######## hyp_cordic_seq ########
==> hyp_cordic_seq/congestion_map.png <==
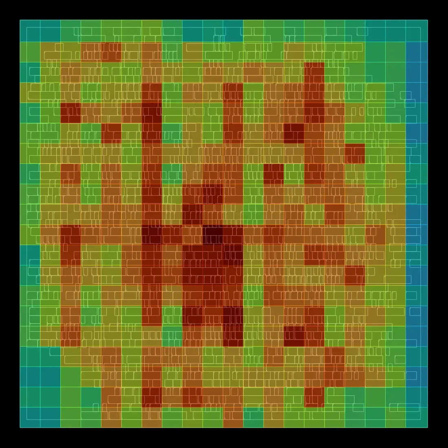
==> hyp_cordic_seq/class_map.png <==
Scale: 3 px per um.
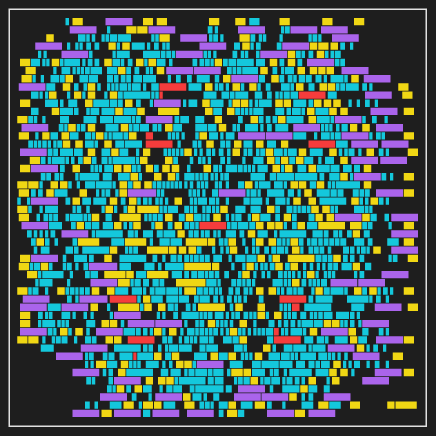
## src/rtl/hyp_cordic_seq.sv

```systemverilog
// Iterative hyperbolic CORDIC sequencer in rotation mode: returns cosh/sinh of a signed Q4.12 angle.
// Optional input range check is compiled in when HYP_CORDIC_RANGE_CHECK_EN is defined.
module hyp_cordic_seq #(
   parameter int DWIDTH = 16,
   parameter int FRAC   = DWIDTH - 4,
   parameter int NITER  = 14,
   parameter int X0     = 4946,
   parameter int ZMAX   = 4579
) (
   input  logic              iClk,
   input  logic              iRstN,
   input  logic              iValid,
   output logic              oReady,
   input  logic [DWIDTH-1:0] iAngle,
   output logic              oValid,
   input  logic              iReady,
   output logic [DWIDTH-1:0] oCosh,
   output logic [DWIDTH-1:0] oSinh,
   output logic              oErr,
   output logic              oSign,
   output logic [4:0]        oShift,
   output logic              oComp
);

   typedef enum logic [1:0] {S_IDLE, S_RUN, S_RANGE, S_DONE} state_t;

   state_t state, state_nxt;

   logic signed [DWIDTH-1:0] x, y, z;
   logic [4:0]               idx;
   logic                     rep;
   logic                     out_valid;
   logic [DWIDTH-1:0]        cosh_q, sinh_q;
   logic                     err;

   logic                     accept, oor, dir, is_repeat, last_iter;
   logic signed [DWIDTH-1:0] dx, dy, atanh_cur;
   logic signed [DWIDTH-1:0] atanh_rom [0:31];

   // atanh(2^-i) from its odd power series at 60 fractional bits, rounded to FRAC bits.
   function automatic logic [DWIDTH-1:0] atanh_q(input int unsigned i);
      logic [63:0] acc;
      int unsigned e;
      acc = '0;
      for (int unsigned k = 0; k < 32; k++) begin
         e = (2 * k + 1) * i;
         if (e <= 60)
            acc = acc + ((64'd1 << (60 - e)) / 64'(2 * k + 1));
      end
      acc = (acc + (64'd1 << (59 - FRAC))) >> (60 - FRAC);
      return acc[DWIDTH-1:0];
   endfunction

   for (genvar g = 0; g < 32; g++) begin : g_rom
      if (g >= 1 && g <= NITER) begin : g_on
         assign atanh_rom[g] = atanh_q(g);
      end else begin : g_off
         assign atanh_rom[g] = '0;
      end
   end

   assign accept = iValid && (state == S_IDLE);

`ifdef HYP_CORDIC_RANGE_CHECK_EN
   localparam logic signed [DWIDTH-1:0] ZMAX_S = DWIDTH'(ZMAX);
   assign oor = ($signed(iAngle) > ZMAX_S) || ($signed(iAngle) < -ZMAX_S);
`else
   assign oor = 1'b0;
`endif

   assign dir       = z[DWIDTH-1];
   assign is_repeat = ((idx == 5'd4) || (idx == 5'd13)) && !rep;
   assign last_iter = (idx == 5'(NITER)) && !is_repeat;
   assign dx        = y >>> idx;
   assign dy        = x >>> idx;
   assign atanh_cur = atanh_rom[idx];

   always_ff @(posedge iClk or negedge iRstN) begin
      if (!iRstN)
         state <= S_IDLE;
      else
         state <= state_nxt;
   end

   always_comb begin
      state_nxt = state;
      case (state)
         S_IDLE:  if (accept) state_nxt = oor ? S_RANGE : S_RUN;
         S_RUN:   if (last_iter) state_nxt = S_DONE;
         S_RANGE: state_nxt = S_DONE;
         S_DONE:  if (out_valid && iReady) state_nxt = S_IDLE;
         default: state_nxt = S_IDLE;
      endcase
   end

   always_ff @(posedge iClk or negedge iRstN) begin
      if (!iRstN) begin
         x         <= '0;
         y         <= '0;
         z         <= '0;
         idx       <= '0;
         rep       <= 1'b0;
         out_valid <= 1'b0;
         cosh_q    <= '0;
         sinh_q    <= '0;
         err       <= 1'b0;
      end else begin
         case (state)
            S_IDLE: begin
               if (accept) begin
                  // a rejected angle runs nothing, so zeroing x here yields the 0/0 result
                  x   <= oor ? '0 : DWIDTH'(X0);
                  y   <= '0;
                  z   <= iAngle;
                  idx <= 5'd1;
                  rep <= 1'b0;
                  err <= oor;
               end
            end
            S_RUN: begin
               if (!dir) begin
                  x <= x + dx;
                  y <= y + dy;
                  z <= z - atanh_cur;
               end else begin
                  x <= x - dx;
                  y <= y - dy;
                  z <= z + atanh_cur;
               end
               if (is_repeat) begin
                  rep <= 1'b1;
               end else begin
                  rep <= 1'b0;
                  idx <= idx + 5'd1;
               end
            end
            S_DONE: begin
               if (!out_valid) begin
                  out_valid <= 1'b1;
                  cosh_q    <= x;
                  sinh_q    <= y;
               end else if (iReady) begin
                  out_valid <= 1'b0;
               end
            end
            default: ;
         endcase
      end
   end

   assign oReady = (state == S_IDLE);
   assign oValid = out_valid;
   assign oCosh  = cosh_q;
   assign oSinh  = sinh_q;
   assign oErr   = err;
   assign oComp  = (state != S_RUN);
   assign oSign  = (state == S_RUN) && dir;
   assign oShift = (state == S_RUN) ? idx : '0;

endmodule
```

## config.mk

```make
export PLATFORM = sky130hd
export DESIGN_NAME = hyp_cordic_seq
export DESIGN_NICKNAME = d
export VERILOG_FILES = /design/src/rtl/hyp_cordic_seq.sv
export SDC_FILE = /design/constraint.sdc
export NUM_CORES = 1
export LEC_CHECK = 0
export ABC_AREA = 1
export CORE_MARGIN = 2
export CORE_UTILIZATION = 46
export CTS_CLUSTER_SIZE = 24
export DETAILED_ROUTE_END_ITERATION = 10
export GPL_ROUTABILITY_DRIVEN = 0
export MAX_ROUTING_LAYER = met4
export PLACE_DENSITY_LB_ADDON = 0.15
export SLEW_MARGIN = 10
export SYNTH_ARGS = -nofsm -noshare
export SYNTH_HDL_FRONTEND = slang
export SYNTH_SLANG_ARGS = --single-unit
export TNS_END_PERCENT = 1
```

## constraint.sdc

```tcl
create_clock -name iClk -period 3.31 [get_ports iClk]
set_input_delay 0.331 -clock iClk [delete_from_list [all_inputs] [get_ports iClk]]
set_output_delay 0.331 -clock iClk [all_outputs]
set_load 0.02 [all_outputs]
```

==> out/results.tsv <==
stage	metric	value	unit
synth	Adder Area Share	0.0974	
place	DP HPWL	19100	um
clocking	clock buffer depth	2	
place	dpl cells	1723	
die	IO Pins	62	
timing	final setup margin	-0.322	ns
finish	clk tree area frac	0.0206	
global_routing	global route total overflow	0	
synth	xor/xnor share	0.0515	
timing	Tightest Pin Transition	0.583	ns
worst_setup_path	Crit Path Category	reg -> reg	
finish	Area Overhead vs Synth	47.1	%
outcome	status	finished, violations left	
outcome	failing checks	setup timing	
timing	Final Setup Violations	30	
global_routing	initial antenna violation count	0	
Notes on hyp_cordic_seq/congestion_map.png above:
GRT met3 Usage: 0.0321
Global Route met1 Usage: 0.356
Total GRT Usage: 0.275
post-DR wirelength/cell: 15.4 um

Notes on hyp_cordic_seq/class_map.png above:
[registers] purple | cells: 89 | share of their area: 19%
[remaining logic cells] cyan | cells: 1,102 | share of their area: 55%
[remaining buffers and delay cells] yellow | cells: 327 | share of their area: 24%
[clock drivers and dummy loads] red | cells: 14 | share of their area: 2.1%
post-route cell area: 12,200 um^2
Cell Rows: 49
sequential cell area share: 0.182
Layout Utilization: 0.686


######## serializador_contador ########
==> serializador_contador/sizing.png <==
Scale: 6 px per um.
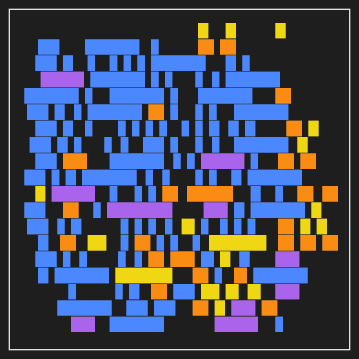
==> serializador_contador/closeup.png <==
Window x 2 to 27, y 30 to 55 um. Cells in grey, sequential cells in the stronger grey; small squares are vias.
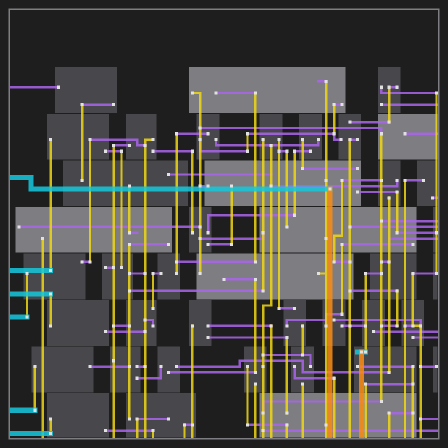
--- src/rtl/serializador_contador_pkg.sv ---
// rtl/serializador_contador_pkg.sv - shared debug-unit types, widths and helpers
package serializador_contador_pkg;

  localparam int DATA_LENGTH_DEFAULT = 8;

  typedef enum logic [1:0] {
    IDLE   = 2'd0,
    START  = 2'd1,
    WAIT   = 2'd2,
    FINISH = 2'd3
  } state_t;

  function automatic int num_bytes(input int contador_length, input int data_length);
    return (contador_length + data_length - 1) / data_length;
  endfunction

endpackage

--- src/rtl/detector_flanco.sv ---
// rtl/detector_flanco.sv - rising-edge detector for debug-unit request inputs
module detector_flanco (
  input  logic i_clock,
  input  logic i_soft_reset,
  input  logic level,
  output logic rise
);

  logic level_prev;

  always_ff @(posedge i_clock or negedge i_soft_reset) begin
    if (!i_soft_reset) begin
      level_prev <= 1'b0;
    end else begin
      level_prev <= level;
    end
  end

  assign rise = level & ~level_prev;

endmodule

--- src/rtl/serializador_contador.sv ---
// rtl/serializador_contador.sv - snapshots the cycle count and feeds it MSB-byte first to the UART TX
module serializador_contador
  import serializador_contador_pkg::*;
#(
  parameter int CONTADOR_LENGTH = 11,
  parameter int DATA_LENGTH     = DATA_LENGTH_DEFAULT
) (
  input  logic                       i_clock,
  input  logic                       i_soft_reset,
  input  logic                       i_request,
  input  logic [CONTADOR_LENGTH-1:0] i_cuenta,
  input  logic                       i_tx_done,
  output logic                       o_tx_start,
  output logic [DATA_LENGTH-1:0]     o_tx_data,
  output logic                       o_busy,
  output logic                       o_done
);

  localparam int NUM_BYTES = num_bytes(CONTADOR_LENGTH, DATA_LENGTH);
  localparam int SNAP_W    = NUM_BYTES * DATA_LENGTH;
  localparam int IDX_W     = (NUM_BYTES > 1) ? $clog2(NUM_BYTES) : 1;

  state_t                 state;
  state_t                 next_state;
  logic                   req_rise;
  logic [SNAP_W-1:0]      snapshot;
  logic [SNAP_W-1:0]      cuenta_ext;
  logic [IDX_W-1:0]       byte_idx;
  logic [DATA_LENGTH-1:0] tx_data;

  function automatic logic [DATA_LENGTH-1:0] byte_of(input logic [SNAP_W-1:0] value, input int idx);
    logic [SNAP_W-1:0] shifted;
    shifted = value >> (idx * DATA_LENGTH);
    return shifted[DATA_LENGTH-1:0];
  endfunction

  detector_flanco u_detector_flanco (
    .i_clock      (i_clock),
    .i_soft_reset (i_soft_reset),
    .level        (i_request),
    .rise         (req_rise)
  );

  assign cuenta_ext = SNAP_W'(i_cuenta);

  always_ff @(posedge i_clock or negedge i_soft_reset) begin
    if (!i_soft_reset) begin
      state <= IDLE;
    end else begin
      state <= next_state;
    end
  end

  always_comb begin
    next_state = state;
    o_tx_start = 1'b0;
    o_busy     = 1'b1;
    o_done     = 1'b0;
    case (state)
      IDLE: begin
        o_busy = 1'b0;
        if (req_rise) next_state = START;
      end
      START: begin
        o_tx_start = 1'b1;
        next_state = WAIT;
      end
      WAIT: begin
        if (i_tx_done) next_state = (byte_idx == '0) ? FINISH : START;
      end
      FINISH: begin
        o_done     = 1'b1;
        next_state = IDLE;
      end
      default: next_state = IDLE;
    endcase
  end

  // tx_data is loaded on every entry to START so it stays stable through WAIT
  always_ff @(posedge i_clock or negedge i_soft_reset) begin
    if (!i_soft_reset) begin
      snapshot <= '0;
      byte_idx <= '0;
      tx_data  <= '0;
    end else begin
      case (state)
        IDLE: begin
          if (req_rise) begin
            snapshot <= cuenta_ext;
            byte_idx <= IDX_W'(NUM_BYTES - 1);
            tx_data  <= byte_of(cuenta_ext, NUM_BYTES - 1);
          end
        end
        WAIT: begin
          if (i_tx_done && (byte_idx != '0)) begin
            byte_idx <= byte_idx - 1'b1;
            tx_data  <= byte_of(snapshot, int'(byte_idx) - 1);
          end
        end
        default: ;
      endcase
    end
  end

  assign o_tx_data = tx_data;

endmodule

--- config.mk ---
export PLATFORM = sky130hd
export DESIGN_NAME = serializador_contador
export DESIGN_NICKNAME = d
export VERILOG_FILES = /design/src/rtl/serializador_contador_pkg.sv /design/src/rtl/detector_flanco.sv /design/src/rtl/serializador_contador.sv
export SDC_FILE = /design/constraint.sdc
export NUM_CORES = 1
export LEC_CHECK = 0
export ABC_AREA = 1
export CAP_MARGIN = 20
export CELL_PAD_IN_SITES_DETAIL_PLACEMENT = 1
export CELL_PAD_IN_SITES_GLOBAL_PLACEMENT = 1
export CORE_UTILIZATION = 32
export CTS_BUF_LIST = sky130_fd_sc_hd__clkbuf_4
export DETAILED_ROUTE_END_ITERATION = 8
export GPL_ROUTABILITY_DRIVEN = 0
export HOLD_SLACK_MARGIN = 0.12
export PLACE_DENSITY = 0.88
export SLEW_MARGIN = 15
export SYNTH_ARGS = -nofsm -noshare
export SYNTH_HDL_FRONTEND = slang
export SYNTH_SLANG_ARGS = --single-unit
--- constraint.sdc ---
create_clock -name i_clock -period 1.1 [get_ports i_clock]
set_input_delay 0.275 -clock i_clock [delete_from_list [all_inputs] [get_ports i_clock]]
set_output_delay 0.275 -clock i_clock [all_outputs]
set_load 0.005 [all_outputs]
==> out/results.tsv <==
stage	metric	value	unit
power	Seq group	1.20	mW
detailed_routing	post-DR vias/cell	4.84	
timing	final setup margin	-0.310	ns
finish	most numerous logic cells after layout	50 x nand2_1, 19 x buf_4, 18 x dfrtp_1, 16 x nand3_1, 14 x clkdlybuf4s50_1	
worst_setup_path	reg-to-reg slack, setup	-0.21	ns
synth	cells in synth_stat.txt	117	
power	Comb group	1.86	mW
synth	Yosys top cell by area	dfrtp_1	
finish	registers	20	
outcome	failing checks	setup timing	
global_routing	first-pass GRT wire length	4590	um
finish	#MultiIn Comb	84	
timing	Final Setup Violations	22	
synth	Yosys reg bits	20	
timing	Worst slew margin	0.865	
power	Power Total	3.66	mW
power	Clock power frac	0.166	
power	cell-internal power	2.31	mW
worst_setup_path	Req. time, crit path	0.82	ns
synth	EDFF count, synth	0	
synth	Mapped Cells	117	
detailed_routing	WL met2	1460	um
clocking	Clock transition at path regs	0.12	ns
worst_setup_path	ordered cell list for the critical path	buf_6, nor2_4, inv_1, buf_2	
die	# Taps	31	
global_routing	largest net degree at the start of global routing	21	
clocking	hold buffers post-CTS	0	
worst_setup_path	worst stage delay on the critical path	0.43	ns
timing	Setup Skew	0.00145	ns
clocking	Late-Pin Clk Latency	0.30	ns
synth	Main synth FF type	dfrtp_1	
outcome	status	finished, violations left	
About serializador_contador/sizing.png:
[x3 and x4] orange | cells: 26 | share: 16%
[x6 and larger] purple | cells: 10 | share: 6.0%
[x1 and smaller] blue | cells: 113 | share: 68%
[x2] yellow | cells: 18 | share: 11%
post-route cell area: 1480 um^2
Area Overhead vs Synth: 56.1%
Signal buffers: 50
final setup margin: -0.310 ns

About serializador_contador/closeup.png:
[M1] purple
[M4] orange
[M3] cyan
[M2] yellow
most frequent: nand2_1 (14), clkdlybuf4s50_1 (7), dfrtp_1 (6)
sequential cells in the window: 6
cells with their middle in the window: 37
netlist names of flops here include: snapshot (5), u_detector_flanco.level_prev (1)


######## bip_control_unit_flat ########
## src/rtl/bip_control_unit_if.sv

```systemverilog
// Program-counter / program-memory / datapath control bundle of the BIP core.
// The control unit is the master: it consumes Addr and instr, and drives the
// next PC value plus all datapath strobes. The PC and datapath are the slave.
interface bip_control_unit_if #(
    parameter int AB  = 11,
    parameter int OPW = 5
);
    logic [AB-1:0]     Addr;         // current PC value
    logic [OPW+AB-1:0] instr;        // program-memory word, valid in EXEC
    logic [AB-1:0]     address_bus;  // next PC value
    logic              WrPC;         // PC load enable
    logic [1:0]        SelA;         // accumulator source
    logic              SelB;         // ALU B source
    logic              WrAcc;        // accumulator write enable
    logic              Op;           // ALU add (0) / subtract (1)
    logic              WrRam;        // data RAM write strobe
    logic              RdRam;        // data RAM read strobe

    modport master (
        input  Addr, instr,
        output address_bus, WrPC, SelA, SelB, WrAcc, Op, WrRam, RdRam
    );

    modport slave (
        output Addr, instr,
        input  address_bus, WrPC, SelA, SelB, WrAcc, Op, WrRam, RdRam
    );
endinterface

```

## src/rtl/bip_control_unit.sv

```systemverilog
// BIP instruction sequencer and decoder.
// IDLE -> FETCH -> EXEC -> FETCH ... until HLT, then HALT until reset.
// FETCH presents Addr to program memory; EXEC decodes the returned word
// combinationally and loads Addr+1 into the PC for every non-HLT opcode.
// Reset forces a PC reload of 0 on the same edge and suppresses all strobes.
module bip_control_unit #(
    parameter int AB  = 11,
    parameter int OPW = 5,
    parameter int CW  = 16
) (
    input  logic                   clk,
    input  logic                   reset,
    input  logic                   start,
    bip_control_unit_if.master     bus,
    output logic                   halted,
    output logic [CW-1:0]          cycle_count,
    output logic [CW-1:0]          instr_count,
    output logic [1:0]             o_state
);

    typedef enum logic [1:0] {
        S_IDLE  = 2'd0,
        S_FETCH = 2'd1,
        S_EXEC  = 2'd2,
        S_HALT  = 2'd3
    } state_t;

    localparam logic [OPW-1:0] OP_HLT  = OPW'(0);
    localparam logic [OPW-1:0] OP_STO  = OPW'(1);
    localparam logic [OPW-1:0] OP_LD   = OPW'(2);
    localparam logic [OPW-1:0] OP_LDI  = OPW'(3);
    localparam logic [OPW-1:0] OP_ADD  = OPW'(4);
    localparam logic [OPW-1:0] OP_ADDI = OPW'(5);
    localparam logic [OPW-1:0] OP_SUB  = OPW'(6);
    localparam logic [OPW-1:0] OP_SUBI = OPW'(7);

    state_t          r_state;
    logic [CW-1:0]   r_cycle_count;
    logic [CW-1:0]   r_instr_count;
    logic [OPW-1:0]  w_opcode;
    logic            w_retire;

    assign w_opcode = bus.instr[OPW+AB-1:AB];
    // An instruction retires on the EXEC cycle of any opcode other than HLT.
    assign w_retire = (r_state == S_EXEC) && (w_opcode != OP_HLT);

    // Mealy decode: controls only during EXEC, reset overrides with a PC reload of 0.
    always_comb begin
        bus.address_bus = bus.Addr;
        bus.WrPC        = 1'b0;
        bus.SelA        = 2'b00;
        bus.SelB        = 1'b0;
        bus.WrAcc       = 1'b0;
        bus.Op          = 1'b0;
        bus.WrRam       = 1'b0;
        bus.RdRam       = 1'b0;
        if (reset) begin
            bus.address_bus = '0;
            bus.WrPC        = 1'b1;
        end else if (w_retire) begin
            bus.address_bus = bus.Addr + AB'(1);
            bus.WrPC        = 1'b1;
            case (w_opcode)
                OP_STO:  bus.WrRam = 1'b1;
                OP_LD:   begin bus.WrAcc = 1'b1; bus.RdRam = 1'b1; end
                OP_LDI:  begin bus.SelA = 2'b01; bus.WrAcc = 1'b1; end
                OP_ADD:  begin bus.SelA = 2'b10; bus.WrAcc = 1'b1; bus.RdRam = 1'b1; end
                OP_ADDI: begin bus.SelA = 2'b10; bus.SelB = 1'b1; bus.WrAcc = 1'b1; end
                OP_SUB:  begin bus.SelA = 2'b10; bus.WrAcc = 1'b1; bus.Op = 1'b1; bus.RdRam = 1'b1; end
                OP_SUBI: begin bus.SelA = 2'b10; bus.SelB = 1'b1; bus.WrAcc = 1'b1; bus.Op = 1'b1; end
                default: ;  // unassigned opcodes execute as NOP
            endcase
        end
    end

    // Sequencer state and saturating performance counters.
    always_ff @(posedge clk) begin
        if (reset) begin
            r_state       <= S_IDLE;
            r_cycle_count <= '0;
            r_instr_count <= '0;
        end else begin
            if ((r_state == S_FETCH || r_state == S_EXEC) && r_cycle_count != '1) begin
                r_cycle_count <= r_cycle_count + CW'(1);
            end
            if (w_retire && r_instr_count != '1) begin
                r_instr_count <= r_instr_count + CW'(1);
            end
            case (r_state)
                S_IDLE:  if (start) r_state <= S_FETCH;
                S_FETCH: r_state <= S_EXEC;
                S_EXEC:  r_state <= (w_opcode == OP_HLT) ? S_HALT : S_FETCH;
                S_HALT:  r_state <= S_HALT;
                default: r_state <= S_IDLE;
            endcase
        end
    end

    assign halted      = (r_state == S_HALT) && !reset;
    assign cycle_count = r_cycle_count;
    assign instr_count = r_instr_count;
    assign o_state     = r_state;

endmodule

```

## src/flat_wrapper.sv

```systemverilog
// flat-port wrapper written by rule: the top's interface ports become plain ports
module bip_control_unit_flat 
#(
    parameter int AB  = 11,
    parameter int OPW = 5,
    parameter int CW  = 16
)
  (clk, reset, start, halted, cycle_count, instr_count, o_state, bus_Addr, bus_instr, bus_address_bus, bus_WrPC, bus_SelA, bus_SelB, bus_WrAcc, bus_Op, bus_WrRam, bus_RdRam);
  bip_control_unit_if #(.AB(AB), .OPW(OPW)) bus_i ();
  input  logic clk;
  input  logic reset;
  input  logic start;
  output logic halted;
  output logic [CW-1:0] cycle_count;
  output logic [CW-1:0] instr_count;
  output logic [1:0] o_state;
  input wire logic [$bits(bus_i.Addr)-1:0] bus_Addr;
  input wire logic [$bits(bus_i.instr)-1:0] bus_instr;
  output wire logic [$bits(bus_i.address_bus)-1:0] bus_address_bus;
  output wire logic [$bits(bus_i.WrPC)-1:0] bus_WrPC;
  output wire logic [$bits(bus_i.SelA)-1:0] bus_SelA;
  output wire logic [$bits(bus_i.SelB)-1:0] bus_SelB;
  output wire logic [$bits(bus_i.WrAcc)-1:0] bus_WrAcc;
  output wire logic [$bits(bus_i.Op)-1:0] bus_Op;
  output wire logic [$bits(bus_i.WrRam)-1:0] bus_WrRam;
  output wire logic [$bits(bus_i.RdRam)-1:0] bus_RdRam;
  assign bus_i.Addr = bus_Addr;
  assign bus_i.instr = bus_instr;
  assign bus_address_bus = bus_i.address_bus;
  assign bus_WrPC = bus_i.WrPC;
  assign bus_SelA = bus_i.SelA;
  assign bus_SelB = bus_i.SelB;
  assign bus_WrAcc = bus_i.WrAcc;
  assign bus_Op = bus_i.Op;
  assign bus_WrRam = bus_i.WrRam;
  assign bus_RdRam = bus_i.RdRam;
  bip_control_unit #(.AB(AB), .OPW(OPW), .CW(CW)) u_core (.clk(clk), .reset(reset), .start(start), .bus(bus_i), .halted(halted), .cycle_count(cycle_count), .instr_count(instr_count), .o_state(o_state));
endmodule
```

## config.mk

```make
export PLATFORM = sky130hd
export DESIGN_NAME = bip_control_unit_flat
export DESIGN_NICKNAME = d
export VERILOG_FILES = /design/src/rtl/bip_control_unit_if.sv /design/src/rtl/bip_control_unit.sv /design/src/flat_wrapper.sv
export SDC_FILE = /design/constraint.sdc
export NUM_CORES = 1
export LEC_CHECK = 0
export CAP_MARGIN = 30
export CORE_AREA = 5 5 74 76
export DETAILED_ROUTE_END_ITERATION = 7
export DIE_AREA = 0 0 79 81
export GPL_TIMING_DRIVEN = 0
export PLACE_DENSITY = 0.85
export RECOVER_POWER = 25
export SLEW_MARGIN = 40
export SYNTH_ARGS = -nofsm -noshare
export SYNTH_HDL_FRONTEND = slang
export SYNTH_SLANG_ARGS = --single-unit
```

## constraint.sdc

```tcl
create_clock -name clk -period 2.8 [get_ports clk]
set_input_delay 0.42 -clock clk [delete_from_list [all_inputs] [get_ports clk]]
set_output_delay 0.42 -clock clk [all_outputs]
set_load 0.03 [all_outputs]
```

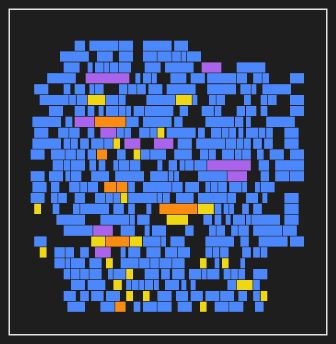
(bip_control_unit_flat/sizing.png)
Scale: 4 px per um.
[x3 and x4] orange | cells: 7 | share: 2.0%
[x2] yellow | cells: 22 | share: 6.3%
[x6 and larger] purple | cells: 10 | share: 2.9%
[x1 and smaller] blue | cells: 309 | share: 89%
post-route cell area: 3090 um^2
final setup margin: 0.0968 ns
Area Overhead vs Synth: 40.9%
Signal buffers: 83

==> out/results.tsv <==
stage	metric	value	unit
global_routing	GRT met3 Usage	0.0410	
synth	Mapped Cells	269	
die	Die X	79	um
power	LEAKAGE	1.15	nW
clocking	Clock transition at path regs	0.06	ns
timing	Max Fclk	370	MHz
outcome	status	finished, final reports clean	
detailed_routing	Initial DRC Count	153	
worst_setup_path	CP Capture Type	primary output	
clocking	CTS resizes	35	
clocking	hold buffers post-CTS	0	
finish	Nets	384	
worst_setup_path	Req. time, crit path	2.38	ns
detailed_routing	WL met2	3190	um
global_routing	Global Route met1 Usage	0.246	
power	sw power	358	uW
clocking	CTS tree	done	
worst_setup_path	Crit Path Category	in -> out	
clocking	postcts setup bufs	1	
synth	Simple-Gate Area Share	0.338	
detailed_routing	vias	2426	
detailed_routing	final WL	6430	um
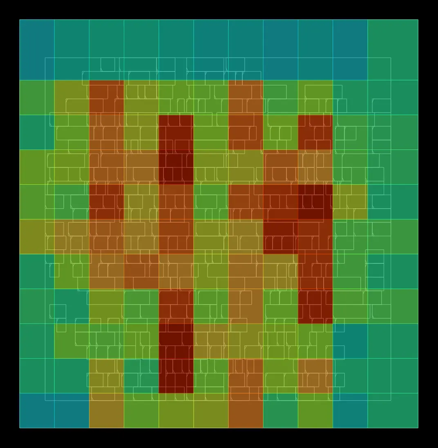
(bip_control_unit_flat/congestion_map.png)
Layout Utilization: 0.663
M2 GR Usage: 0.366


######## bitmap_index_scanner ########
==> bitmap_index_scanner/congestion_map.png <==
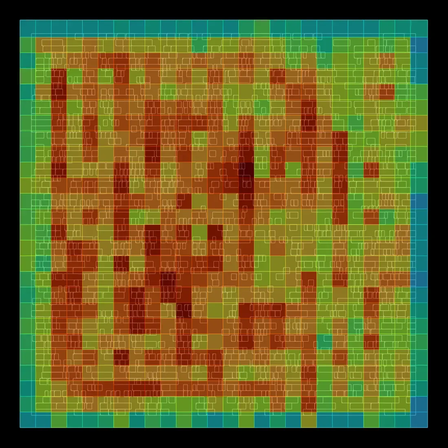
==> bitmap_index_scanner/closeup.png <==
Window x 33 to 58, y 123 to 148 um. Cells in grey, sequential cells in the stronger grey; small squares are vias.
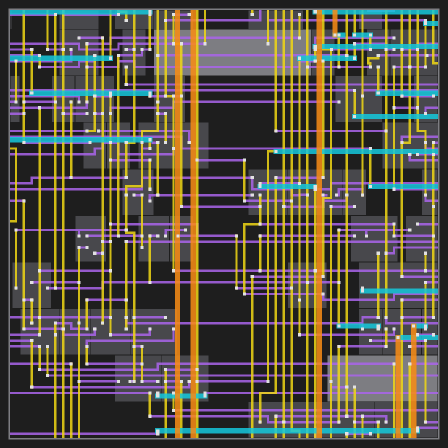
==> bitmap_index_scanner/sizing.png <==
Scale: 2 px per um.
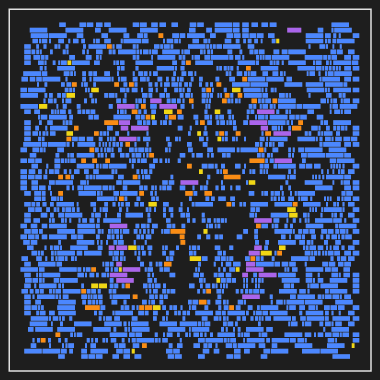
## src/rtl/bitmap_pkg.sv

```systemverilog
// Shared bitmap memory geometry and scanner FSM encoding.
// Geometry defaults are also used by the decryption engine that fills the memory.
`ifndef CLOG2
`define CLOG2(x) $clog2(x)
`endif

package bitmap_pkg;

  localparam int unsigned BITMAP_MEM_WIDTH     = 128;
  localparam int unsigned MAX_BITMAP_MEM_DEPTH = 2048;

  localparam int unsigned AW = `CLOG2(MAX_BITMAP_MEM_DEPTH);
  localparam int unsigned BW = `CLOG2(BITMAP_MEM_WIDTH);
  localparam int unsigned IW = AW + BW;

  typedef enum logic [2:0] {
    StIdle  = 3'd0,
    StFetch = 3'd1,
    StLoad  = 3'd2,
    StScan  = 3'd3,
    StDone  = 3'd4
  } state_e;

endpackage

```

## src/rtl/lsb_priority_encoder.sv

```systemverilog
// Combinational lowest-set-bit finder; pos is 0 when vec is all zeros.
module lsb_priority_encoder #(
  parameter int unsigned Width = 128,
  localparam int unsigned PosW = $clog2(Width)
) (
  input  logic [Width-1:0] vec,
  output logic [PosW-1:0]  pos,
  output logic             any
);

  always_comb begin
    pos = '0;
    // Walk downward so the lowest set bit is the last one assigned.
    for (int i = Width - 1; i >= 0; i--) begin
      if (vec[i]) begin
        pos = PosW'(i);
      end
    end
  end

  assign any = |vec;

endmodule

```

## src/rtl/bitmap_index_scanner.sv

```systemverilog
// Walks a bitmap memory word by word and streams the global index of every set bit,
// lowest index first, on a valid/ready interface.
module bitmap_index_scanner #(
  parameter int unsigned BITMAP_MEM_WIDTH     = bitmap_pkg::BITMAP_MEM_WIDTH,
  parameter int unsigned MAX_BITMAP_MEM_DEPTH = bitmap_pkg::MAX_BITMAP_MEM_DEPTH,
  localparam int unsigned AddrW = $clog2(MAX_BITMAP_MEM_DEPTH),
  localparam int unsigned BitW  = $clog2(BITMAP_MEM_WIDTH),
  localparam int unsigned IdxW  = AddrW + BitW
) (
  input  logic                        clock,
  input  logic                        reset,
  input  logic                        start,
  input  logic [AddrW-1:0]            bit_map_depth,
  output logic [AddrW-1:0]            rd_addr,
  input  logic [BITMAP_MEM_WIDTH-1:0] rd_data,
  output logic [IdxW-1:0]             idx,
  output logic                        idx_valid,
  input  logic                        idx_ready,
  output logic                        busy,
  output logic                        done,
  output logic [IdxW:0]               set_count
);

  import bitmap_pkg::*;

  state_e                      state_q, state_d;
  logic [AddrW-1:0]            depth_q, depth_d;
  logic [AddrW-1:0]            word_addr_q, word_addr_d;
  logic [AddrW-1:0]            rd_addr_q, rd_addr_d;
  logic [BITMAP_MEM_WIDTH-1:0] word_q, word_d;
  logic [IdxW:0]               set_count_q, set_count_d;

  logic [BitW-1:0] lsb_pos;
  logic            lsb_any;
  logic            last_word;
  logic            last_bit;
  logic            advance;

  lsb_priority_encoder #(
    .Width (BITMAP_MEM_WIDTH)
  ) u_lsb_enc (
    .vec (word_q),
    .pos (lsb_pos),
    .any (lsb_any)
  );

  assign last_word = (word_addr_q == depth_q - AddrW'(1));
  // Clearing the lowest set bit leaves zero exactly when it was the only one.
  assign last_bit  = ~|(word_q & (word_q - BITMAP_MEM_WIDTH'(1)));

  always_comb begin
    state_d     = state_q;
    depth_d     = depth_q;
    word_addr_d = word_addr_q;
    rd_addr_d   = rd_addr_q;
    word_d      = word_q;
    set_count_d = set_count_q;
    advance     = 1'b0;

    unique case (state_q)
      StIdle: begin
        if (start) begin
          depth_d     = bit_map_depth;
          set_count_d = '0;
          word_addr_d = '0;
          if (bit_map_depth == '0) begin
            state_d = StDone;
          end else begin
            rd_addr_d = '0;
            state_d   = StFetch;
          end
        end
      end
      StFetch: state_d = StLoad;
      StLoad: begin
        word_d = rd_data;
        if (rd_data == '0) begin
          advance = 1'b1;
        end else begin
          state_d = StScan;
        end
      end
      StScan: begin
        if (idx_ready) begin
          word_d      = word_q & ~(BITMAP_MEM_WIDTH'(1) << lsb_pos);
          set_count_d = set_count_q + 1'b1;
          advance     = last_bit;
        end
      end
      StDone:  state_d = StIdle;
      default: state_d = StIdle;
    endcase

    if (advance) begin
      if (last_word) begin
        state_d = StDone;
      end else begin
        word_addr_d = word_addr_q + AddrW'(1);
        rd_addr_d   = word_addr_q + AddrW'(1);
        state_d     = StFetch;
      end
    end
  end

  always_ff @(posedge clock or negedge reset) begin
    if (!reset) begin
      state_q     <= StIdle;
      depth_q     <= '0;
      word_addr_q <= '0;
      rd_addr_q   <= '0;
      word_q      <= '0;
      set_count_q <= '0;
    end else begin
      state_q     <= state_d;
      depth_q     <= depth_d;
      word_addr_q <= word_addr_d;
      rd_addr_q   <= rd_addr_d;
      word_q      <= word_d;
      set_count_q <= set_count_d;
    end
  end

  assign rd_addr   = rd_addr_q;
  assign idx       = {word_addr_q, lsb_pos};
  assign idx_valid = (state_q == StScan) && lsb_any;
  assign busy      = (state_q != StIdle);
  assign done      = (state_q == StDone);
  assign set_count = set_count_q;

endmodule

```

## config.mk

```make
export PLATFORM = sky130hd
export DESIGN_NAME = bitmap_index_scanner
export DESIGN_NICKNAME = d
export VERILOG_FILES = /design/src/rtl/bitmap_pkg.sv /design/src/rtl/lsb_priority_encoder.sv /design/src/rtl/bitmap_index_scanner.sv
export SDC_FILE = /design/constraint.sdc
export NUM_CORES = 1
export LEC_CHECK = 0
export ABC_AREA = 0
export ABC_CLOCK_PERIOD_IN_PS = 4900
export CAP_MARGIN = 25
export CORE_MARGIN = 5
export CORE_UTILIZATION = 45
export DETAILED_ROUTE_END_ITERATION = 16
export PLACE_DENSITY_LB_ADDON = 0.2
export RECOVER_POWER = 50
export REMOVE_ABC_BUFFERS = 1
export SYNTH_ARGS = -nofsm -noshare
export SYNTH_HDL_FRONTEND = slang
export SYNTH_HIERARCHICAL = 1
export SYNTH_SLANG_ARGS = --single-unit
```

## constraint.sdc

```tcl
create_clock -name clock -period 4.9 [get_ports clock]
set_input_delay 0.98 -clock clock [delete_from_list [all_inputs] [get_ports clock]]
set_output_delay 0.98 -clock clock [all_outputs]
set_load 0.005 [all_outputs]
```

==> out/results.tsv <==
stage	metric	value	unit
finish	Largest cell class	logic gates	
clocking	Clock transition at path regs	0.09	ns
synth	Mapped Cells	1629	
die	chip area	32400	um^2
timing	Max Slew Vio Count	133	
die	Cell Rows	62	
synth	yosys stat area	13000	um^2
worst_setup_path	crit path DAT	3.75	ns
worst_setup_path	Worst Reg2Reg Path Length in Cells	11	
outcome	status	finished, violations left	
synth	Adder Area Share	0.00365	
finish	clk_buf instances	18	
worst_setup_path	worst stage delay on the critical path	0.74	ns
worst_setup_path	ordered cell list for the critical path	nor4_1, nand4_1, nor3_1, nand2_1, a21oi_1, clkdlybuf4s50_1	
power	Clock power frac	0.250	
power	P_clk	1.46	mW
finish	#MultiIn Comb	1343	
synth	Post-synth top cells	275 x nand2_1, 183 x dfrtp_1, 176 x o21ai_0	
finish	FF+latch area	4580	um^2
synth	mapped cell area	13000	um^2
synth	cells in synth_stat.txt	1629	
clocking	htree depth	4	
job	Max-Cap Viols	2	
clocking	Clock Sinks	183	
timing	final hold vios	0	
finish	post-route cell area	16200	um^2
job	OpenROAD warning count	27	
power	Seq group	1.98	mW
worst_setup_path	CP Depth	6	
detailed_routing	WL met2	24800	um
place	Buffers on Ports	193	
outcome	failing checks	capacitance limit, slew limit	
worst_setup_path	reg-to-reg slack, setup	0.18	ns
About bitmap_index_scanner/congestion_map.png:
M2 GR Usage: 0.504
Layout Utilization: 0.568
GRT met3 Usage: 0.0832
Total GRT Usage: 0.337
post-DR wirelength/cell: 25.6 um

About bitmap_index_scanner/closeup.png:
[M3] cyan
[M4] orange
[M2] yellow
[M1] purple
most frequent: nor2_1 (6), nand4_1 (5), nor4_1 (4)
cells with their middle in the window: 40
sequential cells in the window: 2
netlist names of flops here include: word_q (2)

About bitmap_index_scanner/sizing.png:
[x3 and x4] orange | cells: 72 | share: 3.9%
[x6 and larger] purple | cells: 29 | share: 1.6%
[x1 and smaller] blue | cells: 1,717 | share: 93%
[x2] yellow | cells: 30 | share: 1.6%
Area Overhead vs Synth: 24.8%
Signal buffers: 255


######## led_sequencer ########
==> led_sequencer/sizing.png <==
Scale: 4 px per um.
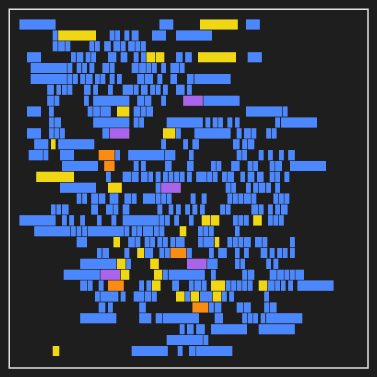
`src/rtl/led_sequencer.sv`:
```
// rtl/led_sequencer.sv - LED pattern sequencer: prescaled rotate/ping-pong/fill patterns with run/pause/step.
// Optional build macro LED_SEQ_PWM_EN adds a 4-bit brightness input and a PWM output stage.
module led_sequencer #(
  parameter int unsigned LED_NUM    = 4,
  parameter logic [24:0] CNT_MAX    = 25'd24_999_999,
  parameter bit          ACTIVE_LOW = 1'b1
) (
  input  logic               clk_50M,
  input  logic               rst_n,
  input  logic [1:0]         mode,
  input  logic               mode_load,
  input  logic               run,
  input  logic               step,
`ifdef LED_SEQ_PWM_EN
  input  logic [3:0]         bright,
`endif
  output logic [LED_NUM-1:0] led_out,
  output logic               tick_o
);

  typedef enum logic [1:0] {
    MODE_ROT_L = 2'b00,
    MODE_ROT_R = 2'b01,
    MODE_PING  = 2'b10,
    MODE_FILL  = 2'b11
  } mode_e;

  typedef enum logic {
    DIR_UP   = 1'b0,
    DIR_DOWN = 1'b1
  } dir_e;

  localparam logic [LED_NUM-1:0] PAT_LSB = LED_NUM'(1);
  localparam logic [LED_NUM-1:0] PAT_MSB = {1'b1, {(LED_NUM-1){1'b0}}};
  localparam logic [LED_NUM-1:0] LED_RST = ACTIVE_LOW ? ~PAT_LSB : PAT_LSB;

  logic [24:0]        cnt_q, cnt_d;
  logic               tick_q, tick_d;
  mode_e              mode_q, mode_d;
  dir_e               dir_q, dir_d;
  logic [LED_NUM-1:0] pat_q, pat_d;
  logic [LED_NUM-1:0] led_q;
  logic               cnt_wrap;
  logic               advance;
  logic               pat_onehot;

  function automatic logic [LED_NUM-1:0] start_pat(input mode_e m);
    logic [LED_NUM-1:0] p;
    p = PAT_LSB;
    case (m)
      MODE_ROT_R: p = PAT_MSB;
      MODE_FILL:  p = '0;
      default:    p = PAT_LSB;
    endcase
    return p;
  endfunction

  assign cnt_wrap   = (cnt_q == CNT_MAX);
  // Single-step only counts while paused; a running sequencer ignores it.
  assign advance    = tick_q | (step & ~run);
  assign pat_onehot = (pat_q != '0) && ((pat_q & (pat_q - PAT_LSB)) == '0);

  always_ff @(posedge clk_50M or negedge rst_n) begin
    if (!rst_n) begin
      cnt_q  <= '0;
      tick_q <= 1'b0;
      mode_q <= MODE_ROT_L;
      dir_q  <= DIR_UP;
      pat_q  <= PAT_LSB;
    end else begin
      cnt_q  <= cnt_d;
      tick_q <= tick_d;
      mode_q <= mode_d;
      dir_q  <= dir_d;
      pat_q  <= pat_d;
    end
  end

  always_comb begin
    cnt_d  = cnt_q;
    tick_d = 1'b0;
    mode_d = mode_q;
    dir_d  = dir_q;
    pat_d  = pat_q;
    if (mode_load) begin
      mode_d = mode_e'(mode);
      pat_d  = start_pat(mode_e'(mode));
      cnt_d  = '0;
      dir_d  = DIR_UP;
    end else begin
      if (run) begin
        cnt_d  = cnt_wrap ? '0 : cnt_q + 25'd1;
        tick_d = cnt_wrap;
      end
      if (advance) begin
        case (mode_q)
          MODE_ROT_L: begin
            if (!pat_onehot) pat_d = PAT_LSB;
            else             pat_d = {pat_q[LED_NUM-2:0], pat_q[LED_NUM-1]};
          end
          MODE_ROT_R: begin
            if (!pat_onehot) pat_d = PAT_MSB;
            else             pat_d = {pat_q[0], pat_q[LED_NUM-1:1]};
          end
          MODE_PING: begin
            // Direction flips on the step that leaves an end, so end LEDs never show twice in a row.
            if (!pat_onehot) begin
              pat_d = PAT_LSB;
              dir_d = DIR_UP;
            end else if (dir_q == DIR_UP) begin
              if (pat_q[LED_NUM-1]) begin
                dir_d = DIR_DOWN;
                pat_d = pat_q >> 1;
              end else begin
                pat_d = pat_q << 1;
              end
            end else begin
              if (pat_q[0]) begin
                dir_d = DIR_UP;
                pat_d = pat_q << 1;
              end else begin
                pat_d = pat_q >> 1;
              end
            end
          end
          default: begin
            if (&pat_q) pat_d = '0;
            else        pat_d = {pat_q[LED_NUM-2:0], 1'b1};
          end
        endcase
      end
    end
  end

`ifdef LED_SEQ_PWM_EN
  logic [3:0]         pwm_cnt_q;
  logic [LED_NUM-1:0] lit;

  // Lit LEDs are gated by the duty window; dark LEDs stay dark regardless of brightness.
  assign lit = pat_q & {LED_NUM{pwm_cnt_q < bright}};

  always_ff @(posedge clk_50M or negedge rst_n) begin
    if (!rst_n) begin
      pwm_cnt_q <= '0;
      led_q     <= LED_RST;
    end else begin
      pwm_cnt_q <= pwm_cnt_q + 4'd1;
      led_q     <= ACTIVE_LOW ? ~lit : lit;
    end
  end
`else
  always_ff @(posedge clk_50M or negedge rst_n) begin
    if (!rst_n) led_q <= LED_RST;
    else        led_q <= ACTIVE_LOW ? ~pat_d : pat_d;
  end
`endif

  assign led_out = led_q;
  assign tick_o  = tick_q;

endmodule

```
`config.mk`:
```
export PLATFORM = sky130hd
export DESIGN_NAME = led_sequencer
export DESIGN_NICKNAME = d
export VERILOG_FILES = /design/src/rtl/led_sequencer.sv
export SDC_FILE = /design/constraint.sdc
export NUM_CORES = 1
export LEC_CHECK = 0
export ABC_AREA = 1
export CAP_MARGIN = 20
export CORE_MARGIN = 2
export CORE_UTILIZATION = 35
export CTS_CLUSTER_SIZE = 12
export DETAILED_ROUTE_END_ITERATION = 16
export PLACE_DENSITY_LB_ADDON = 0.25
export SYNTH_ARGS = -nofsm -noshare
export SYNTH_HDL_FRONTEND = slang
export SYNTH_SLANG_ARGS = --single-unit
```
`constraint.sdc`:
```
create_clock -name clk_50M -period 3.59 [get_ports clk_50M]
set_input_delay 0.718 -clock clk_50M [delete_from_list [all_inputs] [get_ports clk_50M]]
set_output_delay 0.718 -clock clk_50M [all_outputs]
set_load 0.1 [all_outputs]
```
==> out/results.tsv <==
stage	metric	value	unit
die	area of the core	7140	um^2
finish	Comb area share	0.505	
timing	Setup TNS	0	ns
finish	Largest cell class	logic gates	
power	Power Total	939	uW
outcome	status	finished, final reports clean	
worst_setup_path	Critical Path Source	led_out[3]	
detailed_routing	final WL	6550	um
synth	Dominant comb cell	simple AND/OR/NAND/NOR gates	
synth	Mapped Cells	393	
synth	xor/xnor share	0.0103	
worst_setup_path	Crit Path Category	reg -> out	
finish	sequential cell area share	0.328	
timing	Max Fclk	375	MHz
clocking	Clock transition at path regs	0.08	ns
synth	yosys stat area	2550	um^2
synth	mapped cell area	2550	um^2
synth	post-synth cell types	34	
clocking	htree depth	2	
global_routing	first-pass GRT wire length	11100	um
detailed_routing	Antenna Nets Post-Route	0	
clocking	clk root buf	clkbuf_8	
worst_setup_path	reg-to-reg slack, setup	1.67	ns
detailed_routing	drt drc	0	
detailed_routing	Met3 Wirelength	343	um
synth	Synth warnings	0	
synth	sequential fraction of the synthesis area	0.365	
detailed_routing	Initial DRC Count	198	
finish	Comb area	1430	um^2
## Picture notes: led_sequencer/sizing.png
[x2] yellow | cells: 28 | share: 6.9%
[x3 and x4] orange | cells: 5 | share: 1.2%
[x1 and smaller] blue | cells: 370 | share: 91%
[x6 and larger] purple | cells: 5 | share: 1.2%
post-route cell area: 2840 um^2
Signal buffers: 12
final setup margin: 0.927 ns
Area Overhead vs Synth: 11.4%


######## multi_range_finder ########
==> multi_range_finder/m1.png <==
Scale: 2 px per um.
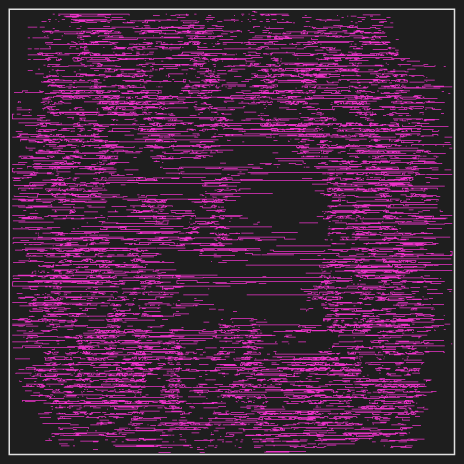
==> multi_range_finder/sizing.png <==
Scale: 1.5 px per um.
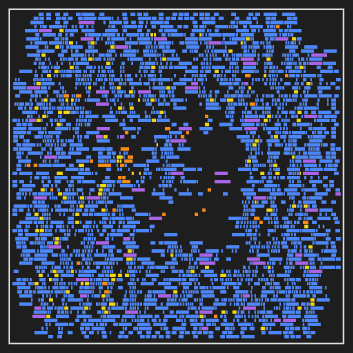
==> multi_range_finder/closeup.png <==
Window x 43 to 68, y 154 to 179 um. Cells in grey, sequential cells in the stronger grey; small squares are vias.
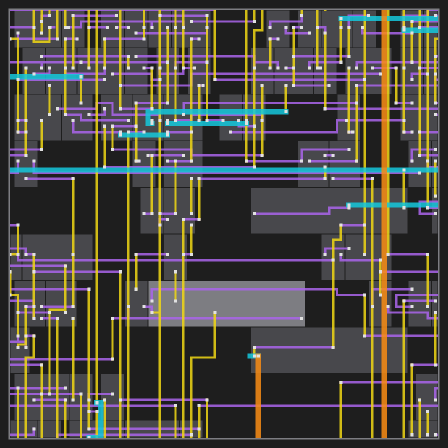
===== src/rtl/multi_range_finder.sv =====
// multi_range_finder: tracks the running minimum and maximum of CHANNELS parallel sample lanes.
// One go/finish sequence is shared by all lanes. Each sequence selects unsigned or signed
// comparison when it starts. At finish the block commits per-lane range, min and max, plus a
// saturating sample count, and pulses done for one cycle.
//
// Ports:
//   clock, reset   rising-edge clock; asynchronous active-high reset
//   data_in        CHANNELS packed samples, lane k at [k*WIDTH +: WIDTH]
//   valid          data_in carries a sample this cycle
//   go             first sample of a sequence (must come with valid)
//   finish         end of sequence; with valid, data_in is the last sample
//   signed_mode    1 = two's-complement compare, latched on an accepted go
//   range          per-lane max-min, WIDTH+1 bits per lane
//   min_out        committed per-lane minimum
//   max_out        committed per-lane maximum
//   count          samples in the last completed sequence (saturating)
//   busy           sequence in progress
//   done           one-cycle pulse when results update
//   error          protocol violation, held until a clean restart
module multi_range_finder #(
    parameter int unsigned WIDTH     = 16,
    parameter int unsigned CHANNELS  = 4,
    parameter int unsigned CNT_WIDTH = 8
) (
    input  logic                          clock,
    input  logic                          reset,
    input  logic [WIDTH*CHANNELS-1:0]     data_in,
    input  logic                          valid,
    input  logic                          go,
    input  logic                          finish,
    input  logic                          signed_mode,
    output logic [(WIDTH+1)*CHANNELS-1:0] range,
    output logic [WIDTH*CHANNELS-1:0]     min_out,
    output logic [WIDTH*CHANNELS-1:0]     max_out,
    output logic [CNT_WIDTH-1:0]          count,
    output logic                          busy,
    output logic                          done,
    output logic                          error
);

    localparam int unsigned RW = WIDTH + 1;

    typedef enum logic [1:0] {StIdle, StRun, StDone, StError} state_e;

    state_e                     state_q, state_d;
    logic [WIDTH*CHANNELS-1:0]  run_min_q, run_min_d, run_max_q, run_max_d;
    logic [CNT_WIDTH-1:0]       cnt_q, cnt_d, cnt_inc;
    logic                       signed_q, signed_d;
    logic [RW*CHANNELS-1:0]     range_q, range_d;
    logic [WIDTH*CHANNELS-1:0]  min_out_q, min_out_d, max_out_q, max_out_d;
    logic [CNT_WIDTH-1:0]       count_q, count_d;

    // Running extremes with this cycle's sample folded in (if valid), and their range.
    logic [WIDTH*CHANNELS-1:0]  upd_min, upd_max;
    logic [RW*CHANNELS-1:0]     upd_range;

    logic load;
    assign load = go & valid & ~finish;

    // Flipping the MSB turns a two's-complement compare into an unsigned one.
    function automatic logic less_than(input logic [WIDTH-1:0] a, input logic [WIDTH-1:0] b,
                                       input logic sgn);
        logic [WIDTH-1:0] ab, bb;
        ab = a;
        bb = b;
        ab[WIDTH-1] = a[WIDTH-1] ^ sgn;
        bb[WIDTH-1] = b[WIDTH-1] ^ sgn;
        return ab < bb;
    endfunction

    assign cnt_inc = (&cnt_q) ? cnt_q : cnt_q + CNT_WIDTH'(1);

    always_comb begin
        upd_min   = run_min_q;
        upd_max   = run_max_q;
        upd_range = '0;
        for (int k = 0; k < CHANNELS; k++) begin
            logic [WIDTH-1:0] smp, mn, mx;
            logic [RW-1:0]    ext_mn, ext_mx;
            smp = data_in[k*WIDTH +: WIDTH];
            mn  = run_min_q[k*WIDTH +: WIDTH];
            mx  = run_max_q[k*WIDTH +: WIDTH];
            if (valid) begin
                if (less_than(smp, mn, signed_q)) mn = smp;
                if (less_than(mx, smp, signed_q)) mx = smp;
            end
            // Sign- or zero-extend to WIDTH+1 so the difference is always exact and >= 0.
            ext_mn = {signed_q & mn[WIDTH-1], mn};
            ext_mx = {signed_q & mx[WIDTH-1], mx};
            upd_min[k*WIDTH +: WIDTH] = mn;
            upd_max[k*WIDTH +: WIDTH] = mx;
            upd_range[k*RW +: RW]     = ext_mx - ext_mn;
        end
    end

    always_comb begin
        logic enter_error;
        state_d     = state_q;
        run_min_d   = run_min_q;
        run_max_d   = run_max_q;
        cnt_d       = cnt_q;
        signed_d    = signed_q;
        range_d     = range_q;
        min_out_d   = min_out_q;
        max_out_d   = max_out_q;
        count_d     = count_q;
        enter_error = 1'b0;

        case (state_q)
            StIdle, StError: begin
                if (load) begin
                    state_d   = StRun;
                    run_min_d = data_in;
                    run_max_d = data_in;
                    cnt_d     = CNT_WIDTH'(1);
                    signed_d  = signed_mode;
                end else if (state_q == StIdle && (finish || go)) begin
                    enter_error = 1'b1;
                end
            end
            StRun: begin
                if (go) begin
                    enter_error = 1'b1;
                end else if (finish) begin
                    state_d   = StDone;
                    range_d   = upd_range;
                    min_out_d = upd_min;
                    max_out_d = upd_max;
                    count_d   = valid ? cnt_inc : cnt_q;
                end else if (valid) begin
                    run_min_d = upd_min;
                    run_max_d = upd_max;
                    cnt_d     = cnt_inc;
                end
            end
            StDone: begin
                state_d = StIdle;
            end
            default: begin
                state_d = StIdle;
            end
        endcase

        if (enter_error) begin
            state_d   = StError;
            range_d   = '0;
            min_out_d = '0;
            max_out_d = '0;
            count_d   = '0;
        end
    end

    always_ff @(posedge clock or posedge reset) begin
        if (reset) begin
            state_q   <= StIdle;
            run_min_q <= '0;
            run_max_q <= '0;
            cnt_q     <= '0;
            signed_q  <= 1'b0;
            range_q   <= '0;
            min_out_q <= '0;
            max_out_q <= '0;
            count_q   <= '0;
        end else begin
            state_q   <= state_d;
            run_min_q <= run_min_d;
            run_max_q <= run_max_d;
            cnt_q     <= cnt_d;
            signed_q  <= signed_d;
            range_q   <= range_d;
            min_out_q <= min_out_d;
            max_out_q <= max_out_d;
            count_q   <= count_d;
        end
    end

    assign range   = range_q;
    assign min_out = min_out_q;
    assign max_out = max_out_q;
    assign count   = count_q;
    assign busy    = (state_q == StRun);
    assign done    = (state_q == StDone);
    assign error   = (state_q == StError);

endmodule

===== config.mk =====
export PLATFORM = sky130hd
export DESIGN_NAME = multi_range_finder
export DESIGN_NICKNAME = d
export VERILOG_FILES = /design/src/rtl/multi_range_finder.sv
export SDC_FILE = /design/constraint.sdc
export NUM_CORES = 1
export LEC_CHECK = 0
export ABC_AREA = 1
export CORE_UTILIZATION = 45
export CTS_CLUSTER_DIAMETER = 120
export DETAILED_ROUTE_END_ITERATION = 8
export PLACE_DENSITY = 0.67
export SYNTH_ARGS = -nofsm -noshare
export SYNTH_HDL_FRONTEND = slang
export SYNTH_SLANG_ARGS = --single-unit

===== constraint.sdc =====
create_clock -name clock -period 13.3 [get_ports clock]
set_input_delay 1.995 -clock clock [delete_from_list [all_inputs] [get_ports clock]]
set_output_delay 1.995 -clock clock [all_outputs]
set_load 0.02 [all_outputs]

==> out/results.tsv <==
stage	metric	value	unit
outcome	status	finished, final reports clean	
finish	sequential cell area share	0.326	
synth	xor/xnor share	0.0129	
detailed_routing	final WL	61800	um
timing	Worst slew margin	0.213	
detailed_routing	WL met2	28900	um
synth	Dominant comb cell	AND-OR/OR-AND gates	
synth	cells in synth_stat.txt	2639	
job	Max-Cap Viols	0	
synth	Synth mux share	0.000518	
job	OpenROAD warning count	38	
synth	Post-synth ARST share	1.00	
worst_hold_path	Cells on Worst Hold Path	2	
timing	Final Critical Period	6.11	ns
die	Die Y	222	um
worst_setup_path	CP most frequent cell	nand2_1	
worst_setup_path	Crit Path Category	in -> reg	
global_routing	vias in the first global route	19100	
place	post-place setup slack	6.71	ns
die	IO Pins	277	
worst_setup_path	Worst Path Max Fanout	32	
detailed_routing	post-DR vias/cell	5.43	
synth	Yosys top cell by area	dfrtp_1	
synth	Post-synth top cells	652 x nand2_1, 349 x inv_1, 343 x dfrtp_1	
place	dpl cell area	24800	um^2
power	sw power	3.85	mW
clocking	htree depth	2	
synth	Simple-Gate Area Share	0.174	
place	Final Wtd Congestion	0.886	
timing	Setup Skew	0.0191	ns
place	DP HPWL	43200	um
worst_setup_path	ordered cell list for the critical path	clkdlybuf4s50_1, xor2_1, ha_1, nand2_1, inv_1, nand3_1, nor2_1, nand2_1, nand2_4, o21ai_1, ha_1, fa_1, o21ai_0, a21oi_1, o21ai_0, a31oi_1, or2_2, nand3_1, nand2_1	
power	top power group	combinational cells	
clocking	clock buffer depth	3	
worst_setup_path	CP Capture Type	register	
timing	RSZ-0062 raised after global routing	no	
clocking	Clock Sinks	343	
timing	Tightest Pin Transition	1.18	ns
power	cell-internal power	3.98	mW
synth	Main synth FF type	dfrtp_1	
clocking	Late-Pin Clk Latency	0.57	ns
## Picture notes: multi_range_finder/m1.png
main direction: horizontal
share of all routed wire: 45%
longest straight run: 69.5 um
wire length on this layer: 27.7 mm
nets with wire on the layer: 2,896
Global Route met1 Usage: 0.333
vias: 19,100

## Picture notes: multi_range_finder/sizing.png
[x6 and larger] purple | cells: 63 | share: 2.2%
[x3 and x4] orange | cells: 35 | share: 1.2%
[x1 and smaller] blue | cells: 2,665 | share: 92%
[x2] yellow | cells: 132 | share: 4.6%
Area Overhead vs Synth: 21.0%
final setup margin: 7.19 ns
Signal buffers: 293
post-route cell area: 26,300 um^2

## Picture notes: multi_range_finder/closeup.png
[M4] orange
[M3] cyan
[M2] yellow
[M1] purple
netlist names of flops here include: range (1)
sequential cells in the window: 1
most frequent: nand2_1 (20), inv_1 (7), nand3_1 (5)
cells with their middle in the window: 57


######## flit_rr_arbiter_flat ########
==> flit_rr_arbiter_flat/class_map.png <==
Scale: 6 px per um.
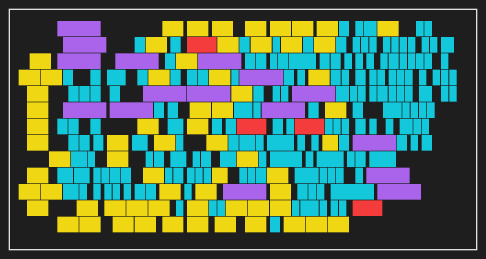
==> flit_rr_arbiter_flat/closeup.png <==
Window x 7 to 32, y 15 to 40 um. Cells in grey, sequential cells in the stronger grey; small squares are vias.
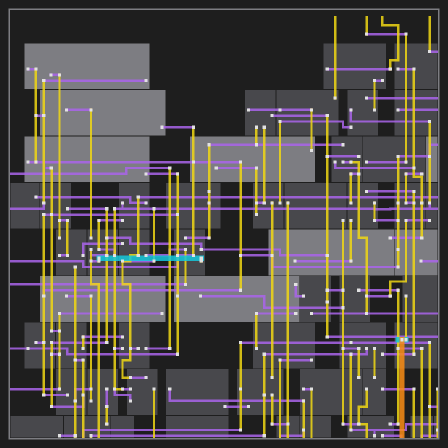
==> flit_rr_arbiter_flat/sizing.png <==
Scale: 6 px per um.
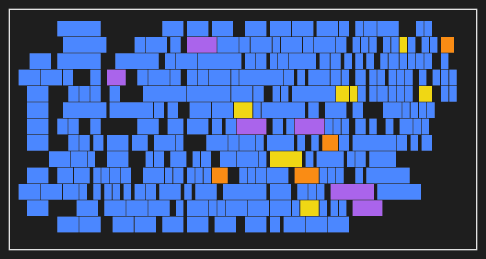
[config.mk]
export PLATFORM = sky130hd
export DESIGN_NAME = flit_rr_arbiter_flat
export DESIGN_NICKNAME = d
export VERILOG_FILES = /design/src/rtl/flit_rr_arbiter_pkg.sv /design/src/rtl/flit_rr_arbiter_if.sv /design/src/rtl/flit_rr_arbiter_rr_pick.sv /design/src/rtl/flit_rr_arbiter.sv /design/src/flat_wrapper.sv
export SDC_FILE = /design/constraint.sdc
export NUM_CORES = 1
export LEC_CHECK = 0
export ABC_AREA = 1
export CAP_MARGIN = 10
export CORE_ASPECT_RATIO = 0.5
export CORE_UTILIZATION = 44
export CTS_BUF_LIST = sky130_fd_sc_hd__clkbuf_4 sky130_fd_sc_hd__clkbuf_8
export CTS_CLUSTER_SIZE = 10
export DETAILED_ROUTE_END_ITERATION = 16
export PLACE_DENSITY = 0.95
export SLEW_MARGIN = 25
export SYNTH_ARGS = -nofsm -noshare
export SYNTH_HDL_FRONTEND = slang
export SYNTH_SLANG_ARGS = --single-unit
[constraint.sdc]
create_clock -name clk -period 4.3 [get_ports clk]
set_clock_uncertainty 0.05 [all_clocks]
set_input_delay 0.43 -clock clk [delete_from_list [all_inputs] [get_ports clk]]
set_output_delay 0.43 -clock clk [all_outputs]
set_load 0.02 [all_outputs]
[src/rtl/flit_rr_arbiter_pkg.sv]
// Shared constants and types for the flit round-robin arbiter.
// Tail flag sits in the flit MSB.
package flit_rr_arbiter_pkg;

  localparam int FLIT_W   = 10;
  localparam int NUM_REQ  = 4;
  localparam int PTR_W    = 2;
  localparam int TAIL_BIT = FLIT_W - 1;

  localparam logic ST_IDLE   = 1'b0;
  localparam logic ST_LOCKED = 1'b1;

  typedef logic [FLIT_W-1:0]  flit_t;
  typedef logic [PTR_W-1:0]   ptr_t;
  typedef logic [NUM_REQ-1:0] req_vec_t;

endpackage

[src/rtl/flit_rr_arbiter_if.sv]
// Requester-side and buffer-side handshake bundle.
// master is the arbiter view, slave the environment view.
interface flit_rr_arbiter_if;
  import flit_rr_arbiter_pkg::*;

  logic [NUM_REQ-1:0]        req_valid;
  logic [NUM_REQ*FLIT_W-1:0] req_data;
  logic [NUM_REQ-1:0]        req_ready;
  logic                      out_valid;
  logic [FLIT_W-1:0]         out_data;
  logic                      out_ready;

  modport master (
    input  req_valid,
    input  req_data,
    input  out_ready,
    output req_ready,
    output out_valid,
    output out_data
  );

  modport slave (
    output req_valid,
    output req_data,
    output out_ready,
    input  req_ready,
    input  out_valid,
    input  out_data
  );

endinterface

[src/rtl/flit_rr_arbiter_rr_pick.sv]
// Round-robin pick: rotate by rr_ptr, find lowest
// valid, rotate the winner back to an absolute index.
module flit_rr_arbiter_rr_pick
  import flit_rr_arbiter_pkg::*;
(
  input  req_vec_t req_valid,
  input  ptr_t     rr_ptr,
  output ptr_t     sel,
  output logic     any_valid
);

  req_vec_t rot;
  ptr_t     off;

  // rotate so the rr_ptr requester lands at bit 0
  always_comb begin
    rot = '0;
    for (int j = 0; j < NUM_REQ; j++) begin
      rot[j] = req_valid[rr_ptr + ptr_t'(j)];
    end
  end

  // lowest set bit of the rotated vector wins
  always_comb begin
    off = '0;
    for (int j = NUM_REQ - 1; j >= 0; j--) begin
      if (rot[j]) off = ptr_t'(j);
    end
  end

  assign any_valid = |req_valid;
  assign sel       = rr_ptr + off;

endmodule

[src/rtl/flit_rr_arbiter.sv]
// Packet-locked round-robin arbiter in front of a flit buffer.
// One registered output stage; a flit is taken only when it can load.
module flit_rr_arbiter
  import flit_rr_arbiter_pkg::*;
(
  input  logic                   clk,
  input  logic                   reset,
  flit_rr_arbiter_if.master      bus,
  output ptr_t                   grant_id,
  output logic                   busy
);

  logic  state;
  logic  state_nx;
  ptr_t  rr_ptr;
  ptr_t  sel;
  ptr_t  cand;
  logic  any_valid;
  logic  load;
  logic  elig;
  logic  take;
  logic  tail;
  flit_t take_data;

  flit_rr_arbiter_rr_pick u_pick (
    .req_valid (bus.req_valid),
    .rr_ptr    (rr_ptr),
    .sel       (sel),
    .any_valid (any_valid)
  );

  assign load = !bus.out_valid | bus.out_ready;
  assign busy = (state == ST_LOCKED);

  // a locked owner is the only candidate; otherwise the rr winner
  always_comb begin
    cand = sel;
    elig = any_valid;
    if (state == ST_LOCKED) begin
      cand = grant_id;
      elig = bus.req_valid[grant_id];
    end
  end

  assign take = elig & load & !reset;

  // select the candidate's flit
  always_comb begin
    take_data = '0;
    for (int i = 0; i < NUM_REQ; i++) begin
      if (cand == ptr_t'(i)) begin
        take_data = bus.req_data[i*FLIT_W +: FLIT_W];
      end
    end
  end

  assign tail = take_data[TAIL_BIT];

  // state register
  always_ff @(posedge clk) begin
    if (reset) state <= ST_IDLE;
    else       state <= state_nx;
  end

  // next state: lock on a head flit, unlock on a tail flit
  always_comb begin
    state_nx = state;
    unique case (1'b1)
      (state == ST_IDLE):
        if (take & !tail) state_nx = ST_LOCKED;
      (state == ST_LOCKED):
        if (take & tail) state_nx = ST_IDLE;
    endcase
  end

  // req_ready decode: one-hot on the taken requester
  always_comb begin
    bus.req_ready = '0;
    if (take) bus.req_ready[cand] = 1'b1;
  end

  // grant and pointer; pointer advances past the owner on tail
  always_ff @(posedge clk) begin
    if (reset) begin
      grant_id <= '0;
      rr_ptr   <= '0;
    end else if (take) begin
      grant_id <= cand;
      if (tail) rr_ptr <= cand + ptr_t'(1);
    end
  end

  // output register: load on take, empty when drained
  always_ff @(posedge clk) begin
    if (reset) begin
      bus.out_valid <= 1'b0;
      bus.out_data  <= '0;
    end else if (take) begin
      bus.out_valid <= 1'b1;
      bus.out_data  <= take_data;
    end else if (bus.out_ready) begin
      bus.out_valid <= 1'b0;
    end
  end

endmodule

[src/flat_wrapper.sv]
// flat-port wrapper written by rule: the top's interface ports become plain ports
module flit_rr_arbiter_flat import flit_rr_arbiter_pkg::*;
  (clk, reset, grant_id, busy, bus_req_valid, bus_req_data, bus_out_ready, bus_req_ready, bus_out_valid, bus_out_data);
  flit_rr_arbiter_if bus_i ();
  input  logic clk;
  input  logic reset;
  output ptr_t grant_id;
  output logic busy;
  input wire logic [$bits(bus_i.req_valid)-1:0] bus_req_valid;
  input wire logic [$bits(bus_i.req_data)-1:0] bus_req_data;
  input wire logic [$bits(bus_i.out_ready)-1:0] bus_out_ready;
  output wire logic [$bits(bus_i.req_ready)-1:0] bus_req_ready;
  output wire logic [$bits(bus_i.out_valid)-1:0] bus_out_valid;
  output wire logic [$bits(bus_i.out_data)-1:0] bus_out_data;
  assign bus_i.req_valid = bus_req_valid;
  assign bus_i.req_data = bus_req_data;
  assign bus_i.out_ready = bus_out_ready;
  assign bus_req_ready = bus_i.req_ready;
  assign bus_out_valid = bus_i.out_valid;
  assign bus_out_data = bus_i.out_data;
  flit_rr_arbiter u_core (.clk(clk), .reset(reset), .bus(bus_i), .grant_id(grant_id), .busy(busy));
endmodule
==> out/results.tsv <==
stage	metric	value	unit
outcome	status	finished, final reports clean	
synth	Mapped Cells	204	
timing	Max Fclk	250	MHz
global_routing	first-pass GRT wire length	5730	um
clocking	htree depth	1	
finish	Comb area	786	um^2
worst_setup_path	element type at the critical path start	input port	
synth	Post-synth top cells	66 x nand2_1, 35 x a21oi_1, 18 x inv_1	
finish	fill cell count	206	
clocking	Late-Pin Clk Latency	0.26	ns
synth	EDFF count, synth	0	
worst_setup_path	CP Depth	15	
synth	count leader, synth	nand2_1	
synth	Synth mux share	0	
finish	non-clock inverter count	22	
synth	Yosys reg bits	16	
finish	Largest cell class	logic gates	
clocking	CTS resizes	0	
detailed_routing	post-DR wirelength/cell	12.8	um
global_routing	Total GRT Usage	0.250	
finish	Commonest Layout Cell	nand2_1	
die	chip area	3090	um^2
place	Buffers on Ports	64	
global_routing	initial antenna violation count	0	
power	cell area power density	807	nW/um^2
finish	post-route cell area	1950	um^2
worst_setup_path	CP Capture Type	primary output	
synth	Synth warnings	0	
place	dpl cells	297	
synth	cells in synth_stat.txt	204	
finish	Nets	317	
Notes on flit_rr_arbiter_flat/class_map.png above:
[clock drivers and dummy loads] red | cells: 4 | share of their area: 2.9%
[remaining logic cells] cyan | cells: 178 | share of their area: 46%
[remaining buffers and delay cells] yellow | cells: 66 | share of their area: 34%
[registers] purple | cells: 16 | share of their area: 17%
Cell Rows: 13
sequential cell area share: 0.164
area of the core: 2650 um^2
Layout Utilization: 0.737

Notes on flit_rr_arbiter_flat/closeup.png above:
[M3] cyan
[M4] orange
[M1] purple
[M2] yellow
cells with their middle in the window: 42
netlist names of flops here include: u_core.bus.out_data (7)
most frequent: a21oi_1 (13), clkdlybuf4s50_1 (10)
sequential cells in the window: 7

Notes on flit_rr_arbiter_flat/sizing.png above:
[x1 and smaller] blue | cells: 247 | share: 94%
[x2] yellow | cells: 7 | share: 2.7%
[x6 and larger] purple | cells: 6 | share: 2.3%
[x3 and x4] orange | cells: 4 | share: 1.5%
Area Overhead vs Synth: 55.2%
final setup margin: 0.301 ns
Signal buffers: 66


######## mf8_ifetch ########
[src/rtl/mf8_ifetch.sv]
// mf8 instruction-fetch front end: reads the word at PC over a Req/Ack handshake,
// hands it to the decoder through a one-entry skid and paces the PC sequencer via Pause.
module mf8_ifetch #(
  parameter int unsigned   AW       = 12,
  parameter int unsigned   DW       = 16,
  parameter logic [DW-1:0] RST_INST = {DW{1'b0}}
) (
  input  logic          Clk,
  input  logic          Reset_n,
  input  logic [AW-1:0] NPC,
  input  logic          RJmp,
  input  logic          Stall,
  output logic          Pause,
  output logic          Mem_Req,
  output logic [AW-1:0] Mem_Addr,
  input  logic          Mem_Ack,
  input  logic [DW-1:0] Mem_Data,
  output logic [DW-1:0] Inst,
  output logic          Inst_Valid
);

  typedef enum logic [1:0] {
    IDLE  = 2'd0,
    FETCH = 2'd1,
    FLUSH = 2'd2,
    HOLD  = 2'd3
  } state_t;

  state_t        state;
  state_t        state_nx;
  logic [AW-1:0] addr_nx;
  logic [AW-1:0] flush_tgt;
  logic [AW-1:0] tgt_nx;
  logic [DW-1:0] skid_word;
  logic [DW-1:0] skid_nx;
  logic [DW-1:0] inst_nx;
  logic          valid_nx;
  logic          accept;

  // A word is accepted only when it reaches Inst; only then may the PC advance.
  assign accept  = ~RJmp & ~Stall & (((state == FETCH) & Mem_Ack) | (state == HOLD));
  assign Pause   = ~accept;
  assign Mem_Req = (state == FETCH) | (state == FLUSH);

  always_ff @(posedge Clk or negedge Reset_n) begin
    if (!Reset_n) begin
      state      <= IDLE;
      Mem_Addr   <= '0;
      flush_tgt  <= '0;
      skid_word  <= '0;
      Inst       <= RST_INST;
      Inst_Valid <= 1'b0;
    end else begin
      state      <= state_nx;
      Mem_Addr   <= addr_nx;
      flush_tgt  <= tgt_nx;
      skid_word  <= skid_nx;
      Inst       <= inst_nx;
      Inst_Valid <= valid_nx;
    end
  end

  always_comb begin
    state_nx = state;
    addr_nx  = Mem_Addr;
    tgt_nx   = flush_tgt;
    skid_nx  = skid_word;
    inst_nx  = Inst;
    valid_nx = Inst_Valid;

    case (state)
      IDLE: begin
        addr_nx  = NPC;
        state_nx = FETCH;
      end

      FETCH: begin
        if (RJmp) begin
          valid_nx = 1'b0;
          if (Mem_Ack) begin
            addr_nx = NPC;
          end else begin
            // The stale request must complete before the target can be issued.
            tgt_nx   = NPC;
            state_nx = FLUSH;
          end
        end else if (Mem_Ack) begin
          if (Stall) begin
            skid_nx  = Mem_Data;
            state_nx = HOLD;
          end else begin
            inst_nx  = Mem_Data;
            valid_nx = 1'b1;
            addr_nx  = NPC;
          end
        end else if (!Stall) begin
          valid_nx = 1'b0;
        end
      end

      HOLD: begin
        if (RJmp) begin
          valid_nx = 1'b0;
          addr_nx  = NPC;
          state_nx = FETCH;
        end else if (!Stall) begin
          inst_nx  = skid_word;
          valid_nx = 1'b1;
          addr_nx  = NPC;
          state_nx = FETCH;
        end
      end

      FLUSH: begin
        if (RJmp) begin
          valid_nx = 1'b0;
          tgt_nx   = NPC;
          if (Mem_Ack) begin
            addr_nx  = NPC;
            state_nx = FETCH;
          end
        end else begin
          if (!Stall) valid_nx = 1'b0;
          if (Mem_Ack) begin
            addr_nx  = flush_tgt;
            state_nx = FETCH;
          end
        end
      end

      default: state_nx = IDLE;
    endcase
  end

endmodule
[config.mk]
export PLATFORM = sky130hd
export DESIGN_NAME = mf8_ifetch
export DESIGN_NICKNAME = d
export VERILOG_FILES = /design/src/rtl/mf8_ifetch.sv
export SDC_FILE = /design/constraint.sdc
export NUM_CORES = 1
export LEC_CHECK = 0
export CAP_MARGIN = 10
export CORE_ASPECT_RATIO = 0.75
export CORE_MARGIN = 2
export CORE_UTILIZATION = 40
export CTS_CLUSTER_SIZE = 20
export DETAILED_ROUTE_END_ITERATION = 10
export PLACE_DENSITY = 0.65
export SLEW_MARGIN = 20
export SYNTH_ARGS = -nofsm -noshare
export SYNTH_HDL_FRONTEND = slang
export SYNTH_SLANG_ARGS = --single-unit
[constraint.sdc]
create_clock -name Clk -period 4.35 [get_ports Clk]
set_input_delay 0.435 -clock Clk [delete_from_list [all_inputs] [get_ports Clk]]
set_output_delay 0.435 -clock Clk [all_outputs]
set_load 0.01 [all_outputs]
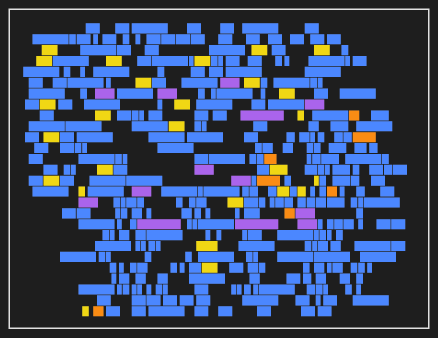
(mf8_ifetch/sizing.png)
Scale: 4 px per um.
[x6 and larger] purple | cells: 13 | share: 3.6%
[x3 and x4] orange | cells: 7 | share: 1.9%
[x1 and smaller] blue | cells: 318 | share: 87%
[x2] yellow | cells: 26 | share: 7.1%
post-route cell area: 3930 um^2
Signal buffers: 67
Area Overhead vs Synth: 29.7%
final setup margin: 1.72 ns

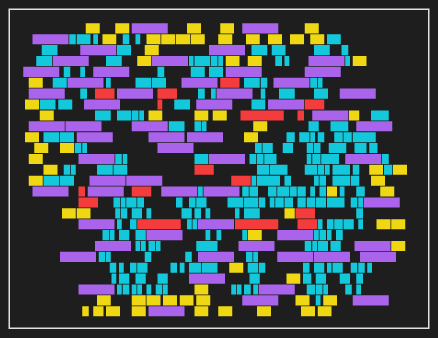
(mf8_ifetch/class_map.png)
Scale: 4 px per um.
[registers] purple | cells: 59 | share of their area: 39%
[remaining logic cells] cyan | cells: 222 | share of their area: 38%
[clock drivers and dummy loads] red | cells: 16 | share of their area: 6.3%
[remaining buffers and delay cells] yellow | cells: 67 | share of their area: 17%
Layout Utilization: 0.536
area of the core: 7330 um^2
sequential cell area share: 0.375

==> out/results.tsv <==
stage	metric	value	unit
synth	Post-synth ARST share	1.00	
timing	WHS	0.243	ns
worst_setup_path	Worst Reg2Reg Path Length in Cells	7	
worst_setup_path	element type at the critical path start	register	
job	Max-Cap Viols	0	
synth	sequential fraction of the synthesis area	0.487	
synth	Yosys reg bits	59	
power	cell-internal power	1.86	mW
timing	Worst slew margin	0.265	
worst_setup_path	Worst Path Max Fanout	10	
outcome	status	finished, final reports clean	
clocking	Late-Pin Clk Latency	0.34	ns
detailed_routing	Met3 Wirelength	308	um
clocking	cts bufs inserted	9	
power	worst vdd ir	0.289	mV
die	Die Y	79.4	um
power	LEAKAGE	1.69	nW
die	# Taps	101	
clocking	hold buffers post-CTS	0	
finish	clk_buf instances	11	
worst_setup_path	Reg2Reg Capture Point	Mem_Addr[6]	
worst_setup_path	crit path buf inv count	2	
timing	period utilisation layout	0.605	
die	IO Pins	64	
worst_setup_path	slowest CP cell	clkdlybuf4s50_1	
clocking	CTS tree	done	
finish	non-clock inverter count	16	

######## pipeline_sink ########
==> pipeline_sink/m1.png <==
Scale: 3 px per um.
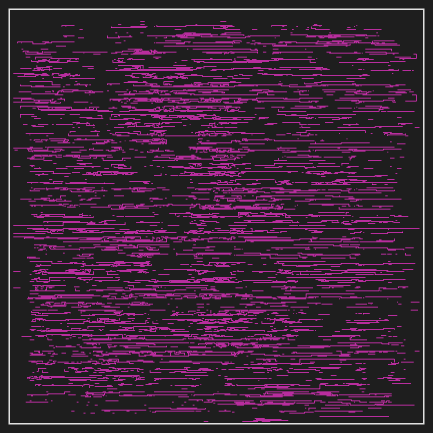
==> pipeline_sink/sizing.png <==
Scale: 3 px per um.
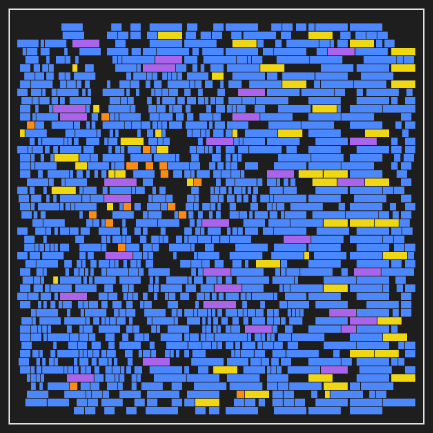
<file path="config.mk">
export PLATFORM = sky130hd
export DESIGN_NAME = pipeline_sink
export DESIGN_NICKNAME = d
export VERILOG_FILES = /design/src/rtl/pipeline_sink.sv
export SDC_FILE = /design/constraint.sdc
export NUM_CORES = 1
export LEC_CHECK = 0
export CORE_MARGIN = 2
export CORE_UTILIZATION = 59
export CTS_BUF_LIST = sky130_fd_sc_hd__clkbuf_8 sky130_fd_sc_hd__clkbuf_16
export CTS_CLUSTER_DIAMETER = 80
export DETAILED_ROUTE_END_ITERATION = 16
export PLACE_DENSITY_LB_ADDON = 0.08
export SYNTH_ARGS = -nofsm -noshare
export SYNTH_HDL_FRONTEND = slang
export SYNTH_SLANG_ARGS = --single-unit
</file>
<file path="constraint.sdc">
create_clock -name clk -period 8.2 [get_ports clk]
set_clock_uncertainty 0.1 [all_clocks]
set_input_delay 1.64 -clock clk [delete_from_list [all_inputs] [get_ports clk]]
set_output_delay 1.64 -clock clk [all_outputs]
set_load 0.005 [all_outputs]
</file>
<file path="src/rtl/pipeline_sink.sv">
// pipeline_sink: terminal consumer for a valid/stall/flush pipeline stream.
// Accepted words land in a small show-ahead FIFO that a host drains. The
// block stalls upstream on a programmable rotating pattern, counts accepted
// words, keeps a wrapping sum checksum, and reports done once the
// programmed word count has been accepted.
`timescale 1ns/1ps

module pipeline_sink #(
    parameter int WIDTH = 32,
    parameter int DEPTH = 4,     // power of two, >= 2
    parameter int PAT_W = 8
) (
    input  logic             clk,
    input  logic             reset,
    input  logic [WIDTH-1:0] in_data,
    input  logic             in_valid,
    input  logic             in_flush,
    output logic             out_stall,
    input  logic             start,
    input  logic [15:0]      target_count,
    input  logic [PAT_W-1:0] stall_pattern,
    input  logic             rd_en,
    output logic [WIDTH-1:0] rd_data,
    output logic             rd_valid,
    output logic [15:0]      word_count,
    output logic [WIDTH-1:0] checksum,
    output logic [7:0]       flush_count,
    output logic             done
);

    localparam int AW    = $clog2(DEPTH);
    localparam int PTR_W = (PAT_W > 1) ? $clog2(PAT_W) : 1;
    localparam logic [AW:0]      FULL_FILL = (AW+1)'(DEPTH);
    localparam logic [PTR_W-1:0] PTR_LAST  = PTR_W'(PAT_W - 1);

    typedef enum logic [1:0] {IDLE, RUN, DONE} state_t;

    state_t           state;
    logic [15:0]      tgt_q;
    logic [PAT_W-1:0] pat_q;
    logic [PTR_W-1:0] ptr;

    logic [WIDTH-1:0] mem [DEPTH];
    logic [AW-1:0]    wr_ptr;
    logic [AW-1:0]    rd_ptr;
    logic [AW:0]      fill;

    logic fifo_full;
    logic accept;
    logic pop;

    // Stall depends only on registered state, so there is no combinational
    // path from in_valid back to out_stall.
    assign fifo_full = (fill == FULL_FILL);
    assign out_stall = (state != RUN) | fifo_full | pat_q[ptr];
    assign accept    = in_valid & ~out_stall & ~in_flush;
    // A flush overrides the host read in the same cycle.
    assign pop       = rd_en & rd_valid & ~in_flush;

    assign rd_valid  = (fill != '0);
    // Show-ahead head; forced to zero when empty so stale entries never leak.
    assign rd_data   = rd_valid ? mem[rd_ptr] : '0;
    assign done      = (state == DONE);

    // Run control: FSM, pattern pointer, word count, checksum, flush counter.
    // NOTE: sequential state uses non-blocking assignments so every register
    // samples pre-edge values, independent of statement order.
    always_ff @(posedge clk) begin
        if (reset) begin
            state       <= IDLE;
            tgt_q       <= '0;
            pat_q       <= '0;
            ptr         <= '0;
            word_count  <= '0;
            checksum    <= '0;
            flush_count <= '0;
        end else begin
            if (in_flush && flush_count != 8'hFF)
                flush_count <= flush_count + 8'd1;

            case (state)
                IDLE, DONE: begin
                    if (start) begin
                        tgt_q      <= target_count;
                        pat_q      <= stall_pattern;
                        word_count <= '0;
                        checksum   <= '0;
                        ptr        <= '0;
                        state      <= (target_count == 16'd0) ? DONE : RUN;
                    end
                end
                RUN: begin
                    ptr <= (ptr == PTR_LAST) ? '0 : ptr + PTR_W'(1);
                    if (accept) begin
                        word_count <= word_count + 16'd1;
                        checksum   <= checksum + in_data;
                        // Leave RUN on the final accept so no extra word slips in.
                        if (word_count + 16'd1 == tgt_q)
                            state <= DONE;
                    end
                end
                default: state <= IDLE;
            endcase
        end
    end

    // FIFO pointers and occupancy; a flush empties the FIFO at the edge.
    always_ff @(posedge clk) begin
        if (reset) begin
            wr_ptr <= '0;
            rd_ptr <= '0;
            fill   <= '0;
        end else if (in_flush) begin
            wr_ptr <= '0;
            rd_ptr <= '0;
            fill   <= '0;
        end else begin
            if (accept) wr_ptr <= wr_ptr + AW'(1);
            if (pop)    rd_ptr <= rd_ptr + AW'(1);
            case ({accept, pop})
                2'b10:   fill <= fill + (AW+1)'(1);
                2'b01:   fill <= fill - (AW+1)'(1);
                default: fill <= fill;
            endcase
        end
    end

    // FIFO storage writes.
    // NOTE: the storage array is deliberately not reset; occupancy and the
    // rd_data mask make its contents unobservable until written.
    always_ff @(posedge clk) begin
        if (accept)
            mem[wr_ptr] <= in_data;
    end

endmodule

</file>
==> out/results.tsv <==
stage	metric	value	unit
outcome	status	finished, final reports clean	
timing	final hold vios	0	
clocking	CTS resizes	0	
finish	non-clock inverter count	20	
synth	Yosys reg bits	222	
synth	xor/xnor share	0.0474	
power	worst vdd ir	0.177	mV
global_routing	initial antenna violation count	0	
place	post-place setup slack	2.45	ns
detailed_routing	max layer used	met4	
die	area of the core	17400	um^2
finish	max reg flops	128	
synth	EDFF count, synth	128	
finish	most numerous logic cells after layout	151 x clkdlybuf4s50_1, 128 x edfxtp_1, 93 x nand2_1, 93 x dfxtp_1, 88 x a21oi_1	
power	share of power burned in registers	0.481	
synth	sequential fraction of the synthesis area	0.543	
timing	Final Setup Violations	0	
finish	Comb area share	0.349	
worst_setup_path	slowest CP cell	o41ai_1	
timing	Final Critical Period	5.29	ns
worst_setup_path	Req. time, crit path	8.49	ns
global_routing	most used routing layer	met2	
finish	Largest cell class	sequential cells	
power	cell area power density	193	nW/um^2
place	dpl cell area	12200	um^2
place	Final Wtd Congestion	0.893	
synth	Dominant comb cell	simple AND/OR/NAND/NOR gates	
About pipeline_sink/m1.png:
share of all routed wire: 42%
longest straight run: 48.8 um
vias: 7,763
final WL: 25,200 um
Global Route met1 Usage: 0.373

About pipeline_sink/sizing.png:
[x3 and x4] orange | cells: 16 | share: 1.5%
[x1 and smaller] blue | cells: 995 | share: 91%
[x6 and larger] purple | cells: 29 | share: 2.7%
[x2] yellow | cells: 50 | share: 4.6%
final setup margin: 2.91 ns
Area Overhead vs Synth: 23.8%
post-route cell area: 13,000 um^2


######## uart_rx_controller_flat ########
==> uart_rx_controller_flat/m1.png <==
Scale: 6 px per um.
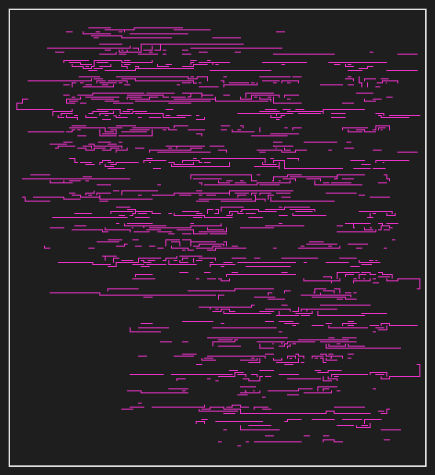
[config.mk]
export PLATFORM = sky130hd
export DESIGN_NAME = uart_rx_controller_flat
export DESIGN_NICKNAME = d
export VERILOG_FILES = /design/src/rtl/uart_rx_if.sv /design/src/rtl/uart_rx_controller.sv /design/src/flat_wrapper.sv
export SDC_FILE = /design/constraint.sdc
export NUM_CORES = 1
export LEC_CHECK = 0
export ABC_AREA = 1
export ABC_CLOCK_PERIOD_IN_PS = 1700
export CAP_MARGIN = 25
export CORE_ASPECT_RATIO = 1.1
export CORE_UTILIZATION = 52
export CTS_BUF_LIST = sky130_fd_sc_hd__clkbuf_8 sky130_fd_sc_hd__clkbuf_16
export DETAILED_ROUTE_END_ITERATION = 8
export PLACE_DENSITY = 0.8
export SYNTH_ARGS = -nofsm -noshare
export SYNTH_HDL_FRONTEND = slang
export SYNTH_SLANG_ARGS = --single-unit
[constraint.sdc]
create_clock -name clk -period 1.7 [get_ports clk]
set_input_delay 0.34 -clock clk [delete_from_list [all_inputs] [get_ports clk]]
set_output_delay 0.34 -clock clk [all_outputs]
set_load 0.02 [all_outputs]
[src/rtl/uart_rx_if.sv]
// Serial-line and byte-delivery signals of the UART receiver.
// master: line driver and byte consumer; slave: the receiver itself.
interface uart_rx_if;
    logic       rx_serial;
    logic [1:0] parity_sel;
    logic       rx_ready;
    logic       clear_err;
    logic [7:0] rx_data;
    logic       rx_valid;
    logic       parity_err;
    logic       frame_err;
    logic       overrun;
    logic       rx_busy;

    modport master (
        output rx_serial, parity_sel, rx_ready, clear_err,
        input  rx_data, rx_valid, parity_err, frame_err, overrun, rx_busy
    );

    modport slave (
        input  rx_serial, parity_sel, rx_ready, clear_err,
        output rx_data, rx_valid, parity_err, frame_err, overrun, rx_busy
    );
endinterface

[src/rtl/uart_rx_controller.sv]
// Oversampling UART receiver: start/8 data LSB-first/optional parity/stop, valid/ready byte output.
// Define UART_RX_MAJORITY_EN for 2-of-3 majority voting around each mid-bit sample.
module uart_rx_controller #(
    parameter int unsigned CLK_FREQ   = 50_000_000,
    parameter int unsigned BAUD_RATE  = 115_200,
    parameter int unsigned OVERSAMPLE = 16
) (
    input  logic      clk,
    input  logic      reset,
    uart_rx_if.slave  bus
);

    localparam int unsigned DIV    = CLK_FREQ / (BAUD_RATE * OVERSAMPLE);
    localparam int unsigned DIV_W  = 12;
    localparam int unsigned CNT_W  = $clog2(OVERSAMPLE);
    localparam int unsigned MID    = OVERSAMPLE / 2 - 1;
`ifdef UART_RX_MAJORITY_EN
    localparam int unsigned START_AT = MID + 1;
`else
    localparam int unsigned START_AT = MID;
`endif
    localparam int unsigned BIT_AT = OVERSAMPLE - 1;

    typedef enum logic [2:0] {
        S_IDLE, S_START, S_DATA, S_PARITY, S_STOP
    } state_e;

    state_e             state_q, state_d;
    logic               rx_meta_q, rx_sync_q;
    logic               armed_q, armed_d;
    logic [DIV_W-1:0]   div_cnt_q, div_cnt_d;
    logic [CNT_W-1:0]   samp_cnt_q, samp_cnt_d;
    logic [2:0]         bit_cnt_q, bit_cnt_d;
    logic [7:0]         shift_q, shift_d;
    logic [1:0]         psel_q, psel_d;
    logic               perr_q, perr_d;
    logic               ferr_q, ferr_d;
    logic               done_q, done_d;
    logic               busy_q, busy_d;
    logic [7:0]         rx_data_q, rx_data_d;
    logic               rx_valid_q, rx_valid_d;
    logic               parity_err_q, parity_err_d;
    logic               frame_err_q, frame_err_d;
    logic               overrun_q, overrun_d;

    logic               tick_c;
    logic               at_point_c;
    logic               bit_c;

    function automatic logic exp_parity(input logic [1:0] sel, input logic [7:0] d);
        case (sel)
            2'b01:   return ^d;
            2'b10:   return ~^d;
            default: return 1'b1;
        endcase
    endfunction

    assign tick_c     = (div_cnt_q == DIV_W'(DIV - 1));
    assign at_point_c = tick_c &&
                        (samp_cnt_q == ((state_q == S_START) ? CNT_W'(START_AT) : CNT_W'(BIT_AT)));

`ifdef UART_RX_MAJORITY_EN
    // Two previous tick samples; the decision tick supplies the third vote.
    logic [1:0] hist_q;

    always_ff @(posedge clk or negedge reset) begin
        if (!reset)      hist_q <= 2'b11;
        else if (tick_c) hist_q <= {hist_q[0], rx_sync_q};
    end

    assign bit_c = (hist_q[1] & hist_q[0]) | (hist_q[1] & rx_sync_q) | (hist_q[0] & rx_sync_q);
`else
    assign bit_c = rx_sync_q;
`endif

    // Frame sequencing, sample timing and output register next-state.
    always_comb begin
        state_d      = state_q;
        armed_d      = armed_q;
        div_cnt_d    = tick_c ? '0 : div_cnt_q + DIV_W'(1);
        samp_cnt_d   = samp_cnt_q;
        bit_cnt_d    = bit_cnt_q;
        shift_d      = shift_q;
        psel_d       = psel_q;
        perr_d       = perr_q;
        ferr_d       = ferr_q;
        done_d       = 1'b0;
        rx_data_d    = rx_data_q;
        rx_valid_d   = rx_valid_q;
        parity_err_d = parity_err_q;
        frame_err_d  = frame_err_q;
        overrun_d    = overrun_q;

        if (tick_c) samp_cnt_d = at_point_c ? '0 : samp_cnt_q + CNT_W'(1);

        case (state_q)
            S_IDLE: begin
                div_cnt_d  = '0;
                samp_cnt_d = '0;
                if (rx_sync_q) armed_d = 1'b1;
                if (armed_q && !rx_sync_q) state_d = S_START;
            end
            S_START: begin
                if (at_point_c) begin
                    if (bit_c) begin
                        state_d = S_IDLE;
                    end else begin
                        psel_d    = bus.parity_sel;
                        bit_cnt_d = '0;
                        perr_d    = 1'b0;
                        state_d   = S_DATA;
                    end
                end
            end
            S_DATA: begin
                if (at_point_c) begin
                    shift_d = {bit_c, shift_q[7:1]};
                    if (bit_cnt_q == 3'd7) begin
                        bit_cnt_d = '0;
                        state_d   = (psel_q != 2'b00) ? S_PARITY : S_STOP;
                    end else begin
                        bit_cnt_d = bit_cnt_q + 3'd1;
                    end
                end
            end
            S_PARITY: begin
                if (at_point_c) begin
                    perr_d  = (bit_c != exp_parity(psel_q, shift_q));
                    state_d = S_STOP;
                end
            end
            S_STOP: begin
                if (at_point_c) begin
                    ferr_d  = !bit_c;
                    done_d  = 1'b1;
                    state_d = S_IDLE;
                    if (!bit_c) armed_d = 1'b0;
                end
            end
            default: state_d = S_IDLE;
        endcase

        busy_d = (state_d != S_IDLE);

        // A completed byte replaces the held one only if the slot is free or being emptied.
        if (done_q && (!rx_valid_q || bus.rx_ready)) begin
            rx_data_d    = shift_q;
            parity_err_d = perr_q;
            frame_err_d  = ferr_q;
            rx_valid_d   = 1'b1;
        end else if (rx_valid_q && bus.rx_ready) begin
            rx_valid_d   = 1'b0;
            parity_err_d = 1'b0;
            frame_err_d  = 1'b0;
        end

        if (done_q && rx_valid_q && !bus.rx_ready) overrun_d = 1'b1;
        else if (bus.clear_err)                    overrun_d = 1'b0;
    end

    always_ff @(posedge clk or negedge reset) begin
        if (!reset) begin
            state_q      <= S_IDLE;
            rx_meta_q    <= 1'b1;
            rx_sync_q    <= 1'b1;
            armed_q      <= 1'b0;
            div_cnt_q    <= '0;
            samp_cnt_q   <= '0;
            bit_cnt_q    <= '0;
            shift_q      <= '0;
            psel_q       <= '0;
            perr_q       <= 1'b0;
            ferr_q       <= 1'b0;
            done_q       <= 1'b0;
            busy_q       <= 1'b0;
            rx_data_q    <= '0;
            rx_valid_q   <= 1'b0;
            parity_err_q <= 1'b0;
            frame_err_q  <= 1'b0;
            overrun_q    <= 1'b0;
        end else begin
            state_q      <= state_d;
            rx_meta_q    <= bus.rx_serial;
            rx_sync_q    <= rx_meta_q;
            armed_q      <= armed_d;
            div_cnt_q    <= div_cnt_d;
            samp_cnt_q   <= samp_cnt_d;
            bit_cnt_q    <= bit_cnt_d;
            shift_q      <= shift_d;
            psel_q       <= psel_d;
            perr_q       <= perr_d;
            ferr_q       <= ferr_d;
            done_q       <= done_d;
            busy_q       <= busy_d;
            rx_data_q    <= rx_data_d;
            rx_valid_q   <= rx_valid_d;
            parity_err_q <= parity_err_d;
            frame_err_q  <= frame_err_d;
            overrun_q    <= overrun_d;
        end
    end

    assign bus.rx_data    = rx_data_q;
    assign bus.rx_valid   = rx_valid_q;
    assign bus.parity_err = parity_err_q;
    assign bus.frame_err  = frame_err_q;
    assign bus.overrun    = overrun_q;
    assign bus.rx_busy    = busy_q;

endmodule

[src/flat_wrapper.sv]
// flat-port wrapper written by rule: the top's interface ports become plain ports
module uart_rx_controller_flat 
#(
    parameter int unsigned CLK_FREQ   = 50_000_000,
    parameter int unsigned BAUD_RATE  = 115_200,
    parameter int unsigned OVERSAMPLE = 16
)
  (clk, reset, bus_rx_serial, bus_parity_sel, bus_rx_ready, bus_clear_err, bus_rx_data, bus_rx_valid, bus_parity_err, bus_frame_err, bus_overrun, bus_rx_busy);
  uart_rx_if bus_i ();
  input  logic clk;
  input  logic reset;
  input wire logic [$bits(bus_i.rx_serial)-1:0] bus_rx_serial;
  input wire logic [$bits(bus_i.parity_sel)-1:0] bus_parity_sel;
  input wire logic [$bits(bus_i.rx_ready)-1:0] bus_rx_ready;
  input wire logic [$bits(bus_i.clear_err)-1:0] bus_clear_err;
  output wire logic [$bits(bus_i.rx_data)-1:0] bus_rx_data;
  output wire logic [$bits(bus_i.rx_valid)-1:0] bus_rx_valid;
  output wire logic [$bits(bus_i.parity_err)-1:0] bus_parity_err;
  output wire logic [$bits(bus_i.frame_err)-1:0] bus_frame_err;
  output wire logic [$bits(bus_i.overrun)-1:0] bus_overrun;
  output wire logic [$bits(bus_i.rx_busy)-1:0] bus_rx_busy;
  assign bus_i.rx_serial = bus_rx_serial;
  assign bus_i.parity_sel = bus_parity_sel;
  assign bus_i.rx_ready = bus_rx_ready;
  assign bus_i.clear_err = bus_clear_err;
  assign bus_rx_data = bus_i.rx_data;
  assign bus_rx_valid = bus_i.rx_valid;
  assign bus_parity_err = bus_i.parity_err;
  assign bus_frame_err = bus_i.frame_err;
  assign bus_overrun = bus_i.overrun;
  assign bus_rx_busy = bus_i.rx_busy;
  uart_rx_controller #(.CLK_FREQ(CLK_FREQ), .BAUD_RATE(BAUD_RATE), .OVERSAMPLE(OVERSAMPLE)) u_core (.clk(clk), .reset(reset), .bus(bus_i));
endmodule
==> out/results.tsv <==
stage	metric	value	unit
clocking	postcts setup bufs	0	
timing	final setup margin	-0.0747	ns
synth	Synth mux share	0	
clocking	CTS resizes	0	
outcome	failing checks	setup timing	
finish	Commonest Layout Cell	nand2_1	
power	Sw Share	0.305	
die	Die Y	75.9	um
synth	Post-synth top cells	78 x nand2_1, 49 x dfrtp_1, 35 x inv_1	
power	sw power	788	uW
timing	Final Setup Violations	14	
die	Cell Rows	26	
power	Gate power share	0.201	
finish	Largest cell class	sequential cells	
outcome	status	finished, violations left	
finish	#MultiIn Comb	209	
About uart_rx_controller_flat/m1.png:
longest straight run: 19.3 um
main direction: horizontal
share of all routed wire: 44%
Global Route met1 Usage: 0.220
final WL: 5000 um
vias: 2,062


######## irq_pending_ctrl ########
File: config.mk
export PLATFORM = sky130hd
export DESIGN_NAME = irq_pending_ctrl
export DESIGN_NICKNAME = d
export VERILOG_FILES = /design/src/rtl/irq_pkg.sv /design/src/rtl/priority_encoder.sv /design/src/rtl/irq_pending_ctrl.sv
export SDC_FILE = /design/constraint.sdc
export NUM_CORES = 1
export LEC_CHECK = 0
export CAP_MARGIN = 0
export CORE_MARGIN = 2
export CORE_UTILIZATION = 23
export DETAILED_ROUTE_END_ITERATION = 16
export MAX_ROUTING_LAYER = met4
export PLACE_DENSITY = 0.49
export SLEW_MARGIN = 20
export SYNTH_ARGS = -nofsm -noshare
export SYNTH_HDL_FRONTEND = slang
export SYNTH_SLANG_ARGS = --single-unit
export TNS_END_PERCENT = 30
File: constraint.sdc
create_clock -name clk -period 3.6 [get_ports clk]
set_clock_uncertainty 0.2 [all_clocks]
set_input_delay 0.72 -clock clk [delete_from_list [all_inputs] [get_ports clk]]
set_output_delay 0.72 -clock clk [all_outputs]
set_load 0.1 [all_outputs]
File: src/rtl/irq_pkg.sv
`default_nettype none
// ============================================================================
// Package     : irq_pkg
// Description : Shared constants and FSM state encoding for the interrupt
//               request capture / service stage (irq_pending_ctrl).
// Contents    : N_REQ  - number of request lines (encoder is fixed 8x3)
//               IDX_W  - width of the presented index
//               state_t - service FSM states (IDLE / HOLD)
// Revision    : 1.0 - initial release
// ============================================================================
package irq_pkg;

    localparam int N_REQ = 8;
    localparam int IDX_W = 3;

    // IDLE: nothing presented, waiting for a selectable pending line.
    // HOLD: idx/valid frozen until the consumer acknowledges.
    typedef enum logic [0:0] {
        IDLE = 1'b0,
        HOLD = 1'b1
    } state_t;

endpackage : irq_pkg
`default_nettype wire

File: src/rtl/priority_encoder.sv
`default_nettype none
// ============================================================================
// Module      : priority_encoder
// Description : Fixed 8-to-3 priority encoder; bit 7 has the highest
//               priority. An all-zero input encodes to index 0, so callers
//               must qualify the result with a non-zero check of the input.
// Ports       : in_vec  [7:0] input  - request vector
//               out_idx [2:0] output - index of the highest set bit
// Revision    : 1.0 - initial release
// ============================================================================
module priority_encoder (
    input  logic [7:0] in_vec,
    output logic [2:0] out_idx
);

    always_comb begin
        out_idx = 3'd0;
        // Ascending scan: the last (highest) set bit overwrites lower ones.
        for (int i = 0; i < 8; i++) begin
            if (in_vec[i]) begin
                out_idx = 3'(i);
            end
        end
    end

endmodule : priority_encoder
`default_nettype wire

File: src/rtl/irq_pending_ctrl.sv
`default_nettype none
// ============================================================================
// Module      : irq_pending_ctrl
// Description : Request capture and service stage in front of an 8x3
//               priority encoder. Raw request lines are double-flop
//               synchronised and rising-edge detected into a sticky pending
//               register. The masked pending vector is priority encoded and
//               the winner is presented on a valid/ack handshake; the index
//               is held stable until acknowledged, and the acknowledge
//               clears that line's pending bit. A new edge on a line that is
//               still pending is dropped and flagged in a sticky overrun bit.
// Ports       : clk      input       - system clock, rising edge
//               rst_n    input       - asynchronous active-low reset
//               req_in   input [7:0] - raw request levels (async to clk)
//               mask     input [7:0] - 1 = line eligible for service
//               ack      input       - consumer accepts idx (only when valid)
//               ovr_clr  input       - pulse, clears all overrun flags
//               valid    output      - idx holds a serviceable request
//               idx      output[2:0] - presented index, 7 = highest priority
//               pending  output[7:0] - pending register, unmasked
//               overrun  output[7:0] - sticky per-line overrun flags
// Revision    : 1.0 - initial release
// ============================================================================
module irq_pending_ctrl
    import irq_pkg::*;
#(
    parameter int N     = N_REQ,   // only 8 is supported (fixed encoder)
    parameter int IDX_W = irq_pkg::IDX_W
) (
    input  logic             clk,
    input  logic             rst_n,
    input  logic [N-1:0]     req_in,
    input  logic [N-1:0]     mask,
    input  logic             ack,
    input  logic             ovr_clr,
    output logic             valid,
    output logic [IDX_W-1:0] idx,
    output logic [N-1:0]     pending,
    output logic [N-1:0]     overrun
);

    // ------------------------------------------------------------------
    // Registers
    // ------------------------------------------------------------------
    logic [N-1:0]     sync1_q,   sync1_d;
    logic [N-1:0]     sync2_q,   sync2_d;
    logic [N-1:0]     prev_q,    prev_d;
    logic [N-1:0]     pending_q, pending_d;
    logic [N-1:0]     overrun_q, overrun_d;
    logic             valid_q,   valid_d;
    logic [IDX_W-1:0] idx_q,     idx_d;
    state_t           state_q,   state_d;

    // ------------------------------------------------------------------
    // Combinational helpers
    // ------------------------------------------------------------------
    logic [N-1:0]     rise;
    logic [N-1:0]     clr;
    logic [N-1:0]     masked;
    logic [IDX_W-1:0] enc_idx;

    priority_encoder u_enc (
        .in_vec  (masked),
        .out_idx (enc_idx)
    );

    always_comb begin
        // Edge detect on the synchronised level against its delayed copy,
        // so a line held high yields exactly one event.
        rise   = sync2_q & ~prev_q;
        // One-hot clear of the presented line, only on an accepted handshake.
        clr    = (ack && valid_q) ? (N'(1) << idx_q) : '0;
        masked = pending_q & mask;
    end

    // ------------------------------------------------------------------
    // Synchroniser, pending and overrun next state
    // ------------------------------------------------------------------
    always_comb begin
        sync1_d   = req_in;
        sync2_d   = sync1_q;
        prev_d    = sync2_q;
        // A rise in the same cycle as its clear re-arms the bit (set wins).
        pending_d = (pending_q & ~clr) | rise;
        // An event hitting a line that stays pending is lost; record it.
        // A fresh overrun beats a simultaneous ovr_clr.
        overrun_d = (overrun_q & ~{N{ovr_clr}}) | (rise & pending_q & ~clr);
    end

    // ------------------------------------------------------------------
    // Service FSM: next state and registered outputs
    // ------------------------------------------------------------------
    always_comb begin
        state_d = state_q;
        valid_d = valid_q;
        idx_d   = idx_q;
        unique case (state_q)
            IDLE: begin
                if (masked != '0) begin
                    idx_d   = enc_idx;
                    valid_d = 1'b1;
                    state_d = HOLD;
                end
            end
            HOLD: begin
                // idx stays frozen; new arrivals and mask changes are
                // only looked at again once back in IDLE.
                if (ack) begin
                    valid_d = 1'b0;
                    state_d = IDLE;
                end
            end
            default: begin
                valid_d = 1'b0;
                state_d = IDLE;
            end
        endcase
    end

    // ------------------------------------------------------------------
    // State registers
    // ------------------------------------------------------------------
    always_ff @(posedge clk or negedge rst_n) begin
        if (!rst_n) begin
            sync1_q   <= '0;
            sync2_q   <= '0;
            prev_q    <= '0;
            pending_q <= '0;
            overrun_q <= '0;
            valid_q   <= 1'b0;
            idx_q     <= '0;
            state_q   <= IDLE;
        end else begin
            sync1_q   <= sync1_d;
            sync2_q   <= sync2_d;
            prev_q    <= prev_d;
            pending_q <= pending_d;
            overrun_q <= overrun_d;
            valid_q   <= valid_d;
            idx_q     <= idx_d;
            state_q   <= state_d;
        end
    end

    assign valid   = valid_q;
    assign idx     = idx_q;
    assign pending = pending_q;
    assign overrun = overrun_q;

endmodule : irq_pending_ctrl
`default_nettype wire
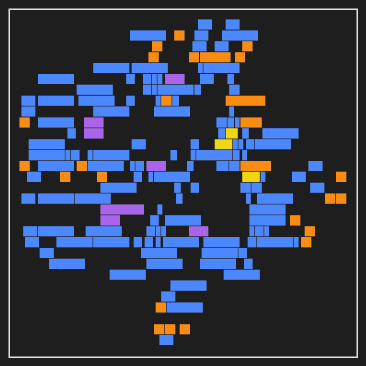
(irq_pending_ctrl/sizing.png)
Scale: 4 px per um.
[x3 and x4] orange | cells: 26 | share: 16%
[x1 and smaller] blue | cells: 124 | share: 78%
[x6 and larger] purple | cells: 7 | share: 4.4%
[x2] yellow | cells: 3 | share: 1.9%
post-route cell area: 2120 um^2
Area Overhead vs Synth: 35.3%
Signal buffers: 39
final setup margin: 1.54 ns

==> out/results.tsv <==
stage	metric	value	unit
worst_hold_path	Worst Hold End	prev_d[7]	
worst_setup_path	ordered cell list for the critical path	buf_4	
power	Sw Share	0.473	
synth	Main synth FF type	dfrtp_1	
power	cell area power density	900	nW/um^2
finish	#MultiIn Comb	58	
worst_setup_path	slowest CP cell	dfrtp_1	
place	post-place setup slack	1.28	ns
timing	Max Fclk	487	MHz
worst_setup_path	reg2reg start	pending[5]	
power	Power Total	1.91	mW
outcome	status	finished, final reports clean	
detailed_routing	post-DR wirelength/cell	13.7	um
finish	layout cells sized above 1	0.225	
finish	Largest cell class	sequential cells	
finish	Finished Layout Cells	240	
worst_setup_path	CP Depth	1	
power	Comb group	828	uW
power	worst vdd ir	0.436	mV
worst_setup_path	Critical Path Source	idx[0]	
finish	Comb area share	0.189	
synth	Dominant comb cell	AND-OR/OR-AND gates	
detailed_routing	max layer used	met4	
synth	yosys stat area	1570	um^2
clocking	clock buffer depth	2	
finish	fill cell count	677	
finish	n_diodes	0	
job	Max-Cap Viols	0	
timing	Tightest Pin Transition	0.547	ns

######## instr_fetch_unit_flat ########
==> instr_fetch_unit_flat/m1.png <==
Scale: 6 px per um.
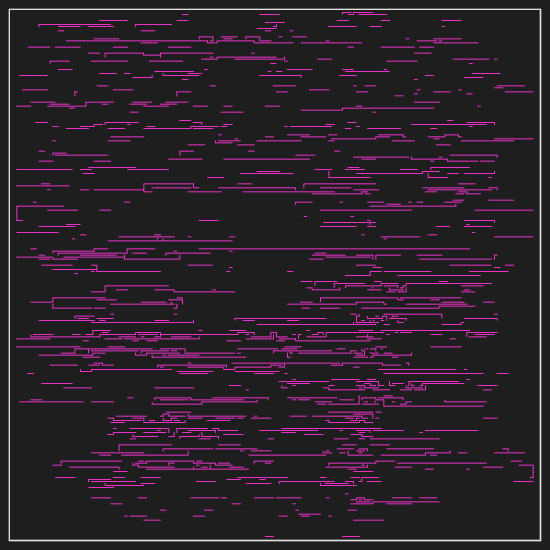
## src/rtl/instr_fetch_unit_if.sv

```systemverilog
// Fetch-to-decode instruction handshake: one registered instruction word plus its PC,
// transferred when valid and ready are both high.
interface instr_fetch_unit_if #(
  parameter int unsigned ADDR_WIDTH = 16,
  parameter int unsigned DATA_WIDTH = 32
);
  logic                  valid;
  logic                  ready;
  logic [DATA_WIDTH-1:0] data;
  logic [ADDR_WIDTH-1:0] pc;

  modport master (
    output valid,
    output data,
    output pc,
    input  ready
  );

  modport slave (
    input  valid,
    input  data,
    input  pc,
    output ready
  );
endinterface

```

## src/rtl/instr_fetch_unit.sv

```systemverilog
// Fetch stage behind the boot ROM: owns the PC, captures the combinational ROM word into a
// one-entry output register and presents it to decode; supports redirect, pause and wrap halt.
module instr_fetch_unit #(
  parameter int unsigned           ADDR_WIDTH = 16,
  parameter int unsigned           DATA_WIDTH = 32,
  parameter logic [ADDR_WIDTH-1:0] RESET_PC   = '0
) (
  input  logic                  clk,
  input  logic                  reset_n,

  output logic [ADDR_WIDTH-1:0] rom_address,
  input  logic [DATA_WIDTH-1:0] rom_data,

  input  logic                  run,
  input  logic                  redirect_valid,
  input  logic [ADDR_WIDTH-1:0] redirect_pc,

  instr_fetch_unit_if.master    instr,
  output logic                  halted
);

  localparam logic StRun  = 1'b0;
  localparam logic StHalt = 1'b1;

  localparam logic [ADDR_WIDTH-1:0] PcOne  = ADDR_WIDTH'(1);
  localparam logic [ADDR_WIDTH-1:0] PcLast = '1;

  logic                  state_q, state_d;
  logic [ADDR_WIDTH-1:0] pc_q, pc_d;
  logic                  valid_q, valid_d;
  logic [DATA_WIDTH-1:0] data_q, data_d;
  logic [ADDR_WIDTH-1:0] ipc_q, ipc_d;
  logic                  halted_q, halted_d;

  logic xfer;
  logic load;

  assign xfer = valid_q & instr.ready;
  // The output slot is free if empty or being drained this cycle, giving one per cycle.
  assign load = (state_q == StRun) & run & ~redirect_valid & (~valid_q | instr.ready);

  always_comb begin
    state_d  = state_q;
    pc_d     = pc_q;
    valid_d  = valid_q;
    data_d   = data_q;
    ipc_d    = ipc_q;
    halted_d = halted_q;

    if (redirect_valid) begin
      // Flush wins over everything; a simultaneous transfer still counts as consumed.
      pc_d     = redirect_pc;
      valid_d  = 1'b0;
      state_d  = StRun;
      halted_d = 1'b0;
    end else if (load) begin
      data_d  = rom_data;
      ipc_d   = pc_q;
      valid_d = 1'b1;
      pc_d    = pc_q + PcOne;
      if (pc_q == PcLast) begin
        state_d  = StHalt;
        halted_d = 1'b1;
      end
    end else if (xfer) begin
      valid_d = 1'b0;
    end
  end

  always_ff @(posedge clk or negedge reset_n) begin
    if (!reset_n) begin
      state_q  <= StRun;
      pc_q     <= RESET_PC;
      valid_q  <= 1'b0;
      data_q   <= '0;
      ipc_q    <= '0;
      halted_q <= 1'b0;
    end else begin
      state_q  <= state_d;
      pc_q     <= pc_d;
      valid_q  <= valid_d;
      data_q   <= data_d;
      ipc_q    <= ipc_d;
      halted_q <= halted_d;
    end
  end

  assign rom_address = pc_q;
  assign instr.valid = valid_q;
  assign instr.data  = data_q;
  assign instr.pc    = ipc_q;
  assign halted      = halted_q;

  // A stalled instruction must stay put until taken, flushed or reset.
  stall_stable_a: assert property (@(posedge clk) disable iff (!reset_n)
    valid_q & ~instr.ready & ~redirect_valid |=> valid_q & $stable(data_q) & $stable(ipc_q));

  halt_no_load_a: assert property (@(posedge clk) disable iff (!reset_n)
    (state_q == StHalt) |-> ~load);

endmodule

```

## src/flat_wrapper.sv

```systemverilog
// flat-port wrapper written by rule: the top's interface ports become plain ports
module instr_fetch_unit_flat 
#(
  parameter int unsigned           ADDR_WIDTH = 16,
  parameter int unsigned           DATA_WIDTH = 32,
  parameter logic [ADDR_WIDTH-1:0] RESET_PC   = '0
)
  (clk, reset_n, rom_address, rom_data, run, redirect_valid, redirect_pc, halted, instr_valid, instr_data, instr_pc, instr_ready);
  instr_fetch_unit_if #(.ADDR_WIDTH(ADDR_WIDTH), .DATA_WIDTH(DATA_WIDTH)) instr_i ();
  input  logic clk;
  input  logic reset_n;
  output logic [ADDR_WIDTH-1:0] rom_address;
  input  logic [DATA_WIDTH-1:0] rom_data;
  input  logic run;
  input  logic redirect_valid;
  input  logic [ADDR_WIDTH-1:0] redirect_pc;
  output logic halted;
  output wire logic [$bits(instr_i.valid)-1:0] instr_valid;
  output wire logic [$bits(instr_i.data)-1:0] instr_data;
  output wire logic [$bits(instr_i.pc)-1:0] instr_pc;
  input wire logic [$bits(instr_i.ready)-1:0] instr_ready;
  assign instr_valid = instr_i.valid;
  assign instr_data = instr_i.data;
  assign instr_pc = instr_i.pc;
  assign instr_i.ready = instr_ready;
  instr_fetch_unit #(.ADDR_WIDTH(ADDR_WIDTH), .DATA_WIDTH(DATA_WIDTH), .RESET_PC(RESET_PC)) u_core (.clk(clk), .reset_n(reset_n), .rom_address(rom_address), .rom_data(rom_data), .run(run), .redirect_valid(redirect_valid), .redirect_pc(redirect_pc), .instr(instr_i), .halted(halted));
endmodule
```

## config.mk

```make
export PLATFORM = sky130hd
export DESIGN_NAME = instr_fetch_unit_flat
export DESIGN_NICKNAME = d
export VERILOG_FILES = /design/src/rtl/instr_fetch_unit_if.sv /design/src/rtl/instr_fetch_unit.sv /design/src/flat_wrapper.sv
export SDC_FILE = /design/constraint.sdc
export NUM_CORES = 1
export LEC_CHECK = 0
export CAP_MARGIN = 10
export CORE_UTILIZATION = 38
export DETAILED_ROUTE_END_ITERATION = 10
export PLACE_DENSITY_LB_ADDON = 0.12
export REMOVE_ABC_BUFFERS = 1
export SYNTH_ARGS = -nofsm -noshare
export SYNTH_HDL_FRONTEND = slang
export SYNTH_SLANG_ARGS = --single-unit
```

## constraint.sdc

```tcl
create_clock -name clk -period 1.9 [get_ports clk]
set_clock_uncertainty 0.05 [all_clocks]
set_input_delay 0.38 -clock clk [delete_from_list [all_inputs] [get_ports clk]]
set_output_delay 0.38 -clock clk [all_outputs]
set_load 0.005 [all_outputs]
```

==> out/results.tsv <==
stage	metric	value	unit
outcome	status	finished, final reports clean	
global_routing	global route total overflow	0	
place	dpl cell area	4220	um^2
place	Final Wtd Congestion	0.754	
synth	Yosys reg bits	66	
synth	Synth warnings	0	
finish	Signal buffers	135	
detailed_routing	WL met2	2980	um
die	Initial Util	0.392	
job	OpenROAD warning count	25	
clocking	postcts setup bufs	0	
power	Gate power share	0.260	
detailed_routing	Pre-Repair DR Iteration Count	4	
worst_setup_path	crit path DAT	2.00	ns
worst_setup_path	CP most frequent cell	buf_4	
finish	Layout Utilization	0.614	
finish	most numerous logic cells after layout	117 x clkdlybuf4s50_1, 65 x dfrtp_1, 48 x mux2_2, 15 x nand2_1	
place	Buffers on Ports	118	
clocking	clk root buf	clkbuf_8	
die	# Taps	99	
clocking	CTS resizes	0	
worst_setup_path	critical path's top delay family	buffers and inverters	
timing	final setup margin	0.0689	ns
finish	#MultiIn Comb	138	
clocking	Clock transition at path regs	0.07	ns
global_routing	Total GRT Usage	0.172	
worst_setup_path	Critical Path Source	run	
power	Comb group	1.01	mW
finish	non-clock inverter count	2	
detailed_routing	Antenna Nets Post-Route	0	
detailed_routing	Initial DRC Count	63	
worst_setup_path	slowest CP cell	clkdlybuf4s50_1	
clocking	Late-Pin Clk Latency	0.33	ns
timing	Max Slew Vio Count	0	
synth	Max-area cell share	0.584	
finish	registers	66	
timing	Setup TNS	0	ns
About instr_fetch_unit_flat/m1.png:
main direction: horizontal
share of all routed wire: 47%
longest straight run: 45.1 um
Global Route met1 Usage: 0.222
final WL: 6520 um
vias: 2,226


######## i2c_bus_frontend_flat ########
==> i2c_bus_frontend_flat/sizing.png <==
Scale: 6 px per um.
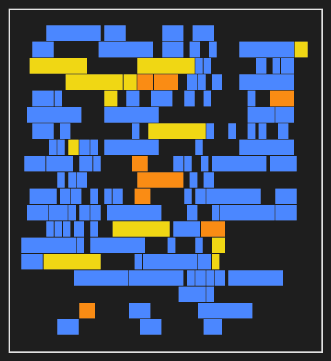
==> i2c_bus_frontend_flat/closeup.png <==
Window x 0 to 25, y 30 to 55 um. Cells in grey, sequential cells in the stronger grey; small squares are vias.
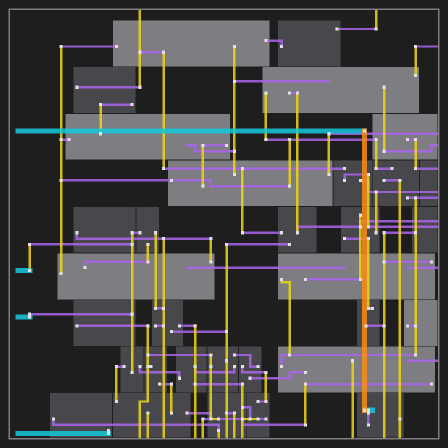
==> src/rtl/i2c_bus_frontend_if.sv <==
// Pin and event bundle between the raw I2C pins, the bus frontend and the slave FSM.
// The master side drives the pins and consumes events; the slave side is the frontend.
interface i2c_bus_frontend_if;
  logic       SCL;
  logic       iSDA;
  logic       fSCL;
  logic       fSDA;
  logic       SCL_R;
  logic       SCL_F;
  logic       START;
  logic       STOP;
  logic       BUSY;
  logic [3:0] BIT_CNT;
  logic       BYTE_END;
  logic       ACK_SLOT;

  modport master (
    output SCL, iSDA,
    input  fSCL, fSDA, SCL_R, SCL_F, START, STOP, BUSY, BIT_CNT, BYTE_END, ACK_SLOT
  );

  modport slave (
    input  SCL, iSDA,
    output fSCL, fSDA, SCL_R, SCL_F, START, STOP, BUSY, BIT_CNT, BYTE_END, ACK_SLOT
  );
endinterface

==> src/rtl/i2c_bus_frontend.sv <==
// Synchronizes and de-glitches SCL/SDA, then derives registered bus event pulses
// (SCL edges, START, STOP) and a per-frame bit-position tracker.
module i2c_bus_frontend #(
  parameter int unsigned SYNC_STAGES = 2,
  parameter int unsigned FILTER_LEN  = 3
) (
  input logic               CLK,
  input logic               RST_N,
  i2c_bus_frontend_if.slave bus
);

  localparam int unsigned CNT_W = 4;
  localparam int unsigned BIT_W = 4;
  localparam logic [CNT_W-1:0] FILT_LAST     = CNT_W'(FILTER_LEN - 1);
  localparam logic [BIT_W-1:0] BITS_PER_BYTE = BIT_W'(8);

  logic [SYNC_STAGES-1:0] scl_sync_q, scl_sync_d;
  logic [SYNC_STAGES-1:0] sda_sync_q, sda_sync_d;
  logic [CNT_W-1:0]       scl_cnt_q, scl_cnt_d;
  logic [CNT_W-1:0]       sda_cnt_q, sda_cnt_d;
  logic                   fscl_q, fscl_d;
  logic                   fsda_q, fsda_d;
  logic                   scl_r_q, scl_r_d;
  logic                   scl_f_q, scl_f_d;
  logic                   start_q, start_d;
  logic                   stop_q, stop_d;
  logic                   busy_q, busy_d;
  logic [BIT_W-1:0]       bit_cnt_q, bit_cnt_d;
  logic                   byte_end_q, byte_end_d;
  logic                   ack_slot_q, ack_slot_d;
  logic                   scl_tgl_c, sda_tgl_c;

  // Pin synchronizers: newest sample enters at bit 0, synchronized level is the MSB.
  always_comb begin
    scl_sync_d = {scl_sync_q[SYNC_STAGES-2:0], bus.SCL};
    sda_sync_d = {sda_sync_q[SYNC_STAGES-2:0], bus.iSDA};
  end

  // Glitch filters: the filtered level flips only after FILTER_LEN consecutive disagreements.
  always_comb begin
    scl_cnt_d = '0;
    sda_cnt_d = '0;
    scl_tgl_c = 1'b0;
    sda_tgl_c = 1'b0;
    if (scl_sync_q[SYNC_STAGES-1] != fscl_q) begin
      if (scl_cnt_q == FILT_LAST) scl_tgl_c = 1'b1;
      else                        scl_cnt_d = scl_cnt_q + CNT_W'(1);
    end
    if (sda_sync_q[SYNC_STAGES-1] != fsda_q) begin
      if (sda_cnt_q == FILT_LAST) sda_tgl_c = 1'b1;
      else                        sda_cnt_d = sda_cnt_q + CNT_W'(1);
    end
    fscl_d = fscl_q ^ scl_tgl_c;
    fsda_d = fsda_q ^ sda_tgl_c;
  end

  // SDA edges are classified against the pre-update fSCL, so a coincident SCL fall still counts.
  always_comb begin
    scl_r_d    = scl_tgl_c & ~fscl_q;
    scl_f_d    = scl_tgl_c &  fscl_q;
    start_d    = sda_tgl_c &  fsda_q & fscl_q;
    stop_d     = sda_tgl_c & ~fsda_q & fscl_q;
    busy_d     = start_d | (busy_q & ~stop_d);
    bit_cnt_d  = bit_cnt_q;
    byte_end_d = 1'b0;
    ack_slot_d = 1'b0;
    if (start_d || stop_d) begin
      bit_cnt_d = '0;
    end else if (scl_r_d && busy_q) begin
      if (bit_cnt_q == BITS_PER_BYTE) begin
        bit_cnt_d  = '0;
        ack_slot_d = 1'b1;
      end else begin
        bit_cnt_d  = bit_cnt_q + BIT_W'(1);
        byte_end_d = (bit_cnt_q == BITS_PER_BYTE - BIT_W'(1));
      end
    end
  end

  always_ff @(posedge CLK or negedge RST_N) begin
    if (!RST_N) begin
      scl_sync_q <= '1;
      sda_sync_q <= '1;
      scl_cnt_q  <= '0;
      sda_cnt_q  <= '0;
      fscl_q     <= 1'b1;
      fsda_q     <= 1'b1;
      scl_r_q    <= 1'b0;
      scl_f_q    <= 1'b0;
      start_q    <= 1'b0;
      stop_q     <= 1'b0;
      busy_q     <= 1'b0;
      bit_cnt_q  <= '0;
      byte_end_q <= 1'b0;
      ack_slot_q <= 1'b0;
    end else begin
      scl_sync_q <= scl_sync_d;
      sda_sync_q <= sda_sync_d;
      scl_cnt_q  <= scl_cnt_d;
      sda_cnt_q  <= sda_cnt_d;
      fscl_q     <= fscl_d;
      fsda_q     <= fsda_d;
      scl_r_q    <= scl_r_d;
      scl_f_q    <= scl_f_d;
      start_q    <= start_d;
      stop_q     <= stop_d;
      busy_q     <= busy_d;
      bit_cnt_q  <= bit_cnt_d;
      byte_end_q <= byte_end_d;
      ack_slot_q <= ack_slot_d;
    end
  end

  assign bus.fSCL     = fscl_q;
  assign bus.fSDA     = fsda_q;
  assign bus.SCL_R    = scl_r_q;
  assign bus.SCL_F    = scl_f_q;
  assign bus.START    = start_q;
  assign bus.STOP     = stop_q;
  assign bus.BUSY     = busy_q;
  assign bus.BIT_CNT  = bit_cnt_q;
  assign bus.BYTE_END = byte_end_q;
  assign bus.ACK_SLOT = ack_slot_q;

endmodule
==> src/flat_wrapper.sv <==
// flat-port wrapper written by rule: the top's interface ports become plain ports
module i2c_bus_frontend_flat 
#(
  parameter int unsigned SYNC_STAGES = 2,
  parameter int unsigned FILTER_LEN  = 3
)
  (CLK, RST_N, bus_SCL, bus_iSDA, bus_fSCL, bus_fSDA, bus_SCL_R, bus_SCL_F, bus_START, bus_STOP, bus_BUSY, bus_BIT_CNT, bus_BYTE_END, bus_ACK_SLOT);
  i2c_bus_frontend_if bus_i ();
  input logic CLK;
  input logic RST_N;
  input wire logic [$bits(bus_i.SCL)-1:0] bus_SCL;
  input wire logic [$bits(bus_i.iSDA)-1:0] bus_iSDA;
  output wire logic [$bits(bus_i.fSCL)-1:0] bus_fSCL;
  output wire logic [$bits(bus_i.fSDA)-1:0] bus_fSDA;
  output wire logic [$bits(bus_i.SCL_R)-1:0] bus_SCL_R;
  output wire logic [$bits(bus_i.SCL_F)-1:0] bus_SCL_F;
  output wire logic [$bits(bus_i.START)-1:0] bus_START;
  output wire logic [$bits(bus_i.STOP)-1:0] bus_STOP;
  output wire logic [$bits(bus_i.BUSY)-1:0] bus_BUSY;
  output wire logic [$bits(bus_i.BIT_CNT)-1:0] bus_BIT_CNT;
  output wire logic [$bits(bus_i.BYTE_END)-1:0] bus_BYTE_END;
  output wire logic [$bits(bus_i.ACK_SLOT)-1:0] bus_ACK_SLOT;
  assign bus_i.SCL = bus_SCL;
  assign bus_i.iSDA = bus_iSDA;
  assign bus_fSCL = bus_i.fSCL;
  assign bus_fSDA = bus_i.fSDA;
  assign bus_SCL_R = bus_i.SCL_R;
  assign bus_SCL_F = bus_i.SCL_F;
  assign bus_START = bus_i.START;
  assign bus_STOP = bus_i.STOP;
  assign bus_BUSY = bus_i.BUSY;
  assign bus_BIT_CNT = bus_i.BIT_CNT;
  assign bus_BYTE_END = bus_i.BYTE_END;
  assign bus_ACK_SLOT = bus_i.ACK_SLOT;
  i2c_bus_frontend #(.SYNC_STAGES(SYNC_STAGES), .FILTER_LEN(FILTER_LEN)) u_core (.CLK(CLK), .RST_N(RST_N), .bus(bus_i));
endmodule
==> config.mk <==
export PLATFORM = sky130hd
export DESIGN_NAME = i2c_bus_frontend_flat
export DESIGN_NICKNAME = d
export VERILOG_FILES = /design/src/rtl/i2c_bus_frontend_if.sv /design/src/rtl/i2c_bus_frontend.sv /design/src/flat_wrapper.sv
export SDC_FILE = /design/constraint.sdc
export NUM_CORES = 1
export LEC_CHECK = 0
export ABC_AREA = 1
export ABC_CLOCK_PERIOD_IN_PS = 1700
export CORE_ASPECT_RATIO = 1.1
export CORE_UTILIZATION = 40
export DETAILED_ROUTE_END_ITERATION = 8
export HOLD_SLACK_MARGIN = 0.08
export SLEW_MARGIN = 20
export SYNTH_ARGS = -nofsm -noshare
export SYNTH_HDL_FRONTEND = slang
export SYNTH_SLANG_ARGS = --single-unit
==> constraint.sdc <==
create_clock -name CLK -period 1.7 [get_ports CLK]
set_input_delay 0.255 -clock CLK [delete_from_list [all_inputs] [get_ports CLK]]
set_output_delay 0.255 -clock CLK [all_outputs]
set_load 0.005 [all_outputs]
==> out/results.tsv <==
stage	metric	value	unit
synth	Dominant comb cell	simple AND/OR/NAND/NOR gates	
die	IO Pins	17	
worst_setup_path	Reg2Reg Capture Point	u_core.scl_cnt_q[3]	
detailed_routing	Met3 Wirelength	44	um
global_routing	GRT met3 Usage	0.0244	
power	Power Total	1.52	mW
finish	#MultiIn Comb	67	
worst_setup_path	crit path DAT	1.39	ns
worst_setup_path	slowest CP cell	dfstp_2	
synth	Post-synth ARST share	1.00	
timing	WHS	0.290	ns
synth	Yosys reg bits	25	
power	Sw Share	0.331	
clocking	clk root buf	clkbuf_4	
timing	RSZ-0062 raised after global routing	no	
power	Comb group	441	uW
place	post-place setup slack	0.393	ns
die	chip area	2950	um^2
global_routing	most used routing layer	met2	
global_routing	global route total overflow	0	
timing	period utilisation layout	0.968	
power	share of power burned in registers	0.545	
outcome	status	finished, final reports clean	
power	P_clk	251	uW
clocking	cts bufs inserted	3	
detailed_routing	max layer used	met4	
finish	layout cells sized above 1	0.156	
worst_hold_path	min-delay worst type	in -> async	
synth	top cells, area	dfrtp_1 43%, dfstp_2 14%, ha_1 6.8%	
worst_setup_path	Worst Path Max Fanout	5	
worst_setup_path	CP endpoint	bus_fSDA	
Notes on i2c_bus_frontend_flat/sizing.png above:
[x3 and x4] orange | cells: 8 | share: 6.3%
[x1 and smaller] blue | cells: 108 | share: 84%
[x2] yellow | cells: 12 | share: 9.4%
Signal buffers: 17
Area Overhead vs Synth: 21.2%
final setup margin: 0.0552 ns

Notes on i2c_bus_frontend_flat/closeup.png above:
[M4] orange
[M2] yellow
[M1] purple
[M3] cyan
cells with their middle in the window: 28
most frequent: clkdlybuf4s50_1 (5), dfrtp_1 (5), nand2_1 (4)
sequential cells in the window: 7
netlist names of flops here include: u_core.bus.BIT_CNT (2), u_core.sda_sync_q (2)


######## beta_decode_flat ########
==> beta_decode_flat/m1.png <==
Scale: 4 px per um.
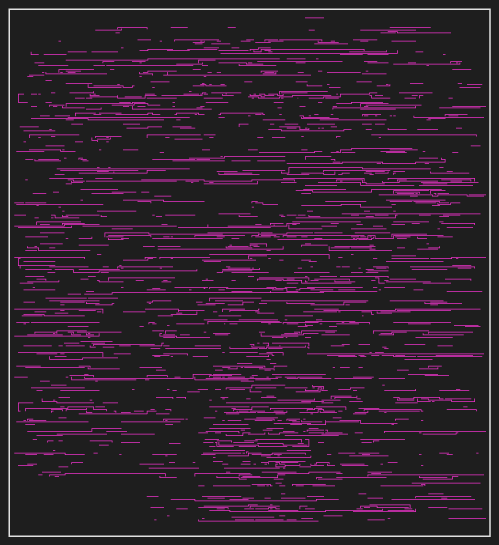
==> beta_decode_flat/sizing.png <==
Scale: 3 px per um.
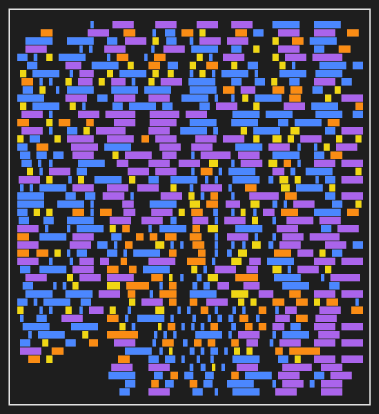
**config.mk**
```make
export PLATFORM = sky130hd
export DESIGN_NAME = beta_decode_flat
export DESIGN_NICKNAME = d
export VERILOG_FILES = /design/src/rtl/beta_decode_if.sv /design/src/rtl/beta_decode.sv /design/src/flat_wrapper.sv
export SDC_FILE = /design/constraint.sdc
export NUM_CORES = 1
export LEC_CHECK = 0
export ABC_AREA = 1
export ABC_CLOCK_PERIOD_IN_PS = 1400
export CAP_MARGIN = 20
export CELL_PAD_IN_SITES_DETAIL_PLACEMENT = 2
export CELL_PAD_IN_SITES_GLOBAL_PLACEMENT = 2
export CORE_ASPECT_RATIO = 1.1
export CORE_MARGIN = 2
export CORE_UTILIZATION = 23
export CTS_BUF_LIST = sky130_fd_sc_hd__clkbuf_4 sky130_fd_sc_hd__clkbuf_8
export CTS_CLUSTER_SIZE = 14
export DETAILED_ROUTE_END_ITERATION = 12
export MAX_ROUTING_LAYER = met4
export PLACE_DENSITY = 0.87
export SLEW_MARGIN = 15
export SYNTH_ARGS = -nofsm -noshare
export SYNTH_HDL_FRONTEND = slang
export SYNTH_SLANG_ARGS = --single-unit
```
**constraint.sdc**
```tcl
create_clock -name clk -period 1.4 [get_ports clk]
set_input_delay 0.28 -clock clk [delete_from_list [all_inputs] [get_ports clk]]
set_output_delay 0.28 -clock clk [all_outputs]
set_load 0.1 [all_outputs]
```
**src/rtl/beta_decode_if.sv**
```systemverilog
// rtl/beta_decode_if.sv - fetch/decode/execute handshake bundle for beta_decode
interface beta_decode_if;
    logic        in_valid;
    logic        in_ready;
    logic [31:0] in_instr;
    logic [31:0] in_pc;
    logic        out_valid;
    logic        out_ready;
    logic [5:0]  out_alufn;
    logic [4:0]  out_ra;
    logic [4:0]  out_rb;
    logic [4:0]  out_rc;
    logic        out_bsel;
    logic [31:0] out_lit;
    logic        out_wr;
    logic        out_mem_rd;
    logic        out_mem_wr;
    logic        out_branch;
    logic        out_illop;
    logic [31:0] out_pc;
    logic        br_resolve;
    logic        flush;

    modport slave (
        input  in_valid, in_instr, in_pc, out_ready, br_resolve, flush,
        output in_ready, out_valid, out_alufn, out_ra, out_rb, out_rc, out_bsel,
               out_lit, out_wr, out_mem_rd, out_mem_wr, out_branch, out_illop, out_pc
    );

    modport master (
        output in_valid, in_instr, in_pc, out_ready, br_resolve, flush,
        input  in_ready, out_valid, out_alufn, out_ra, out_rb, out_rc, out_bsel,
               out_lit, out_wr, out_mem_rd, out_mem_wr, out_branch, out_illop, out_pc
    );
endinterface

```
**src/rtl/beta_decode.sv**
```systemverilog
// rtl/beta_decode.sv - Beta decode stage with registered output and branch/trap FSM
// Optional one-entry skid buffer (registered in_ready) enabled by BETA_DECODE_SKID_EN.
module beta_decode #(
    parameter logic [31:0] RESET_PC = 32'h0
) (
    input  logic         clk,
    input  logic         rst_n,
    beta_decode_if.slave bus
);
    typedef struct packed {
        logic [5:0]  alufn;
        logic [4:0]  ra;
        logic [4:0]  rb;
        logic [4:0]  rc;
        logic        bsel;
        logic [31:0] lit;
        logic        wr;
        logic        mem_rd;
        logic        mem_wr;
        logic        branch;
        logic        illop;
        logic [31:0] pc;
    } bundle_t;

    typedef enum logic [1:0] {ST_RUN, ST_WAIT_BR, ST_TRAP} state_e;

    localparam logic [5:0] FN_ADD = 6'b010000;
    localparam bundle_t RESET_BUNDLE = '{pc: RESET_PC, default: '0};

    function automatic bundle_t decode(input logic [31:0] instr, input logic [31:0] pc);
        bundle_t    b;
        logic [5:0] op;
        logic       ill;
        op      = instr[31:26];
        ill     = 1'b0;
        b       = '0;
        b.ra    = instr[20:16];
        b.rb    = instr[15:11];
        b.rc    = instr[25:21];
        b.lit   = {{16{instr[15]}}, instr[15:0]};
        b.pc    = pc;
        b.alufn = FN_ADD;
        if (op[5]) begin
            // OP and OPC share the function field; op[4] picks the literal operand
            b.wr   = 1'b1;
            b.bsel = op[4];
            case (op[3:0])
                4'h0:    b.alufn = 6'b010000;
                4'h1:    b.alufn = 6'b010001;
                4'h4:    b.alufn = 6'b000001;
                4'h5:    b.alufn = 6'b000010;
                4'h6:    b.alufn = 6'b000011;
                4'h8:    b.alufn = 6'b101000;
                4'h9:    b.alufn = 6'b101110;
                4'hA:    b.alufn = 6'b100110;
                4'hB:    b.alufn = 6'b101001;
                4'hC:    b.alufn = 6'b110000;
                4'hD:    b.alufn = 6'b110001;
                4'hE:    b.alufn = 6'b110011;
                default: ill = 1'b1;
            endcase
        end else begin
            case (op)
                6'h18, 6'h1F: begin b.mem_rd = 1'b1; b.wr = 1'b1; b.bsel = 1'b1; end
                6'h19:        begin b.mem_wr = 1'b1; b.bsel = 1'b1; b.rb = instr[25:21]; end
                6'h1B:        begin b.branch = 1'b1; b.wr = 1'b1; end
                6'h1C, 6'h1D: begin b.branch = 1'b1; b.wr = 1'b1; b.bsel = 1'b1; end
                default:      ill = 1'b1;
            endcase
        end
        if (ill) begin
            b.illop  = 1'b1;
            b.wr     = 1'b1;
            b.rc     = 5'd30;
            b.alufn  = FN_ADD;
            b.bsel   = 1'b0;
            b.mem_rd = 1'b0;
            b.mem_wr = 1'b0;
            b.branch = 1'b0;
        end
        return b;
    endfunction

    state_e  state_q, state_d;
    bundle_t out_q, out_d;
    logic    out_valid_q, out_valid_d;
    bundle_t dec;
    logic    in_ready;
    logic    accept;

    always_comb dec = decode(bus.in_instr, bus.in_pc);
    assign accept = bus.in_valid && in_ready;

    always_comb begin
        state_d = state_q;
        if (bus.flush) begin
            state_d = ST_RUN;
        end else begin
            case (state_q)
                ST_RUN: begin
                    if (accept && dec.illop)       state_d = ST_TRAP;
                    else if (accept && dec.branch) state_d = ST_WAIT_BR;
                end
                ST_WAIT_BR: if (bus.br_resolve) state_d = ST_RUN;
                ST_TRAP:    state_d = ST_TRAP;
                default:    state_d = ST_RUN;
            endcase
        end
    end

`ifdef BETA_DECODE_SKID_EN
    bundle_t skid_q, skid_d;
    logic    skid_valid_q, skid_valid_d;
    logic    out_free;

    // in_ready depends only on flops (and the kill input), never on out_ready
    assign in_ready = (state_q == ST_RUN) && !skid_valid_q && !bus.flush;
    assign out_free = !out_valid_q || bus.out_ready;

    always_comb begin
        out_d        = out_q;
        out_valid_d  = out_valid_q;
        skid_d       = skid_q;
        skid_valid_d = skid_valid_q;
        if (bus.flush) begin
            out_valid_d  = 1'b0;
            skid_valid_d = 1'b0;
        end else if (out_free) begin
            if (skid_valid_q) begin
                out_d        = skid_q;
                out_valid_d  = 1'b1;
                skid_valid_d = 1'b0;
            end else if (accept) begin
                out_d       = dec;
                out_valid_d = 1'b1;
            end else begin
                out_valid_d = 1'b0;
            end
        end else if (accept) begin
            skid_d       = dec;
            skid_valid_d = 1'b1;
        end
    end

    always_ff @(posedge clk or negedge rst_n) begin
        if (!rst_n) begin
            skid_q       <= RESET_BUNDLE;
            skid_valid_q <= 1'b0;
        end else begin
            skid_q       <= skid_d;
            skid_valid_q <= skid_valid_d;
        end
    end
`else
    assign in_ready = (state_q == ST_RUN) && (!out_valid_q || bus.out_ready) && !bus.flush;

    always_comb begin
        out_d       = out_q;
        out_valid_d = out_valid_q;
        if (bus.flush) begin
            out_valid_d = 1'b0;
        end else if (accept) begin
            out_d       = dec;
            out_valid_d = 1'b1;
        end else if (bus.out_ready) begin
            out_valid_d = 1'b0;
        end
    end
`endif

    always_ff @(posedge clk or negedge rst_n) begin
        if (!rst_n) begin
            state_q     <= ST_RUN;
            out_q       <= RESET_BUNDLE;
            out_valid_q <= 1'b0;
        end else begin
            state_q     <= state_d;
            out_q       <= out_d;
            out_valid_q <= out_valid_d;
        end
    end

    assign bus.in_ready   = in_ready;
    assign bus.out_valid  = out_valid_q;
    assign bus.out_alufn  = out_q.alufn;
    assign bus.out_ra     = out_q.ra;
    assign bus.out_rb     = out_q.rb;
    assign bus.out_rc     = out_q.rc;
    assign bus.out_bsel   = out_q.bsel;
    assign bus.out_lit    = out_q.lit;
    assign bus.out_wr     = out_q.wr;
    assign bus.out_mem_rd = out_q.mem_rd;
    assign bus.out_mem_wr = out_q.mem_wr;
    assign bus.out_branch = out_q.branch;
    assign bus.out_illop  = out_q.illop;
    assign bus.out_pc     = out_q.pc;
endmodule
```
**src/flat_wrapper.sv**
```systemverilog
// flat-port wrapper written by rule: the top's interface ports become plain ports
module beta_decode_flat 
#(
    parameter logic [31:0] RESET_PC = 32'h0
)
  (clk, rst_n, bus_in_valid, bus_in_instr, bus_in_pc, bus_out_ready, bus_br_resolve, bus_flush, bus_in_ready, bus_out_valid, bus_out_alufn, bus_out_ra, bus_out_rb, bus_out_rc, bus_out_bsel, bus_out_lit, bus_out_wr, bus_out_mem_rd, bus_out_mem_wr, bus_out_branch, bus_out_illop, bus_out_pc);
  beta_decode_if bus_i ();
  input  logic clk;
  input  logic rst_n;
  input wire logic [$bits(bus_i.in_valid)-1:0] bus_in_valid;
  input wire logic [$bits(bus_i.in_instr)-1:0] bus_in_instr;
  input wire logic [$bits(bus_i.in_pc)-1:0] bus_in_pc;
  input wire logic [$bits(bus_i.out_ready)-1:0] bus_out_ready;
  input wire logic [$bits(bus_i.br_resolve)-1:0] bus_br_resolve;
  input wire logic [$bits(bus_i.flush)-1:0] bus_flush;
  output wire logic [$bits(bus_i.in_ready)-1:0] bus_in_ready;
  output wire logic [$bits(bus_i.out_valid)-1:0] bus_out_valid;
  output wire logic [$bits(bus_i.out_alufn)-1:0] bus_out_alufn;
  output wire logic [$bits(bus_i.out_ra)-1:0] bus_out_ra;
  output wire logic [$bits(bus_i.out_rb)-1:0] bus_out_rb;
  output wire logic [$bits(bus_i.out_rc)-1:0] bus_out_rc;
  output wire logic [$bits(bus_i.out_bsel)-1:0] bus_out_bsel;
  output wire logic [$bits(bus_i.out_lit)-1:0] bus_out_lit;
  output wire logic [$bits(bus_i.out_wr)-1:0] bus_out_wr;
  output wire logic [$bits(bus_i.out_mem_rd)-1:0] bus_out_mem_rd;
  output wire logic [$bits(bus_i.out_mem_wr)-1:0] bus_out_mem_wr;
  output wire logic [$bits(bus_i.out_branch)-1:0] bus_out_branch;
  output wire logic [$bits(bus_i.out_illop)-1:0] bus_out_illop;
  output wire logic [$bits(bus_i.out_pc)-1:0] bus_out_pc;
  assign bus_i.in_valid = bus_in_valid;
  assign bus_i.in_instr = bus_in_instr;
  assign bus_i.in_pc = bus_in_pc;
  assign bus_i.out_ready = bus_out_ready;
  assign bus_i.br_resolve = bus_br_resolve;
  assign bus_i.flush = bus_flush;
  assign bus_in_ready = bus_i.in_ready;
  assign bus_out_valid = bus_i.out_valid;
  assign bus_out_alufn = bus_i.out_alufn;
  assign bus_out_ra = bus_i.out_ra;
  assign bus_out_rb = bus_i.out_rb;
  assign bus_out_rc = bus_i.out_rc;
  assign bus_out_bsel = bus_i.out_bsel;
  assign bus_out_lit = bus_i.out_lit;
  assign bus_out_wr = bus_i.out_wr;
  assign bus_out_mem_rd = bus_i.out_mem_rd;
  assign bus_out_mem_wr = bus_i.out_mem_wr;
  assign bus_out_branch = bus_i.out_branch;
  assign bus_out_illop = bus_i.out_illop;
  assign bus_out_pc = bus_i.out_pc;
  beta_decode #(.RESET_PC(RESET_PC)) u_core (.clk(clk), .rst_n(rst_n), .bus(bus_i));
endmodule
```
==> out/results.tsv <==
stage	metric	value	unit
detailed_routing	drt drc	0	
worst_setup_path	element type at the critical path start	register	
place	dpl cell area	6370	um^2
clocking	hold buffers post-CTS	1	
synth	Synth mux share	0	
outcome	failing checks	setup timing	
die	# Taps	192	
clocking	clk root buf	clkbuf_8	
finish	registers	78	
synth	sequential fraction of the synthesis area	0.575	
clocking	Late-Pin Clk Latency	0.39	ns
power	P_clk	1.70	mW
synth	Post-synth top cells	206 x nand2_1, 78 x dfrtp_1, 19 x buf_4	
die	area of the core	14400	um^2
timing	Final Setup Violations	98	
worst_setup_path	worst stage delay on the critical path	0.42	ns
finish	non-clock inverter count	22	
timing	final setup margin	-0.393	ns
clocking	clock buffer depth	2	
worst_hold_path	min-delay worst type	in -> async	
detailed_routing	Antenna Nets Post-Route	0	
worst_setup_path	crit path buf inv count	3	
synth	Max-area cell share	0.575	
synth	Adder Area Share	0	
outcome	status	finished, violations left	
synth	cells in synth_stat.txt	401	
power	Seq group	3.24	mW
finish	Largest cell class	non-clock buffers	
power	LEAKAGE	3.84	nW
Notes on beta_decode_flat/m1.png above:
share of all routed wire: 34%
longest straight run: 52.9 um
nets with wire on the layer: 598
wire length on this layer: 7,060 um
main direction: horizontal
final WL: 20,600 um
Global Route met1 Usage: 0.226
vias: 3,774

Notes on beta_decode_flat/sizing.png above:
[x2] yellow | cells: 96 | share: 15%
[x3 and x4] orange | cells: 90 | share: 14%
[x6 and larger] purple | cells: 155 | share: 25%
[x1 and smaller] blue | cells: 283 | share: 45%
final setup margin: -0.393 ns
post-route cell area: 8010 um^2
Signal buffers: 238
Area Overhead vs Synth: 136%


######## switch_debounce_edge ########
==> switch_debounce_edge/m1.png <==
Scale: 10 px per um.
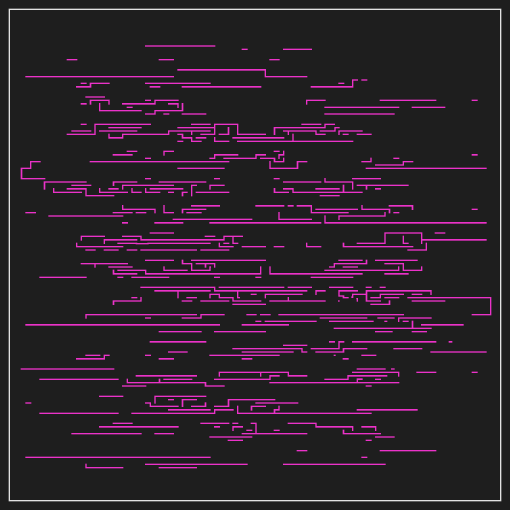
==> src/rtl/switch_pkg.sv <==
// State encodings and default limits shared by the switch conditioning blocks.
package switch_pkg;

    typedef enum logic [1:0] {
        ST_STABLE_LOW  = 2'd0,
        ST_CHECK_HIGH  = 2'd1,
        ST_STABLE_HIGH = 2'd2,
        ST_CHECK_LOW   = 2'd3
    } sw_state_e;

    // 10 ms and 1 s at a 25 MHz system clock
    localparam int unsigned DEFAULT_DEBOUNCE_LIMIT   = 250000;
    localparam int unsigned DEFAULT_LONG_PRESS_LIMIT = 25000000;

endpackage

==> src/rtl/sync_2ff.sv <==
// Two-flop synchronizer for asynchronous inputs; both stages reset to 0.
module sync_2ff #(
    parameter int unsigned WIDTH = 1
) (
    input  logic             clk,
    input  logic             rst_n,
    input  logic [WIDTH-1:0] d,
    output logic [WIDTH-1:0] q
);

    logic [WIDTH-1:0] s1_q, s1_d;
    logic [WIDTH-1:0] s2_q, s2_d;

    always_comb begin
        s1_d = d;
        s2_d = s1_q;
    end

    always_ff @(posedge clk or negedge rst_n) begin
        if (!rst_n) begin
            s1_q <= '0;
            s2_q <= '0;
        end else begin
            s1_q <= s1_d;
            s2_q <= s2_d;
        end
    end

    assign q = s2_q;

endmodule

==> src/rtl/switch_debounce_edge.sv <==
// Debounces one raw mechanical switch into a clean level plus press/release strobes.
// Optional long-press strobe is built only when SWITCH_LONG_PRESS_EN is defined.
module switch_debounce_edge #(
    parameter int unsigned DEBOUNCE_LIMIT   = switch_pkg::DEFAULT_DEBOUNCE_LIMIT,
    parameter int unsigned LONG_PRESS_LIMIT = switch_pkg::DEFAULT_LONG_PRESS_LIMIT
) (
    input  logic i_Clk,
    input  logic i_Rst_L,
    input  logic i_Switch,
    output logic o_Switch,
    output logic o_Press,
    output logic o_Release,
    output logic o_Long_Press
);

    import switch_pkg::*;

    localparam int unsigned      CNT_W   = $clog2(DEBOUNCE_LIMIT + 1);
    localparam logic [CNT_W-1:0] CNT_MAX = CNT_W'(DEBOUNCE_LIMIT);
    localparam logic [CNT_W-1:0] CNT_ONE = CNT_W'(1);

    if (DEBOUNCE_LIMIT < 1 || LONG_PRESS_LIMIT < 1) begin : g_bad_limits
        $error("switch_debounce_edge: DEBOUNCE_LIMIT and LONG_PRESS_LIMIT must be >= 1");
    end

    logic       sw_sync;
    sw_state_e  state_q, state_d;
    logic [CNT_W-1:0] cnt_q, cnt_d;
    logic       switch_q, switch_d;
    logic       press_q, press_d;
    logic       release_q, release_d;

    sync_2ff #(
        .WIDTH (1)
    ) u_sync (
        .clk   (i_Clk),
        .rst_n (i_Rst_L),
        .d     (i_Switch),
        .q     (sw_sync)
    );

    // A new level is accepted only after the counter has seen it for DEBOUNCE_LIMIT extra cycles.
    always_comb begin
        state_d   = state_q;
        cnt_d     = cnt_q;
        switch_d  = switch_q;
        press_d   = 1'b0;
        release_d = 1'b0;
        unique case (state_q)
            ST_STABLE_LOW: begin
                if (sw_sync) begin
                    state_d = ST_CHECK_HIGH;
                    cnt_d   = CNT_ONE;
                end
            end
            ST_CHECK_HIGH: begin
                if (!sw_sync) begin
                    state_d = ST_STABLE_LOW;
                    cnt_d   = '0;
                end else if (cnt_q == CNT_MAX) begin
                    state_d  = ST_STABLE_HIGH;
                    switch_d = 1'b1;
                    press_d  = 1'b1;
                    cnt_d    = '0;
                end else begin
                    cnt_d = cnt_q + 1'b1;
                end
            end
            ST_STABLE_HIGH: begin
                if (!sw_sync) begin
                    state_d = ST_CHECK_LOW;
                    cnt_d   = CNT_ONE;
                end
            end
            ST_CHECK_LOW: begin
                if (sw_sync) begin
                    state_d = ST_STABLE_HIGH;
                    cnt_d   = '0;
                end else if (cnt_q == CNT_MAX) begin
                    state_d   = ST_STABLE_LOW;
                    switch_d  = 1'b0;
                    release_d = 1'b1;
                    cnt_d     = '0;
                end else begin
                    cnt_d = cnt_q + 1'b1;
                end
            end
            default: begin
                state_d = ST_STABLE_LOW;
                cnt_d   = '0;
            end
        endcase
    end

    always_ff @(posedge i_Clk or negedge i_Rst_L) begin
        if (!i_Rst_L) begin
            state_q   <= ST_STABLE_LOW;
            cnt_q     <= '0;
            switch_q  <= 1'b0;
            press_q   <= 1'b0;
            release_q <= 1'b0;
        end else begin
            state_q   <= state_d;
            cnt_q     <= cnt_d;
            switch_q  <= switch_d;
            press_q   <= press_d;
            release_q <= release_d;
        end
    end

    assign o_Switch  = switch_q;
    assign o_Press   = press_q;
    assign o_Release = release_q;

`ifdef SWITCH_LONG_PRESS_EN
    localparam int unsigned       LONG_W   = $clog2(LONG_PRESS_LIMIT + 1);
    localparam logic [LONG_W-1:0] LONG_MAX = LONG_W'(LONG_PRESS_LIMIT);

    logic [LONG_W-1:0] long_cnt_q, long_cnt_d;
    logic              long_press_q, long_press_d;

    // Saturating at LONG_MAX makes the strobe fire once per press; CHECK_LOW bounces keep the count.
    always_comb begin
        long_cnt_d   = long_cnt_q;
        long_press_d = 1'b0;
        if (press_d) begin
            long_cnt_d = '0;
        end else if (state_q == ST_STABLE_HIGH && long_cnt_q != LONG_MAX) begin
            long_cnt_d   = long_cnt_q + 1'b1;
            long_press_d = (long_cnt_d == LONG_MAX);
        end
    end

    always_ff @(posedge i_Clk or negedge i_Rst_L) begin
        if (!i_Rst_L) begin
            long_cnt_q   <= '0;
            long_press_q <= 1'b0;
        end else begin
            long_cnt_q   <= long_cnt_d;
            long_press_q <= long_press_d;
        end
    end

    assign o_Long_Press = long_press_q;
`else
    assign o_Long_Press = 1'b0;
`endif

endmodule

==> config.mk <==
export PLATFORM = sky130hd
export DESIGN_NAME = switch_debounce_edge
export DESIGN_NICKNAME = d
export VERILOG_FILES = /design/src/rtl/switch_pkg.sv /design/src/rtl/sync_2ff.sv /design/src/rtl/switch_debounce_edge.sv
export SDC_FILE = /design/constraint.sdc
export NUM_CORES = 1
export LEC_CHECK = 0
export CAP_MARGIN = 10
export CORE_UTILIZATION = 60
export CTS_BUF_LIST = sky130_fd_sc_hd__clkbuf_8
export CTS_CLUSTER_DIAMETER = 30
export CTS_CLUSTER_SIZE = 10
export DETAILED_ROUTE_END_ITERATION = 16
export DONT_BUFFER_PORTS = 1
export GPL_TIMING_DRIVEN = 1
export PLACE_DENSITY_LB_ADDON = 0.2
export SLEW_MARGIN = 5
export SYNTH_ARGS = -nofsm -noshare
export SYNTH_HDL_FRONTEND = slang
export SYNTH_SLANG_ARGS = --single-unit
==> constraint.sdc <==
create_clock -name i_Clk -period 5.6 [get_ports i_Clk]
set_input_delay 1.12 -clock i_Clk [delete_from_list [all_inputs] [get_ports i_Clk]]
set_output_delay 1.12 -clock i_Clk [all_outputs]
set_load 0.01 [all_outputs]
==> out/results.tsv <==
stage	metric	value	unit
synth	post-synth cell types	40	
timing	Tightest Pin Transition	0.754	ns
synth	top cells, area	dfrtp_1 47%, nand3_1 5.7%, nand2_1 4.2%	
clocking	clk root buf	clkbuf_8	
synth	sequential fraction of the synthesis area	0.472	
worst_setup_path	crit path buf inv count	0	
clocking	htree depth	1	
finish	Comb area share	0.469	
place	Buffers on Ports	0	
synth	Adder Area Share	0.0189	
finish	clk_buf instances	3	
die	IO Pins	7	
outcome	status	finished, final reports clean	
power	cell-internal power	242	uW
timing	RSZ-0062 raised after global routing	no	
synth	EDFF count, synth	0	
clocking	clock buffer depth	2	
timing	Setup TNS	0	ns
place	dpl cell area	1320	um^2
die	# Taps	27	
finish	clk tree area frac	0.0365	
synth	Mapped Cells	135	
detailed_routing	WL met2	1040	um
finish	buffer share of cell area	0	
About switch_debounce_edge/m1.png:
share of all routed wire: 49%
wire length on this layer: 1,150 um
longest straight run: 19.3 um
nets with wire on the layer: 130
vias: 964
final WL: 2350 um
Global Route met1 Usage: 0.311


######## mem_arbiter ########
**src/rtl/mem_arbiter.sv**
```systemverilog
// mem_arbiter: shares one single-port memory between the instruction-fetch
// port and the load/store data port. One transaction is in flight at a time.
// Simultaneous requests are granted round-robin. Read data returns with a
// registered one-cycle valid pulse. A memory response that takes too long
// aborts the transaction and raises err together with that valid.
module mem_arbiter #(
    parameter int ADDR_W  = 32,
    parameter int DATA_W  = 32,
    parameter int TIMEOUT = 16
) (
    input  logic              clk,
    input  logic              reset,
    input  logic              if_req,
    input  logic [ADDR_W-1:0] if_addr,
    output logic              if_gnt,
    output logic              if_valid,
    output logic [DATA_W-1:0] if_rdata,
    input  logic              d_req,
    input  logic              d_we,
    input  logic [ADDR_W-1:0] d_addr,
    input  logic [DATA_W-1:0] d_wdata,
    output logic              d_gnt,
    output logic              d_valid,
    output logic [DATA_W-1:0] d_rdata,
    output logic              err,
    output logic              mem_req,
    output logic              mem_we,
    output logic [ADDR_W-1:0] mem_addr,
    output logic [DATA_W-1:0] mem_wdata,
    input  logic [DATA_W-1:0] mem_rdata,
    input  logic              mem_ready
);

    localparam logic [1:0] ST_IDLE   = 2'd0;
    localparam logic [1:0] ST_BUSY_I = 2'd1;
    localparam logic [1:0] ST_BUSY_D = 2'd2;

    localparam logic PORT_IF = 1'b0;
    localparam logic PORT_D  = 1'b1;

    // A zero TIMEOUT disables the watchdog; keep at least one counter bit.
    localparam int              CNT_W    = (TIMEOUT > 0) ? $clog2(TIMEOUT + 1) : 1;
    localparam logic [CNT_W-1:0] CNT_LAST = CNT_W'((TIMEOUT > 0) ? (TIMEOUT - 1) : 0);
    localparam logic [CNT_W-1:0] CNT_ONE  = CNT_W'(1);

    logic [1:0]        state_r;
    logic              rr_last_r;
    logic [CNT_W-1:0]  tmo_cnt_r;
    logic              mem_req_r;
    logic              mem_we_r;
    logic [ADDR_W-1:0] mem_addr_r;
    logic [DATA_W-1:0] mem_wdata_r;
    logic              if_valid_r;
    logic              d_valid_r;
    logic              err_r;
    logic [DATA_W-1:0] if_rdata_r;
    logic [DATA_W-1:0] d_rdata_r;

    logic              grant_if_s;
    logic              grant_d_s;
    logic              busy_s;
    logic              done_s;
    logic              abort_s;
    logic              finish_s;

    // Grant decision: only in IDLE (and out of reset), tie goes to the port not served last.
    always_comb begin
        grant_if_s = 1'b0;
        grant_d_s  = 1'b0;
        if ((state_r == ST_IDLE) && reset) begin
            if (if_req && d_req) begin
                if (rr_last_r == PORT_D) begin
                    grant_if_s = 1'b1;
                end else begin
                    grant_d_s = 1'b1;
                end
            end else if (if_req) begin
                grant_if_s = 1'b1;
            end else if (d_req) begin
                grant_d_s = 1'b1;
            end else begin
                grant_if_s = 1'b0;
                grant_d_s  = 1'b0;
            end
        end else begin
            grant_if_s = 1'b0;
            grant_d_s  = 1'b0;
        end
    end

    // Completion qualifiers: ready wins over a watchdog expiry in the same cycle.
    always_comb begin
        busy_s   = (state_r == ST_BUSY_I) || (state_r == ST_BUSY_D);
        done_s   = busy_s && mem_ready;
        if (TIMEOUT > 0) begin
            abort_s = busy_s && !mem_ready && (tmo_cnt_r == CNT_LAST);
        end else begin
            abort_s = 1'b0;
        end
        finish_s = done_s || abort_s;
    end

    // Transaction state machine.
    always_ff @(posedge clk or negedge reset) begin
        if (!reset) begin
            state_r <= ST_IDLE;
        end else begin
            case (state_r)
                ST_IDLE: begin
                    if (grant_if_s) begin
                        state_r <= ST_BUSY_I;
                    end else if (grant_d_s) begin
                        state_r <= ST_BUSY_D;
                    end else begin
                        state_r <= ST_IDLE;
                    end
                end
                ST_BUSY_I, ST_BUSY_D: begin
                    if (finish_s) begin
                        state_r <= ST_IDLE;
                    end else begin
                        state_r <= state_r;
                    end
                end
                default: state_r <= ST_IDLE;
            endcase
        end
    end

    // Remember the most recently granted port for round-robin tie breaking.
    always_ff @(posedge clk or negedge reset) begin
        if (!reset) begin
            rr_last_r <= PORT_D;
        end else if (grant_if_s) begin
            rr_last_r <= PORT_IF;
        end else if (grant_d_s) begin
            rr_last_r <= PORT_D;
        end else begin
            rr_last_r <= rr_last_r;
        end
    end

    // Memory-wait watchdog: cleared on grant, counts BUSY cycles without ready.
    always_ff @(posedge clk or negedge reset) begin
        if (!reset) begin
            tmo_cnt_r <= '0;
        end else if (grant_if_s || grant_d_s || finish_s) begin
            tmo_cnt_r <= '0;
        end else if (busy_s) begin
            tmo_cnt_r <= tmo_cnt_r + CNT_ONE;
        end else begin
            tmo_cnt_r <= tmo_cnt_r;
        end
    end

    // Memory request: raised on grant and held stable until the transaction ends.
    always_ff @(posedge clk or negedge reset) begin
        if (!reset) begin
            mem_req_r   <= 1'b0;
            mem_we_r    <= 1'b0;
            mem_addr_r  <= '0;
            mem_wdata_r <= '0;
        end else if (grant_if_s) begin
            mem_req_r   <= 1'b1;
            mem_we_r    <= 1'b0;
            mem_addr_r  <= if_addr;
            mem_wdata_r <= '0;
        end else if (grant_d_s) begin
            mem_req_r   <= 1'b1;
            mem_we_r    <= d_we;
            mem_addr_r  <= d_addr;
            mem_wdata_r <= d_wdata;
        end else if (finish_s) begin
            mem_req_r   <= 1'b0;
            mem_we_r    <= mem_we_r;
            mem_addr_r  <= mem_addr_r;
            mem_wdata_r <= mem_wdata_r;
        end else begin
            mem_req_r   <= mem_req_r;
            mem_we_r    <= mem_we_r;
            mem_addr_r  <= mem_addr_r;
            mem_wdata_r <= mem_wdata_r;
        end
    end

    // One-cycle response pulses for the port whose transaction just ended.
    always_ff @(posedge clk or negedge reset) begin
        if (!reset) begin
            if_valid_r <= 1'b0;
            d_valid_r  <= 1'b0;
            err_r      <= 1'b0;
        end else begin
            if_valid_r <= finish_s && (state_r == ST_BUSY_I);
            d_valid_r  <= finish_s && (state_r == ST_BUSY_D);
            err_r      <= abort_s;
        end
    end

    // Fetch data register: load on success, zero on abort, otherwise hold.
    always_ff @(posedge clk or negedge reset) begin
        if (!reset) begin
            if_rdata_r <= '0;
        end else if ((state_r == ST_BUSY_I) && done_s) begin
            if_rdata_r <= mem_rdata;
        end else if ((state_r == ST_BUSY_I) && abort_s) begin
            if_rdata_r <= '0;
        end else begin
            if_rdata_r <= if_rdata_r;
        end
    end

    // Load data register: successful stores leave it untouched.
    always_ff @(posedge clk or negedge reset) begin
        if (!reset) begin
            d_rdata_r <= '0;
        end else if ((state_r == ST_BUSY_D) && done_s && !mem_we_r) begin
            d_rdata_r <= mem_rdata;
        end else if ((state_r == ST_BUSY_D) && abort_s) begin
            d_rdata_r <= '0;
        end else begin
            d_rdata_r <= d_rdata_r;
        end
    end

    assign if_gnt    = grant_if_s;
    assign d_gnt     = grant_d_s;
    assign if_valid  = if_valid_r;
    assign d_valid   = d_valid_r;
    assign err       = err_r;
    assign if_rdata  = if_rdata_r;
    assign d_rdata   = d_rdata_r;
    assign mem_req   = mem_req_r;
    assign mem_we    = mem_we_r;
    assign mem_addr  = mem_addr_r;
    assign mem_wdata = mem_wdata_r;

endmodule
```
**config.mk**
```make
export PLATFORM = sky130hd
export DESIGN_NAME = mem_arbiter
export DESIGN_NICKNAME = d
export VERILOG_FILES = /design/src/rtl/mem_arbiter.sv
export SDC_FILE = /design/constraint.sdc
export NUM_CORES = 1
export LEC_CHECK = 0
export ABC_AREA = 0
export CORE_AREA = 2 2 134 103
export DETAILED_ROUTE_END_ITERATION = 8
export DIE_AREA = 0 0 136 105
export GPL_TIMING_DRIVEN = 0
export PLACE_DENSITY = 0.92
export SKIP_LAST_GASP = 1
export SLEW_MARGIN = 20
export SYNTH_ARGS = -nofsm -noshare
export SYNTH_HDL_FRONTEND = slang
export SYNTH_SLANG_ARGS = --single-unit
```
**constraint.sdc**
```tcl
create_clock -name clk -period 4.1 [get_ports clk]
set_clock_uncertainty 0.1 [all_clocks]
set_input_delay 0.615 -clock clk [delete_from_list [all_inputs] [get_ports clk]]
set_output_delay 0.615 -clock clk [all_outputs]
set_load 0.02 [all_outputs]
```
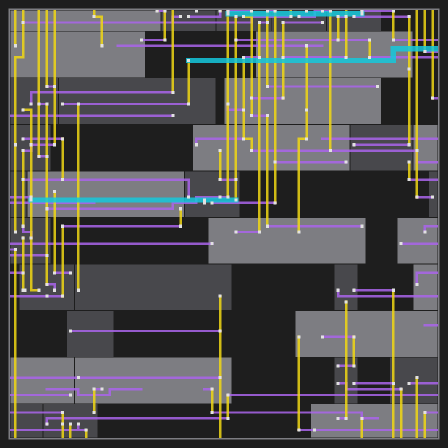
(mem_arbiter/closeup.png)
Window x 22 to 47, y 66 to 91 um. Cells in grey, sequential cells in the stronger grey; small squares are vias.
[M3] cyan
[M1] purple
[M2] yellow
most frequent: dfrtp_1 (9), a22o_1 (6)
netlist names of flops here include: if_rdata (4), d_rdata (2), tmo_cnt_r (2)
sequential cells in the window: 9
cells with their middle in the window: 22

==> out/results.tsv <==
stage	metric	value	unit
outcome	status	finished, final reports clean	
place	dpl cell area	8560	um^2
detailed_routing	Initial DRC Count	376	
die	Die Y	105	um
synth	Main synth FF type	dfrtp_1	
power	Sw Share	0.339	
worst_setup_path	CP Depth	6	
power	Power Total	6.38	mW
synth	sequential fraction of the synthesis area	0.627	
clocking	cts bufs inserted	17	
timing	WHS	0.00753	ns
finish	Commonest Layout Cell	clkdlybuf4s50_1	
finish	fill cell count	869	
finish	Signal buffers	307	
worst_setup_path	critical path's top delay family	buffers and inverters	
worst_setup_path	crit path DAT	3.02	ns
clocking	clock buffer depth	2	
clocking	Clock transition at path regs	0.06	ns
detailed_routing	Antenna Nets Post-Route	0	
worst_setup_path	ordered cell list for the critical path	buf_12, buf_16, nand3_1, a21oi_2, clkbuf_1, clkdlybuf4s50_1	
timing	period utilisation layout	0.911	
worst_setup_path	Worst Path Max Fanout	80	

######## grf_wb_arbiter ########
==> grf_wb_arbiter/congestion_map.png <==
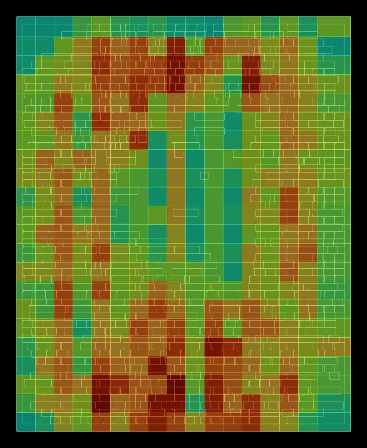
==> grf_wb_arbiter/m1.png <==
Scale: 3 px per um.
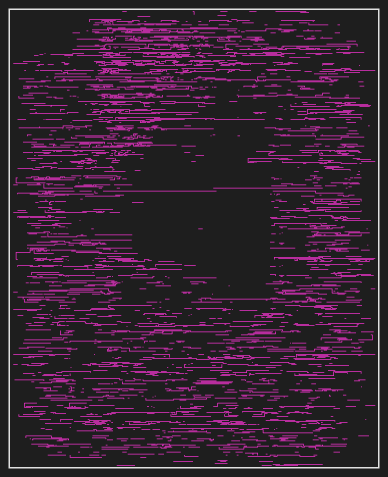
<file path="config.mk">
export PLATFORM = sky130hd
export DESIGN_NAME = grf_wb_arbiter
export DESIGN_NICKNAME = d
export VERILOG_FILES = /design/src/rtl/grf_wb_arbiter.sv
export SDC_FILE = /design/constraint.sdc
export NUM_CORES = 1
export LEC_CHECK = 0
export ABC_AREA = 0
export CORE_ASPECT_RATIO = 1.25
export CORE_MARGIN = 2
export CORE_UTILIZATION = 54
export DETAILED_ROUTE_END_ITERATION = 7
export PLACE_DENSITY = 0.95
export SLEW_MARGIN = 20
export SYNTH_ARGS = -nofsm -noshare
export SYNTH_HDL_FRONTEND = slang
export SYNTH_SLANG_ARGS = --single-unit
</file>
<file path="constraint.sdc">
create_clock -name clk -period 10.5 [get_ports clk]
set_input_delay 2.1 -clock clk [delete_from_list [all_inputs] [get_ports clk]]
set_output_delay 2.1 -clock clk [all_outputs]
set_load 0.05 [all_outputs]
</file>
<file path="src/rtl/grf_wb_arbiter.sv">
// grf_wb_arbiter: merges the in-order pipeline writeback (priority, never stalled) and a
// buffered auxiliary producer into the single GRF write port. Queued auxiliary writes
// are reported per source register so the D-stage hazard unit can stall on them.
// Optional simulation-only diagnostics: define GRF_WB_CONFLICT_CHECK_EN.
module grf_wb_arbiter #(
    parameter int unsigned DEPTH = 2,
    parameter int unsigned CW    = 2
) (
    input  logic          clk,
    input  logic          reset,
    input  logic          wb_valid,
    input  logic [4:0]    wb_addr,
    input  logic [31:0]   wb_data,
    input  logic [31:0]   wb_pc,
    input  logic          aux_valid,
    output logic          aux_ready,
    input  logic [4:0]    aux_addr,
    input  logic [31:0]   aux_data,
    input  logic [31:0]   aux_pc,
    output logic          gwe,
    output logic [4:0]    gwa,
    output logic [31:0]   gwd,
    output logic [31:0]   W_pc,
    input  logic [4:0]    rs,
    input  logic [4:0]    rt,
    output logic          rs_pending,
    output logic          rt_pending,
    output logic [CW-1:0] fifo_count
);

    localparam int unsigned PW = (DEPTH > 1) ? $clog2(DEPTH) : 1;
    localparam logic [CW-1:0] DepthC = CW'(DEPTH);

    typedef logic [PW-1:0] ptr_t;

    // FIFO storage; payload needs no reset because valid bits gate every use
    logic [4:0]       fifo_addr [DEPTH];
    logic [31:0]      fifo_data [DEPTH];
    logic [31:0]      fifo_pc   [DEPTH];
    logic [DEPTH-1:0] vld_q, vld_d;
    logic [DEPTH-1:0] kill_q, kill_d;
    ptr_t             rd_ptr_q, rd_ptr_d;
    ptr_t             wr_ptr_q, wr_ptr_d;
    logic [CW-1:0]    count_q, count_d;

    logic             gwe_d;
    logic [4:0]       gwa_d;
    logic [31:0]      gwd_d;
    logic [31:0]      w_pc_d;

    logic             wb_sel;
    logic             push;
    logic             pop;
    logic             push_killed;
    logic             head_live;

    assign aux_ready   = !reset && (count_q < DepthC);
    assign wb_sel      = wb_valid && (wb_addr != 5'd0);
    // Address 0 completes the handshake but never occupies a slot
    assign push        = aux_valid && aux_ready && (aux_addr != 5'd0);
    assign pop         = !wb_sel && (count_q != '0);
    assign push_killed = wb_sel && (aux_addr == wb_addr);
    assign head_live   = vld_q[rd_ptr_q] && !kill_q[rd_ptr_q];
    assign fifo_count  = count_q;

    // Commit selection: pipeline first, then FIFO head; killed head writes nothing
    always_comb begin
        gwe_d  = 1'b0;
        gwa_d  = gwa;
        gwd_d  = gwd;
        w_pc_d = W_pc;
        if (wb_sel) begin
            gwe_d  = 1'b1;
            gwa_d  = wb_addr;
            gwd_d  = wb_data;
            w_pc_d = wb_pc;
        end else if (pop && head_live) begin
            gwe_d  = 1'b1;
            gwa_d  = fifo_addr[rd_ptr_q];
            gwd_d  = fifo_data[rd_ptr_q];
            w_pc_d = fifo_pc[rd_ptr_q];
        end
    end

    // FIFO bookkeeping: kill matching live entries, retire head, append new entry
    always_comb begin
        vld_d    = vld_q;
        kill_d   = kill_q;
        rd_ptr_d = rd_ptr_q;
        wr_ptr_d = wr_ptr_q;
        count_d  = count_q;
        for (int i = 0; i < DEPTH; i++) begin
            if (wb_sel && vld_q[i] && (fifo_addr[i] == wb_addr)) begin
                kill_d[i] = 1'b1;
            end
        end
        if (pop) begin
            vld_d[rd_ptr_q]  = 1'b0;
            kill_d[rd_ptr_q] = 1'b0;
            rd_ptr_d         = ptr_t'(rd_ptr_q + 1'b1);
        end
        if (push) begin
            vld_d[wr_ptr_q]  = 1'b1;
            kill_d[wr_ptr_q] = push_killed;
            wr_ptr_d         = ptr_t'(wr_ptr_q + 1'b1);
        end
        unique case ({push, pop})
            2'b10:   count_d = count_q + 1'b1;
            2'b01:   count_d = count_q - 1'b1;
            default: count_d = count_q;
        endcase
    end

    // Pending flags: any live queued entry targeting the source register
    always_comb begin
        rs_pending = 1'b0;
        rt_pending = 1'b0;
        for (int i = 0; i < DEPTH; i++) begin
            if (vld_q[i] && !kill_q[i]) begin
                if ((rs != 5'd0) && (fifo_addr[i] == rs)) rs_pending = 1'b1;
                if ((rt != 5'd0) && (fifo_addr[i] == rt)) rt_pending = 1'b1;
            end
        end
    end

    // Control state and output registers
    always_ff @(posedge clk or posedge reset) begin
        if (reset) begin
            vld_q    <= '0;
            kill_q   <= '0;
            rd_ptr_q <= '0;
            wr_ptr_q <= '0;
            count_q  <= '0;
            gwe      <= 1'b0;
            gwa      <= 5'd0;
            gwd      <= 32'd0;
            W_pc     <= 32'd0;
        end else begin
            vld_q    <= vld_d;
            kill_q   <= kill_d;
            rd_ptr_q <= rd_ptr_d;
            wr_ptr_q <= wr_ptr_d;
            count_q  <= count_d;
            gwe      <= gwe_d;
            gwa      <= gwa_d;
            gwd      <= gwd_d;
            W_pc     <= w_pc_d;
        end
    end

    // Payload write on push
    always_ff @(posedge clk) begin
        if (push) begin
            fifo_addr[wr_ptr_q] <= aux_addr;
            fifo_data[wr_ptr_q] <= aux_data;
            fifo_pc[wr_ptr_q]   <= aux_pc;
        end
    end

`ifdef GRF_WB_CONFLICT_CHECK_EN
    int unsigned full_wait_q;

    // Diagnostics: FIFO commit colliding with a pipeline write, and long full stalls
    always_ff @(posedge clk or posedge reset) begin
        if (reset) begin
            full_wait_q <= 0;
        end else begin
            if (pop && head_live && wb_valid && (fifo_addr[rd_ptr_q] == wb_addr)) begin
                $display("%d@%h: wb conflict $%d", $time, w_pc_d, gwa_d);
            end
            if (aux_valid && (count_q == DepthC)) begin
                full_wait_q <= full_wait_q + 1;
                if (full_wait_q == 64) begin
                    $display("%d: aux push held off by full FIFO for over 64 cycles", $time);
                end
            end else begin
                full_wait_q <= 0;
            end
        end
    end
`endif

endmodule

</file>
==> out/results.tsv <==
stage	metric	value	unit
outcome	status	finished, final reports clean	
power	cell-internal power	2.21	mW
worst_setup_path	crit path DAT	4.27	ns
die	Die Y	152	um
worst_setup_path	element type at the critical path start	input port	
power	Gate power share	0.420	
clocking	Late-Pin Clk Latency	0.50	ns
worst_setup_path	reg2reg start	rd_ptr_q	
timing	Setup Skew	0.0175	ns
worst_setup_path	Worst Reg2Reg Path Length in Cells	5	
clocking	htree depth	1	
detailed_routing	met1 wire length	8050	um
clocking	hold buffers post-CTS	0	
die	# Taps	224	
finish	Largest cell class	sequential cells	
global_routing	GRT met3 Usage	0.0472	
place	Buffers on Ports	226	
detailed_routing	Initial DRC Count	392	
die	Die X	123	um
clocking	Clock transition at path regs	0.06	ns
finish	most numerous logic cells after layout	226 x clkdlybuf4s50_1, 138 x edfxtp_1, 128 x mux2_2, 77 x dfrtp_1, 65 x mux2_4	
finish	layout cells sized above 1	0.313	
## Picture notes: grf_wb_arbiter/congestion_map.png
Total GRT Usage: 0.232
Layout Utilization: 0.726
Global Route met1 Usage: 0.268
M2 GR Usage: 0.412
most used routing layer: met2

## Picture notes: grf_wb_arbiter/m1.png
wire length on this layer: 8,050 um
main direction: horizontal
share of all routed wire: 37%
vias: 5,679
final WL: 21,900 um


######## uart_rx_ctrl ########
==> uart_rx_ctrl/class_map.png <==
Scale: 6 px per um.
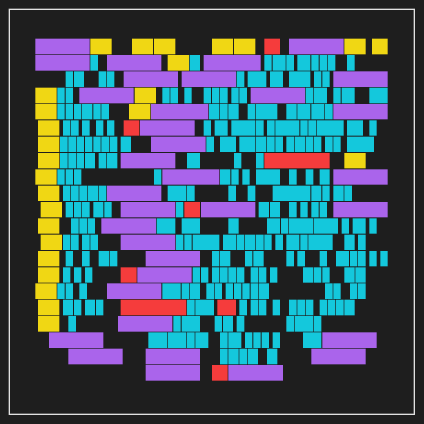
<file path="config.mk">
export PLATFORM = sky130hd
export DESIGN_NAME = uart_rx_ctrl
export DESIGN_NICKNAME = d
export VERILOG_FILES = /design/src/rtl/uart_pkg.sv /design/src/rtl/uart_sync2.sv /design/src/rtl/uart_rx_ctrl.sv
export SDC_FILE = /design/constraint.sdc
export NUM_CORES = 1
export LEC_CHECK = 0
export ABC_AREA = 1
export CAP_MARGIN = 30
export CORE_MARGIN = 4
export CORE_UTILIZATION = 60
export DETAILED_ROUTE_END_ITERATION = 8
export PLACE_DENSITY = 0.85
export SLEW_MARGIN = 10
export SYNTH_ARGS = -nofsm -noshare
export SYNTH_HDL_FRONTEND = slang
export SYNTH_SLANG_ARGS = --single-unit
</file>
<file path="constraint.sdc">
create_clock -name clk_50M -period 3 [get_ports clk_50M]
set_clock_uncertainty 0.05 [all_clocks]
set_input_delay 0.45 -clock clk_50M [delete_from_list [all_inputs] [get_ports clk_50M]]
set_output_delay 0.45 -clock clk_50M [all_outputs]
set_load 0.01 [all_outputs]
</file>
<file path="src/rtl/uart_pkg.sv">
`default_nettype none
// ============================================================================
//  Module   : uart_pkg
//  Purpose  : Shared UART receive types, frame constants and baud-divider helper
//  Revision : 1.0
// ============================================================================
package uart_pkg;

    localparam int FRAME_BITS = 11;

    typedef enum logic [2:0] {
        ST_IDLE  = 3'd0,
        ST_START = 3'd1,
        ST_DATA  = 3'd2,
        ST_CHECK = 3'd3,
        ST_BREAK = 3'd4
    } state_t;

    function automatic int calc_div(input int clk_freq, input int baud);
        return clk_freq / baud;
    endfunction

endpackage
`default_nettype wire

</file>
<file path="src/rtl/uart_sync2.sv">
`default_nettype none
// ============================================================================
//  Module   : uart_sync2
//  Purpose  : Two-flop synchroniser with a configurable reset level
//  Revision : 1.0
// ============================================================================
module uart_sync2 #(
    parameter bit RESET_VAL = 1'b1
) (
    input  logic clk,
    input  logic rst_n,
    input  logic i_d,
    output logic o_q
);

    logic [1:0] r_sync;

    always_ff @(posedge clk or negedge rst_n) begin
        if (!rst_n) begin
            r_sync <= {2{RESET_VAL}};
        end else begin
            r_sync <= {r_sync[0], i_d};
        end
    end

    assign o_q = r_sync[1];

endmodule
`default_nettype wire

</file>
<file path="src/rtl/uart_rx_ctrl.sv">
`default_nettype none
// ============================================================================
//  Module   : uart_rx_ctrl
//  Purpose  : UART receive controller issuing mid-bit ticks to a SIPO stage
//             and validating the captured byte, parity and stop bit
//  Revision : 1.0
// ============================================================================
module uart_rx_ctrl
    import uart_pkg::*;
#(
    parameter int CLK_FREQ   = 50_000_000,
    parameter int BAUD       = 9600,
    parameter bit PARITY_ODD = 1'b0
) (
    input  logic       clk_50M,
    input  logic       reset_n,
    input  logic       uart_rxd,
    output logic       rxd_sync,
    output logic       tick,
    input  logic [7:0] sipo_data,
    input  logic       sipo_parity,
    output logic [7:0] rx_data,
    output logic       rx_valid,
    output logic       parity_err,
    output logic       frame_err,
    output logic       busy
);

    localparam int DIV   = calc_div(CLK_FREQ, BAUD);
    localparam int HALF  = DIV / 2;
    localparam int CNT_W = (DIV > 1) ? $clog2(DIV) : 1;

    localparam logic [CNT_W-1:0] DIV_LAST  = CNT_W'(DIV - 1);
    localparam logic [CNT_W-1:0] HALF_LAST = CNT_W'(HALF - 1);
    localparam logic [CNT_W-1:0] CNT_ONE   = CNT_W'(1);
    localparam logic [3:0]       STOP_IDX  = 4'(FRAME_BITS - 1);

    state_t           r_state;
    state_t           w_state_nxt;
    logic [CNT_W-1:0] r_baud_cnt;
    logic [CNT_W-1:0] w_baud_nxt;
    logic [3:0]       r_bit_cnt;
    logic [3:0]       w_bit_nxt;
    logic             r_stop_bit;
    logic             w_stop_nxt;
    logic             w_tick;
    logic             w_check;
    logic             w_rxd_sync;
    logic [7:0]       r_rx_data;
    logic             r_rx_valid;
    logic             r_parity_err;
    logic             r_frame_err;

    uart_sync2 #(
        .RESET_VAL (1'b1)
    ) u_sync (
        .clk   (clk_50M),
        .rst_n (reset_n),
        .i_d   (uart_rxd),
        .o_q   (w_rxd_sync)
    );

    // tick is combinational so the SIPO shifts on the same edge the FSM
    // advances; CHECK therefore sees the complete frame in the SIPO.
    always_comb begin
        w_state_nxt = r_state;
        w_baud_nxt  = r_baud_cnt;
        w_bit_nxt   = r_bit_cnt;
        w_stop_nxt  = r_stop_bit;
        w_tick      = 1'b0;
        w_check     = 1'b0;
        case (r_state)
            ST_IDLE: begin
                w_baud_nxt = '0;
                w_bit_nxt  = '0;
                if (!w_rxd_sync) begin
                    w_state_nxt = ST_START;
                end
            end
            ST_START: begin
                if (r_baud_cnt == HALF_LAST) begin
                    w_baud_nxt = '0;
                    if (!w_rxd_sync) begin
                        w_tick      = 1'b1;
                        w_bit_nxt   = 4'd1;
                        w_state_nxt = ST_DATA;
                    end else begin
                        w_state_nxt = ST_IDLE;
                    end
                end else begin
                    w_baud_nxt = r_baud_cnt + CNT_ONE;
                end
            end
            ST_DATA: begin
                if (r_baud_cnt == DIV_LAST) begin
                    w_tick     = 1'b1;
                    w_baud_nxt = '0;
                    if (r_bit_cnt == STOP_IDX) begin
                        w_stop_nxt  = w_rxd_sync;
                        w_state_nxt = ST_CHECK;
                    end else begin
                        w_bit_nxt = r_bit_cnt + 4'd1;
                    end
                end else begin
                    w_baud_nxt = r_baud_cnt + CNT_ONE;
                end
            end
            ST_CHECK: begin
                w_check     = 1'b1;
                w_state_nxt = r_stop_bit ? ST_IDLE : ST_BREAK;
            end
            ST_BREAK: begin
                if (w_rxd_sync) begin
                    w_state_nxt = ST_IDLE;
                end
            end
            default: w_state_nxt = ST_IDLE;
        endcase
    end

    always_ff @(posedge clk_50M or negedge reset_n) begin
        if (!reset_n) begin
            r_state      <= ST_IDLE;
            r_baud_cnt   <= '0;
            r_bit_cnt    <= '0;
            r_stop_bit   <= 1'b1;
            r_rx_data    <= '0;
            r_rx_valid   <= 1'b0;
            r_parity_err <= 1'b0;
            r_frame_err  <= 1'b0;
        end else begin
            r_state    <= w_state_nxt;
            r_baud_cnt <= w_baud_nxt;
            r_bit_cnt  <= w_bit_nxt;
            r_stop_bit <= w_stop_nxt;
            r_rx_valid <= w_check;
            if (w_check) begin
                r_rx_data    <= sipo_data;
                r_parity_err <= ((^{sipo_data, sipo_parity}) != PARITY_ODD);
                r_frame_err  <= !r_stop_bit;
            end
        end
    end

    assign rxd_sync   = w_rxd_sync;
    assign tick       = w_tick;
    assign rx_data    = r_rx_data;
    assign rx_valid   = r_rx_valid;
    assign parity_err = r_parity_err;
    assign frame_err  = r_frame_err;
    assign busy       = (r_state != ST_IDLE);

endmodule
`default_nettype wire

</file>
==> out/results.tsv <==
stage	metric	value	unit
finish	clk tree area frac	0.0427	
finish	non-clock inverter count	38	
worst_setup_path	Worst Reg2Reg Path Length in Cells	8	
global_routing	initial antenna violation count	0	
place	dpl cell area	2390	um^2
worst_setup_path	critical path's top delay family	buffers and inverters	
synth	Post-synth ARST share	1.00	
worst_hold_path	Cells on Worst Hold Path	0	
place	Buffers on Ports	25	
clocking	clock buffer depth	2	
die	chip area	4530	um^2
worst_setup_path	CP endpoint	tick	
outcome	status	finished, final reports clean	
global_routing	Total GRT Usage	0.224	
finish	layout cells sized above 1	0.136	
Notes on uart_rx_ctrl/class_map.png above:
[remaining buffers and delay cells] yellow | cells: 26 | share of their area: 11%
[clock drivers and dummy loads] red | cells: 8 | share of their area: 4.4%
[remaining logic cells] cyan | cells: 256 | share of their area: 50%
[registers] purple | cells: 34 | share of their area: 35%
sequential cell area share: 0.343
Layout Utilization: 0.741
area of the core: 3360 um^2


######## smachine_control_unit_flat ########
==> smachine_control_unit_flat/class_map.png <==
Scale: 4 px per um.
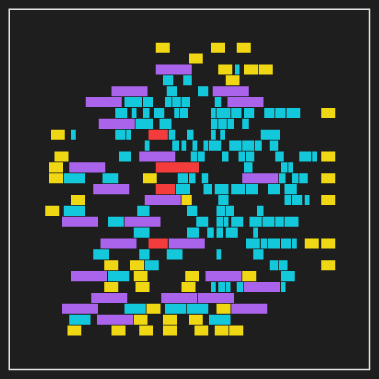
==> smachine_control_unit_flat/sizing.png <==
Scale: 4 px per um.
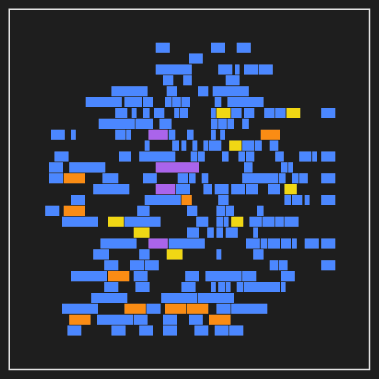
==> smachine_control_unit_flat/closeup.png <==
Window x 10 to 35, y 55 to 80 um. Cells in grey, sequential cells in the stronger grey; small squares are vias.
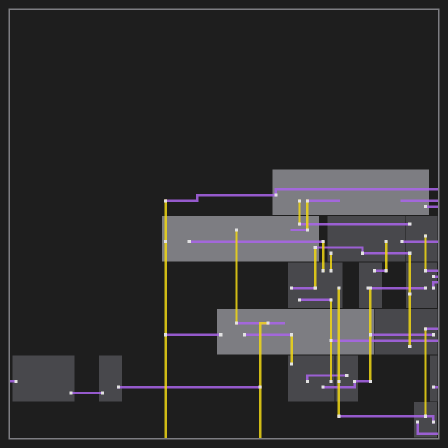
$ cat src/rtl/smachine_pkg.sv
// Shared definitions for the S-Machine control unit: opcodes, FSM states,
// write-back select codes, branch conditions and small decode helpers.
package smachine_pkg;

   localparam logic [3:0] OP_LDI  = 4'h0;
   localparam logic [3:0] OP_ADD  = 4'h1;
   localparam logic [3:0] OP_SUB  = 4'h2;
   localparam logic [3:0] OP_INC  = 4'h3;
   localparam logic [3:0] OP_OR   = 4'h4;
   localparam logic [3:0] OP_AND  = 4'h5;
   localparam logic [3:0] OP_XOR  = 4'h6;
   localparam logic [3:0] OP_ST   = 4'h7;
   localparam logic [3:0] OP_LD   = 4'h8;
   localparam logic [3:0] OP_SHR  = 4'h9;
   localparam logic [3:0] OP_EXCH = 4'hA;
   localparam logic [3:0] OP_CMP  = 4'hB;
   localparam logic [3:0] OP_MOV  = 4'hC;
   localparam logic [3:0] OP_SET  = 4'hD;
   localparam logic [3:0] OP_CLR  = 4'hE;
   localparam logic [3:0] OP_BR   = 4'hF;

   typedef enum logic [3:0] {
      IDLE   = 4'd0,
      FETCH  = 4'd1,
      DECODE = 4'd2,
      FOP    = 4'd3,
      EXEC   = 4'd4,
      MRD    = 4'd5,
      MWR    = 4'd6,
      EXCH2  = 4'd7,
      FAULT  = 4'd8
   } state_t;

   localparam logic [1:0] WB_ALU   = 2'b00;
   localparam logic [1:0] WB_MEM   = 2'b01;
   localparam logic [1:0] WB_OPND  = 2'b10;
   localparam logic [1:0] WB_OTHER = 2'b11;

   localparam logic [1:0] BR_ALWAYS = 2'b00;
   localparam logic [1:0] BR_Z      = 2'b01;
   localparam logic [1:0] BR_N      = 2'b10;
   localparam logic [1:0] BR_C      = 2'b11;

   // Instructions that carry an immediate/address byte after the opcode.
   function automatic logic is_two_byte(input logic [3:0] op);
      return (op == OP_LDI) || (op == OP_ST) || (op == OP_LD) || (op == OP_BR);
   endfunction

   // flags is {C,N,Z}.
   function automatic logic br_taken(input logic [1:0] cond, input logic [2:0] flags);
      logic taken;
      case (cond)
         BR_ALWAYS: taken = 1'b1;
         BR_Z:      taken = flags[0];
         BR_N:      taken = flags[1];
         default:   taken = flags[2];
      endcase
      return taken;
   endfunction

endpackage

$ cat src/rtl/smachine_control_unit_if.sv
// Memory port of the S-Machine control unit.
// Handshake: mem_req rises with mem_we/mem_addr_sel valid and stays high
// until a cycle in which mem_ack is high; that cycle completes the transfer
// and mem_rdata is valid in it. mem_ack while mem_req is low is ignored.
interface smachine_control_unit_if #(parameter int DATA_W = 8);
   logic              mem_req;
   logic              mem_we;
   logic              mem_addr_sel;
   logic              mem_ack;
   logic [DATA_W-1:0] mem_rdata;

   modport master (output mem_req, mem_we, mem_addr_sel, input mem_ack, mem_rdata);
   modport slave  (input mem_req, mem_we, mem_addr_sel, output mem_ack, mem_rdata);
endinterface

$ cat src/rtl/smachine_mem_port.sv
// Request/acknowledge tracker with a wait-cycle timeout. A request starts the
// cycle after start_i and is held until ack or timeout; both end it.
module smachine_mem_port #(
   parameter int MEM_TIMEOUT = 15
) (
   input  logic clk,
   input  logic reset,
   input  logic start_i,
   input  logic mem_ack_i,
   output logic req_o,
   output logic ack_o,
   output logic timeout_o
);
   localparam int CNT_W = $clog2(MEM_TIMEOUT + 1);

   logic             req_q, req_d;
   logic [CNT_W-1:0] cnt_q, cnt_d;

   assign req_o     = req_q;
   assign ack_o     = req_q & mem_ack_i;
   assign timeout_o = req_q & ~mem_ack_i & (cnt_q == CNT_W'(MEM_TIMEOUT - 1));

   // Next request/wait-count state: open on start, close on ack or timeout.
   always_comb begin
      req_d = req_q;
      cnt_d = cnt_q;
      if (req_q) begin
         if (mem_ack_i || timeout_o) begin
            req_d = 1'b0;
            cnt_d = '0;
         end else begin
            cnt_d = cnt_q + 1'b1;
         end
      end else if (start_i) begin
         req_d = 1'b1;
         cnt_d = '0;
      end
   end

   // Request and wait-count registers; reset drops an open request at once.
   always_ff @(posedge clk or posedge reset) begin
      if (reset) begin
         req_q <= 1'b0;
         cnt_q <= '0;
      end else begin
         req_q <= req_d;
         cnt_q <= cnt_d;
      end
   end
endmodule

$ cat src/rtl/smachine_control_unit.sv
// S-Machine multi-cycle instruction sequencer: fetch, decode, operand fetch,
// execute and memory phases driving datapath strobes.
// Optional SMC_SINGLE_STEP_EN: adds a `step` input; after each instruction the
// FSM parks in IDLE until a rising edge of step while enable is high.
module smachine_control_unit
   import smachine_pkg::*;
#(
   parameter int DATA_W      = 8,
   parameter int MEM_TIMEOUT = 15
) (
   input  logic                        clk,
   input  logic                        reset,
   input  logic                        enable,
`ifdef SMC_SINGLE_STEP_EN
   input  logic                        step,
`endif
   smachine_control_unit_if.master     mem,
   output logic                        pc_inc,
   output logic                        pc_load,
   output logic [DATA_W-1:0]           operand,
   output logic [3:0]                  alu_op,
   output logic                        reg_dst,
   output logic                        reg_we,
   output logic [1:0]                  wb_sel,
   output logic                        flags_we,
   input  logic [2:0]                  flags,
   output logic                        instr_done,
   output logic                        fault,
   output logic [3:0]                  state_o
);
`ifdef SMC_SINGLE_STEP_EN
   localparam state_t AFTER_DONE = IDLE;
`else
   localparam state_t AFTER_DONE = FETCH;
`endif

   state_t            state_q, state_d;
   logic [DATA_W-1:0] ir_q, ir_d;
   logic [DATA_W-1:0] operand_q, operand_d;
   logic              mem_start, mem_we_c, addr_sel_c;
   logic              req, ack, timeout;
   logic [3:0]        opcode;
   // The src bit picks the "other" register inside the datapath only.
   logic              src_unused;

   assign opcode     = ir_q[7:4];
   assign src_unused = ir_q[1];

   smachine_mem_port #(.MEM_TIMEOUT(MEM_TIMEOUT)) u_mem_port (
      .clk       (clk),
      .reset     (reset),
      .start_i   (mem_start),
      .mem_ack_i (mem.mem_ack),
      .req_o     (req),
      .ack_o     (ack),
      .timeout_o (timeout)
   );

   assign mem.mem_req      = req;
   assign mem.mem_we       = mem_we_c;
   assign mem.mem_addr_sel = addr_sel_c;
   assign operand          = operand_q;
   assign alu_op           = opcode;
   assign fault            = (state_q == FAULT);
   assign state_o          = state_q;

`ifdef SMC_SINGLE_STEP_EN
   logic step_q, step_d;
   // Previous step level for rising-edge detection.
   always_comb step_d = step;
   // Step history register.
   always_ff @(posedge clk or posedge reset) begin
      if (reset) step_q <= 1'b0;
      else       step_q <= step_d;
   end
`endif

   // Next-state, register loads and per-cycle strobes.
   always_comb begin
      state_d    = state_q;
      ir_d       = ir_q;
      operand_d  = operand_q;
      mem_start  = 1'b0;
      mem_we_c   = 1'b0;
      addr_sel_c = 1'b0;
      pc_inc     = 1'b0;
      pc_load    = 1'b0;
      reg_we     = 1'b0;
      reg_dst    = ir_q[0];
      wb_sel     = WB_ALU;
      flags_we   = 1'b0;
      instr_done = 1'b0;
      case (state_q)
         IDLE: begin
`ifdef SMC_SINGLE_STEP_EN
            if (enable && step && !step_q) state_d = FETCH;
`else
            if (enable) state_d = FETCH;
`endif
         end
         // No open request means this is the entry cycle: enable decides.
         FETCH: begin
            if (!req) begin
               if (enable) mem_start = 1'b1;
               else        state_d   = IDLE;
            end else if (ack) begin
               ir_d    = mem.mem_rdata;
               pc_inc  = 1'b1;
               state_d = DECODE;
            end else if (timeout) begin
               state_d = FAULT;
            end
         end
         DECODE: state_d = is_two_byte(opcode) ? FOP : EXEC;
         FOP: begin
            if (!req) begin
               mem_start = 1'b1;
            end else if (ack) begin
               operand_d = mem.mem_rdata;
               pc_inc    = 1'b1;
               state_d   = EXEC;
            end else if (timeout) begin
               state_d = FAULT;
            end
         end
         EXEC: begin
            instr_done = 1'b1;
            state_d    = AFTER_DONE;
            case (opcode)
               OP_ADD, OP_SUB, OP_INC, OP_OR, OP_AND, OP_XOR, OP_SHR: begin
                  reg_we   = 1'b1;
                  flags_we = 1'b1;
               end
               OP_CMP: flags_we = 1'b1;
               OP_LDI: begin
                  reg_we = 1'b1;
                  wb_sel = WB_OPND;
               end
               OP_MOV: begin
                  reg_we = 1'b1;
                  wb_sel = WB_OTHER;
               end
               // ALU produces 0xFF/0x00 for these opcodes; flags untouched.
               OP_SET, OP_CLR: reg_we = 1'b1;
               OP_BR: pc_load = br_taken(ir_q[3:2], flags);
               // Address is already in the operand register, so the data
               // request is opened here to save a cycle.
               OP_LD: begin
                  instr_done = 1'b0;
                  mem_start  = 1'b1;
                  state_d    = MRD;
               end
               OP_ST: begin
                  instr_done = 1'b0;
                  mem_start  = 1'b1;
                  state_d    = MWR;
               end
               // First half of exchange: dst <= other, datapath saves old dst.
               OP_EXCH: begin
                  instr_done = 1'b0;
                  reg_we     = 1'b1;
                  wb_sel     = WB_OTHER;
                  state_d    = EXCH2;
               end
               default: ;
            endcase
         end
         MRD: begin
            addr_sel_c = 1'b1;
            if (ack) begin
               reg_we     = 1'b1;
               wb_sel     = WB_MEM;
               instr_done = 1'b1;
               state_d    = AFTER_DONE;
            end else if (timeout) begin
               state_d = FAULT;
            end
         end
         MWR: begin
            addr_sel_c = 1'b1;
            mem_we_c   = 1'b1;
            if (ack) begin
               instr_done = 1'b1;
               state_d    = AFTER_DONE;
            end else if (timeout) begin
               state_d = FAULT;
            end
         end
         // Second half of exchange: other <= saved temp (datapath routes it).
         EXCH2: begin
            reg_we     = 1'b1;
            reg_dst    = ~ir_q[0];
            wb_sel     = WB_OTHER;
            instr_done = 1'b1;
            state_d    = AFTER_DONE;
         end
         FAULT:   state_d = FAULT;
         default: state_d = IDLE;
      endcase
   end

   // State, instruction and operand registers.
   always_ff @(posedge clk or posedge reset) begin
      if (reset) begin
         state_q   <= IDLE;
         ir_q      <= '0;
         operand_q <= '0;
      end else begin
         state_q   <= state_d;
         ir_q      <= ir_d;
         operand_q <= operand_d;
      end
   end
endmodule

$ cat src/flat_wrapper.sv
// flat-port wrapper written by rule: the top's interface ports become plain ports
module smachine_control_unit_flat import smachine_pkg::*;
#(
   parameter int DATA_W      = 8,
   parameter int MEM_TIMEOUT = 15
)
  (clk, reset, enable, pc_inc, pc_load, operand, alu_op, reg_dst, reg_we, wb_sel, flags_we, flags, instr_done, fault, state_o, mem_mem_req, mem_mem_we, mem_mem_addr_sel, mem_mem_ack, mem_mem_rdata);
  smachine_control_unit_if #(.DATA_W(DATA_W)) mem_i ();
  input  logic clk;
  input  logic reset;
  input  logic enable;
  output logic pc_inc;
  output logic pc_load;
  output logic [DATA_W-1:0] operand;
  output logic [3:0] alu_op;
  output logic reg_dst;
  output logic reg_we;
  output logic [1:0] wb_sel;
  output logic flags_we;
  input  logic [2:0] flags;
  output logic instr_done;
  output logic fault;
  output logic [3:0] state_o;
  output wire logic [$bits(mem_i.mem_req)-1:0] mem_mem_req;
  output wire logic [$bits(mem_i.mem_we)-1:0] mem_mem_we;
  output wire logic [$bits(mem_i.mem_addr_sel)-1:0] mem_mem_addr_sel;
  input wire logic [$bits(mem_i.mem_ack)-1:0] mem_mem_ack;
  input wire logic [$bits(mem_i.mem_rdata)-1:0] mem_mem_rdata;
  assign mem_mem_req = mem_i.mem_req;
  assign mem_mem_we = mem_i.mem_we;
  assign mem_mem_addr_sel = mem_i.mem_addr_sel;
  assign mem_i.mem_ack = mem_mem_ack;
  assign mem_i.mem_rdata = mem_mem_rdata;
  smachine_control_unit #(.DATA_W(DATA_W), .MEM_TIMEOUT(MEM_TIMEOUT)) u_core (.clk(clk), .reset(reset), .enable(enable), .mem(mem_i), .pc_inc(pc_inc), .pc_load(pc_load), .operand(operand), .alu_op(alu_op), .reg_dst(reg_dst), .reg_we(reg_we), .wb_sel(wb_sel), .flags_we(flags_we), .flags(flags), .instr_done(instr_done), .fault(fault), .state_o(state_o));
endmodule
$ cat config.mk
export PLATFORM = sky130hd
export DESIGN_NAME = smachine_control_unit_flat
export DESIGN_NICKNAME = d
export VERILOG_FILES = /design/src/rtl/smachine_pkg.sv /design/src/rtl/smachine_control_unit_if.sv /design/src/rtl/smachine_mem_port.sv /design/src/rtl/smachine_control_unit.sv /design/src/flat_wrapper.sv
export SDC_FILE = /design/constraint.sdc
export NUM_CORES = 1
export LEC_CHECK = 0
export CORE_MARGIN = 8
export CORE_UTILIZATION = 30
export CTS_CLUSTER_DIAMETER = 150
export DETAILED_ROUTE_END_ITERATION = 7
export PLACE_DENSITY = 0.53
export SLEW_MARGIN = 20
export SYNTH_ARGS = -nofsm -noshare
export SYNTH_HDL_FRONTEND = slang
export SYNTH_SLANG_ARGS = --single-unit
$ cat constraint.sdc
create_clock -name clk -period 5.1 [get_ports clk]
set_input_delay 0.765 -clock clk [delete_from_list [all_inputs] [get_ports clk]]
set_output_delay 0.765 -clock clk [all_outputs]
set_load 0.05 [all_outputs]
==> out/results.tsv <==
stage	metric	value	unit
die	# Taps	72	
place	Final Wtd Congestion	0.765	
finish	FF+latch area	601	um^2
worst_setup_path	reg-to-reg slack, setup	2.84	ns
power	Seq group	345	uW
synth	count leader, synth	dfrtp_1	
synth	Nets at Floorplan	184	
finish	#MultiIn Comb	119	
clocking	cts bufs inserted	3	
timing	Setup Skew	0.00406	ns
synth	Yosys reg bits	24	
die	area of the core	5370	um^2
power	top power group	combinational cells	
power	cell area power density	456	nW/um^2
worst_setup_path	ordered cell list for the critical path	nor4b_1, nand2_1, a2111oi_0, clkdlybuf4s50_1	
clocking	Clock Sinks	24	
die	Initial Util	0.303	
detailed_routing	final WL	4070	um
finish	Finished Layout Cells	268	
timing	Worst slew margin	0.387	
worst_hold_path	Worst Hold End	u_core.operand[5]	
timing	final hold vios	0	
job	OpenROAD warning count	27	
worst_setup_path	Worst Reg2Reg Path Length in Cells	3	
synth	Post-synth ARST share	1.00	
synth	mapped cell area	1630	um^2
outcome	status	finished, final reports clean	
synth	Main synth FF type	dfrtp_1	
synth	Adder Area Share	0.0154	
finish	buffer share of cell area	0.204	
worst_hold_path	Cells on Worst Hold Path	1	
synth	top cells, area	dfrtp_1 37%, mux2_4 7.4%, o21ai_0 3.1%	
worst_setup_path	Worst Path Max Fanout	19	
timing	Final Setup Violations	0	
finish	clk tree area frac	0.0340	
Notes on smachine_control_unit_flat/class_map.png above:
[clock drivers and dummy loads] red | cells: 4 | share of their area: 3.6%
[remaining logic cells] cyan | cells: 125 | share of their area: 45%
[registers] purple | cells: 24 | share of their area: 30%
[remaining buffers and delay cells] yellow | cells: 43 | share of their area: 21%
Layout Utilization: 0.391
Cell Rows: 27
sequential cell area share: 0.286

Notes on smachine_control_unit_flat/sizing.png above:
[x3 and x4] orange | cells: 10 | share: 5.1%
[x2] yellow | cells: 8 | share: 4.1%
[x1 and smaller] blue | cells: 174 | share: 89%
[x6 and larger] purple | cells: 4 | share: 2.0%
Signal buffers: 43
post-route cell area: 2100 um^2
Area Overhead vs Synth: 28.9%

Notes on smachine_control_unit_flat/closeup.png above:
[M2] yellow
[M1] purple
cells with their middle in the window: 14
most frequent: dfrtp_1 (3), a21o_1 (2), ha_1 (2)
netlist names of flops here include: u_core.u_mem_port.cnt_q (3)
sequential cells in the window: 3


######## alu_cmd_issuer_flat ########
## src/rtl/alu_issue_pkg.sv

```systemverilog
// Shared types for the ALU command issuer: FSM states, command record and
// the opcode legality helper.
package alu_issue_pkg;

  localparam int         OPC_W         = 4;
  localparam logic [3:0] OPC_MAX_LEGAL = 4'hD;

  typedef enum logic [1:0] {
    IDLE  = 2'd0,
    ISSUE = 2'd1,
    WAIT  = 2'd2,
    HOLD  = 2'd3
  } issue_state_t;

  typedef struct packed {
    logic [OPC_W-1:0] opcode;
    logic [7:0]       a;
    logic [7:0]       b;
  } alu_cmd_t;

  function automatic logic opc_legal(input logic [OPC_W-1:0] opc);
    return (opc <= OPC_MAX_LEGAL);
  endfunction

endpackage

```

## src/rtl/alu_cmd_issuer_if.sv

```systemverilog
// Host-side command and result handshake bundle for alu_cmd_issuer.
interface alu_cmd_issuer_if;

  logic                           cmd_valid;
  logic                           cmd_ready;
  logic [alu_issue_pkg::OPC_W-1:0] cmd_opcode;
  logic [7:0]                     cmd_a;
  logic [7:0]                     cmd_b;
  logic                           res_valid;
  logic                           res_ready;
  logic [7:0]                     res_data;
  logic                           res_err;

  modport master (
    output cmd_valid, cmd_opcode, cmd_a, cmd_b, res_ready,
    input  cmd_ready, res_valid, res_data, res_err
  );

  modport slave (
    input  cmd_valid, cmd_opcode, cmd_a, cmd_b, res_ready,
    output cmd_ready, res_valid, res_data, res_err
  );

endinterface

```

## src/rtl/alu_cmd_fifo.sv

```systemverilog
// Synchronous command FIFO (no bypass); FIFO_DEPTH must be a power of two so
// the pointers wrap naturally.
module alu_cmd_fifo
  import alu_issue_pkg::*;
#(
  parameter int FIFO_DEPTH = 4
) (
  input  logic     Clk,
  input  logic     Reset,
  input  logic     push,
  input  alu_cmd_t push_data,
  input  logic     pop,
  output alu_cmd_t pop_data,
  output logic     full,
  output logic     empty
);

  localparam int PTR_W = $clog2(FIFO_DEPTH);

  alu_cmd_t         mem_q [FIFO_DEPTH];
  logic [PTR_W-1:0] wr_ptr_q, wr_ptr_d, rd_ptr_q, rd_ptr_d;
  logic [PTR_W:0]   count_q, count_d;
  logic             do_push_s, do_pop_s;

  assign full      = (count_q == (PTR_W+1)'(FIFO_DEPTH));
  assign empty     = (count_q == (PTR_W+1)'(0));
  assign do_push_s = push && !full;
  assign do_pop_s  = pop && !empty;
  assign pop_data  = mem_q[rd_ptr_q];

  // Pointer and occupancy next-state.
  always_comb begin
    wr_ptr_d = wr_ptr_q;
    rd_ptr_d = rd_ptr_q;
    count_d  = count_q;
    if (do_push_s) wr_ptr_d = wr_ptr_q + PTR_W'(1);
    else           wr_ptr_d = wr_ptr_q;
    if (do_pop_s)  rd_ptr_d = rd_ptr_q + PTR_W'(1);
    else           rd_ptr_d = rd_ptr_q;
    case ({do_push_s, do_pop_s})
      2'b10:   count_d = count_q + (PTR_W+1)'(1);
      2'b01:   count_d = count_q - (PTR_W+1)'(1);
      default: count_d = count_q;
    endcase
  end

  // Pointer and occupancy registers.
  always_ff @(posedge Clk or negedge Reset) begin
    if (!Reset) begin
      wr_ptr_q <= PTR_W'(0);
      rd_ptr_q <= PTR_W'(0);
      count_q  <= (PTR_W+1)'(0);
    end else begin
      wr_ptr_q <= wr_ptr_d;
      rd_ptr_q <= rd_ptr_d;
      count_q  <= count_d;
    end
  end

  // Storage array; contents are don't-care until written.
  always_ff @(posedge Clk) begin
    if (do_push_s) mem_q[wr_ptr_q] <= push_data;
  end

endmodule

```

## src/rtl/alu_cmd_issuer.sv

```systemverilog
// Issues queued commands to the ALU one at a time and returns each result.
// Define ALU_ISSUE_STATS_EN to add saturating issue_count / err_count outputs.
module alu_cmd_issuer
  import alu_issue_pkg::*;
#(
  parameter int FIFO_DEPTH = 4,
  parameter int ALU_LAT    = 2
) (
  input  logic             Clk,
  input  logic             Reset,
  alu_cmd_issuer_if.slave  host,
  output logic [OPC_W-1:0] Opcode,
  output logic [7:0]       A,
  output logic [7:0]       B,
  input  logic [7:0]       Mux_Out,
  output logic             busy
`ifdef ALU_ISSUE_STATS_EN
  ,
  output logic [15:0]      issue_count,
  output logic [7:0]       err_count
`endif
);

  localparam int CNT_W = (ALU_LAT > 1) ? $clog2(ALU_LAT) : 1;

  issue_state_t state_q, state_d;
  alu_cmd_t     cmd_q, cmd_d, fifo_head_s;
  logic [CNT_W-1:0] cnt_q, cnt_d;
  logic [7:0]   res_data_q, res_data_d;
  logic         res_err_q, res_err_d, res_valid_q, res_valid_d;
  logic         rdy_en_q, fifo_full_s, fifo_empty_s, pop_s, push_s;
  logic         issue_inc_s, err_inc_s;

  // cmd_ready stays low while in reset and for the first edge after release.
  assign host.cmd_ready = rdy_en_q && !fifo_full_s;
  assign push_s         = host.cmd_valid && host.cmd_ready;
  assign host.res_valid = res_valid_q;
  assign host.res_data  = res_data_q;
  assign host.res_err   = res_err_q;
  assign Opcode         = cmd_q.opcode;
  assign A              = cmd_q.a;
  assign B              = cmd_q.b;
  assign busy           = (state_q != IDLE) || !fifo_empty_s;

  alu_cmd_fifo #(.FIFO_DEPTH(FIFO_DEPTH)) u_fifo (
    .Clk       (Clk),
    .Reset     (Reset),
    .push      (push_s),
    .push_data ({host.cmd_opcode, host.cmd_a, host.cmd_b}),
    .pop       (pop_s),
    .pop_data  (fifo_head_s),
    .full      (fifo_full_s),
    .empty     (fifo_empty_s)
  );

  // Issue FSM next-state and result capture.
  always_comb begin
    state_d     = state_q;
    cmd_d       = cmd_q;
    cnt_d       = cnt_q;
    res_data_d  = res_data_q;
    res_err_d   = res_err_q;
    pop_s       = 1'b0;
    issue_inc_s = 1'b0;
    err_inc_s   = 1'b0;
    case (state_q)
      IDLE: begin
        if (!fifo_empty_s) begin
          pop_s   = 1'b1;
          cmd_d   = fifo_head_s;
          state_d = ISSUE;
        end else begin
          state_d = IDLE;
        end
      end
      ISSUE: begin
        if (opc_legal(cmd_q.opcode)) begin
          cnt_d       = CNT_W'(ALU_LAT - 1);
          issue_inc_s = 1'b1;
          state_d     = WAIT;
        end else begin
          res_data_d = 8'h00;
          res_err_d  = 1'b1;
          err_inc_s  = 1'b1;
          state_d    = HOLD;
        end
      end
      WAIT: begin
        if (cnt_q == CNT_W'(0)) begin
          res_data_d = Mux_Out;
          res_err_d  = 1'b0;
          state_d    = HOLD;
        end else begin
          cnt_d = cnt_q - CNT_W'(1);
        end
      end
      HOLD: begin
        if (host.res_ready) state_d = IDLE;
        else                state_d = HOLD;
      end
      default: state_d = IDLE;
    endcase
    res_valid_d = (state_d == HOLD);
  end

  // FSM, operand and result registers.
  always_ff @(posedge Clk or negedge Reset) begin
    if (!Reset) begin
      state_q     <= IDLE;
      cmd_q       <= '0;
      cnt_q       <= CNT_W'(0);
      res_data_q  <= 8'h00;
      res_err_q   <= 1'b0;
      res_valid_q <= 1'b0;
      rdy_en_q    <= 1'b0;
    end else begin
      state_q     <= state_d;
      cmd_q       <= cmd_d;
      cnt_q       <= cnt_d;
      res_data_q  <= res_data_d;
      res_err_q   <= res_err_d;
      res_valid_q <= res_valid_d;
      rdy_en_q    <= 1'b1;
    end
  end

`ifdef ALU_ISSUE_STATS_EN
  logic [15:0] issue_count_q, issue_count_d;
  logic [7:0]  err_count_q, err_count_d;

  assign issue_count = issue_count_q;
  assign err_count   = err_count_q;

  // Saturating statistics counters.
  always_comb begin
    issue_count_d = issue_count_q;
    err_count_d   = err_count_q;
    if (issue_inc_s && (issue_count_q != 16'hFFFF)) issue_count_d = issue_count_q + 16'd1;
    else                                            issue_count_d = issue_count_q;
    if (err_inc_s && (err_count_q != 8'hFF)) err_count_d = err_count_q + 8'd1;
    else                                     err_count_d = err_count_q;
  end

  // Statistics registers.
  always_ff @(posedge Clk or negedge Reset) begin
    if (!Reset) begin
      issue_count_q <= 16'd0;
      err_count_q   <= 8'd0;
    end else begin
      issue_count_q <= issue_count_d;
      err_count_q   <= err_count_d;
    end
  end
`else
  logic unused_stats_s;
  assign unused_stats_s = issue_inc_s ^ err_inc_s;
`endif

endmodule
```

## src/flat_wrapper.sv

```systemverilog
// flat-port wrapper written by rule: the top's interface ports become plain ports
module alu_cmd_issuer_flat import alu_issue_pkg::*;
#(
  parameter int FIFO_DEPTH = 4,
  parameter int ALU_LAT    = 2
)
  (Clk, Reset, Opcode, A, B, Mux_Out, busy, host_cmd_valid, host_cmd_opcode, host_cmd_a, host_cmd_b, host_res_ready, host_cmd_ready, host_res_valid, host_res_data, host_res_err);
  alu_cmd_issuer_if host_i ();
  input  logic Clk;
  input  logic Reset;
  output logic [OPC_W-1:0] Opcode;
  output logic [7:0] A;
  output logic [7:0] B;
  input  logic [7:0] Mux_Out;
  output logic busy;
  input wire logic [$bits(host_i.cmd_valid)-1:0] host_cmd_valid;
  input wire logic [$bits(host_i.cmd_opcode)-1:0] host_cmd_opcode;
  input wire logic [$bits(host_i.cmd_a)-1:0] host_cmd_a;
  input wire logic [$bits(host_i.cmd_b)-1:0] host_cmd_b;
  input wire logic [$bits(host_i.res_ready)-1:0] host_res_ready;
  output wire logic [$bits(host_i.cmd_ready)-1:0] host_cmd_ready;
  output wire logic [$bits(host_i.res_valid)-1:0] host_res_valid;
  output wire logic [$bits(host_i.res_data)-1:0] host_res_data;
  output wire logic [$bits(host_i.res_err)-1:0] host_res_err;
  assign host_i.cmd_valid = host_cmd_valid;
  assign host_i.cmd_opcode = host_cmd_opcode;
  assign host_i.cmd_a = host_cmd_a;
  assign host_i.cmd_b = host_cmd_b;
  assign host_i.res_ready = host_res_ready;
  assign host_cmd_ready = host_i.cmd_ready;
  assign host_res_valid = host_i.res_valid;
  assign host_res_data = host_i.res_data;
  assign host_res_err = host_i.res_err;
  alu_cmd_issuer #(.FIFO_DEPTH(FIFO_DEPTH), .ALU_LAT(ALU_LAT)) u_core (.Clk(Clk), .Reset(Reset), .host(host_i), .Opcode(Opcode), .A(A), .B(B), .Mux_Out(Mux_Out), .busy(busy));
endmodule
```

## config.mk

```make
export PLATFORM = sky130hd
export DESIGN_NAME = alu_cmd_issuer_flat
export DESIGN_NICKNAME = d
export VERILOG_FILES = /design/src/rtl/alu_issue_pkg.sv /design/src/rtl/alu_cmd_issuer_if.sv /design/src/rtl/alu_cmd_fifo.sv /design/src/rtl/alu_cmd_issuer.sv /design/src/flat_wrapper.sv
export SDC_FILE = /design/constraint.sdc
export NUM_CORES = 1
export LEC_CHECK = 0
export ABC_AREA = 1
export CAP_MARGIN = 20
export CORE_UTILIZATION = 40
export DETAILED_ROUTE_END_ITERATION = 16
export HOLD_SLACK_MARGIN = 0.05
export PLACE_DENSITY = 0.74
export SLEW_MARGIN = 25
export SYNTH_ARGS = -nofsm -noshare
export SYNTH_HDL_FRONTEND = slang
export SYNTH_SLANG_ARGS = --single-unit
```

## constraint.sdc

```tcl
create_clock -name Clk -period 2.18 [get_ports Clk]
set_input_delay 0.545 -clock Clk [delete_from_list [all_inputs] [get_ports Clk]]
set_output_delay 0.545 -clock Clk [all_outputs]
set_load 0.01 [all_outputs]
```

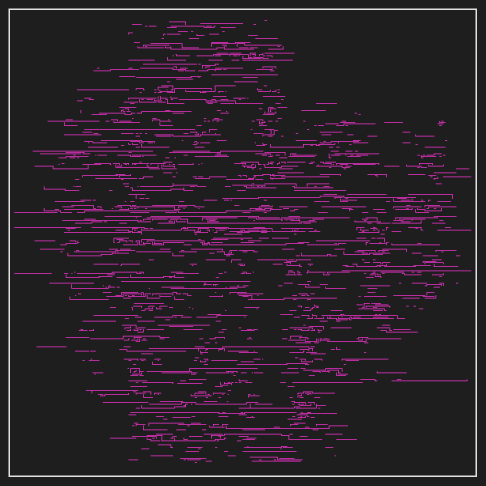
(alu_cmd_issuer_flat/m1.png)
Scale: 4 px per um.
nets with wire on the layer: 577
main direction: horizontal
wire length on this layer: 4,430 um
longest straight run: 32.2 um
share of all routed wire: 43%
vias: 3,505
final WL: 10,400 um
Global Route met1 Usage: 0.198

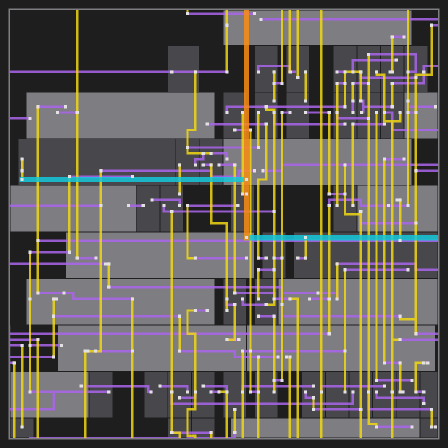
(alu_cmd_issuer_flat/closeup.png)
Window x 17 to 42, y 75 to 100 um. Cells in grey, sequential cells in the stronger grey; small squares are vias.
[M4] orange
[M1] purple
[M3] cyan
[M2] yellow
cells with their middle in the window: 45
sequential cells in the window: 9
netlist names of flops here include: u_core.u_fifo.mem_q (9)
most frequent: nand2_1 (17), nor2_1 (9), edfxtp_1 (9)

==> out/results.tsv <==
stage	metric	value	unit
power	Seq group	3.28	mW
global_routing	Total GRT Usage	0.170	
finish	Area Overhead vs Synth	28.6	%
clocking	cts bufs inserted	17	
place	dpl cells	753	
detailed_routing	Met3 Wirelength	536	um
synth	Yosys reg bits	121	
outcome	status	finished, final reports clean	
synth	Main synth FF type	edfxtp_1	
timing	Tightest Pin Transition	0.599	ns
detailed_routing	max layer used	met4	
power	top power group	combinational cells	
timing	Setup Skew	0.00965	ns
die	chip area	13500	um^2
place	DP HPWL	6690	um
global_routing	GRT met3 Usage	0.0509	
detailed_routing	WL met2	5260	um
power	Power Total	9.63	mW
place	post-place setup slack	-0.122	ns
timing	RSZ-0062 raised after global routing	no	
detailed_routing	Antenna Nets Post-Route	0	
die	IO Pins	64	
global_routing	M2 GR Usage	0.288	
finish	clk tree area frac	0.0908	
finish	Comb area	1460	um^2
finish	most numerous logic cells after layout	191 x nand2_1, 82 x nor2_1, 80 x edfxtp_1, 60 x clkdlybuf4s50_1, 56 x inv_1	
finish	n_diodes	0	
power	worst vdd ir	0.692	mV
power	P_clk	2.81	mW
job	OpenROAD warning count	34	
finish	Largest Register	u_core.u_fifo.mem_q	
worst_setup_path	Critical Path Source	u_core.state_q[1]	
finish	max reg flops	80	
synth	Synth warnings	0	
finish	Largest cell class	sequential cells	
synth	post-synth cell types	27	
worst_setup_path	CP most frequent cell	inv_1	
clocking	htree depth	4	

######## ic_74hc32 ########
==> ic_74hc32/sizing.png <==
Scale: 8 px per um.
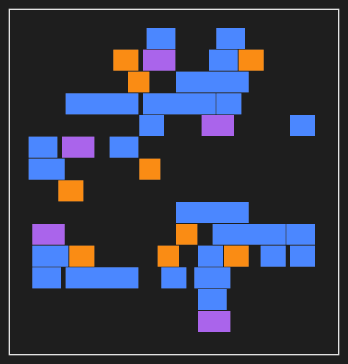
==> ic_74hc32/closeup.png <==
Window x 0 to 25, y 18 to 43 um. Cells in grey, sequential cells in the stronger grey; small squares are vias.
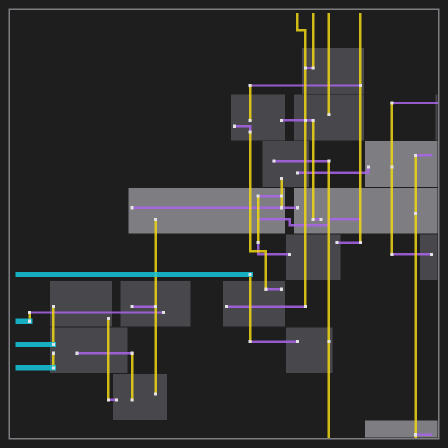
**config.mk**
```make
export PLATFORM = sky130hd
export DESIGN_NAME = ic_74hc32
export DESIGN_NICKNAME = d
export VERILOG_FILES = /design/src/rtl/ic_74hc32.sv
export SDC_FILE = /design/constraint.sdc
export NUM_CORES = 1
export LEC_CHECK = 0
export ABC_AREA = 0
export CAP_MARGIN = 5
export CORE_AREA = 2 2 39 41
export DETAILED_ROUTE_END_ITERATION = 8
export DIE_AREA = 0 0 41 43
export PLACE_DENSITY_LB_ADDON = 0.1
export SYNTH_ARGS = -nofsm -noshare
export SYNTH_HDL_FRONTEND = slang
export SYNTH_SLANG_ARGS = --single-unit
```
**constraint.sdc**
```tcl
create_clock -name clk -period 1.4 [get_ports clk]
set_clock_uncertainty 0.05 [all_clocks]
set_input_delay 0.28 -clock clk [delete_from_list [all_inputs] [get_ports clk]]
set_output_delay 0.28 -clock clk [all_outputs]
set_load 0.01 [all_outputs]
```
**src/rtl/ic_74hc32.sv**
```systemverilog
`default_nettype none
// ============================================================================
// Module   : ic_74hc32
// Purpose  : Quad-OR style gate block with combinational outputs, a registered
//            copy of every output and a change-detect pulse on the primary gate.
// Revision : 1.0 - initial release
// ============================================================================
module ic_74hc32 #(
  parameter int NUM_GATES = 4
) (
  input  logic                 clk,
  input  logic                 n_reset,
  input  logic                 in1,
  input  logic                 in2,
  output logic                 out,
  input  logic [NUM_GATES-1:0] a,
  input  logic [NUM_GATES-1:0] b,
  output logic [NUM_GATES-1:0] y,
  output logic                 out_q,
  output logic [NUM_GATES-1:0] y_q,
  output logic                 out_chg
);

  logic                 w_out;
  logic [NUM_GATES-1:0] w_y;
  logic                 r_out_q;
  logic [NUM_GATES-1:0] r_y_q;
  logic                 r_out_chg;

  // Plain OR keeps X/Z propagation exactly as the language defines it.
  assign w_out = in1 | in2;

  for (genvar gi = 0; gi < NUM_GATES; gi++) begin : g_gate
    assign w_y[gi] = a[gi] | b[gi];
  end

  always_ff @(posedge clk or negedge n_reset) begin
    if (!n_reset) begin
      r_out_q   <= 1'b0;
      r_y_q     <= '0;
      r_out_chg <= 1'b0;
    end else begin
      r_out_q   <= w_out;
      r_y_q     <= w_y;
      // Compared against the old register, so the first load after reset is
      // measured against the cleared value.
      r_out_chg <= (w_out != r_out_q);
    end
  end

  assign out     = w_out;
  assign y       = w_y;
  assign out_q   = r_out_q;
  assign y_q     = r_y_q;
  assign out_chg = r_out_chg;

endmodule
`default_nettype wire

```
==> out/results.tsv <==
stage	metric	value	unit
worst_setup_path	Critical Path Source	b[2]	
detailed_routing	WL met2	265	um
outcome	status	finished, final reports clean	
power	worst vdd ir	0.398	mV
worst_setup_path	ordered cell list for the critical path	clkdlybuf4s50_1, or2_4, buf_6	
finish	Nets	52	
finish	sequential cell area share	0.313	
global_routing	Global Route met1 Usage	0.0719	
die	Die Y	43	um
place	post-place setup slack	-0.397	ns
synth	Synth warnings	0	
worst_setup_path	Worst Path Max Fanout	2	
worst_setup_path	reg-to-reg slack, setup	0.70	ns
power	share of power burned in registers	0.437	
finish	most numerous logic cells after layout	8 x clkdlybuf4s50_1, 6 x dfrtp_1, 6 x dlygate4sd2_1, 5 x or2_4, 5 x buf_6	
die	chip area	1760	um^2
power	cell area power density	892	nW/um^2
die	Cell Rows	14	
finish	fill cell count	139	
power	LEAKAGE	0.227	nW
detailed_routing	Pre-Repair DR Iteration Count	2	
synth	count leader, synth	dfrtp_1	
finish	non-clock inverter count	0	
timing	Worst slew margin	0.811	
clocking	hold buffers post-CTS	0	
global_routing	largest net degree at the start of global routing	7	
worst_hold_path	Cells on Worst Hold Path	2	
worst_setup_path	reg2reg start	out_q	
global_routing	initial antenna violation count	0	
finish	Largest cell class	non-clock buffers	
global_routing	global route total overflow	0	
detailed_routing	Met3 Wirelength	40	um
synth	Simple-Gate Area Share	0.175	
synth	Synth mux share	0	
finish	Comb area	52.6	um^2
timing	RSZ-0062 raised after global routing	no	
clocking	clock buffer depth	2	
synth	post-synth cell types	4	
About ic_74hc32/sizing.png:
[x3 and x4] orange | cells: 9 | share: 24%
[x6 and larger] purple | cells: 5 | share: 13%
[x1 and smaller] blue | cells: 24 | share: 63%
Signal buffers: 23
Area Overhead vs Synth: 149%
final setup margin: 0.0137 ns

About ic_74hc32/closeup.png:
[M3] cyan
[M1] purple
[M2] yellow
most frequent: clkdlybuf4s50_1 (3)
netlist names of flops here include: y_q (2)
cells with their middle in the window: 13
sequential cells in the window: 2


######## out_uart_tx ########
==> out_uart_tx/class_map.png <==
Scale: 4 px per um.
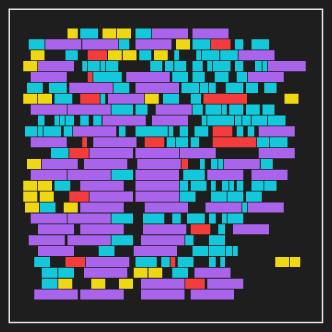
==> out_uart_tx/sizing.png <==
Scale: 4 px per um.
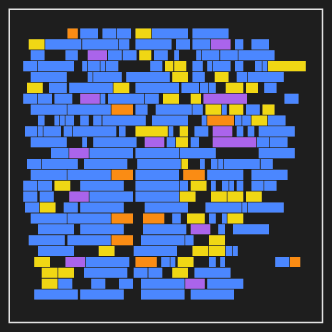
[src/rtl/out_uart_tx.sv]
// CPU output port: captures bus bytes on load into a display latch and a small FIFO,
// then drains the FIFO as back-to-back 8N1 UART frames on tx.
module out_uart_tx #(
   parameter int CLKS_PER_BIT = 4,
   parameter int DEPTH        = 4
) (
   input  logic                         clk,
   input  logic                         rst,
   input  logic                         load,
   input  logic [7:0]                   bus,
   output logic [7:0]                   display,
   output logic                         tx,
   output logic                         busy,
   output logic                         full,
   output logic [$clog2(DEPTH+1)-1:0]   count,
   output logic                         overflow
);

   localparam int CNT_W  = $clog2(DEPTH + 1);
   localparam int PTR_W  = $clog2(DEPTH);
   localparam int BAUD_W = $clog2(CLKS_PER_BIT);

   localparam logic [1:0] S_IDLE  = 2'd0;
   localparam logic [1:0] S_START = 2'd1;
   localparam logic [1:0] S_DATA  = 2'd2;
   localparam logic [1:0] S_STOP  = 2'd3;

   logic [1:0]        r_state;
   logic [BAUD_W-1:0] r_baud;
   logic [2:0]        r_bit;
   logic [7:0]        r_shift;
   logic              r_tx;
   logic [7:0]        r_mem [DEPTH];
   logic [PTR_W-1:0]  r_wr_ptr;
   logic [PTR_W-1:0]  r_rd_ptr;
   logic [CNT_W-1:0]  r_count;
   logic [7:0]        r_display;
   logic              r_overflow;

   logic              w_last_baud;
   logic              w_pop;
   logic              w_push;
   logic [7:0]        w_pop_data;

   assign w_last_baud = (r_baud == BAUD_W'(CLKS_PER_BIT - 1));
   // A pop on the final stop cycle chains straight into the next start bit.
   assign w_pop       = (r_count != '0) &&
                        ((r_state == S_IDLE) || ((r_state == S_STOP) && w_last_baud));
   assign w_push      = load && ((r_count < CNT_W'(DEPTH)) || w_pop);
   assign w_pop_data  = r_mem[r_rd_ptr];

   always_ff @(posedge clk) begin
      if (w_push) begin
         r_mem[r_wr_ptr] <= bus;
      end
   end

   always_ff @(posedge clk or negedge rst) begin
      if (!rst) begin
         r_wr_ptr   <= '0;
         r_rd_ptr   <= '0;
         r_count    <= '0;
         r_display  <= 8'h00;
         r_overflow <= 1'b0;
      end else begin
         if (w_push) begin
            r_wr_ptr  <= r_wr_ptr + PTR_W'(1);
            r_display <= bus;
         end
         if (load && !w_push) begin
            r_overflow <= 1'b1;
         end
         if (w_pop) begin
            r_rd_ptr <= r_rd_ptr + PTR_W'(1);
         end
         if (w_push && !w_pop) begin
            r_count <= r_count + CNT_W'(1);
         end else if (!w_push && w_pop) begin
            r_count <= r_count - CNT_W'(1);
         end
      end
   end

   always_ff @(posedge clk or negedge rst) begin
      if (!rst) begin
         r_state <= S_IDLE;
         r_baud  <= '0;
         r_bit   <= 3'd0;
         r_shift <= 8'h00;
         r_tx    <= 1'b1;
      end else begin
         case (r_state)
            S_IDLE: begin
               r_tx <= 1'b1;
               if (w_pop) begin
                  r_state <= S_START;
                  r_shift <= w_pop_data;
                  r_baud  <= '0;
                  r_tx    <= 1'b0;
               end
            end
            S_START: begin
               if (w_last_baud) begin
                  r_baud  <= '0;
                  r_bit   <= 3'd0;
                  r_state <= S_DATA;
                  r_tx    <= r_shift[0];
                  r_shift <= {1'b0, r_shift[7:1]};
               end else begin
                  r_baud <= r_baud + BAUD_W'(1);
               end
            end
            S_DATA: begin
               if (w_last_baud) begin
                  r_baud <= '0;
                  if (r_bit == 3'd7) begin
                     r_state <= S_STOP;
                     r_tx    <= 1'b1;
                  end else begin
                     r_bit   <= r_bit + 3'd1;
                     r_tx    <= r_shift[0];
                     r_shift <= {1'b0, r_shift[7:1]};
                  end
               end else begin
                  r_baud <= r_baud + BAUD_W'(1);
               end
            end
            S_STOP: begin
               if (w_last_baud) begin
                  r_baud <= '0;
                  if (w_pop) begin
                     r_state <= S_START;
                     r_shift <= w_pop_data;
                     r_tx    <= 1'b0;
                  end else begin
                     r_state <= S_IDLE;
                     r_tx    <= 1'b1;
                  end
               end else begin
                  r_baud <= r_baud + BAUD_W'(1);
               end
            end
            default: begin
               r_state <= S_IDLE;
               r_tx    <= 1'b1;
            end
         endcase
      end
   end

   assign display  = r_display;
   assign tx       = r_tx;
   assign busy     = (r_state != S_IDLE);
   assign full     = (r_count == CNT_W'(DEPTH));
   assign count    = r_count;
   assign overflow = r_overflow;

endmodule

[config.mk]
export PLATFORM = sky130hd
export DESIGN_NAME = out_uart_tx
export DESIGN_NICKNAME = d
export VERILOG_FILES = /design/src/rtl/out_uart_tx.sv
export SDC_FILE = /design/constraint.sdc
export NUM_CORES = 1
export LEC_CHECK = 0
export CAP_MARGIN = 20
export CORE_MARGIN = 3
export CORE_UTILIZATION = 57
export DETAILED_ROUTE_END_ITERATION = 8
export HOLD_SLACK_MARGIN = 0.12
export PLACE_DENSITY = 0.79
export SYNTH_ARGS = -nofsm -noshare
export SYNTH_HDL_FRONTEND = slang
export SYNTH_SLANG_ARGS = --single-unit
[constraint.sdc]
create_clock -name clk -period 3.1 [get_ports clk]
set_input_delay 0.775 -clock clk [delete_from_list [all_inputs] [get_ports clk]]
set_output_delay 0.775 -clock clk [all_outputs]
set_load 0.01 [all_outputs]
==> out/results.tsv <==
stage	metric	value	unit
outcome	status	finished, final reports clean	
power	cell-internal power	2.58	mW
worst_setup_path	crit path DAT	1.72	ns
power	worst vdd ir	0.654	mV
finish	registers	64	
detailed_routing	vias	1653	
global_routing	M2 GR Usage	0.342	
place	DP HPWL	3780	um
worst_setup_path	element type at the critical path start	register	
detailed_routing	WL met2	2780	um
synth	xor/xnor share	0.0178	
synth	Main synth FF type	edfxtp_1	
timing	WHS	0.468	ns
worst_setup_path	CP most frequent cell	inv_1	
place	Buffers on Ports	25	
place	dpl cell area	3230	um^2
timing	Tightest Pin Transition	0.797	ns
clocking	CTS resizes	0	
timing	Setup Skew	0.00628	ns
synth	Adder Area Share	0.0619	
synth	Post-synth top cells	32 x edfxtp_1, 31 x dfrtp_1, 25 x mux2_2	
finish	Comb area share	0.310	
worst_setup_path	Reg2Reg Capture Point	count[1]	
power	Sw Share	0.341	
synth	Syn Area/Cell	14.9	um^2
About out_uart_tx/class_map.png:
[registers] purple | cells: 64 | share of their area: 52%
[clock drivers and dummy loads] red | cells: 16 | share of their area: 6.4%
[remaining buffers and delay cells] yellow | cells: 27 | share of their area: 7.9%
[remaining logic cells] cyan | cells: 128 | share of their area: 33%
Layout Utilization: 0.711
area of the core: 4850 um^2
sequential cell area share: 0.511
Cell Rows: 25
post-route cell area: 3450 um^2

About out_uart_tx/sizing.png:
[x1 and smaller] blue | cells: 172 | share: 73%
[x2] yellow | cells: 41 | share: 17%
[x6 and larger] purple | cells: 12 | share: 5.1%
[x3 and x4] orange | cells: 10 | share: 4.3%
Signal buffers: 27
Area Overhead vs Synth: 16.9%
final setup margin: 0.608 ns


######## ntt_result_collector ########
==> ntt_result_collector/closeup.png <==
Window x 14 to 39, y 66 to 91 um. Cells in grey, sequential cells in the stronger grey; small squares are vias.
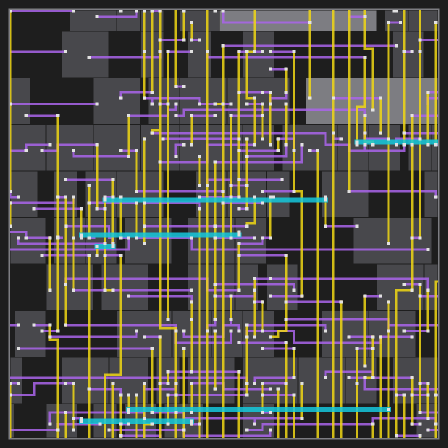
==> ntt_result_collector/m1.png <==
Scale: 4 px per um.
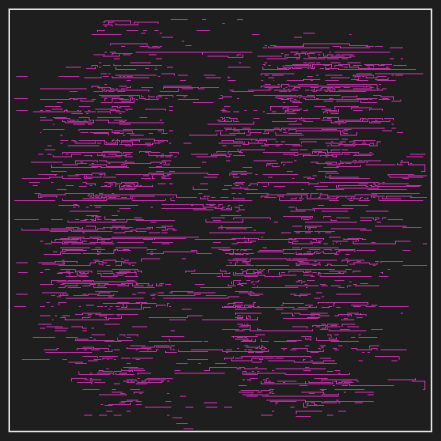
==> ntt_result_collector/sizing.png <==
Scale: 4 px per um.
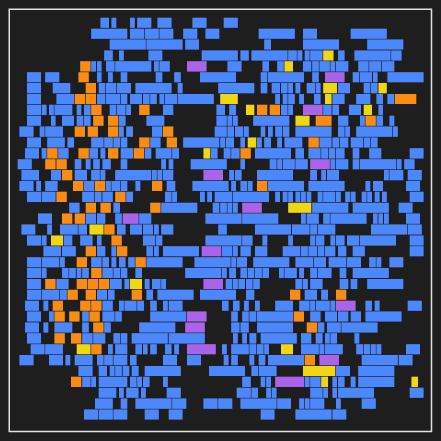
`src/rtl/ntt_result_collector.sv`:
```
// rtl/ntt_result_collector.sv - NTT1024 drain: de-interleave dout0 bursts, reduce mod q, write result RAM
// Optional framing check enabled by defining NTT_COLLECT_FRAME_CHECK_EN (adds sticky frame_err output).
module ntt_result_collector #(
  parameter int PE_DEPTH = 3,
  parameter int DATA_W   = 16,
  parameter int ADDR_W   = 10
) (
  input  logic              clk,
  input  logic              reset,
  input  logic              done,
  input  logic [31:0]       dout0,
  input  logic [DATA_W-1:0] q,
  input  logic [11:0]       ring_size,
  output logic              wr_en,
  output logic [ADDR_W-1:0] wr_addr,
  output logic [DATA_W-1:0] wr_data,
  output logic              busy,
  output logic              finished
`ifdef NTT_COLLECT_FRAME_CHECK_EN
  ,
  output logic              frame_err
`endif
);
  localparam int BW = PE_DEPTH + 1;

  typedef enum logic [2:0] {IDLE, SKIP, BURST, GAP, FINISH} state_t;
  state_t state, state_nxt;

  logic              done_d;
  logic              start;
  logic [11:0]       nb_start;
  logic [11:0]       nb;
  logic [11:0]       burst_cnt;
  logic [ADDR_W-1:0] half;
  logic [ADDR_W-1:0] m;
  logic [ADDR_W-1:0] cap_addr;
  logic [BW-1:0]     beat;
  logic [DATA_W-1:0] c;
  logic [DATA_W-1:0] c_red;
  logic              last_beat;
  logic              last_burst;
  logic              unused_dout;

  assign start      = done & ~done_d;
  assign nb_start   = ring_size >> BW;
  assign last_beat  = &beat;
  assign last_burst = (burst_cnt + 12'd1) == nb;
  assign c          = dout0[DATA_W-1:0];
  assign c_red      = (c >= q) ? c - q : c;
  // Even stream words fill the low half of the ring, odd words the high half.
  assign cap_addr   = m[0] ? (m >> 1) + half : (m >> 1);
  assign busy       = (state != IDLE);
  assign finished   = (state == FINISH);
  assign unused_dout = ^dout0[31:DATA_W];

  always_ff @(posedge clk or negedge reset) begin
    if (!reset) state <= IDLE;
    else        state <= state_nxt;
  end

  always_comb begin
    state_nxt = state;
    case (state)
      IDLE:    if (start) state_nxt = (nb_start == 12'd0) ? FINISH : SKIP;
      SKIP:    state_nxt = BURST;
      BURST:   if (last_beat) state_nxt = GAP;
      GAP:     state_nxt = last_burst ? FINISH : BURST;
      FINISH:  state_nxt = IDLE;
      default: state_nxt = IDLE;
    endcase
  end

  always_ff @(posedge clk or negedge reset) begin
    if (!reset) begin
      done_d    <= 1'b0;
      nb        <= '0;
      half      <= '0;
      m         <= '0;
      beat      <= '0;
      burst_cnt <= '0;
      wr_en     <= 1'b0;
      wr_addr   <= '0;
      wr_data   <= '0;
    end else begin
      done_d <= done;
      wr_en  <= 1'b0;
      case (state)
        IDLE: if (start) begin
          nb        <= nb_start;
          half      <= ring_size[ADDR_W:1];
          m         <= '0;
          beat      <= '0;
          burst_cnt <= '0;
        end
        BURST: begin
          wr_en   <= 1'b1;
          wr_addr <= cap_addr;
          wr_data <= c_red;
          m       <= m + ADDR_W'(1);
          beat    <= beat + BW'(1);
        end
        GAP:     burst_cnt <= burst_cnt + 12'd1;
        default: ;
      endcase
    end
  end

`ifdef NTT_COLLECT_FRAME_CHECK_EN
  // Gap words must be zero and a burst must not open with a zero word.
  always_ff @(posedge clk or negedge reset) begin
    if (!reset)
      frame_err <= 1'b0;
    else if (state == IDLE && start)
      frame_err <= 1'b0;
    else if ((state == GAP && c != '0) || (state == BURST && beat == '0 && c == '0))
      frame_err <= 1'b1;
  end
`endif

endmodule
```
`config.mk`:
```
export PLATFORM = sky130hd
export DESIGN_NAME = ntt_result_collector
export DESIGN_NICKNAME = d
export VERILOG_FILES = /design/src/rtl/ntt_result_collector.sv
export SDC_FILE = /design/constraint.sdc
export NUM_CORES = 1
export LEC_CHECK = 0
export CORE_MARGIN = 1.5
export CORE_UTILIZATION = 45
export DETAILED_ROUTE_END_ITERATION = 10
export GPL_ROUTABILITY_DRIVEN = 1
export PLACE_DENSITY = 0.71
export SYNTH_ARGS = -nofsm -noshare
export SYNTH_HDL_FRONTEND = slang
export SYNTH_SLANG_ARGS = --single-unit
```
`constraint.sdc`:
```
create_clock -name clk -period 2.7 [get_ports clk]
set_clock_uncertainty 0.2 [all_clocks]
set_input_delay 0.405 -clock clk [delete_from_list [all_inputs] [get_ports clk]]
set_output_delay 0.405 -clock clk [all_outputs]
set_load 0.02 [all_outputs]
```
==> out/results.tsv <==
stage	metric	value	unit
outcome	status	finished, final reports clean	
worst_setup_path	crit path DAT	2.67	ns
synth	mapped cell area	4700	um^2
worst_setup_path	Worst Path Max Fanout	5	
power	cell area power density	900	nW/um^2
finish	n_diodes	0	
die	Initial Util	0.459	
die	IO Pins	92	
timing	Final Setup Violations	0	
synth	cells in synth_stat.txt	570	
global_routing	global route total overflow	0	
worst_setup_path	CP endpoint	wr_data[14]	
die	# Taps	136	
finish	Finished Layout Cells	842	
detailed_routing	WL met2	6270	um
synth	EDFF count, synth	0	
synth	sequential fraction of the synthesis area	0.362	
timing	period utilisation layout	0.964	
finish	fill cell count	925	
finish	Top Registers	wr_data (16), burst_cnt (12)	
global_routing	first-pass GRT wire length	20700	um
synth	Synth mux share	0.0224	
synth	Mapped Cells	570	
power	Gate power share	0.532	
synth	Dominant comb cell	simple AND/OR/NAND/NOR gates	
timing	Worst slew margin	0.603	
die	area of the core	10200	um^2
synth	top cells, area	dfrtp_1 36%, ha_1 7.5%, nand2_1 7.4%	
clocking	htree depth	3	
power	Comb group	2.99	mW
synth	Yosys top cell by area	dfrtp_1	
power	Seq group	1.84	mW
timing	Final Critical Period	2.60	ns
worst_setup_path	Crit Path Category	in -> reg	
clocking	Clock Sinks	68	
finish	max reg flops	16	
finish	Nets	794	
global_routing	most used routing layer	met2	
power	Sw Share	0.425	
finish	non-clock inverter count	28	
timing	Max Fclk	384	MHz
global_routing	GRT met3 Usage	0.0362	
power	cell-internal power	3.23	mW
place	dpl cells	825	
Notes on ntt_result_collector/closeup.png above:
[M2] yellow
[M1] purple
[M3] cyan
sequential cells in the window: 1
most frequent: buf_4 (15), nand2_1 (7), nand3_1 (7)
netlist names of flops here include: wr_data (1)
cells with their middle in the window: 60

Notes on ntt_result_collector/m1.png above:
share of all routed wire: 43%
wire length on this layer: 5,300 um
longest straight run: 29.0 um
Global Route met1 Usage: 0.280
vias: 4,611
final WL: 12,300 um

Notes on ntt_result_collector/sizing.png above:
[x1 and smaller] blue | cells: 601 | share: 85%
[x3 and x4] orange | cells: 70 | share: 9.9%
[x6 and larger] purple | cells: 15 | share: 2.1%
[x2] yellow | cells: 20 | share: 2.8%
Signal buffers: 145
Area Overhead vs Synth: 33.0%
final setup margin: 0.0981 ns
post-route cell area: 6250 um^2


######## uart_fifo_tx_param ########
===== src/rtl/uart_fifo_tx_param.sv =====
// -----------------------------------------------------------------------------
// uart_fifo_tx_param
//   Buffered UART transmitter: a synchronous FIFO feeding a frame serialiser
//   with configurable payload width, FIFO depth, bit period, parity and stop
//   bit count. Frames start automatically from IDLE while tx_en is high and
//   the FIFO holds data. A write into a full FIFO is dropped and latches a
//   sticky overflow flag, unless a pop happens on the same edge.
//
// Ports
//   clk_in          in   1            sole clock
//   rst             in   1            synchronous, active-low reset
//   tx_en           in   1            permits starting new frames (IDLE only)
//   wr_en           in   1            write strobe
//   din             in   DATA_BITS    write data
//   full            out  1            occupancy == FIFO_DEPTH
//   almost_full     out  1            occupancy >= AF_LEVEL
//   empty           out  1            occupancy == 0
//   count           out  AW+1         FIFO occupancy
//   overflow        out  1            sticky, set by a dropped write
//   busy            out  1            serialiser not in IDLE
//   tx_done         out  1            pulse on the edge leaving the last stop bit
//   tx_serial_data  out  1            registered serial line, idle high
// -----------------------------------------------------------------------------
module uart_fifo_tx_param #(
    parameter int DATA_BITS    = 8,
    parameter int FIFO_DEPTH   = 16,
    parameter int AF_LEVEL     = FIFO_DEPTH - 2,
    parameter int CLKS_PER_BIT = 868,
    parameter int PARITY       = 0,
    parameter int STOP_BITS    = 1
) (
    input  logic                          clk_in,
    input  logic                          rst,
    input  logic                          tx_en,
    input  logic                          wr_en,
    input  logic [DATA_BITS-1:0]          din,
    output logic                          full,
    output logic                          almost_full,
    output logic                          empty,
    output logic [$clog2(FIFO_DEPTH):0]   count,
    output logic                          overflow,
    output logic                          busy,
    output logic                          tx_done,
    output logic                          tx_serial_data
);

    localparam int AW = $clog2(FIFO_DEPTH);
    localparam int PW = AW + 1;
    localparam int TW = (CLKS_PER_BIT > 1) ? $clog2(CLKS_PER_BIT) : 1;
    localparam int BW = $clog2(DATA_BITS + 1);

    localparam logic [TW-1:0] TIMER_LAST = TW'(CLKS_PER_BIT - 1);
    localparam logic [BW-1:0] DATA_LAST  = BW'(DATA_BITS - 1);
    localparam logic [BW-1:0] STOP_LAST  = BW'(STOP_BITS - 1);
    localparam logic [PW-1:0] DEPTH_C    = PW'(FIFO_DEPTH);
    localparam logic [PW-1:0] AF_C       = PW'(AF_LEVEL);

    typedef enum logic [2:0] {
        S_IDLE   = 3'd0,
        S_START  = 3'd1,
        S_DATA   = 3'd2,
        S_PARITY = 3'd3,
        S_STOP   = 3'd4
    } state_t;

    // Parity bit for a payload word: even parity copies the XOR reduction,
    // odd parity inverts it so that data plus parity holds an odd number of ones.
    function automatic logic calc_parity(input logic [DATA_BITS-1:0] d);
        logic p;
        p = ^d;
        if (PARITY == 1) begin
            return ~p;
        end else begin
            return p;
        end
    endfunction

    // FIFO storage and bookkeeping
    logic [DATA_BITS-1:0] mem_r [FIFO_DEPTH];
    logic [PW-1:0]        wr_ptr_r;
    logic [PW-1:0]        rd_ptr_r;
    logic [PW-1:0]        count_r;
    logic                 full_r;
    logic                 almost_full_r;
    logic                 empty_r;
    logic                 overflow_r;

    logic                 pop_s;
    logic                 wr_accept_s;
    logic [PW-1:0]        wr_ptr_nxt_s;
    logic [PW-1:0]        rd_ptr_nxt_s;
    logic [PW-1:0]        count_nxt_s;
    logic [DATA_BITS-1:0] head_s;

    // Serialiser state
    state_t               state_r;
    state_t               state_nxt_s;
    logic [TW-1:0]        timer_r;
    logic [TW-1:0]        timer_nxt_s;
    logic [BW-1:0]        bit_cnt_r;
    logic [BW-1:0]        bit_cnt_nxt_s;
    logic [DATA_BITS-1:0] shift_r;
    logic [DATA_BITS-1:0] shift_nxt_s;
    logic                 par_r;
    logic                 par_nxt_s;
    logic                 line_r;
    logic                 line_nxt_s;
    logic                 done_r;
    logic                 done_nxt_s;
    logic                 busy_r;

    // Pop/write decisions and next pointer values. A full FIFO still accepts
    // a write when the serialiser pops on the same edge, since a slot frees up.
    always_comb begin
        pop_s        = (state_r == S_IDLE) && tx_en && !empty_r;
        wr_accept_s  = wr_en && (!full_r || pop_s);
        wr_ptr_nxt_s = wr_accept_s ? (wr_ptr_r + PW'(1)) : wr_ptr_r;
        rd_ptr_nxt_s = pop_s ? (rd_ptr_r + PW'(1)) : rd_ptr_r;
        // The wrap bit makes the pointer difference span 0..FIFO_DEPTH.
        count_nxt_s  = wr_ptr_nxt_s - rd_ptr_nxt_s;
        head_s       = mem_r[rd_ptr_r[AW-1:0]];
    end

    // FIFO data array; contents are discarded on reset via the pointers.
    always_ff @(posedge clk_in) begin
        if (wr_accept_s) begin
            mem_r[wr_ptr_r[AW-1:0]] <= din;
        end
    end

    // FIFO pointers, occupancy and registered status flags.
    always_ff @(posedge clk_in) begin
        if (!rst) begin
            wr_ptr_r      <= '0;
            rd_ptr_r      <= '0;
            count_r       <= '0;
            full_r        <= 1'b0;
            almost_full_r <= 1'b0;
            empty_r       <= 1'b1;
            overflow_r    <= 1'b0;
        end else begin
            wr_ptr_r      <= wr_ptr_nxt_s;
            rd_ptr_r      <= rd_ptr_nxt_s;
            count_r       <= count_nxt_s;
            full_r        <= (count_nxt_s == DEPTH_C);
            almost_full_r <= (count_nxt_s >= AF_C);
            empty_r       <= (count_nxt_s == '0);
            overflow_r    <= overflow_r | (wr_en & full_r & ~pop_s);
        end
    end

    // Serialiser next-state logic and next registered line value.
    always_comb begin
        state_nxt_s   = state_r;
        timer_nxt_s   = timer_r;
        bit_cnt_nxt_s = bit_cnt_r;
        shift_nxt_s   = shift_r;
        par_nxt_s     = par_r;
        done_nxt_s    = 1'b0;

        case (state_r)
            S_IDLE: begin
                timer_nxt_s   = '0;
                bit_cnt_nxt_s = '0;
                if (pop_s) begin
                    state_nxt_s = S_START;
                    shift_nxt_s = head_s;
                    par_nxt_s   = calc_parity(head_s);
                end else begin
                    state_nxt_s = S_IDLE;
                end
            end
            S_START: begin
                if (timer_r == TIMER_LAST) begin
                    state_nxt_s   = S_DATA;
                    timer_nxt_s   = '0;
                    bit_cnt_nxt_s = '0;
                end else begin
                    timer_nxt_s = timer_r + TW'(1);
                end
            end
            S_DATA: begin
                if (timer_r == TIMER_LAST) begin
                    timer_nxt_s = '0;
                    if (bit_cnt_r == DATA_LAST) begin
                        bit_cnt_nxt_s = '0;
                        if (PARITY != 0) begin
                            state_nxt_s = S_PARITY;
                        end else begin
                            state_nxt_s = S_STOP;
                        end
                    end else begin
                        // Next payload bit moves into position 0 on each bit boundary.
                        bit_cnt_nxt_s = bit_cnt_r + BW'(1);
                        shift_nxt_s   = shift_r >> 1'b1;
                    end
                end else begin
                    timer_nxt_s = timer_r + TW'(1);
                end
            end
            S_PARITY: begin
                if (timer_r == TIMER_LAST) begin
                    state_nxt_s   = S_STOP;
                    timer_nxt_s   = '0;
                    bit_cnt_nxt_s = '0;
                end else begin
                    timer_nxt_s = timer_r + TW'(1);
                end
            end
            S_STOP: begin
                if (timer_r == TIMER_LAST) begin
                    timer_nxt_s = '0;
                    if (bit_cnt_r == STOP_LAST) begin
                        state_nxt_s   = S_IDLE;
                        bit_cnt_nxt_s = '0;
                        done_nxt_s    = 1'b1;
                    end else begin
                        bit_cnt_nxt_s = bit_cnt_r + BW'(1);
                    end
                end else begin
                    timer_nxt_s = timer_r + TW'(1);
                end
            end
            default: begin
                state_nxt_s   = S_IDLE;
                timer_nxt_s   = '0;
                bit_cnt_nxt_s = '0;
            end
        endcase

        // The line is registered from the state being entered so it changes
        // on the same edge as the state.
        case (state_nxt_s)
            S_START:  line_nxt_s = 1'b0;
            S_DATA:   line_nxt_s = shift_nxt_s[0];
            S_PARITY: line_nxt_s = par_nxt_s;
            default:  line_nxt_s = 1'b1;
        endcase
    end

    // Serialiser state register and registered outputs.
    always_ff @(posedge clk_in) begin
        if (!rst) begin
            state_r   <= S_IDLE;
            timer_r   <= '0;
            bit_cnt_r <= '0;
            shift_r   <= '0;
            par_r     <= 1'b0;
            line_r    <= 1'b1;
            done_r    <= 1'b0;
            busy_r    <= 1'b0;
        end else begin
            state_r   <= state_nxt_s;
            timer_r   <= timer_nxt_s;
            bit_cnt_r <= bit_cnt_nxt_s;
            shift_r   <= shift_nxt_s;
            par_r     <= par_nxt_s;
            line_r    <= line_nxt_s;
            done_r    <= done_nxt_s;
            busy_r    <= (state_nxt_s != S_IDLE);
        end
    end

    assign full           = full_r;
    assign almost_full    = almost_full_r;
    assign empty          = empty_r;
    assign count          = count_r;
    assign overflow       = overflow_r;
    assign busy           = busy_r;
    assign tx_done        = done_r;
    assign tx_serial_data = line_r;

endmodule


===== config.mk =====
export PLATFORM = sky130hd
export DESIGN_NAME = uart_fifo_tx_param
export DESIGN_NICKNAME = d
export VERILOG_FILES = /design/src/rtl/uart_fifo_tx_param.sv
export SDC_FILE = /design/constraint.sdc
export NUM_CORES = 1
export LEC_CHECK = 0
export ABC_AREA = 0
export CORE_UTILIZATION = 35
export DETAILED_ROUTE_END_ITERATION = 10
export REMOVE_ABC_BUFFERS = 1
export SYNTH_ARGS = -nofsm -noshare
export SYNTH_HDL_FRONTEND = slang
export SYNTH_SLANG_ARGS = --single-unit

===== constraint.sdc =====
create_clock -name clk_in -period 4.9 [get_ports clk_in]
set_input_delay 0.98 -clock clk_in [delete_from_list [all_inputs] [get_ports clk_in]]
set_output_delay 0.98 -clock clk_in [all_outputs]
set_load 0.02 [all_outputs]

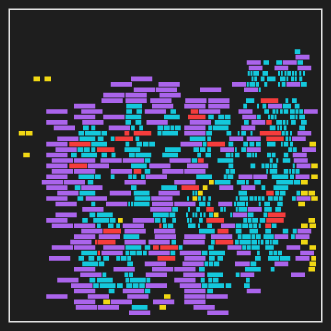
(uart_fifo_tx_param/class_map.png)
Scale: 2 px per um.
[remaining buffers and delay cells] yellow | cells: 30 | share of their area: 3.1%
[remaining logic cells] cyan | cells: 378 | share of their area: 37%
[registers] purple | cells: 176 | share of their area: 53%
[clock drivers and dummy loads] red | cells: 32 | share of their area: 6.7%
Layout Utilization: 0.412
post-route cell area: 9420 um^2
Cell Rows: 55
area of the core: 22,800 um^2

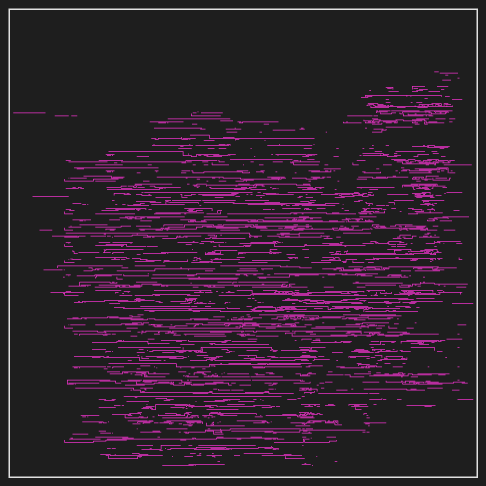
(uart_fifo_tx_param/m1.png)
Scale: 3 px per um.
main direction: horizontal
nets with wire on the layer: 586
final WL: 18,700 um
vias: 4,925
Global Route met1 Usage: 0.207

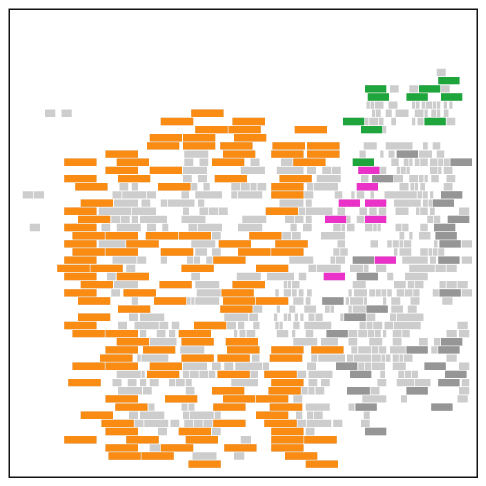
(uart_fifo_tx_param/ff_map.png)
Scale: 3 px per um. Other sequential cells in the stronger grey, the rest of the logic in the fainter grey.
[timer_r] green | sequential cells: 10 | where: top right
[mem_r] orange | sequential cells: 128
[shift_r] magenta | sequential cells: 8 | where: right middle
sequential cell area share: 0.510
FF+latch area: 4810 um^2
Seq group: 1.81 mW

==> out/results.tsv <==
stage	metric	value	unit
power	share of power burned in registers	0.436	
finish	Commonest Layout Cell	edfxtp_1	
finish	n_diodes	0	
job	OpenROAD warning count	29	
timing	Max Slew Vio Count	0	
global_routing	first-pass GRT wire length	28700	um
power	LEAKAGE	3.03	nW
clocking	postcts setup bufs	0	
clocking	CTS tree	done	
outcome	status	finished, final reports clean	
die	chip area	24200	um^2
finish	Comb area	3290	um^2
detailed_routing	Initial DRC Count	364	
worst_setup_path	Reg2Reg Capture Point	par_r	
finish	fill cell count	2073	
timing	Final Setup Violations	0	

######## morse_code_decoder ########
==> src/rtl/morse_pkg.sv <==
// Shared Morse digit definitions: FSM states, the digit/pattern table and timing defaults.
// Imported by both the digit encoder and the decoder so they always agree on the code book.
package morse_pkg;

  typedef enum logic [2:0] {
    IDLE,
    MARK,
    SPACE,
    DECODE,
    ERR_WAIT
  } state_t;

  localparam int SYMS_PER_DIGIT = 5;
  localparam int NUM_DIGITS     = 10;

  // Pattern for digit i sits at index i; MSB is the first symbol sent, 1 = dash.
  localparam logic [NUM_DIGITS-1:0][SYMS_PER_DIGIT-1:0] DIGIT_CODE = {
    5'b11110,  // 9
    5'b11100,  // 8
    5'b11000,  // 7
    5'b10000,  // 6
    5'b00000,  // 5
    5'b00001,  // 4
    5'b00011,  // 3
    5'b00111,  // 2
    5'b01111,  // 1
    5'b11111   // 0
  };

  localparam int DEF_CLK_HZ = 100_000_000;
  localparam int DEF_CNT_W  = 32;

endpackage

==> src/rtl/morse_key_sync.sv <==
// Two-flop synchronizer bringing the raw key line into the clk domain.
// Both stages reset to 0 so a held key cannot look like a mark straight out of reset.
module morse_key_sync (
  input  logic clk,
  input  logic rst,
  input  logic d,
  output logic q
);

  logic [1:0] sync_reg;

  always_ff @(posedge clk or posedge rst) begin
    if (rst) begin
      sync_reg <= 2'b00;
    end else begin
      sync_reg <= {sync_reg[0], d};
    end
  end

  assign q = sync_reg[1];

endmodule

==> src/rtl/morse_code_decoder.sv <==
// Single-digit Morse receiver: times marks and spaces on the synchronized key line,
// classifies dots/dashes into a 5-bit code and looks the code up in the digit table.
module morse_code_decoder
  import morse_pkg::*;
#(
  parameter int CLK_HZ     = DEF_CLK_HZ,
  parameter int GLITCH_LEN = CLK_HZ / 100,
  parameter int DASH_MIN   = 2 * CLK_HZ,
  parameter int CHAR_GAP   = 2 * CLK_HZ,
  parameter int MARK_MAX   = 5 * CLK_HZ,
  parameter int CNT_W      = DEF_CNT_W
) (
  input  logic       clk,
  input  logic       rst,
  input  logic       key_in,
  output logic [3:0] digit_out,
  output logic       digit_valid,
  output logic       error,
  output logic       busy
);

  localparam int LEN_W = CNT_W + 1;
  localparam logic [CNT_W-1:0] MARK_LAST = CNT_W'(MARK_MAX - 1);
  localparam logic [CNT_W-1:0] GAP_LAST  = CNT_W'(CHAR_GAP - 1);

  logic key_s;

  state_t                    state_reg, state_next;
  logic [CNT_W-1:0]          cnt_reg, cnt_next;
  logic [SYMS_PER_DIGIT-1:0] code_reg, code_next;
  logic [2:0]                sym_cnt_reg, sym_cnt_next;
  logic [3:0]                digit_reg, digit_next;
  logic                      valid_reg, valid_next;
  logic                      error_reg, error_next;
  logic                      busy_reg, busy_next;

  logic [LEN_W-1:0]          mark_len;
  logic [2:0]                sym_inc;
  logic [NUM_DIGITS-1:0]     hit;
  logic                      match;
  logic [3:0]                match_digit;
  logic                      is_dash;

  morse_key_sync u_key_sync (
    .clk (clk),
    .rst (rst),
    .d   (key_in),
    .q   (key_s)
  );

  // The cycle that detected the rising key was spent in IDLE/SPACE, so the
  // mark has lasted one cycle more than the MARK counter shows at release.
  assign mark_len = {1'b0, cnt_reg} + LEN_W'(1);
  assign sym_inc  = sym_cnt_reg + 3'd1;
  assign is_dash  = (mark_len >= LEN_W'(DASH_MIN));

  for (genvar gi = 0; gi < NUM_DIGITS; gi++) begin : g_match
    assign hit[gi] = (code_reg == DIGIT_CODE[gi]);
  end

  always_comb begin
    match       = 1'b0;
    match_digit = 4'd0;
    for (int i = 0; i < NUM_DIGITS; i++) begin
      if (hit[i]) begin
        match       = 1'b1;
        match_digit = 4'(i);
      end
    end
  end

  always_ff @(posedge clk or posedge rst) begin
    if (rst) begin
      state_reg   <= IDLE;
      cnt_reg     <= '0;
      code_reg    <= '0;
      sym_cnt_reg <= '0;
      digit_reg   <= '0;
      valid_reg   <= 1'b0;
      error_reg   <= 1'b0;
      busy_reg    <= 1'b0;
    end else begin
      state_reg   <= state_next;
      cnt_reg     <= cnt_next;
      code_reg    <= code_next;
      sym_cnt_reg <= sym_cnt_next;
      digit_reg   <= digit_next;
      valid_reg   <= valid_next;
      error_reg   <= error_next;
      busy_reg    <= busy_next;
    end
  end

  always_comb begin
    state_next   = state_reg;
    code_next    = code_reg;
    sym_cnt_next = sym_cnt_reg;
    digit_next   = digit_reg;
    valid_next   = 1'b0;
    error_next   = 1'b0;

    unique case (state_reg)
      IDLE: begin
        if (key_s) state_next = MARK;
      end
      MARK: begin
        // Release is evaluated first so a release on the timeout cycle still counts.
        if (!key_s) begin
          if (mark_len < LEN_W'(GLITCH_LEN)) begin
            state_next = (sym_cnt_reg != 3'd0) ? SPACE : IDLE;
          end else begin
            code_next    = {code_reg[SYMS_PER_DIGIT-2:0], is_dash};
            sym_cnt_next = sym_inc;
            state_next   = (sym_inc == 3'(SYMS_PER_DIGIT)) ? DECODE : SPACE;
          end
        end else if (cnt_reg == MARK_LAST) begin
          state_next = ERR_WAIT;
          error_next = 1'b1;
        end
      end
      SPACE: begin
        if (key_s) begin
          state_next = MARK;
        end else if (cnt_reg == GAP_LAST) begin
          state_next = IDLE;
          error_next = 1'b1;
        end
      end
      DECODE: begin
        if (match) begin
          digit_next = match_digit;
          valid_next = 1'b1;
        end else begin
          error_next = 1'b1;
        end
        state_next = key_s ? ERR_WAIT : IDLE;
      end
      ERR_WAIT: begin
        if (!key_s) state_next = IDLE;
      end
      default: state_next = IDLE;
    endcase

    if (state_next == IDLE) begin
      code_next    = '0;
      sym_cnt_next = '0;
    end
  end

  always_comb begin
    if (state_next != state_reg) begin
      cnt_next = '0;
    end else if (&cnt_reg) begin
      cnt_next = cnt_reg;
    end else begin
      cnt_next = cnt_reg + CNT_W'(1);
    end
  end

  assign busy_next   = (state_next != IDLE);

  assign digit_out   = digit_reg;
  assign digit_valid = valid_reg;
  assign error       = error_reg;
  assign busy        = busy_reg;

endmodule

==> config.mk <==
export PLATFORM = sky130hd
export DESIGN_NAME = morse_code_decoder
export DESIGN_NICKNAME = d
export VERILOG_FILES = /design/src/rtl/morse_pkg.sv /design/src/rtl/morse_key_sync.sv /design/src/rtl/morse_code_decoder.sv
export SDC_FILE = /design/constraint.sdc
export NUM_CORES = 1
export LEC_CHECK = 0
export ABC_AREA = 0
export CAP_MARGIN = 0
export CORE_MARGIN = 3
export CORE_UTILIZATION = 50
export DETAILED_ROUTE_END_ITERATION = 10
export PLACE_DENSITY = 0.73
export SYNTH_ARGS = -nofsm -noshare
export SYNTH_HDL_FRONTEND = slang
export SYNTH_SLANG_ARGS = --single-unit
export TNS_END_PERCENT = 20
==> constraint.sdc <==
create_clock -name clk -period 6 [get_ports clk]
set_input_delay 1.2 -clock clk [delete_from_list [all_inputs] [get_ports clk]]
set_output_delay 1.2 -clock clk [all_outputs]
set_load 0.03 [all_outputs]
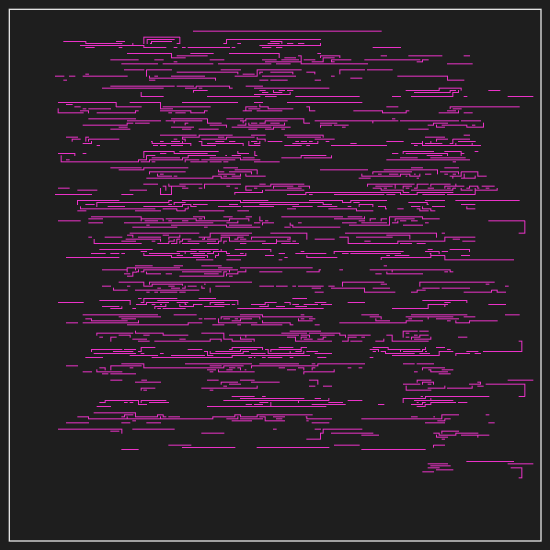
(morse_code_decoder/m1.png)
Scale: 6 px per um.
nets with wire on the layer: 345
wire length on this layer: 3,400 um
main direction: horizontal
longest straight run: 31.3 um
vias: 2,774
Global Route met1 Usage: 0.297
final WL: 7470 um

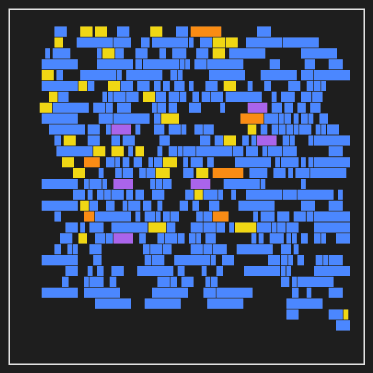
(morse_code_decoder/sizing.png)
Scale: 4 px per um.
[x2] yellow | cells: 33 | share: 9.0%
[x6 and larger] purple | cells: 6 | share: 1.6%
[x1 and smaller] blue | cells: 321 | share: 88%
[x3 and x4] orange | cells: 6 | share: 1.6%
Signal buffers: 10
post-route cell area: 3550 um^2
final setup margin: 1.61 ns
Area Overhead vs Synth: 4.68%

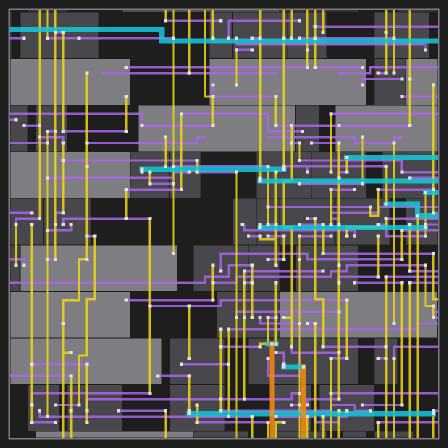
(morse_code_decoder/closeup.png)
Window x 10 to 35, y 54 to 79 um. Cells in grey, sequential cells in the stronger grey; small squares are vias.
[M1] purple
[M4] orange
[M3] cyan
[M2] yellow
sequential cells in the window: 9
most frequent: dfrtp_1 (9), xnor2_1 (4), a21oi_2 (4)
netlist names of flops here include: cnt_reg (9)
cells with their middle in the window: 42

==> out/results.tsv <==
stage	metric	value	unit
synth	sequential fraction of the synthesis area	0.384	
detailed_routing	met1 wire length	3400	um
die	area of the core	6460	um^2
detailed_routing	post-DR wirelength/cell	16.9	um
power	Seq group	357	uW
synth	Adder Area Share	0.0148	
worst_setup_path	Worst Path Max Fanout	20	
timing	Max Slew Vio Count	0	
worst_setup_path	CP Capture Type	register	
outcome	status	finished, final reports clean	
synth	Syn Area/Cell	9.09	um^2
die	Cell Rows	29	
finish	fill cell count	598	
global_routing	Total GRT Usage	0.207	
finish	Comb area	1910	um^2
power	Power Total	593	uW
place	dpl cells	435	
clocking	hold buffers post-CTS	0	
synth	Max-area cell share	0.384	
synth	count leader, synth	dfrtp_1	
timing	Final Critical Period	4.39	ns
power	Clock power frac	0.346	
timing	Setup Skew	0.00790	ns
worst_setup_path	ordered cell list for the critical path	ha_1, nand3_1, or4_1, or4_4, mux2i_1, o211ai_1, or4_4, or2_0, o211ai_4, nor2_2	


==> screenshots <==
Cells coloured by class.
shot_01.png
Scale: 8 px per um.
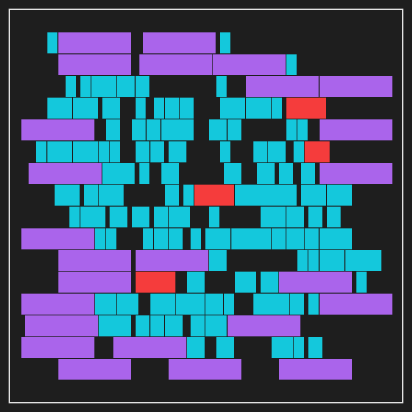
shot_02.png
Scale: 3 px per um.
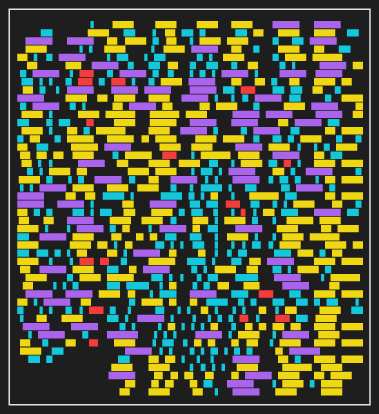
shot_03.png
Scale: 8 px per um.
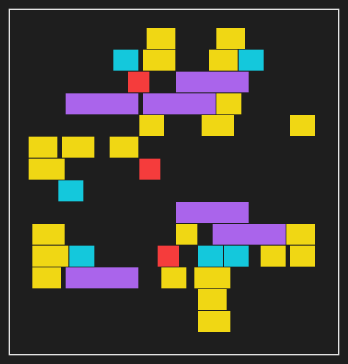
shot_04.png
Scale: 4 px per um.
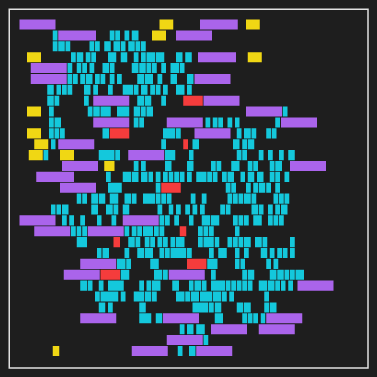
shot_05.png
Scale: 4 px per um.
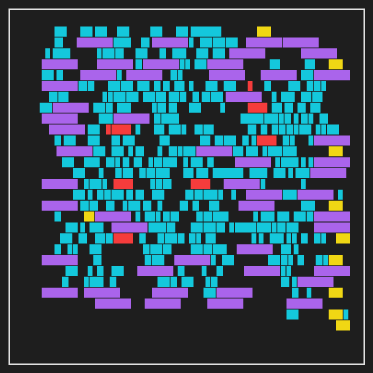
shot_06.png
Scale: 6 px per um.
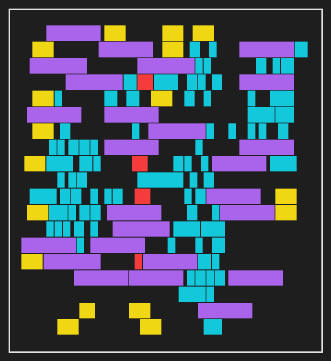
shot_01.png is switch_debounce_edge.
shot_03.png is ic_74hc32.
shot_06.png is i2c_bus_frontend_flat.
shot_02.png is beta_decode_flat.
shot_05.png is morse_code_decoder.
shot_04.png is led_sequencer.


==> layout pictures side by side <==
Routing congestion.
image #1
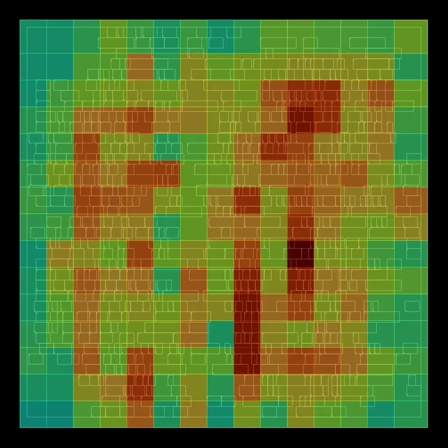
image #2
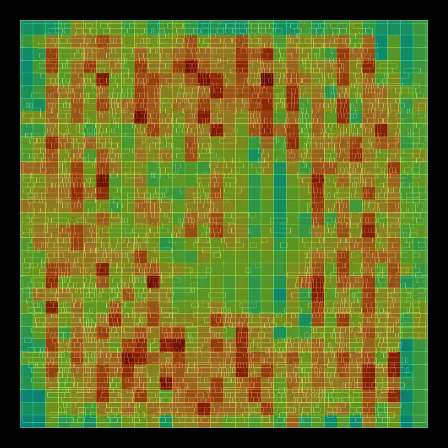
image #3
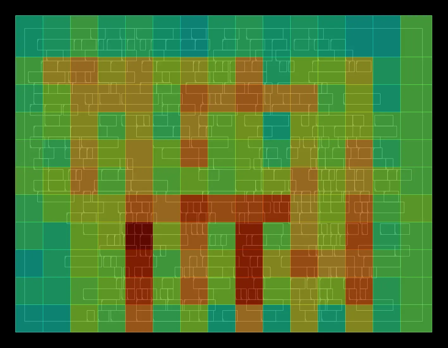
image #4
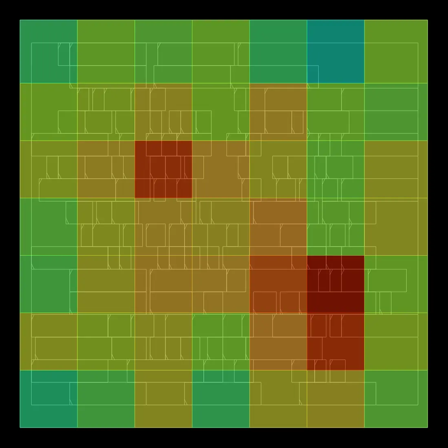
image #5
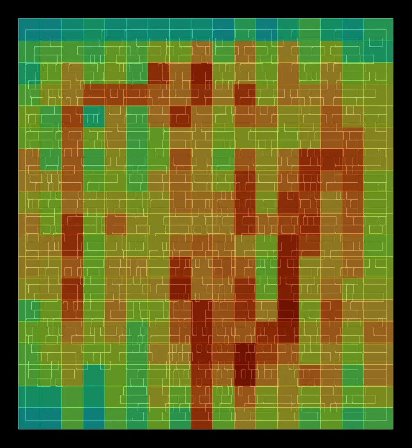
image #6
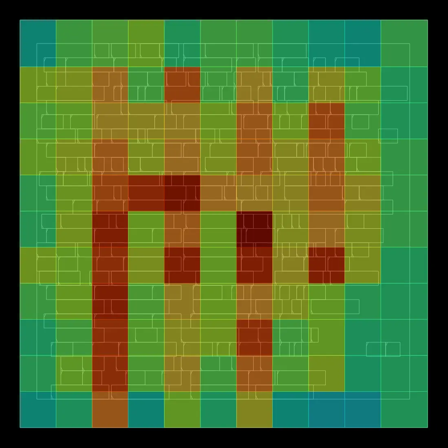
image #3 -> mf8_ifetch
image #1 -> ntt_result_collector
image #6 -> out_uart_tx
image #2 -> multi_range_finder
image #5 -> beta_decode_flat
image #4 -> switch_debounce_edge
- most wire per cell: image #5
- lowest track usage: image #3

No activity file was given, so power comes from the tool's default toggle rates.
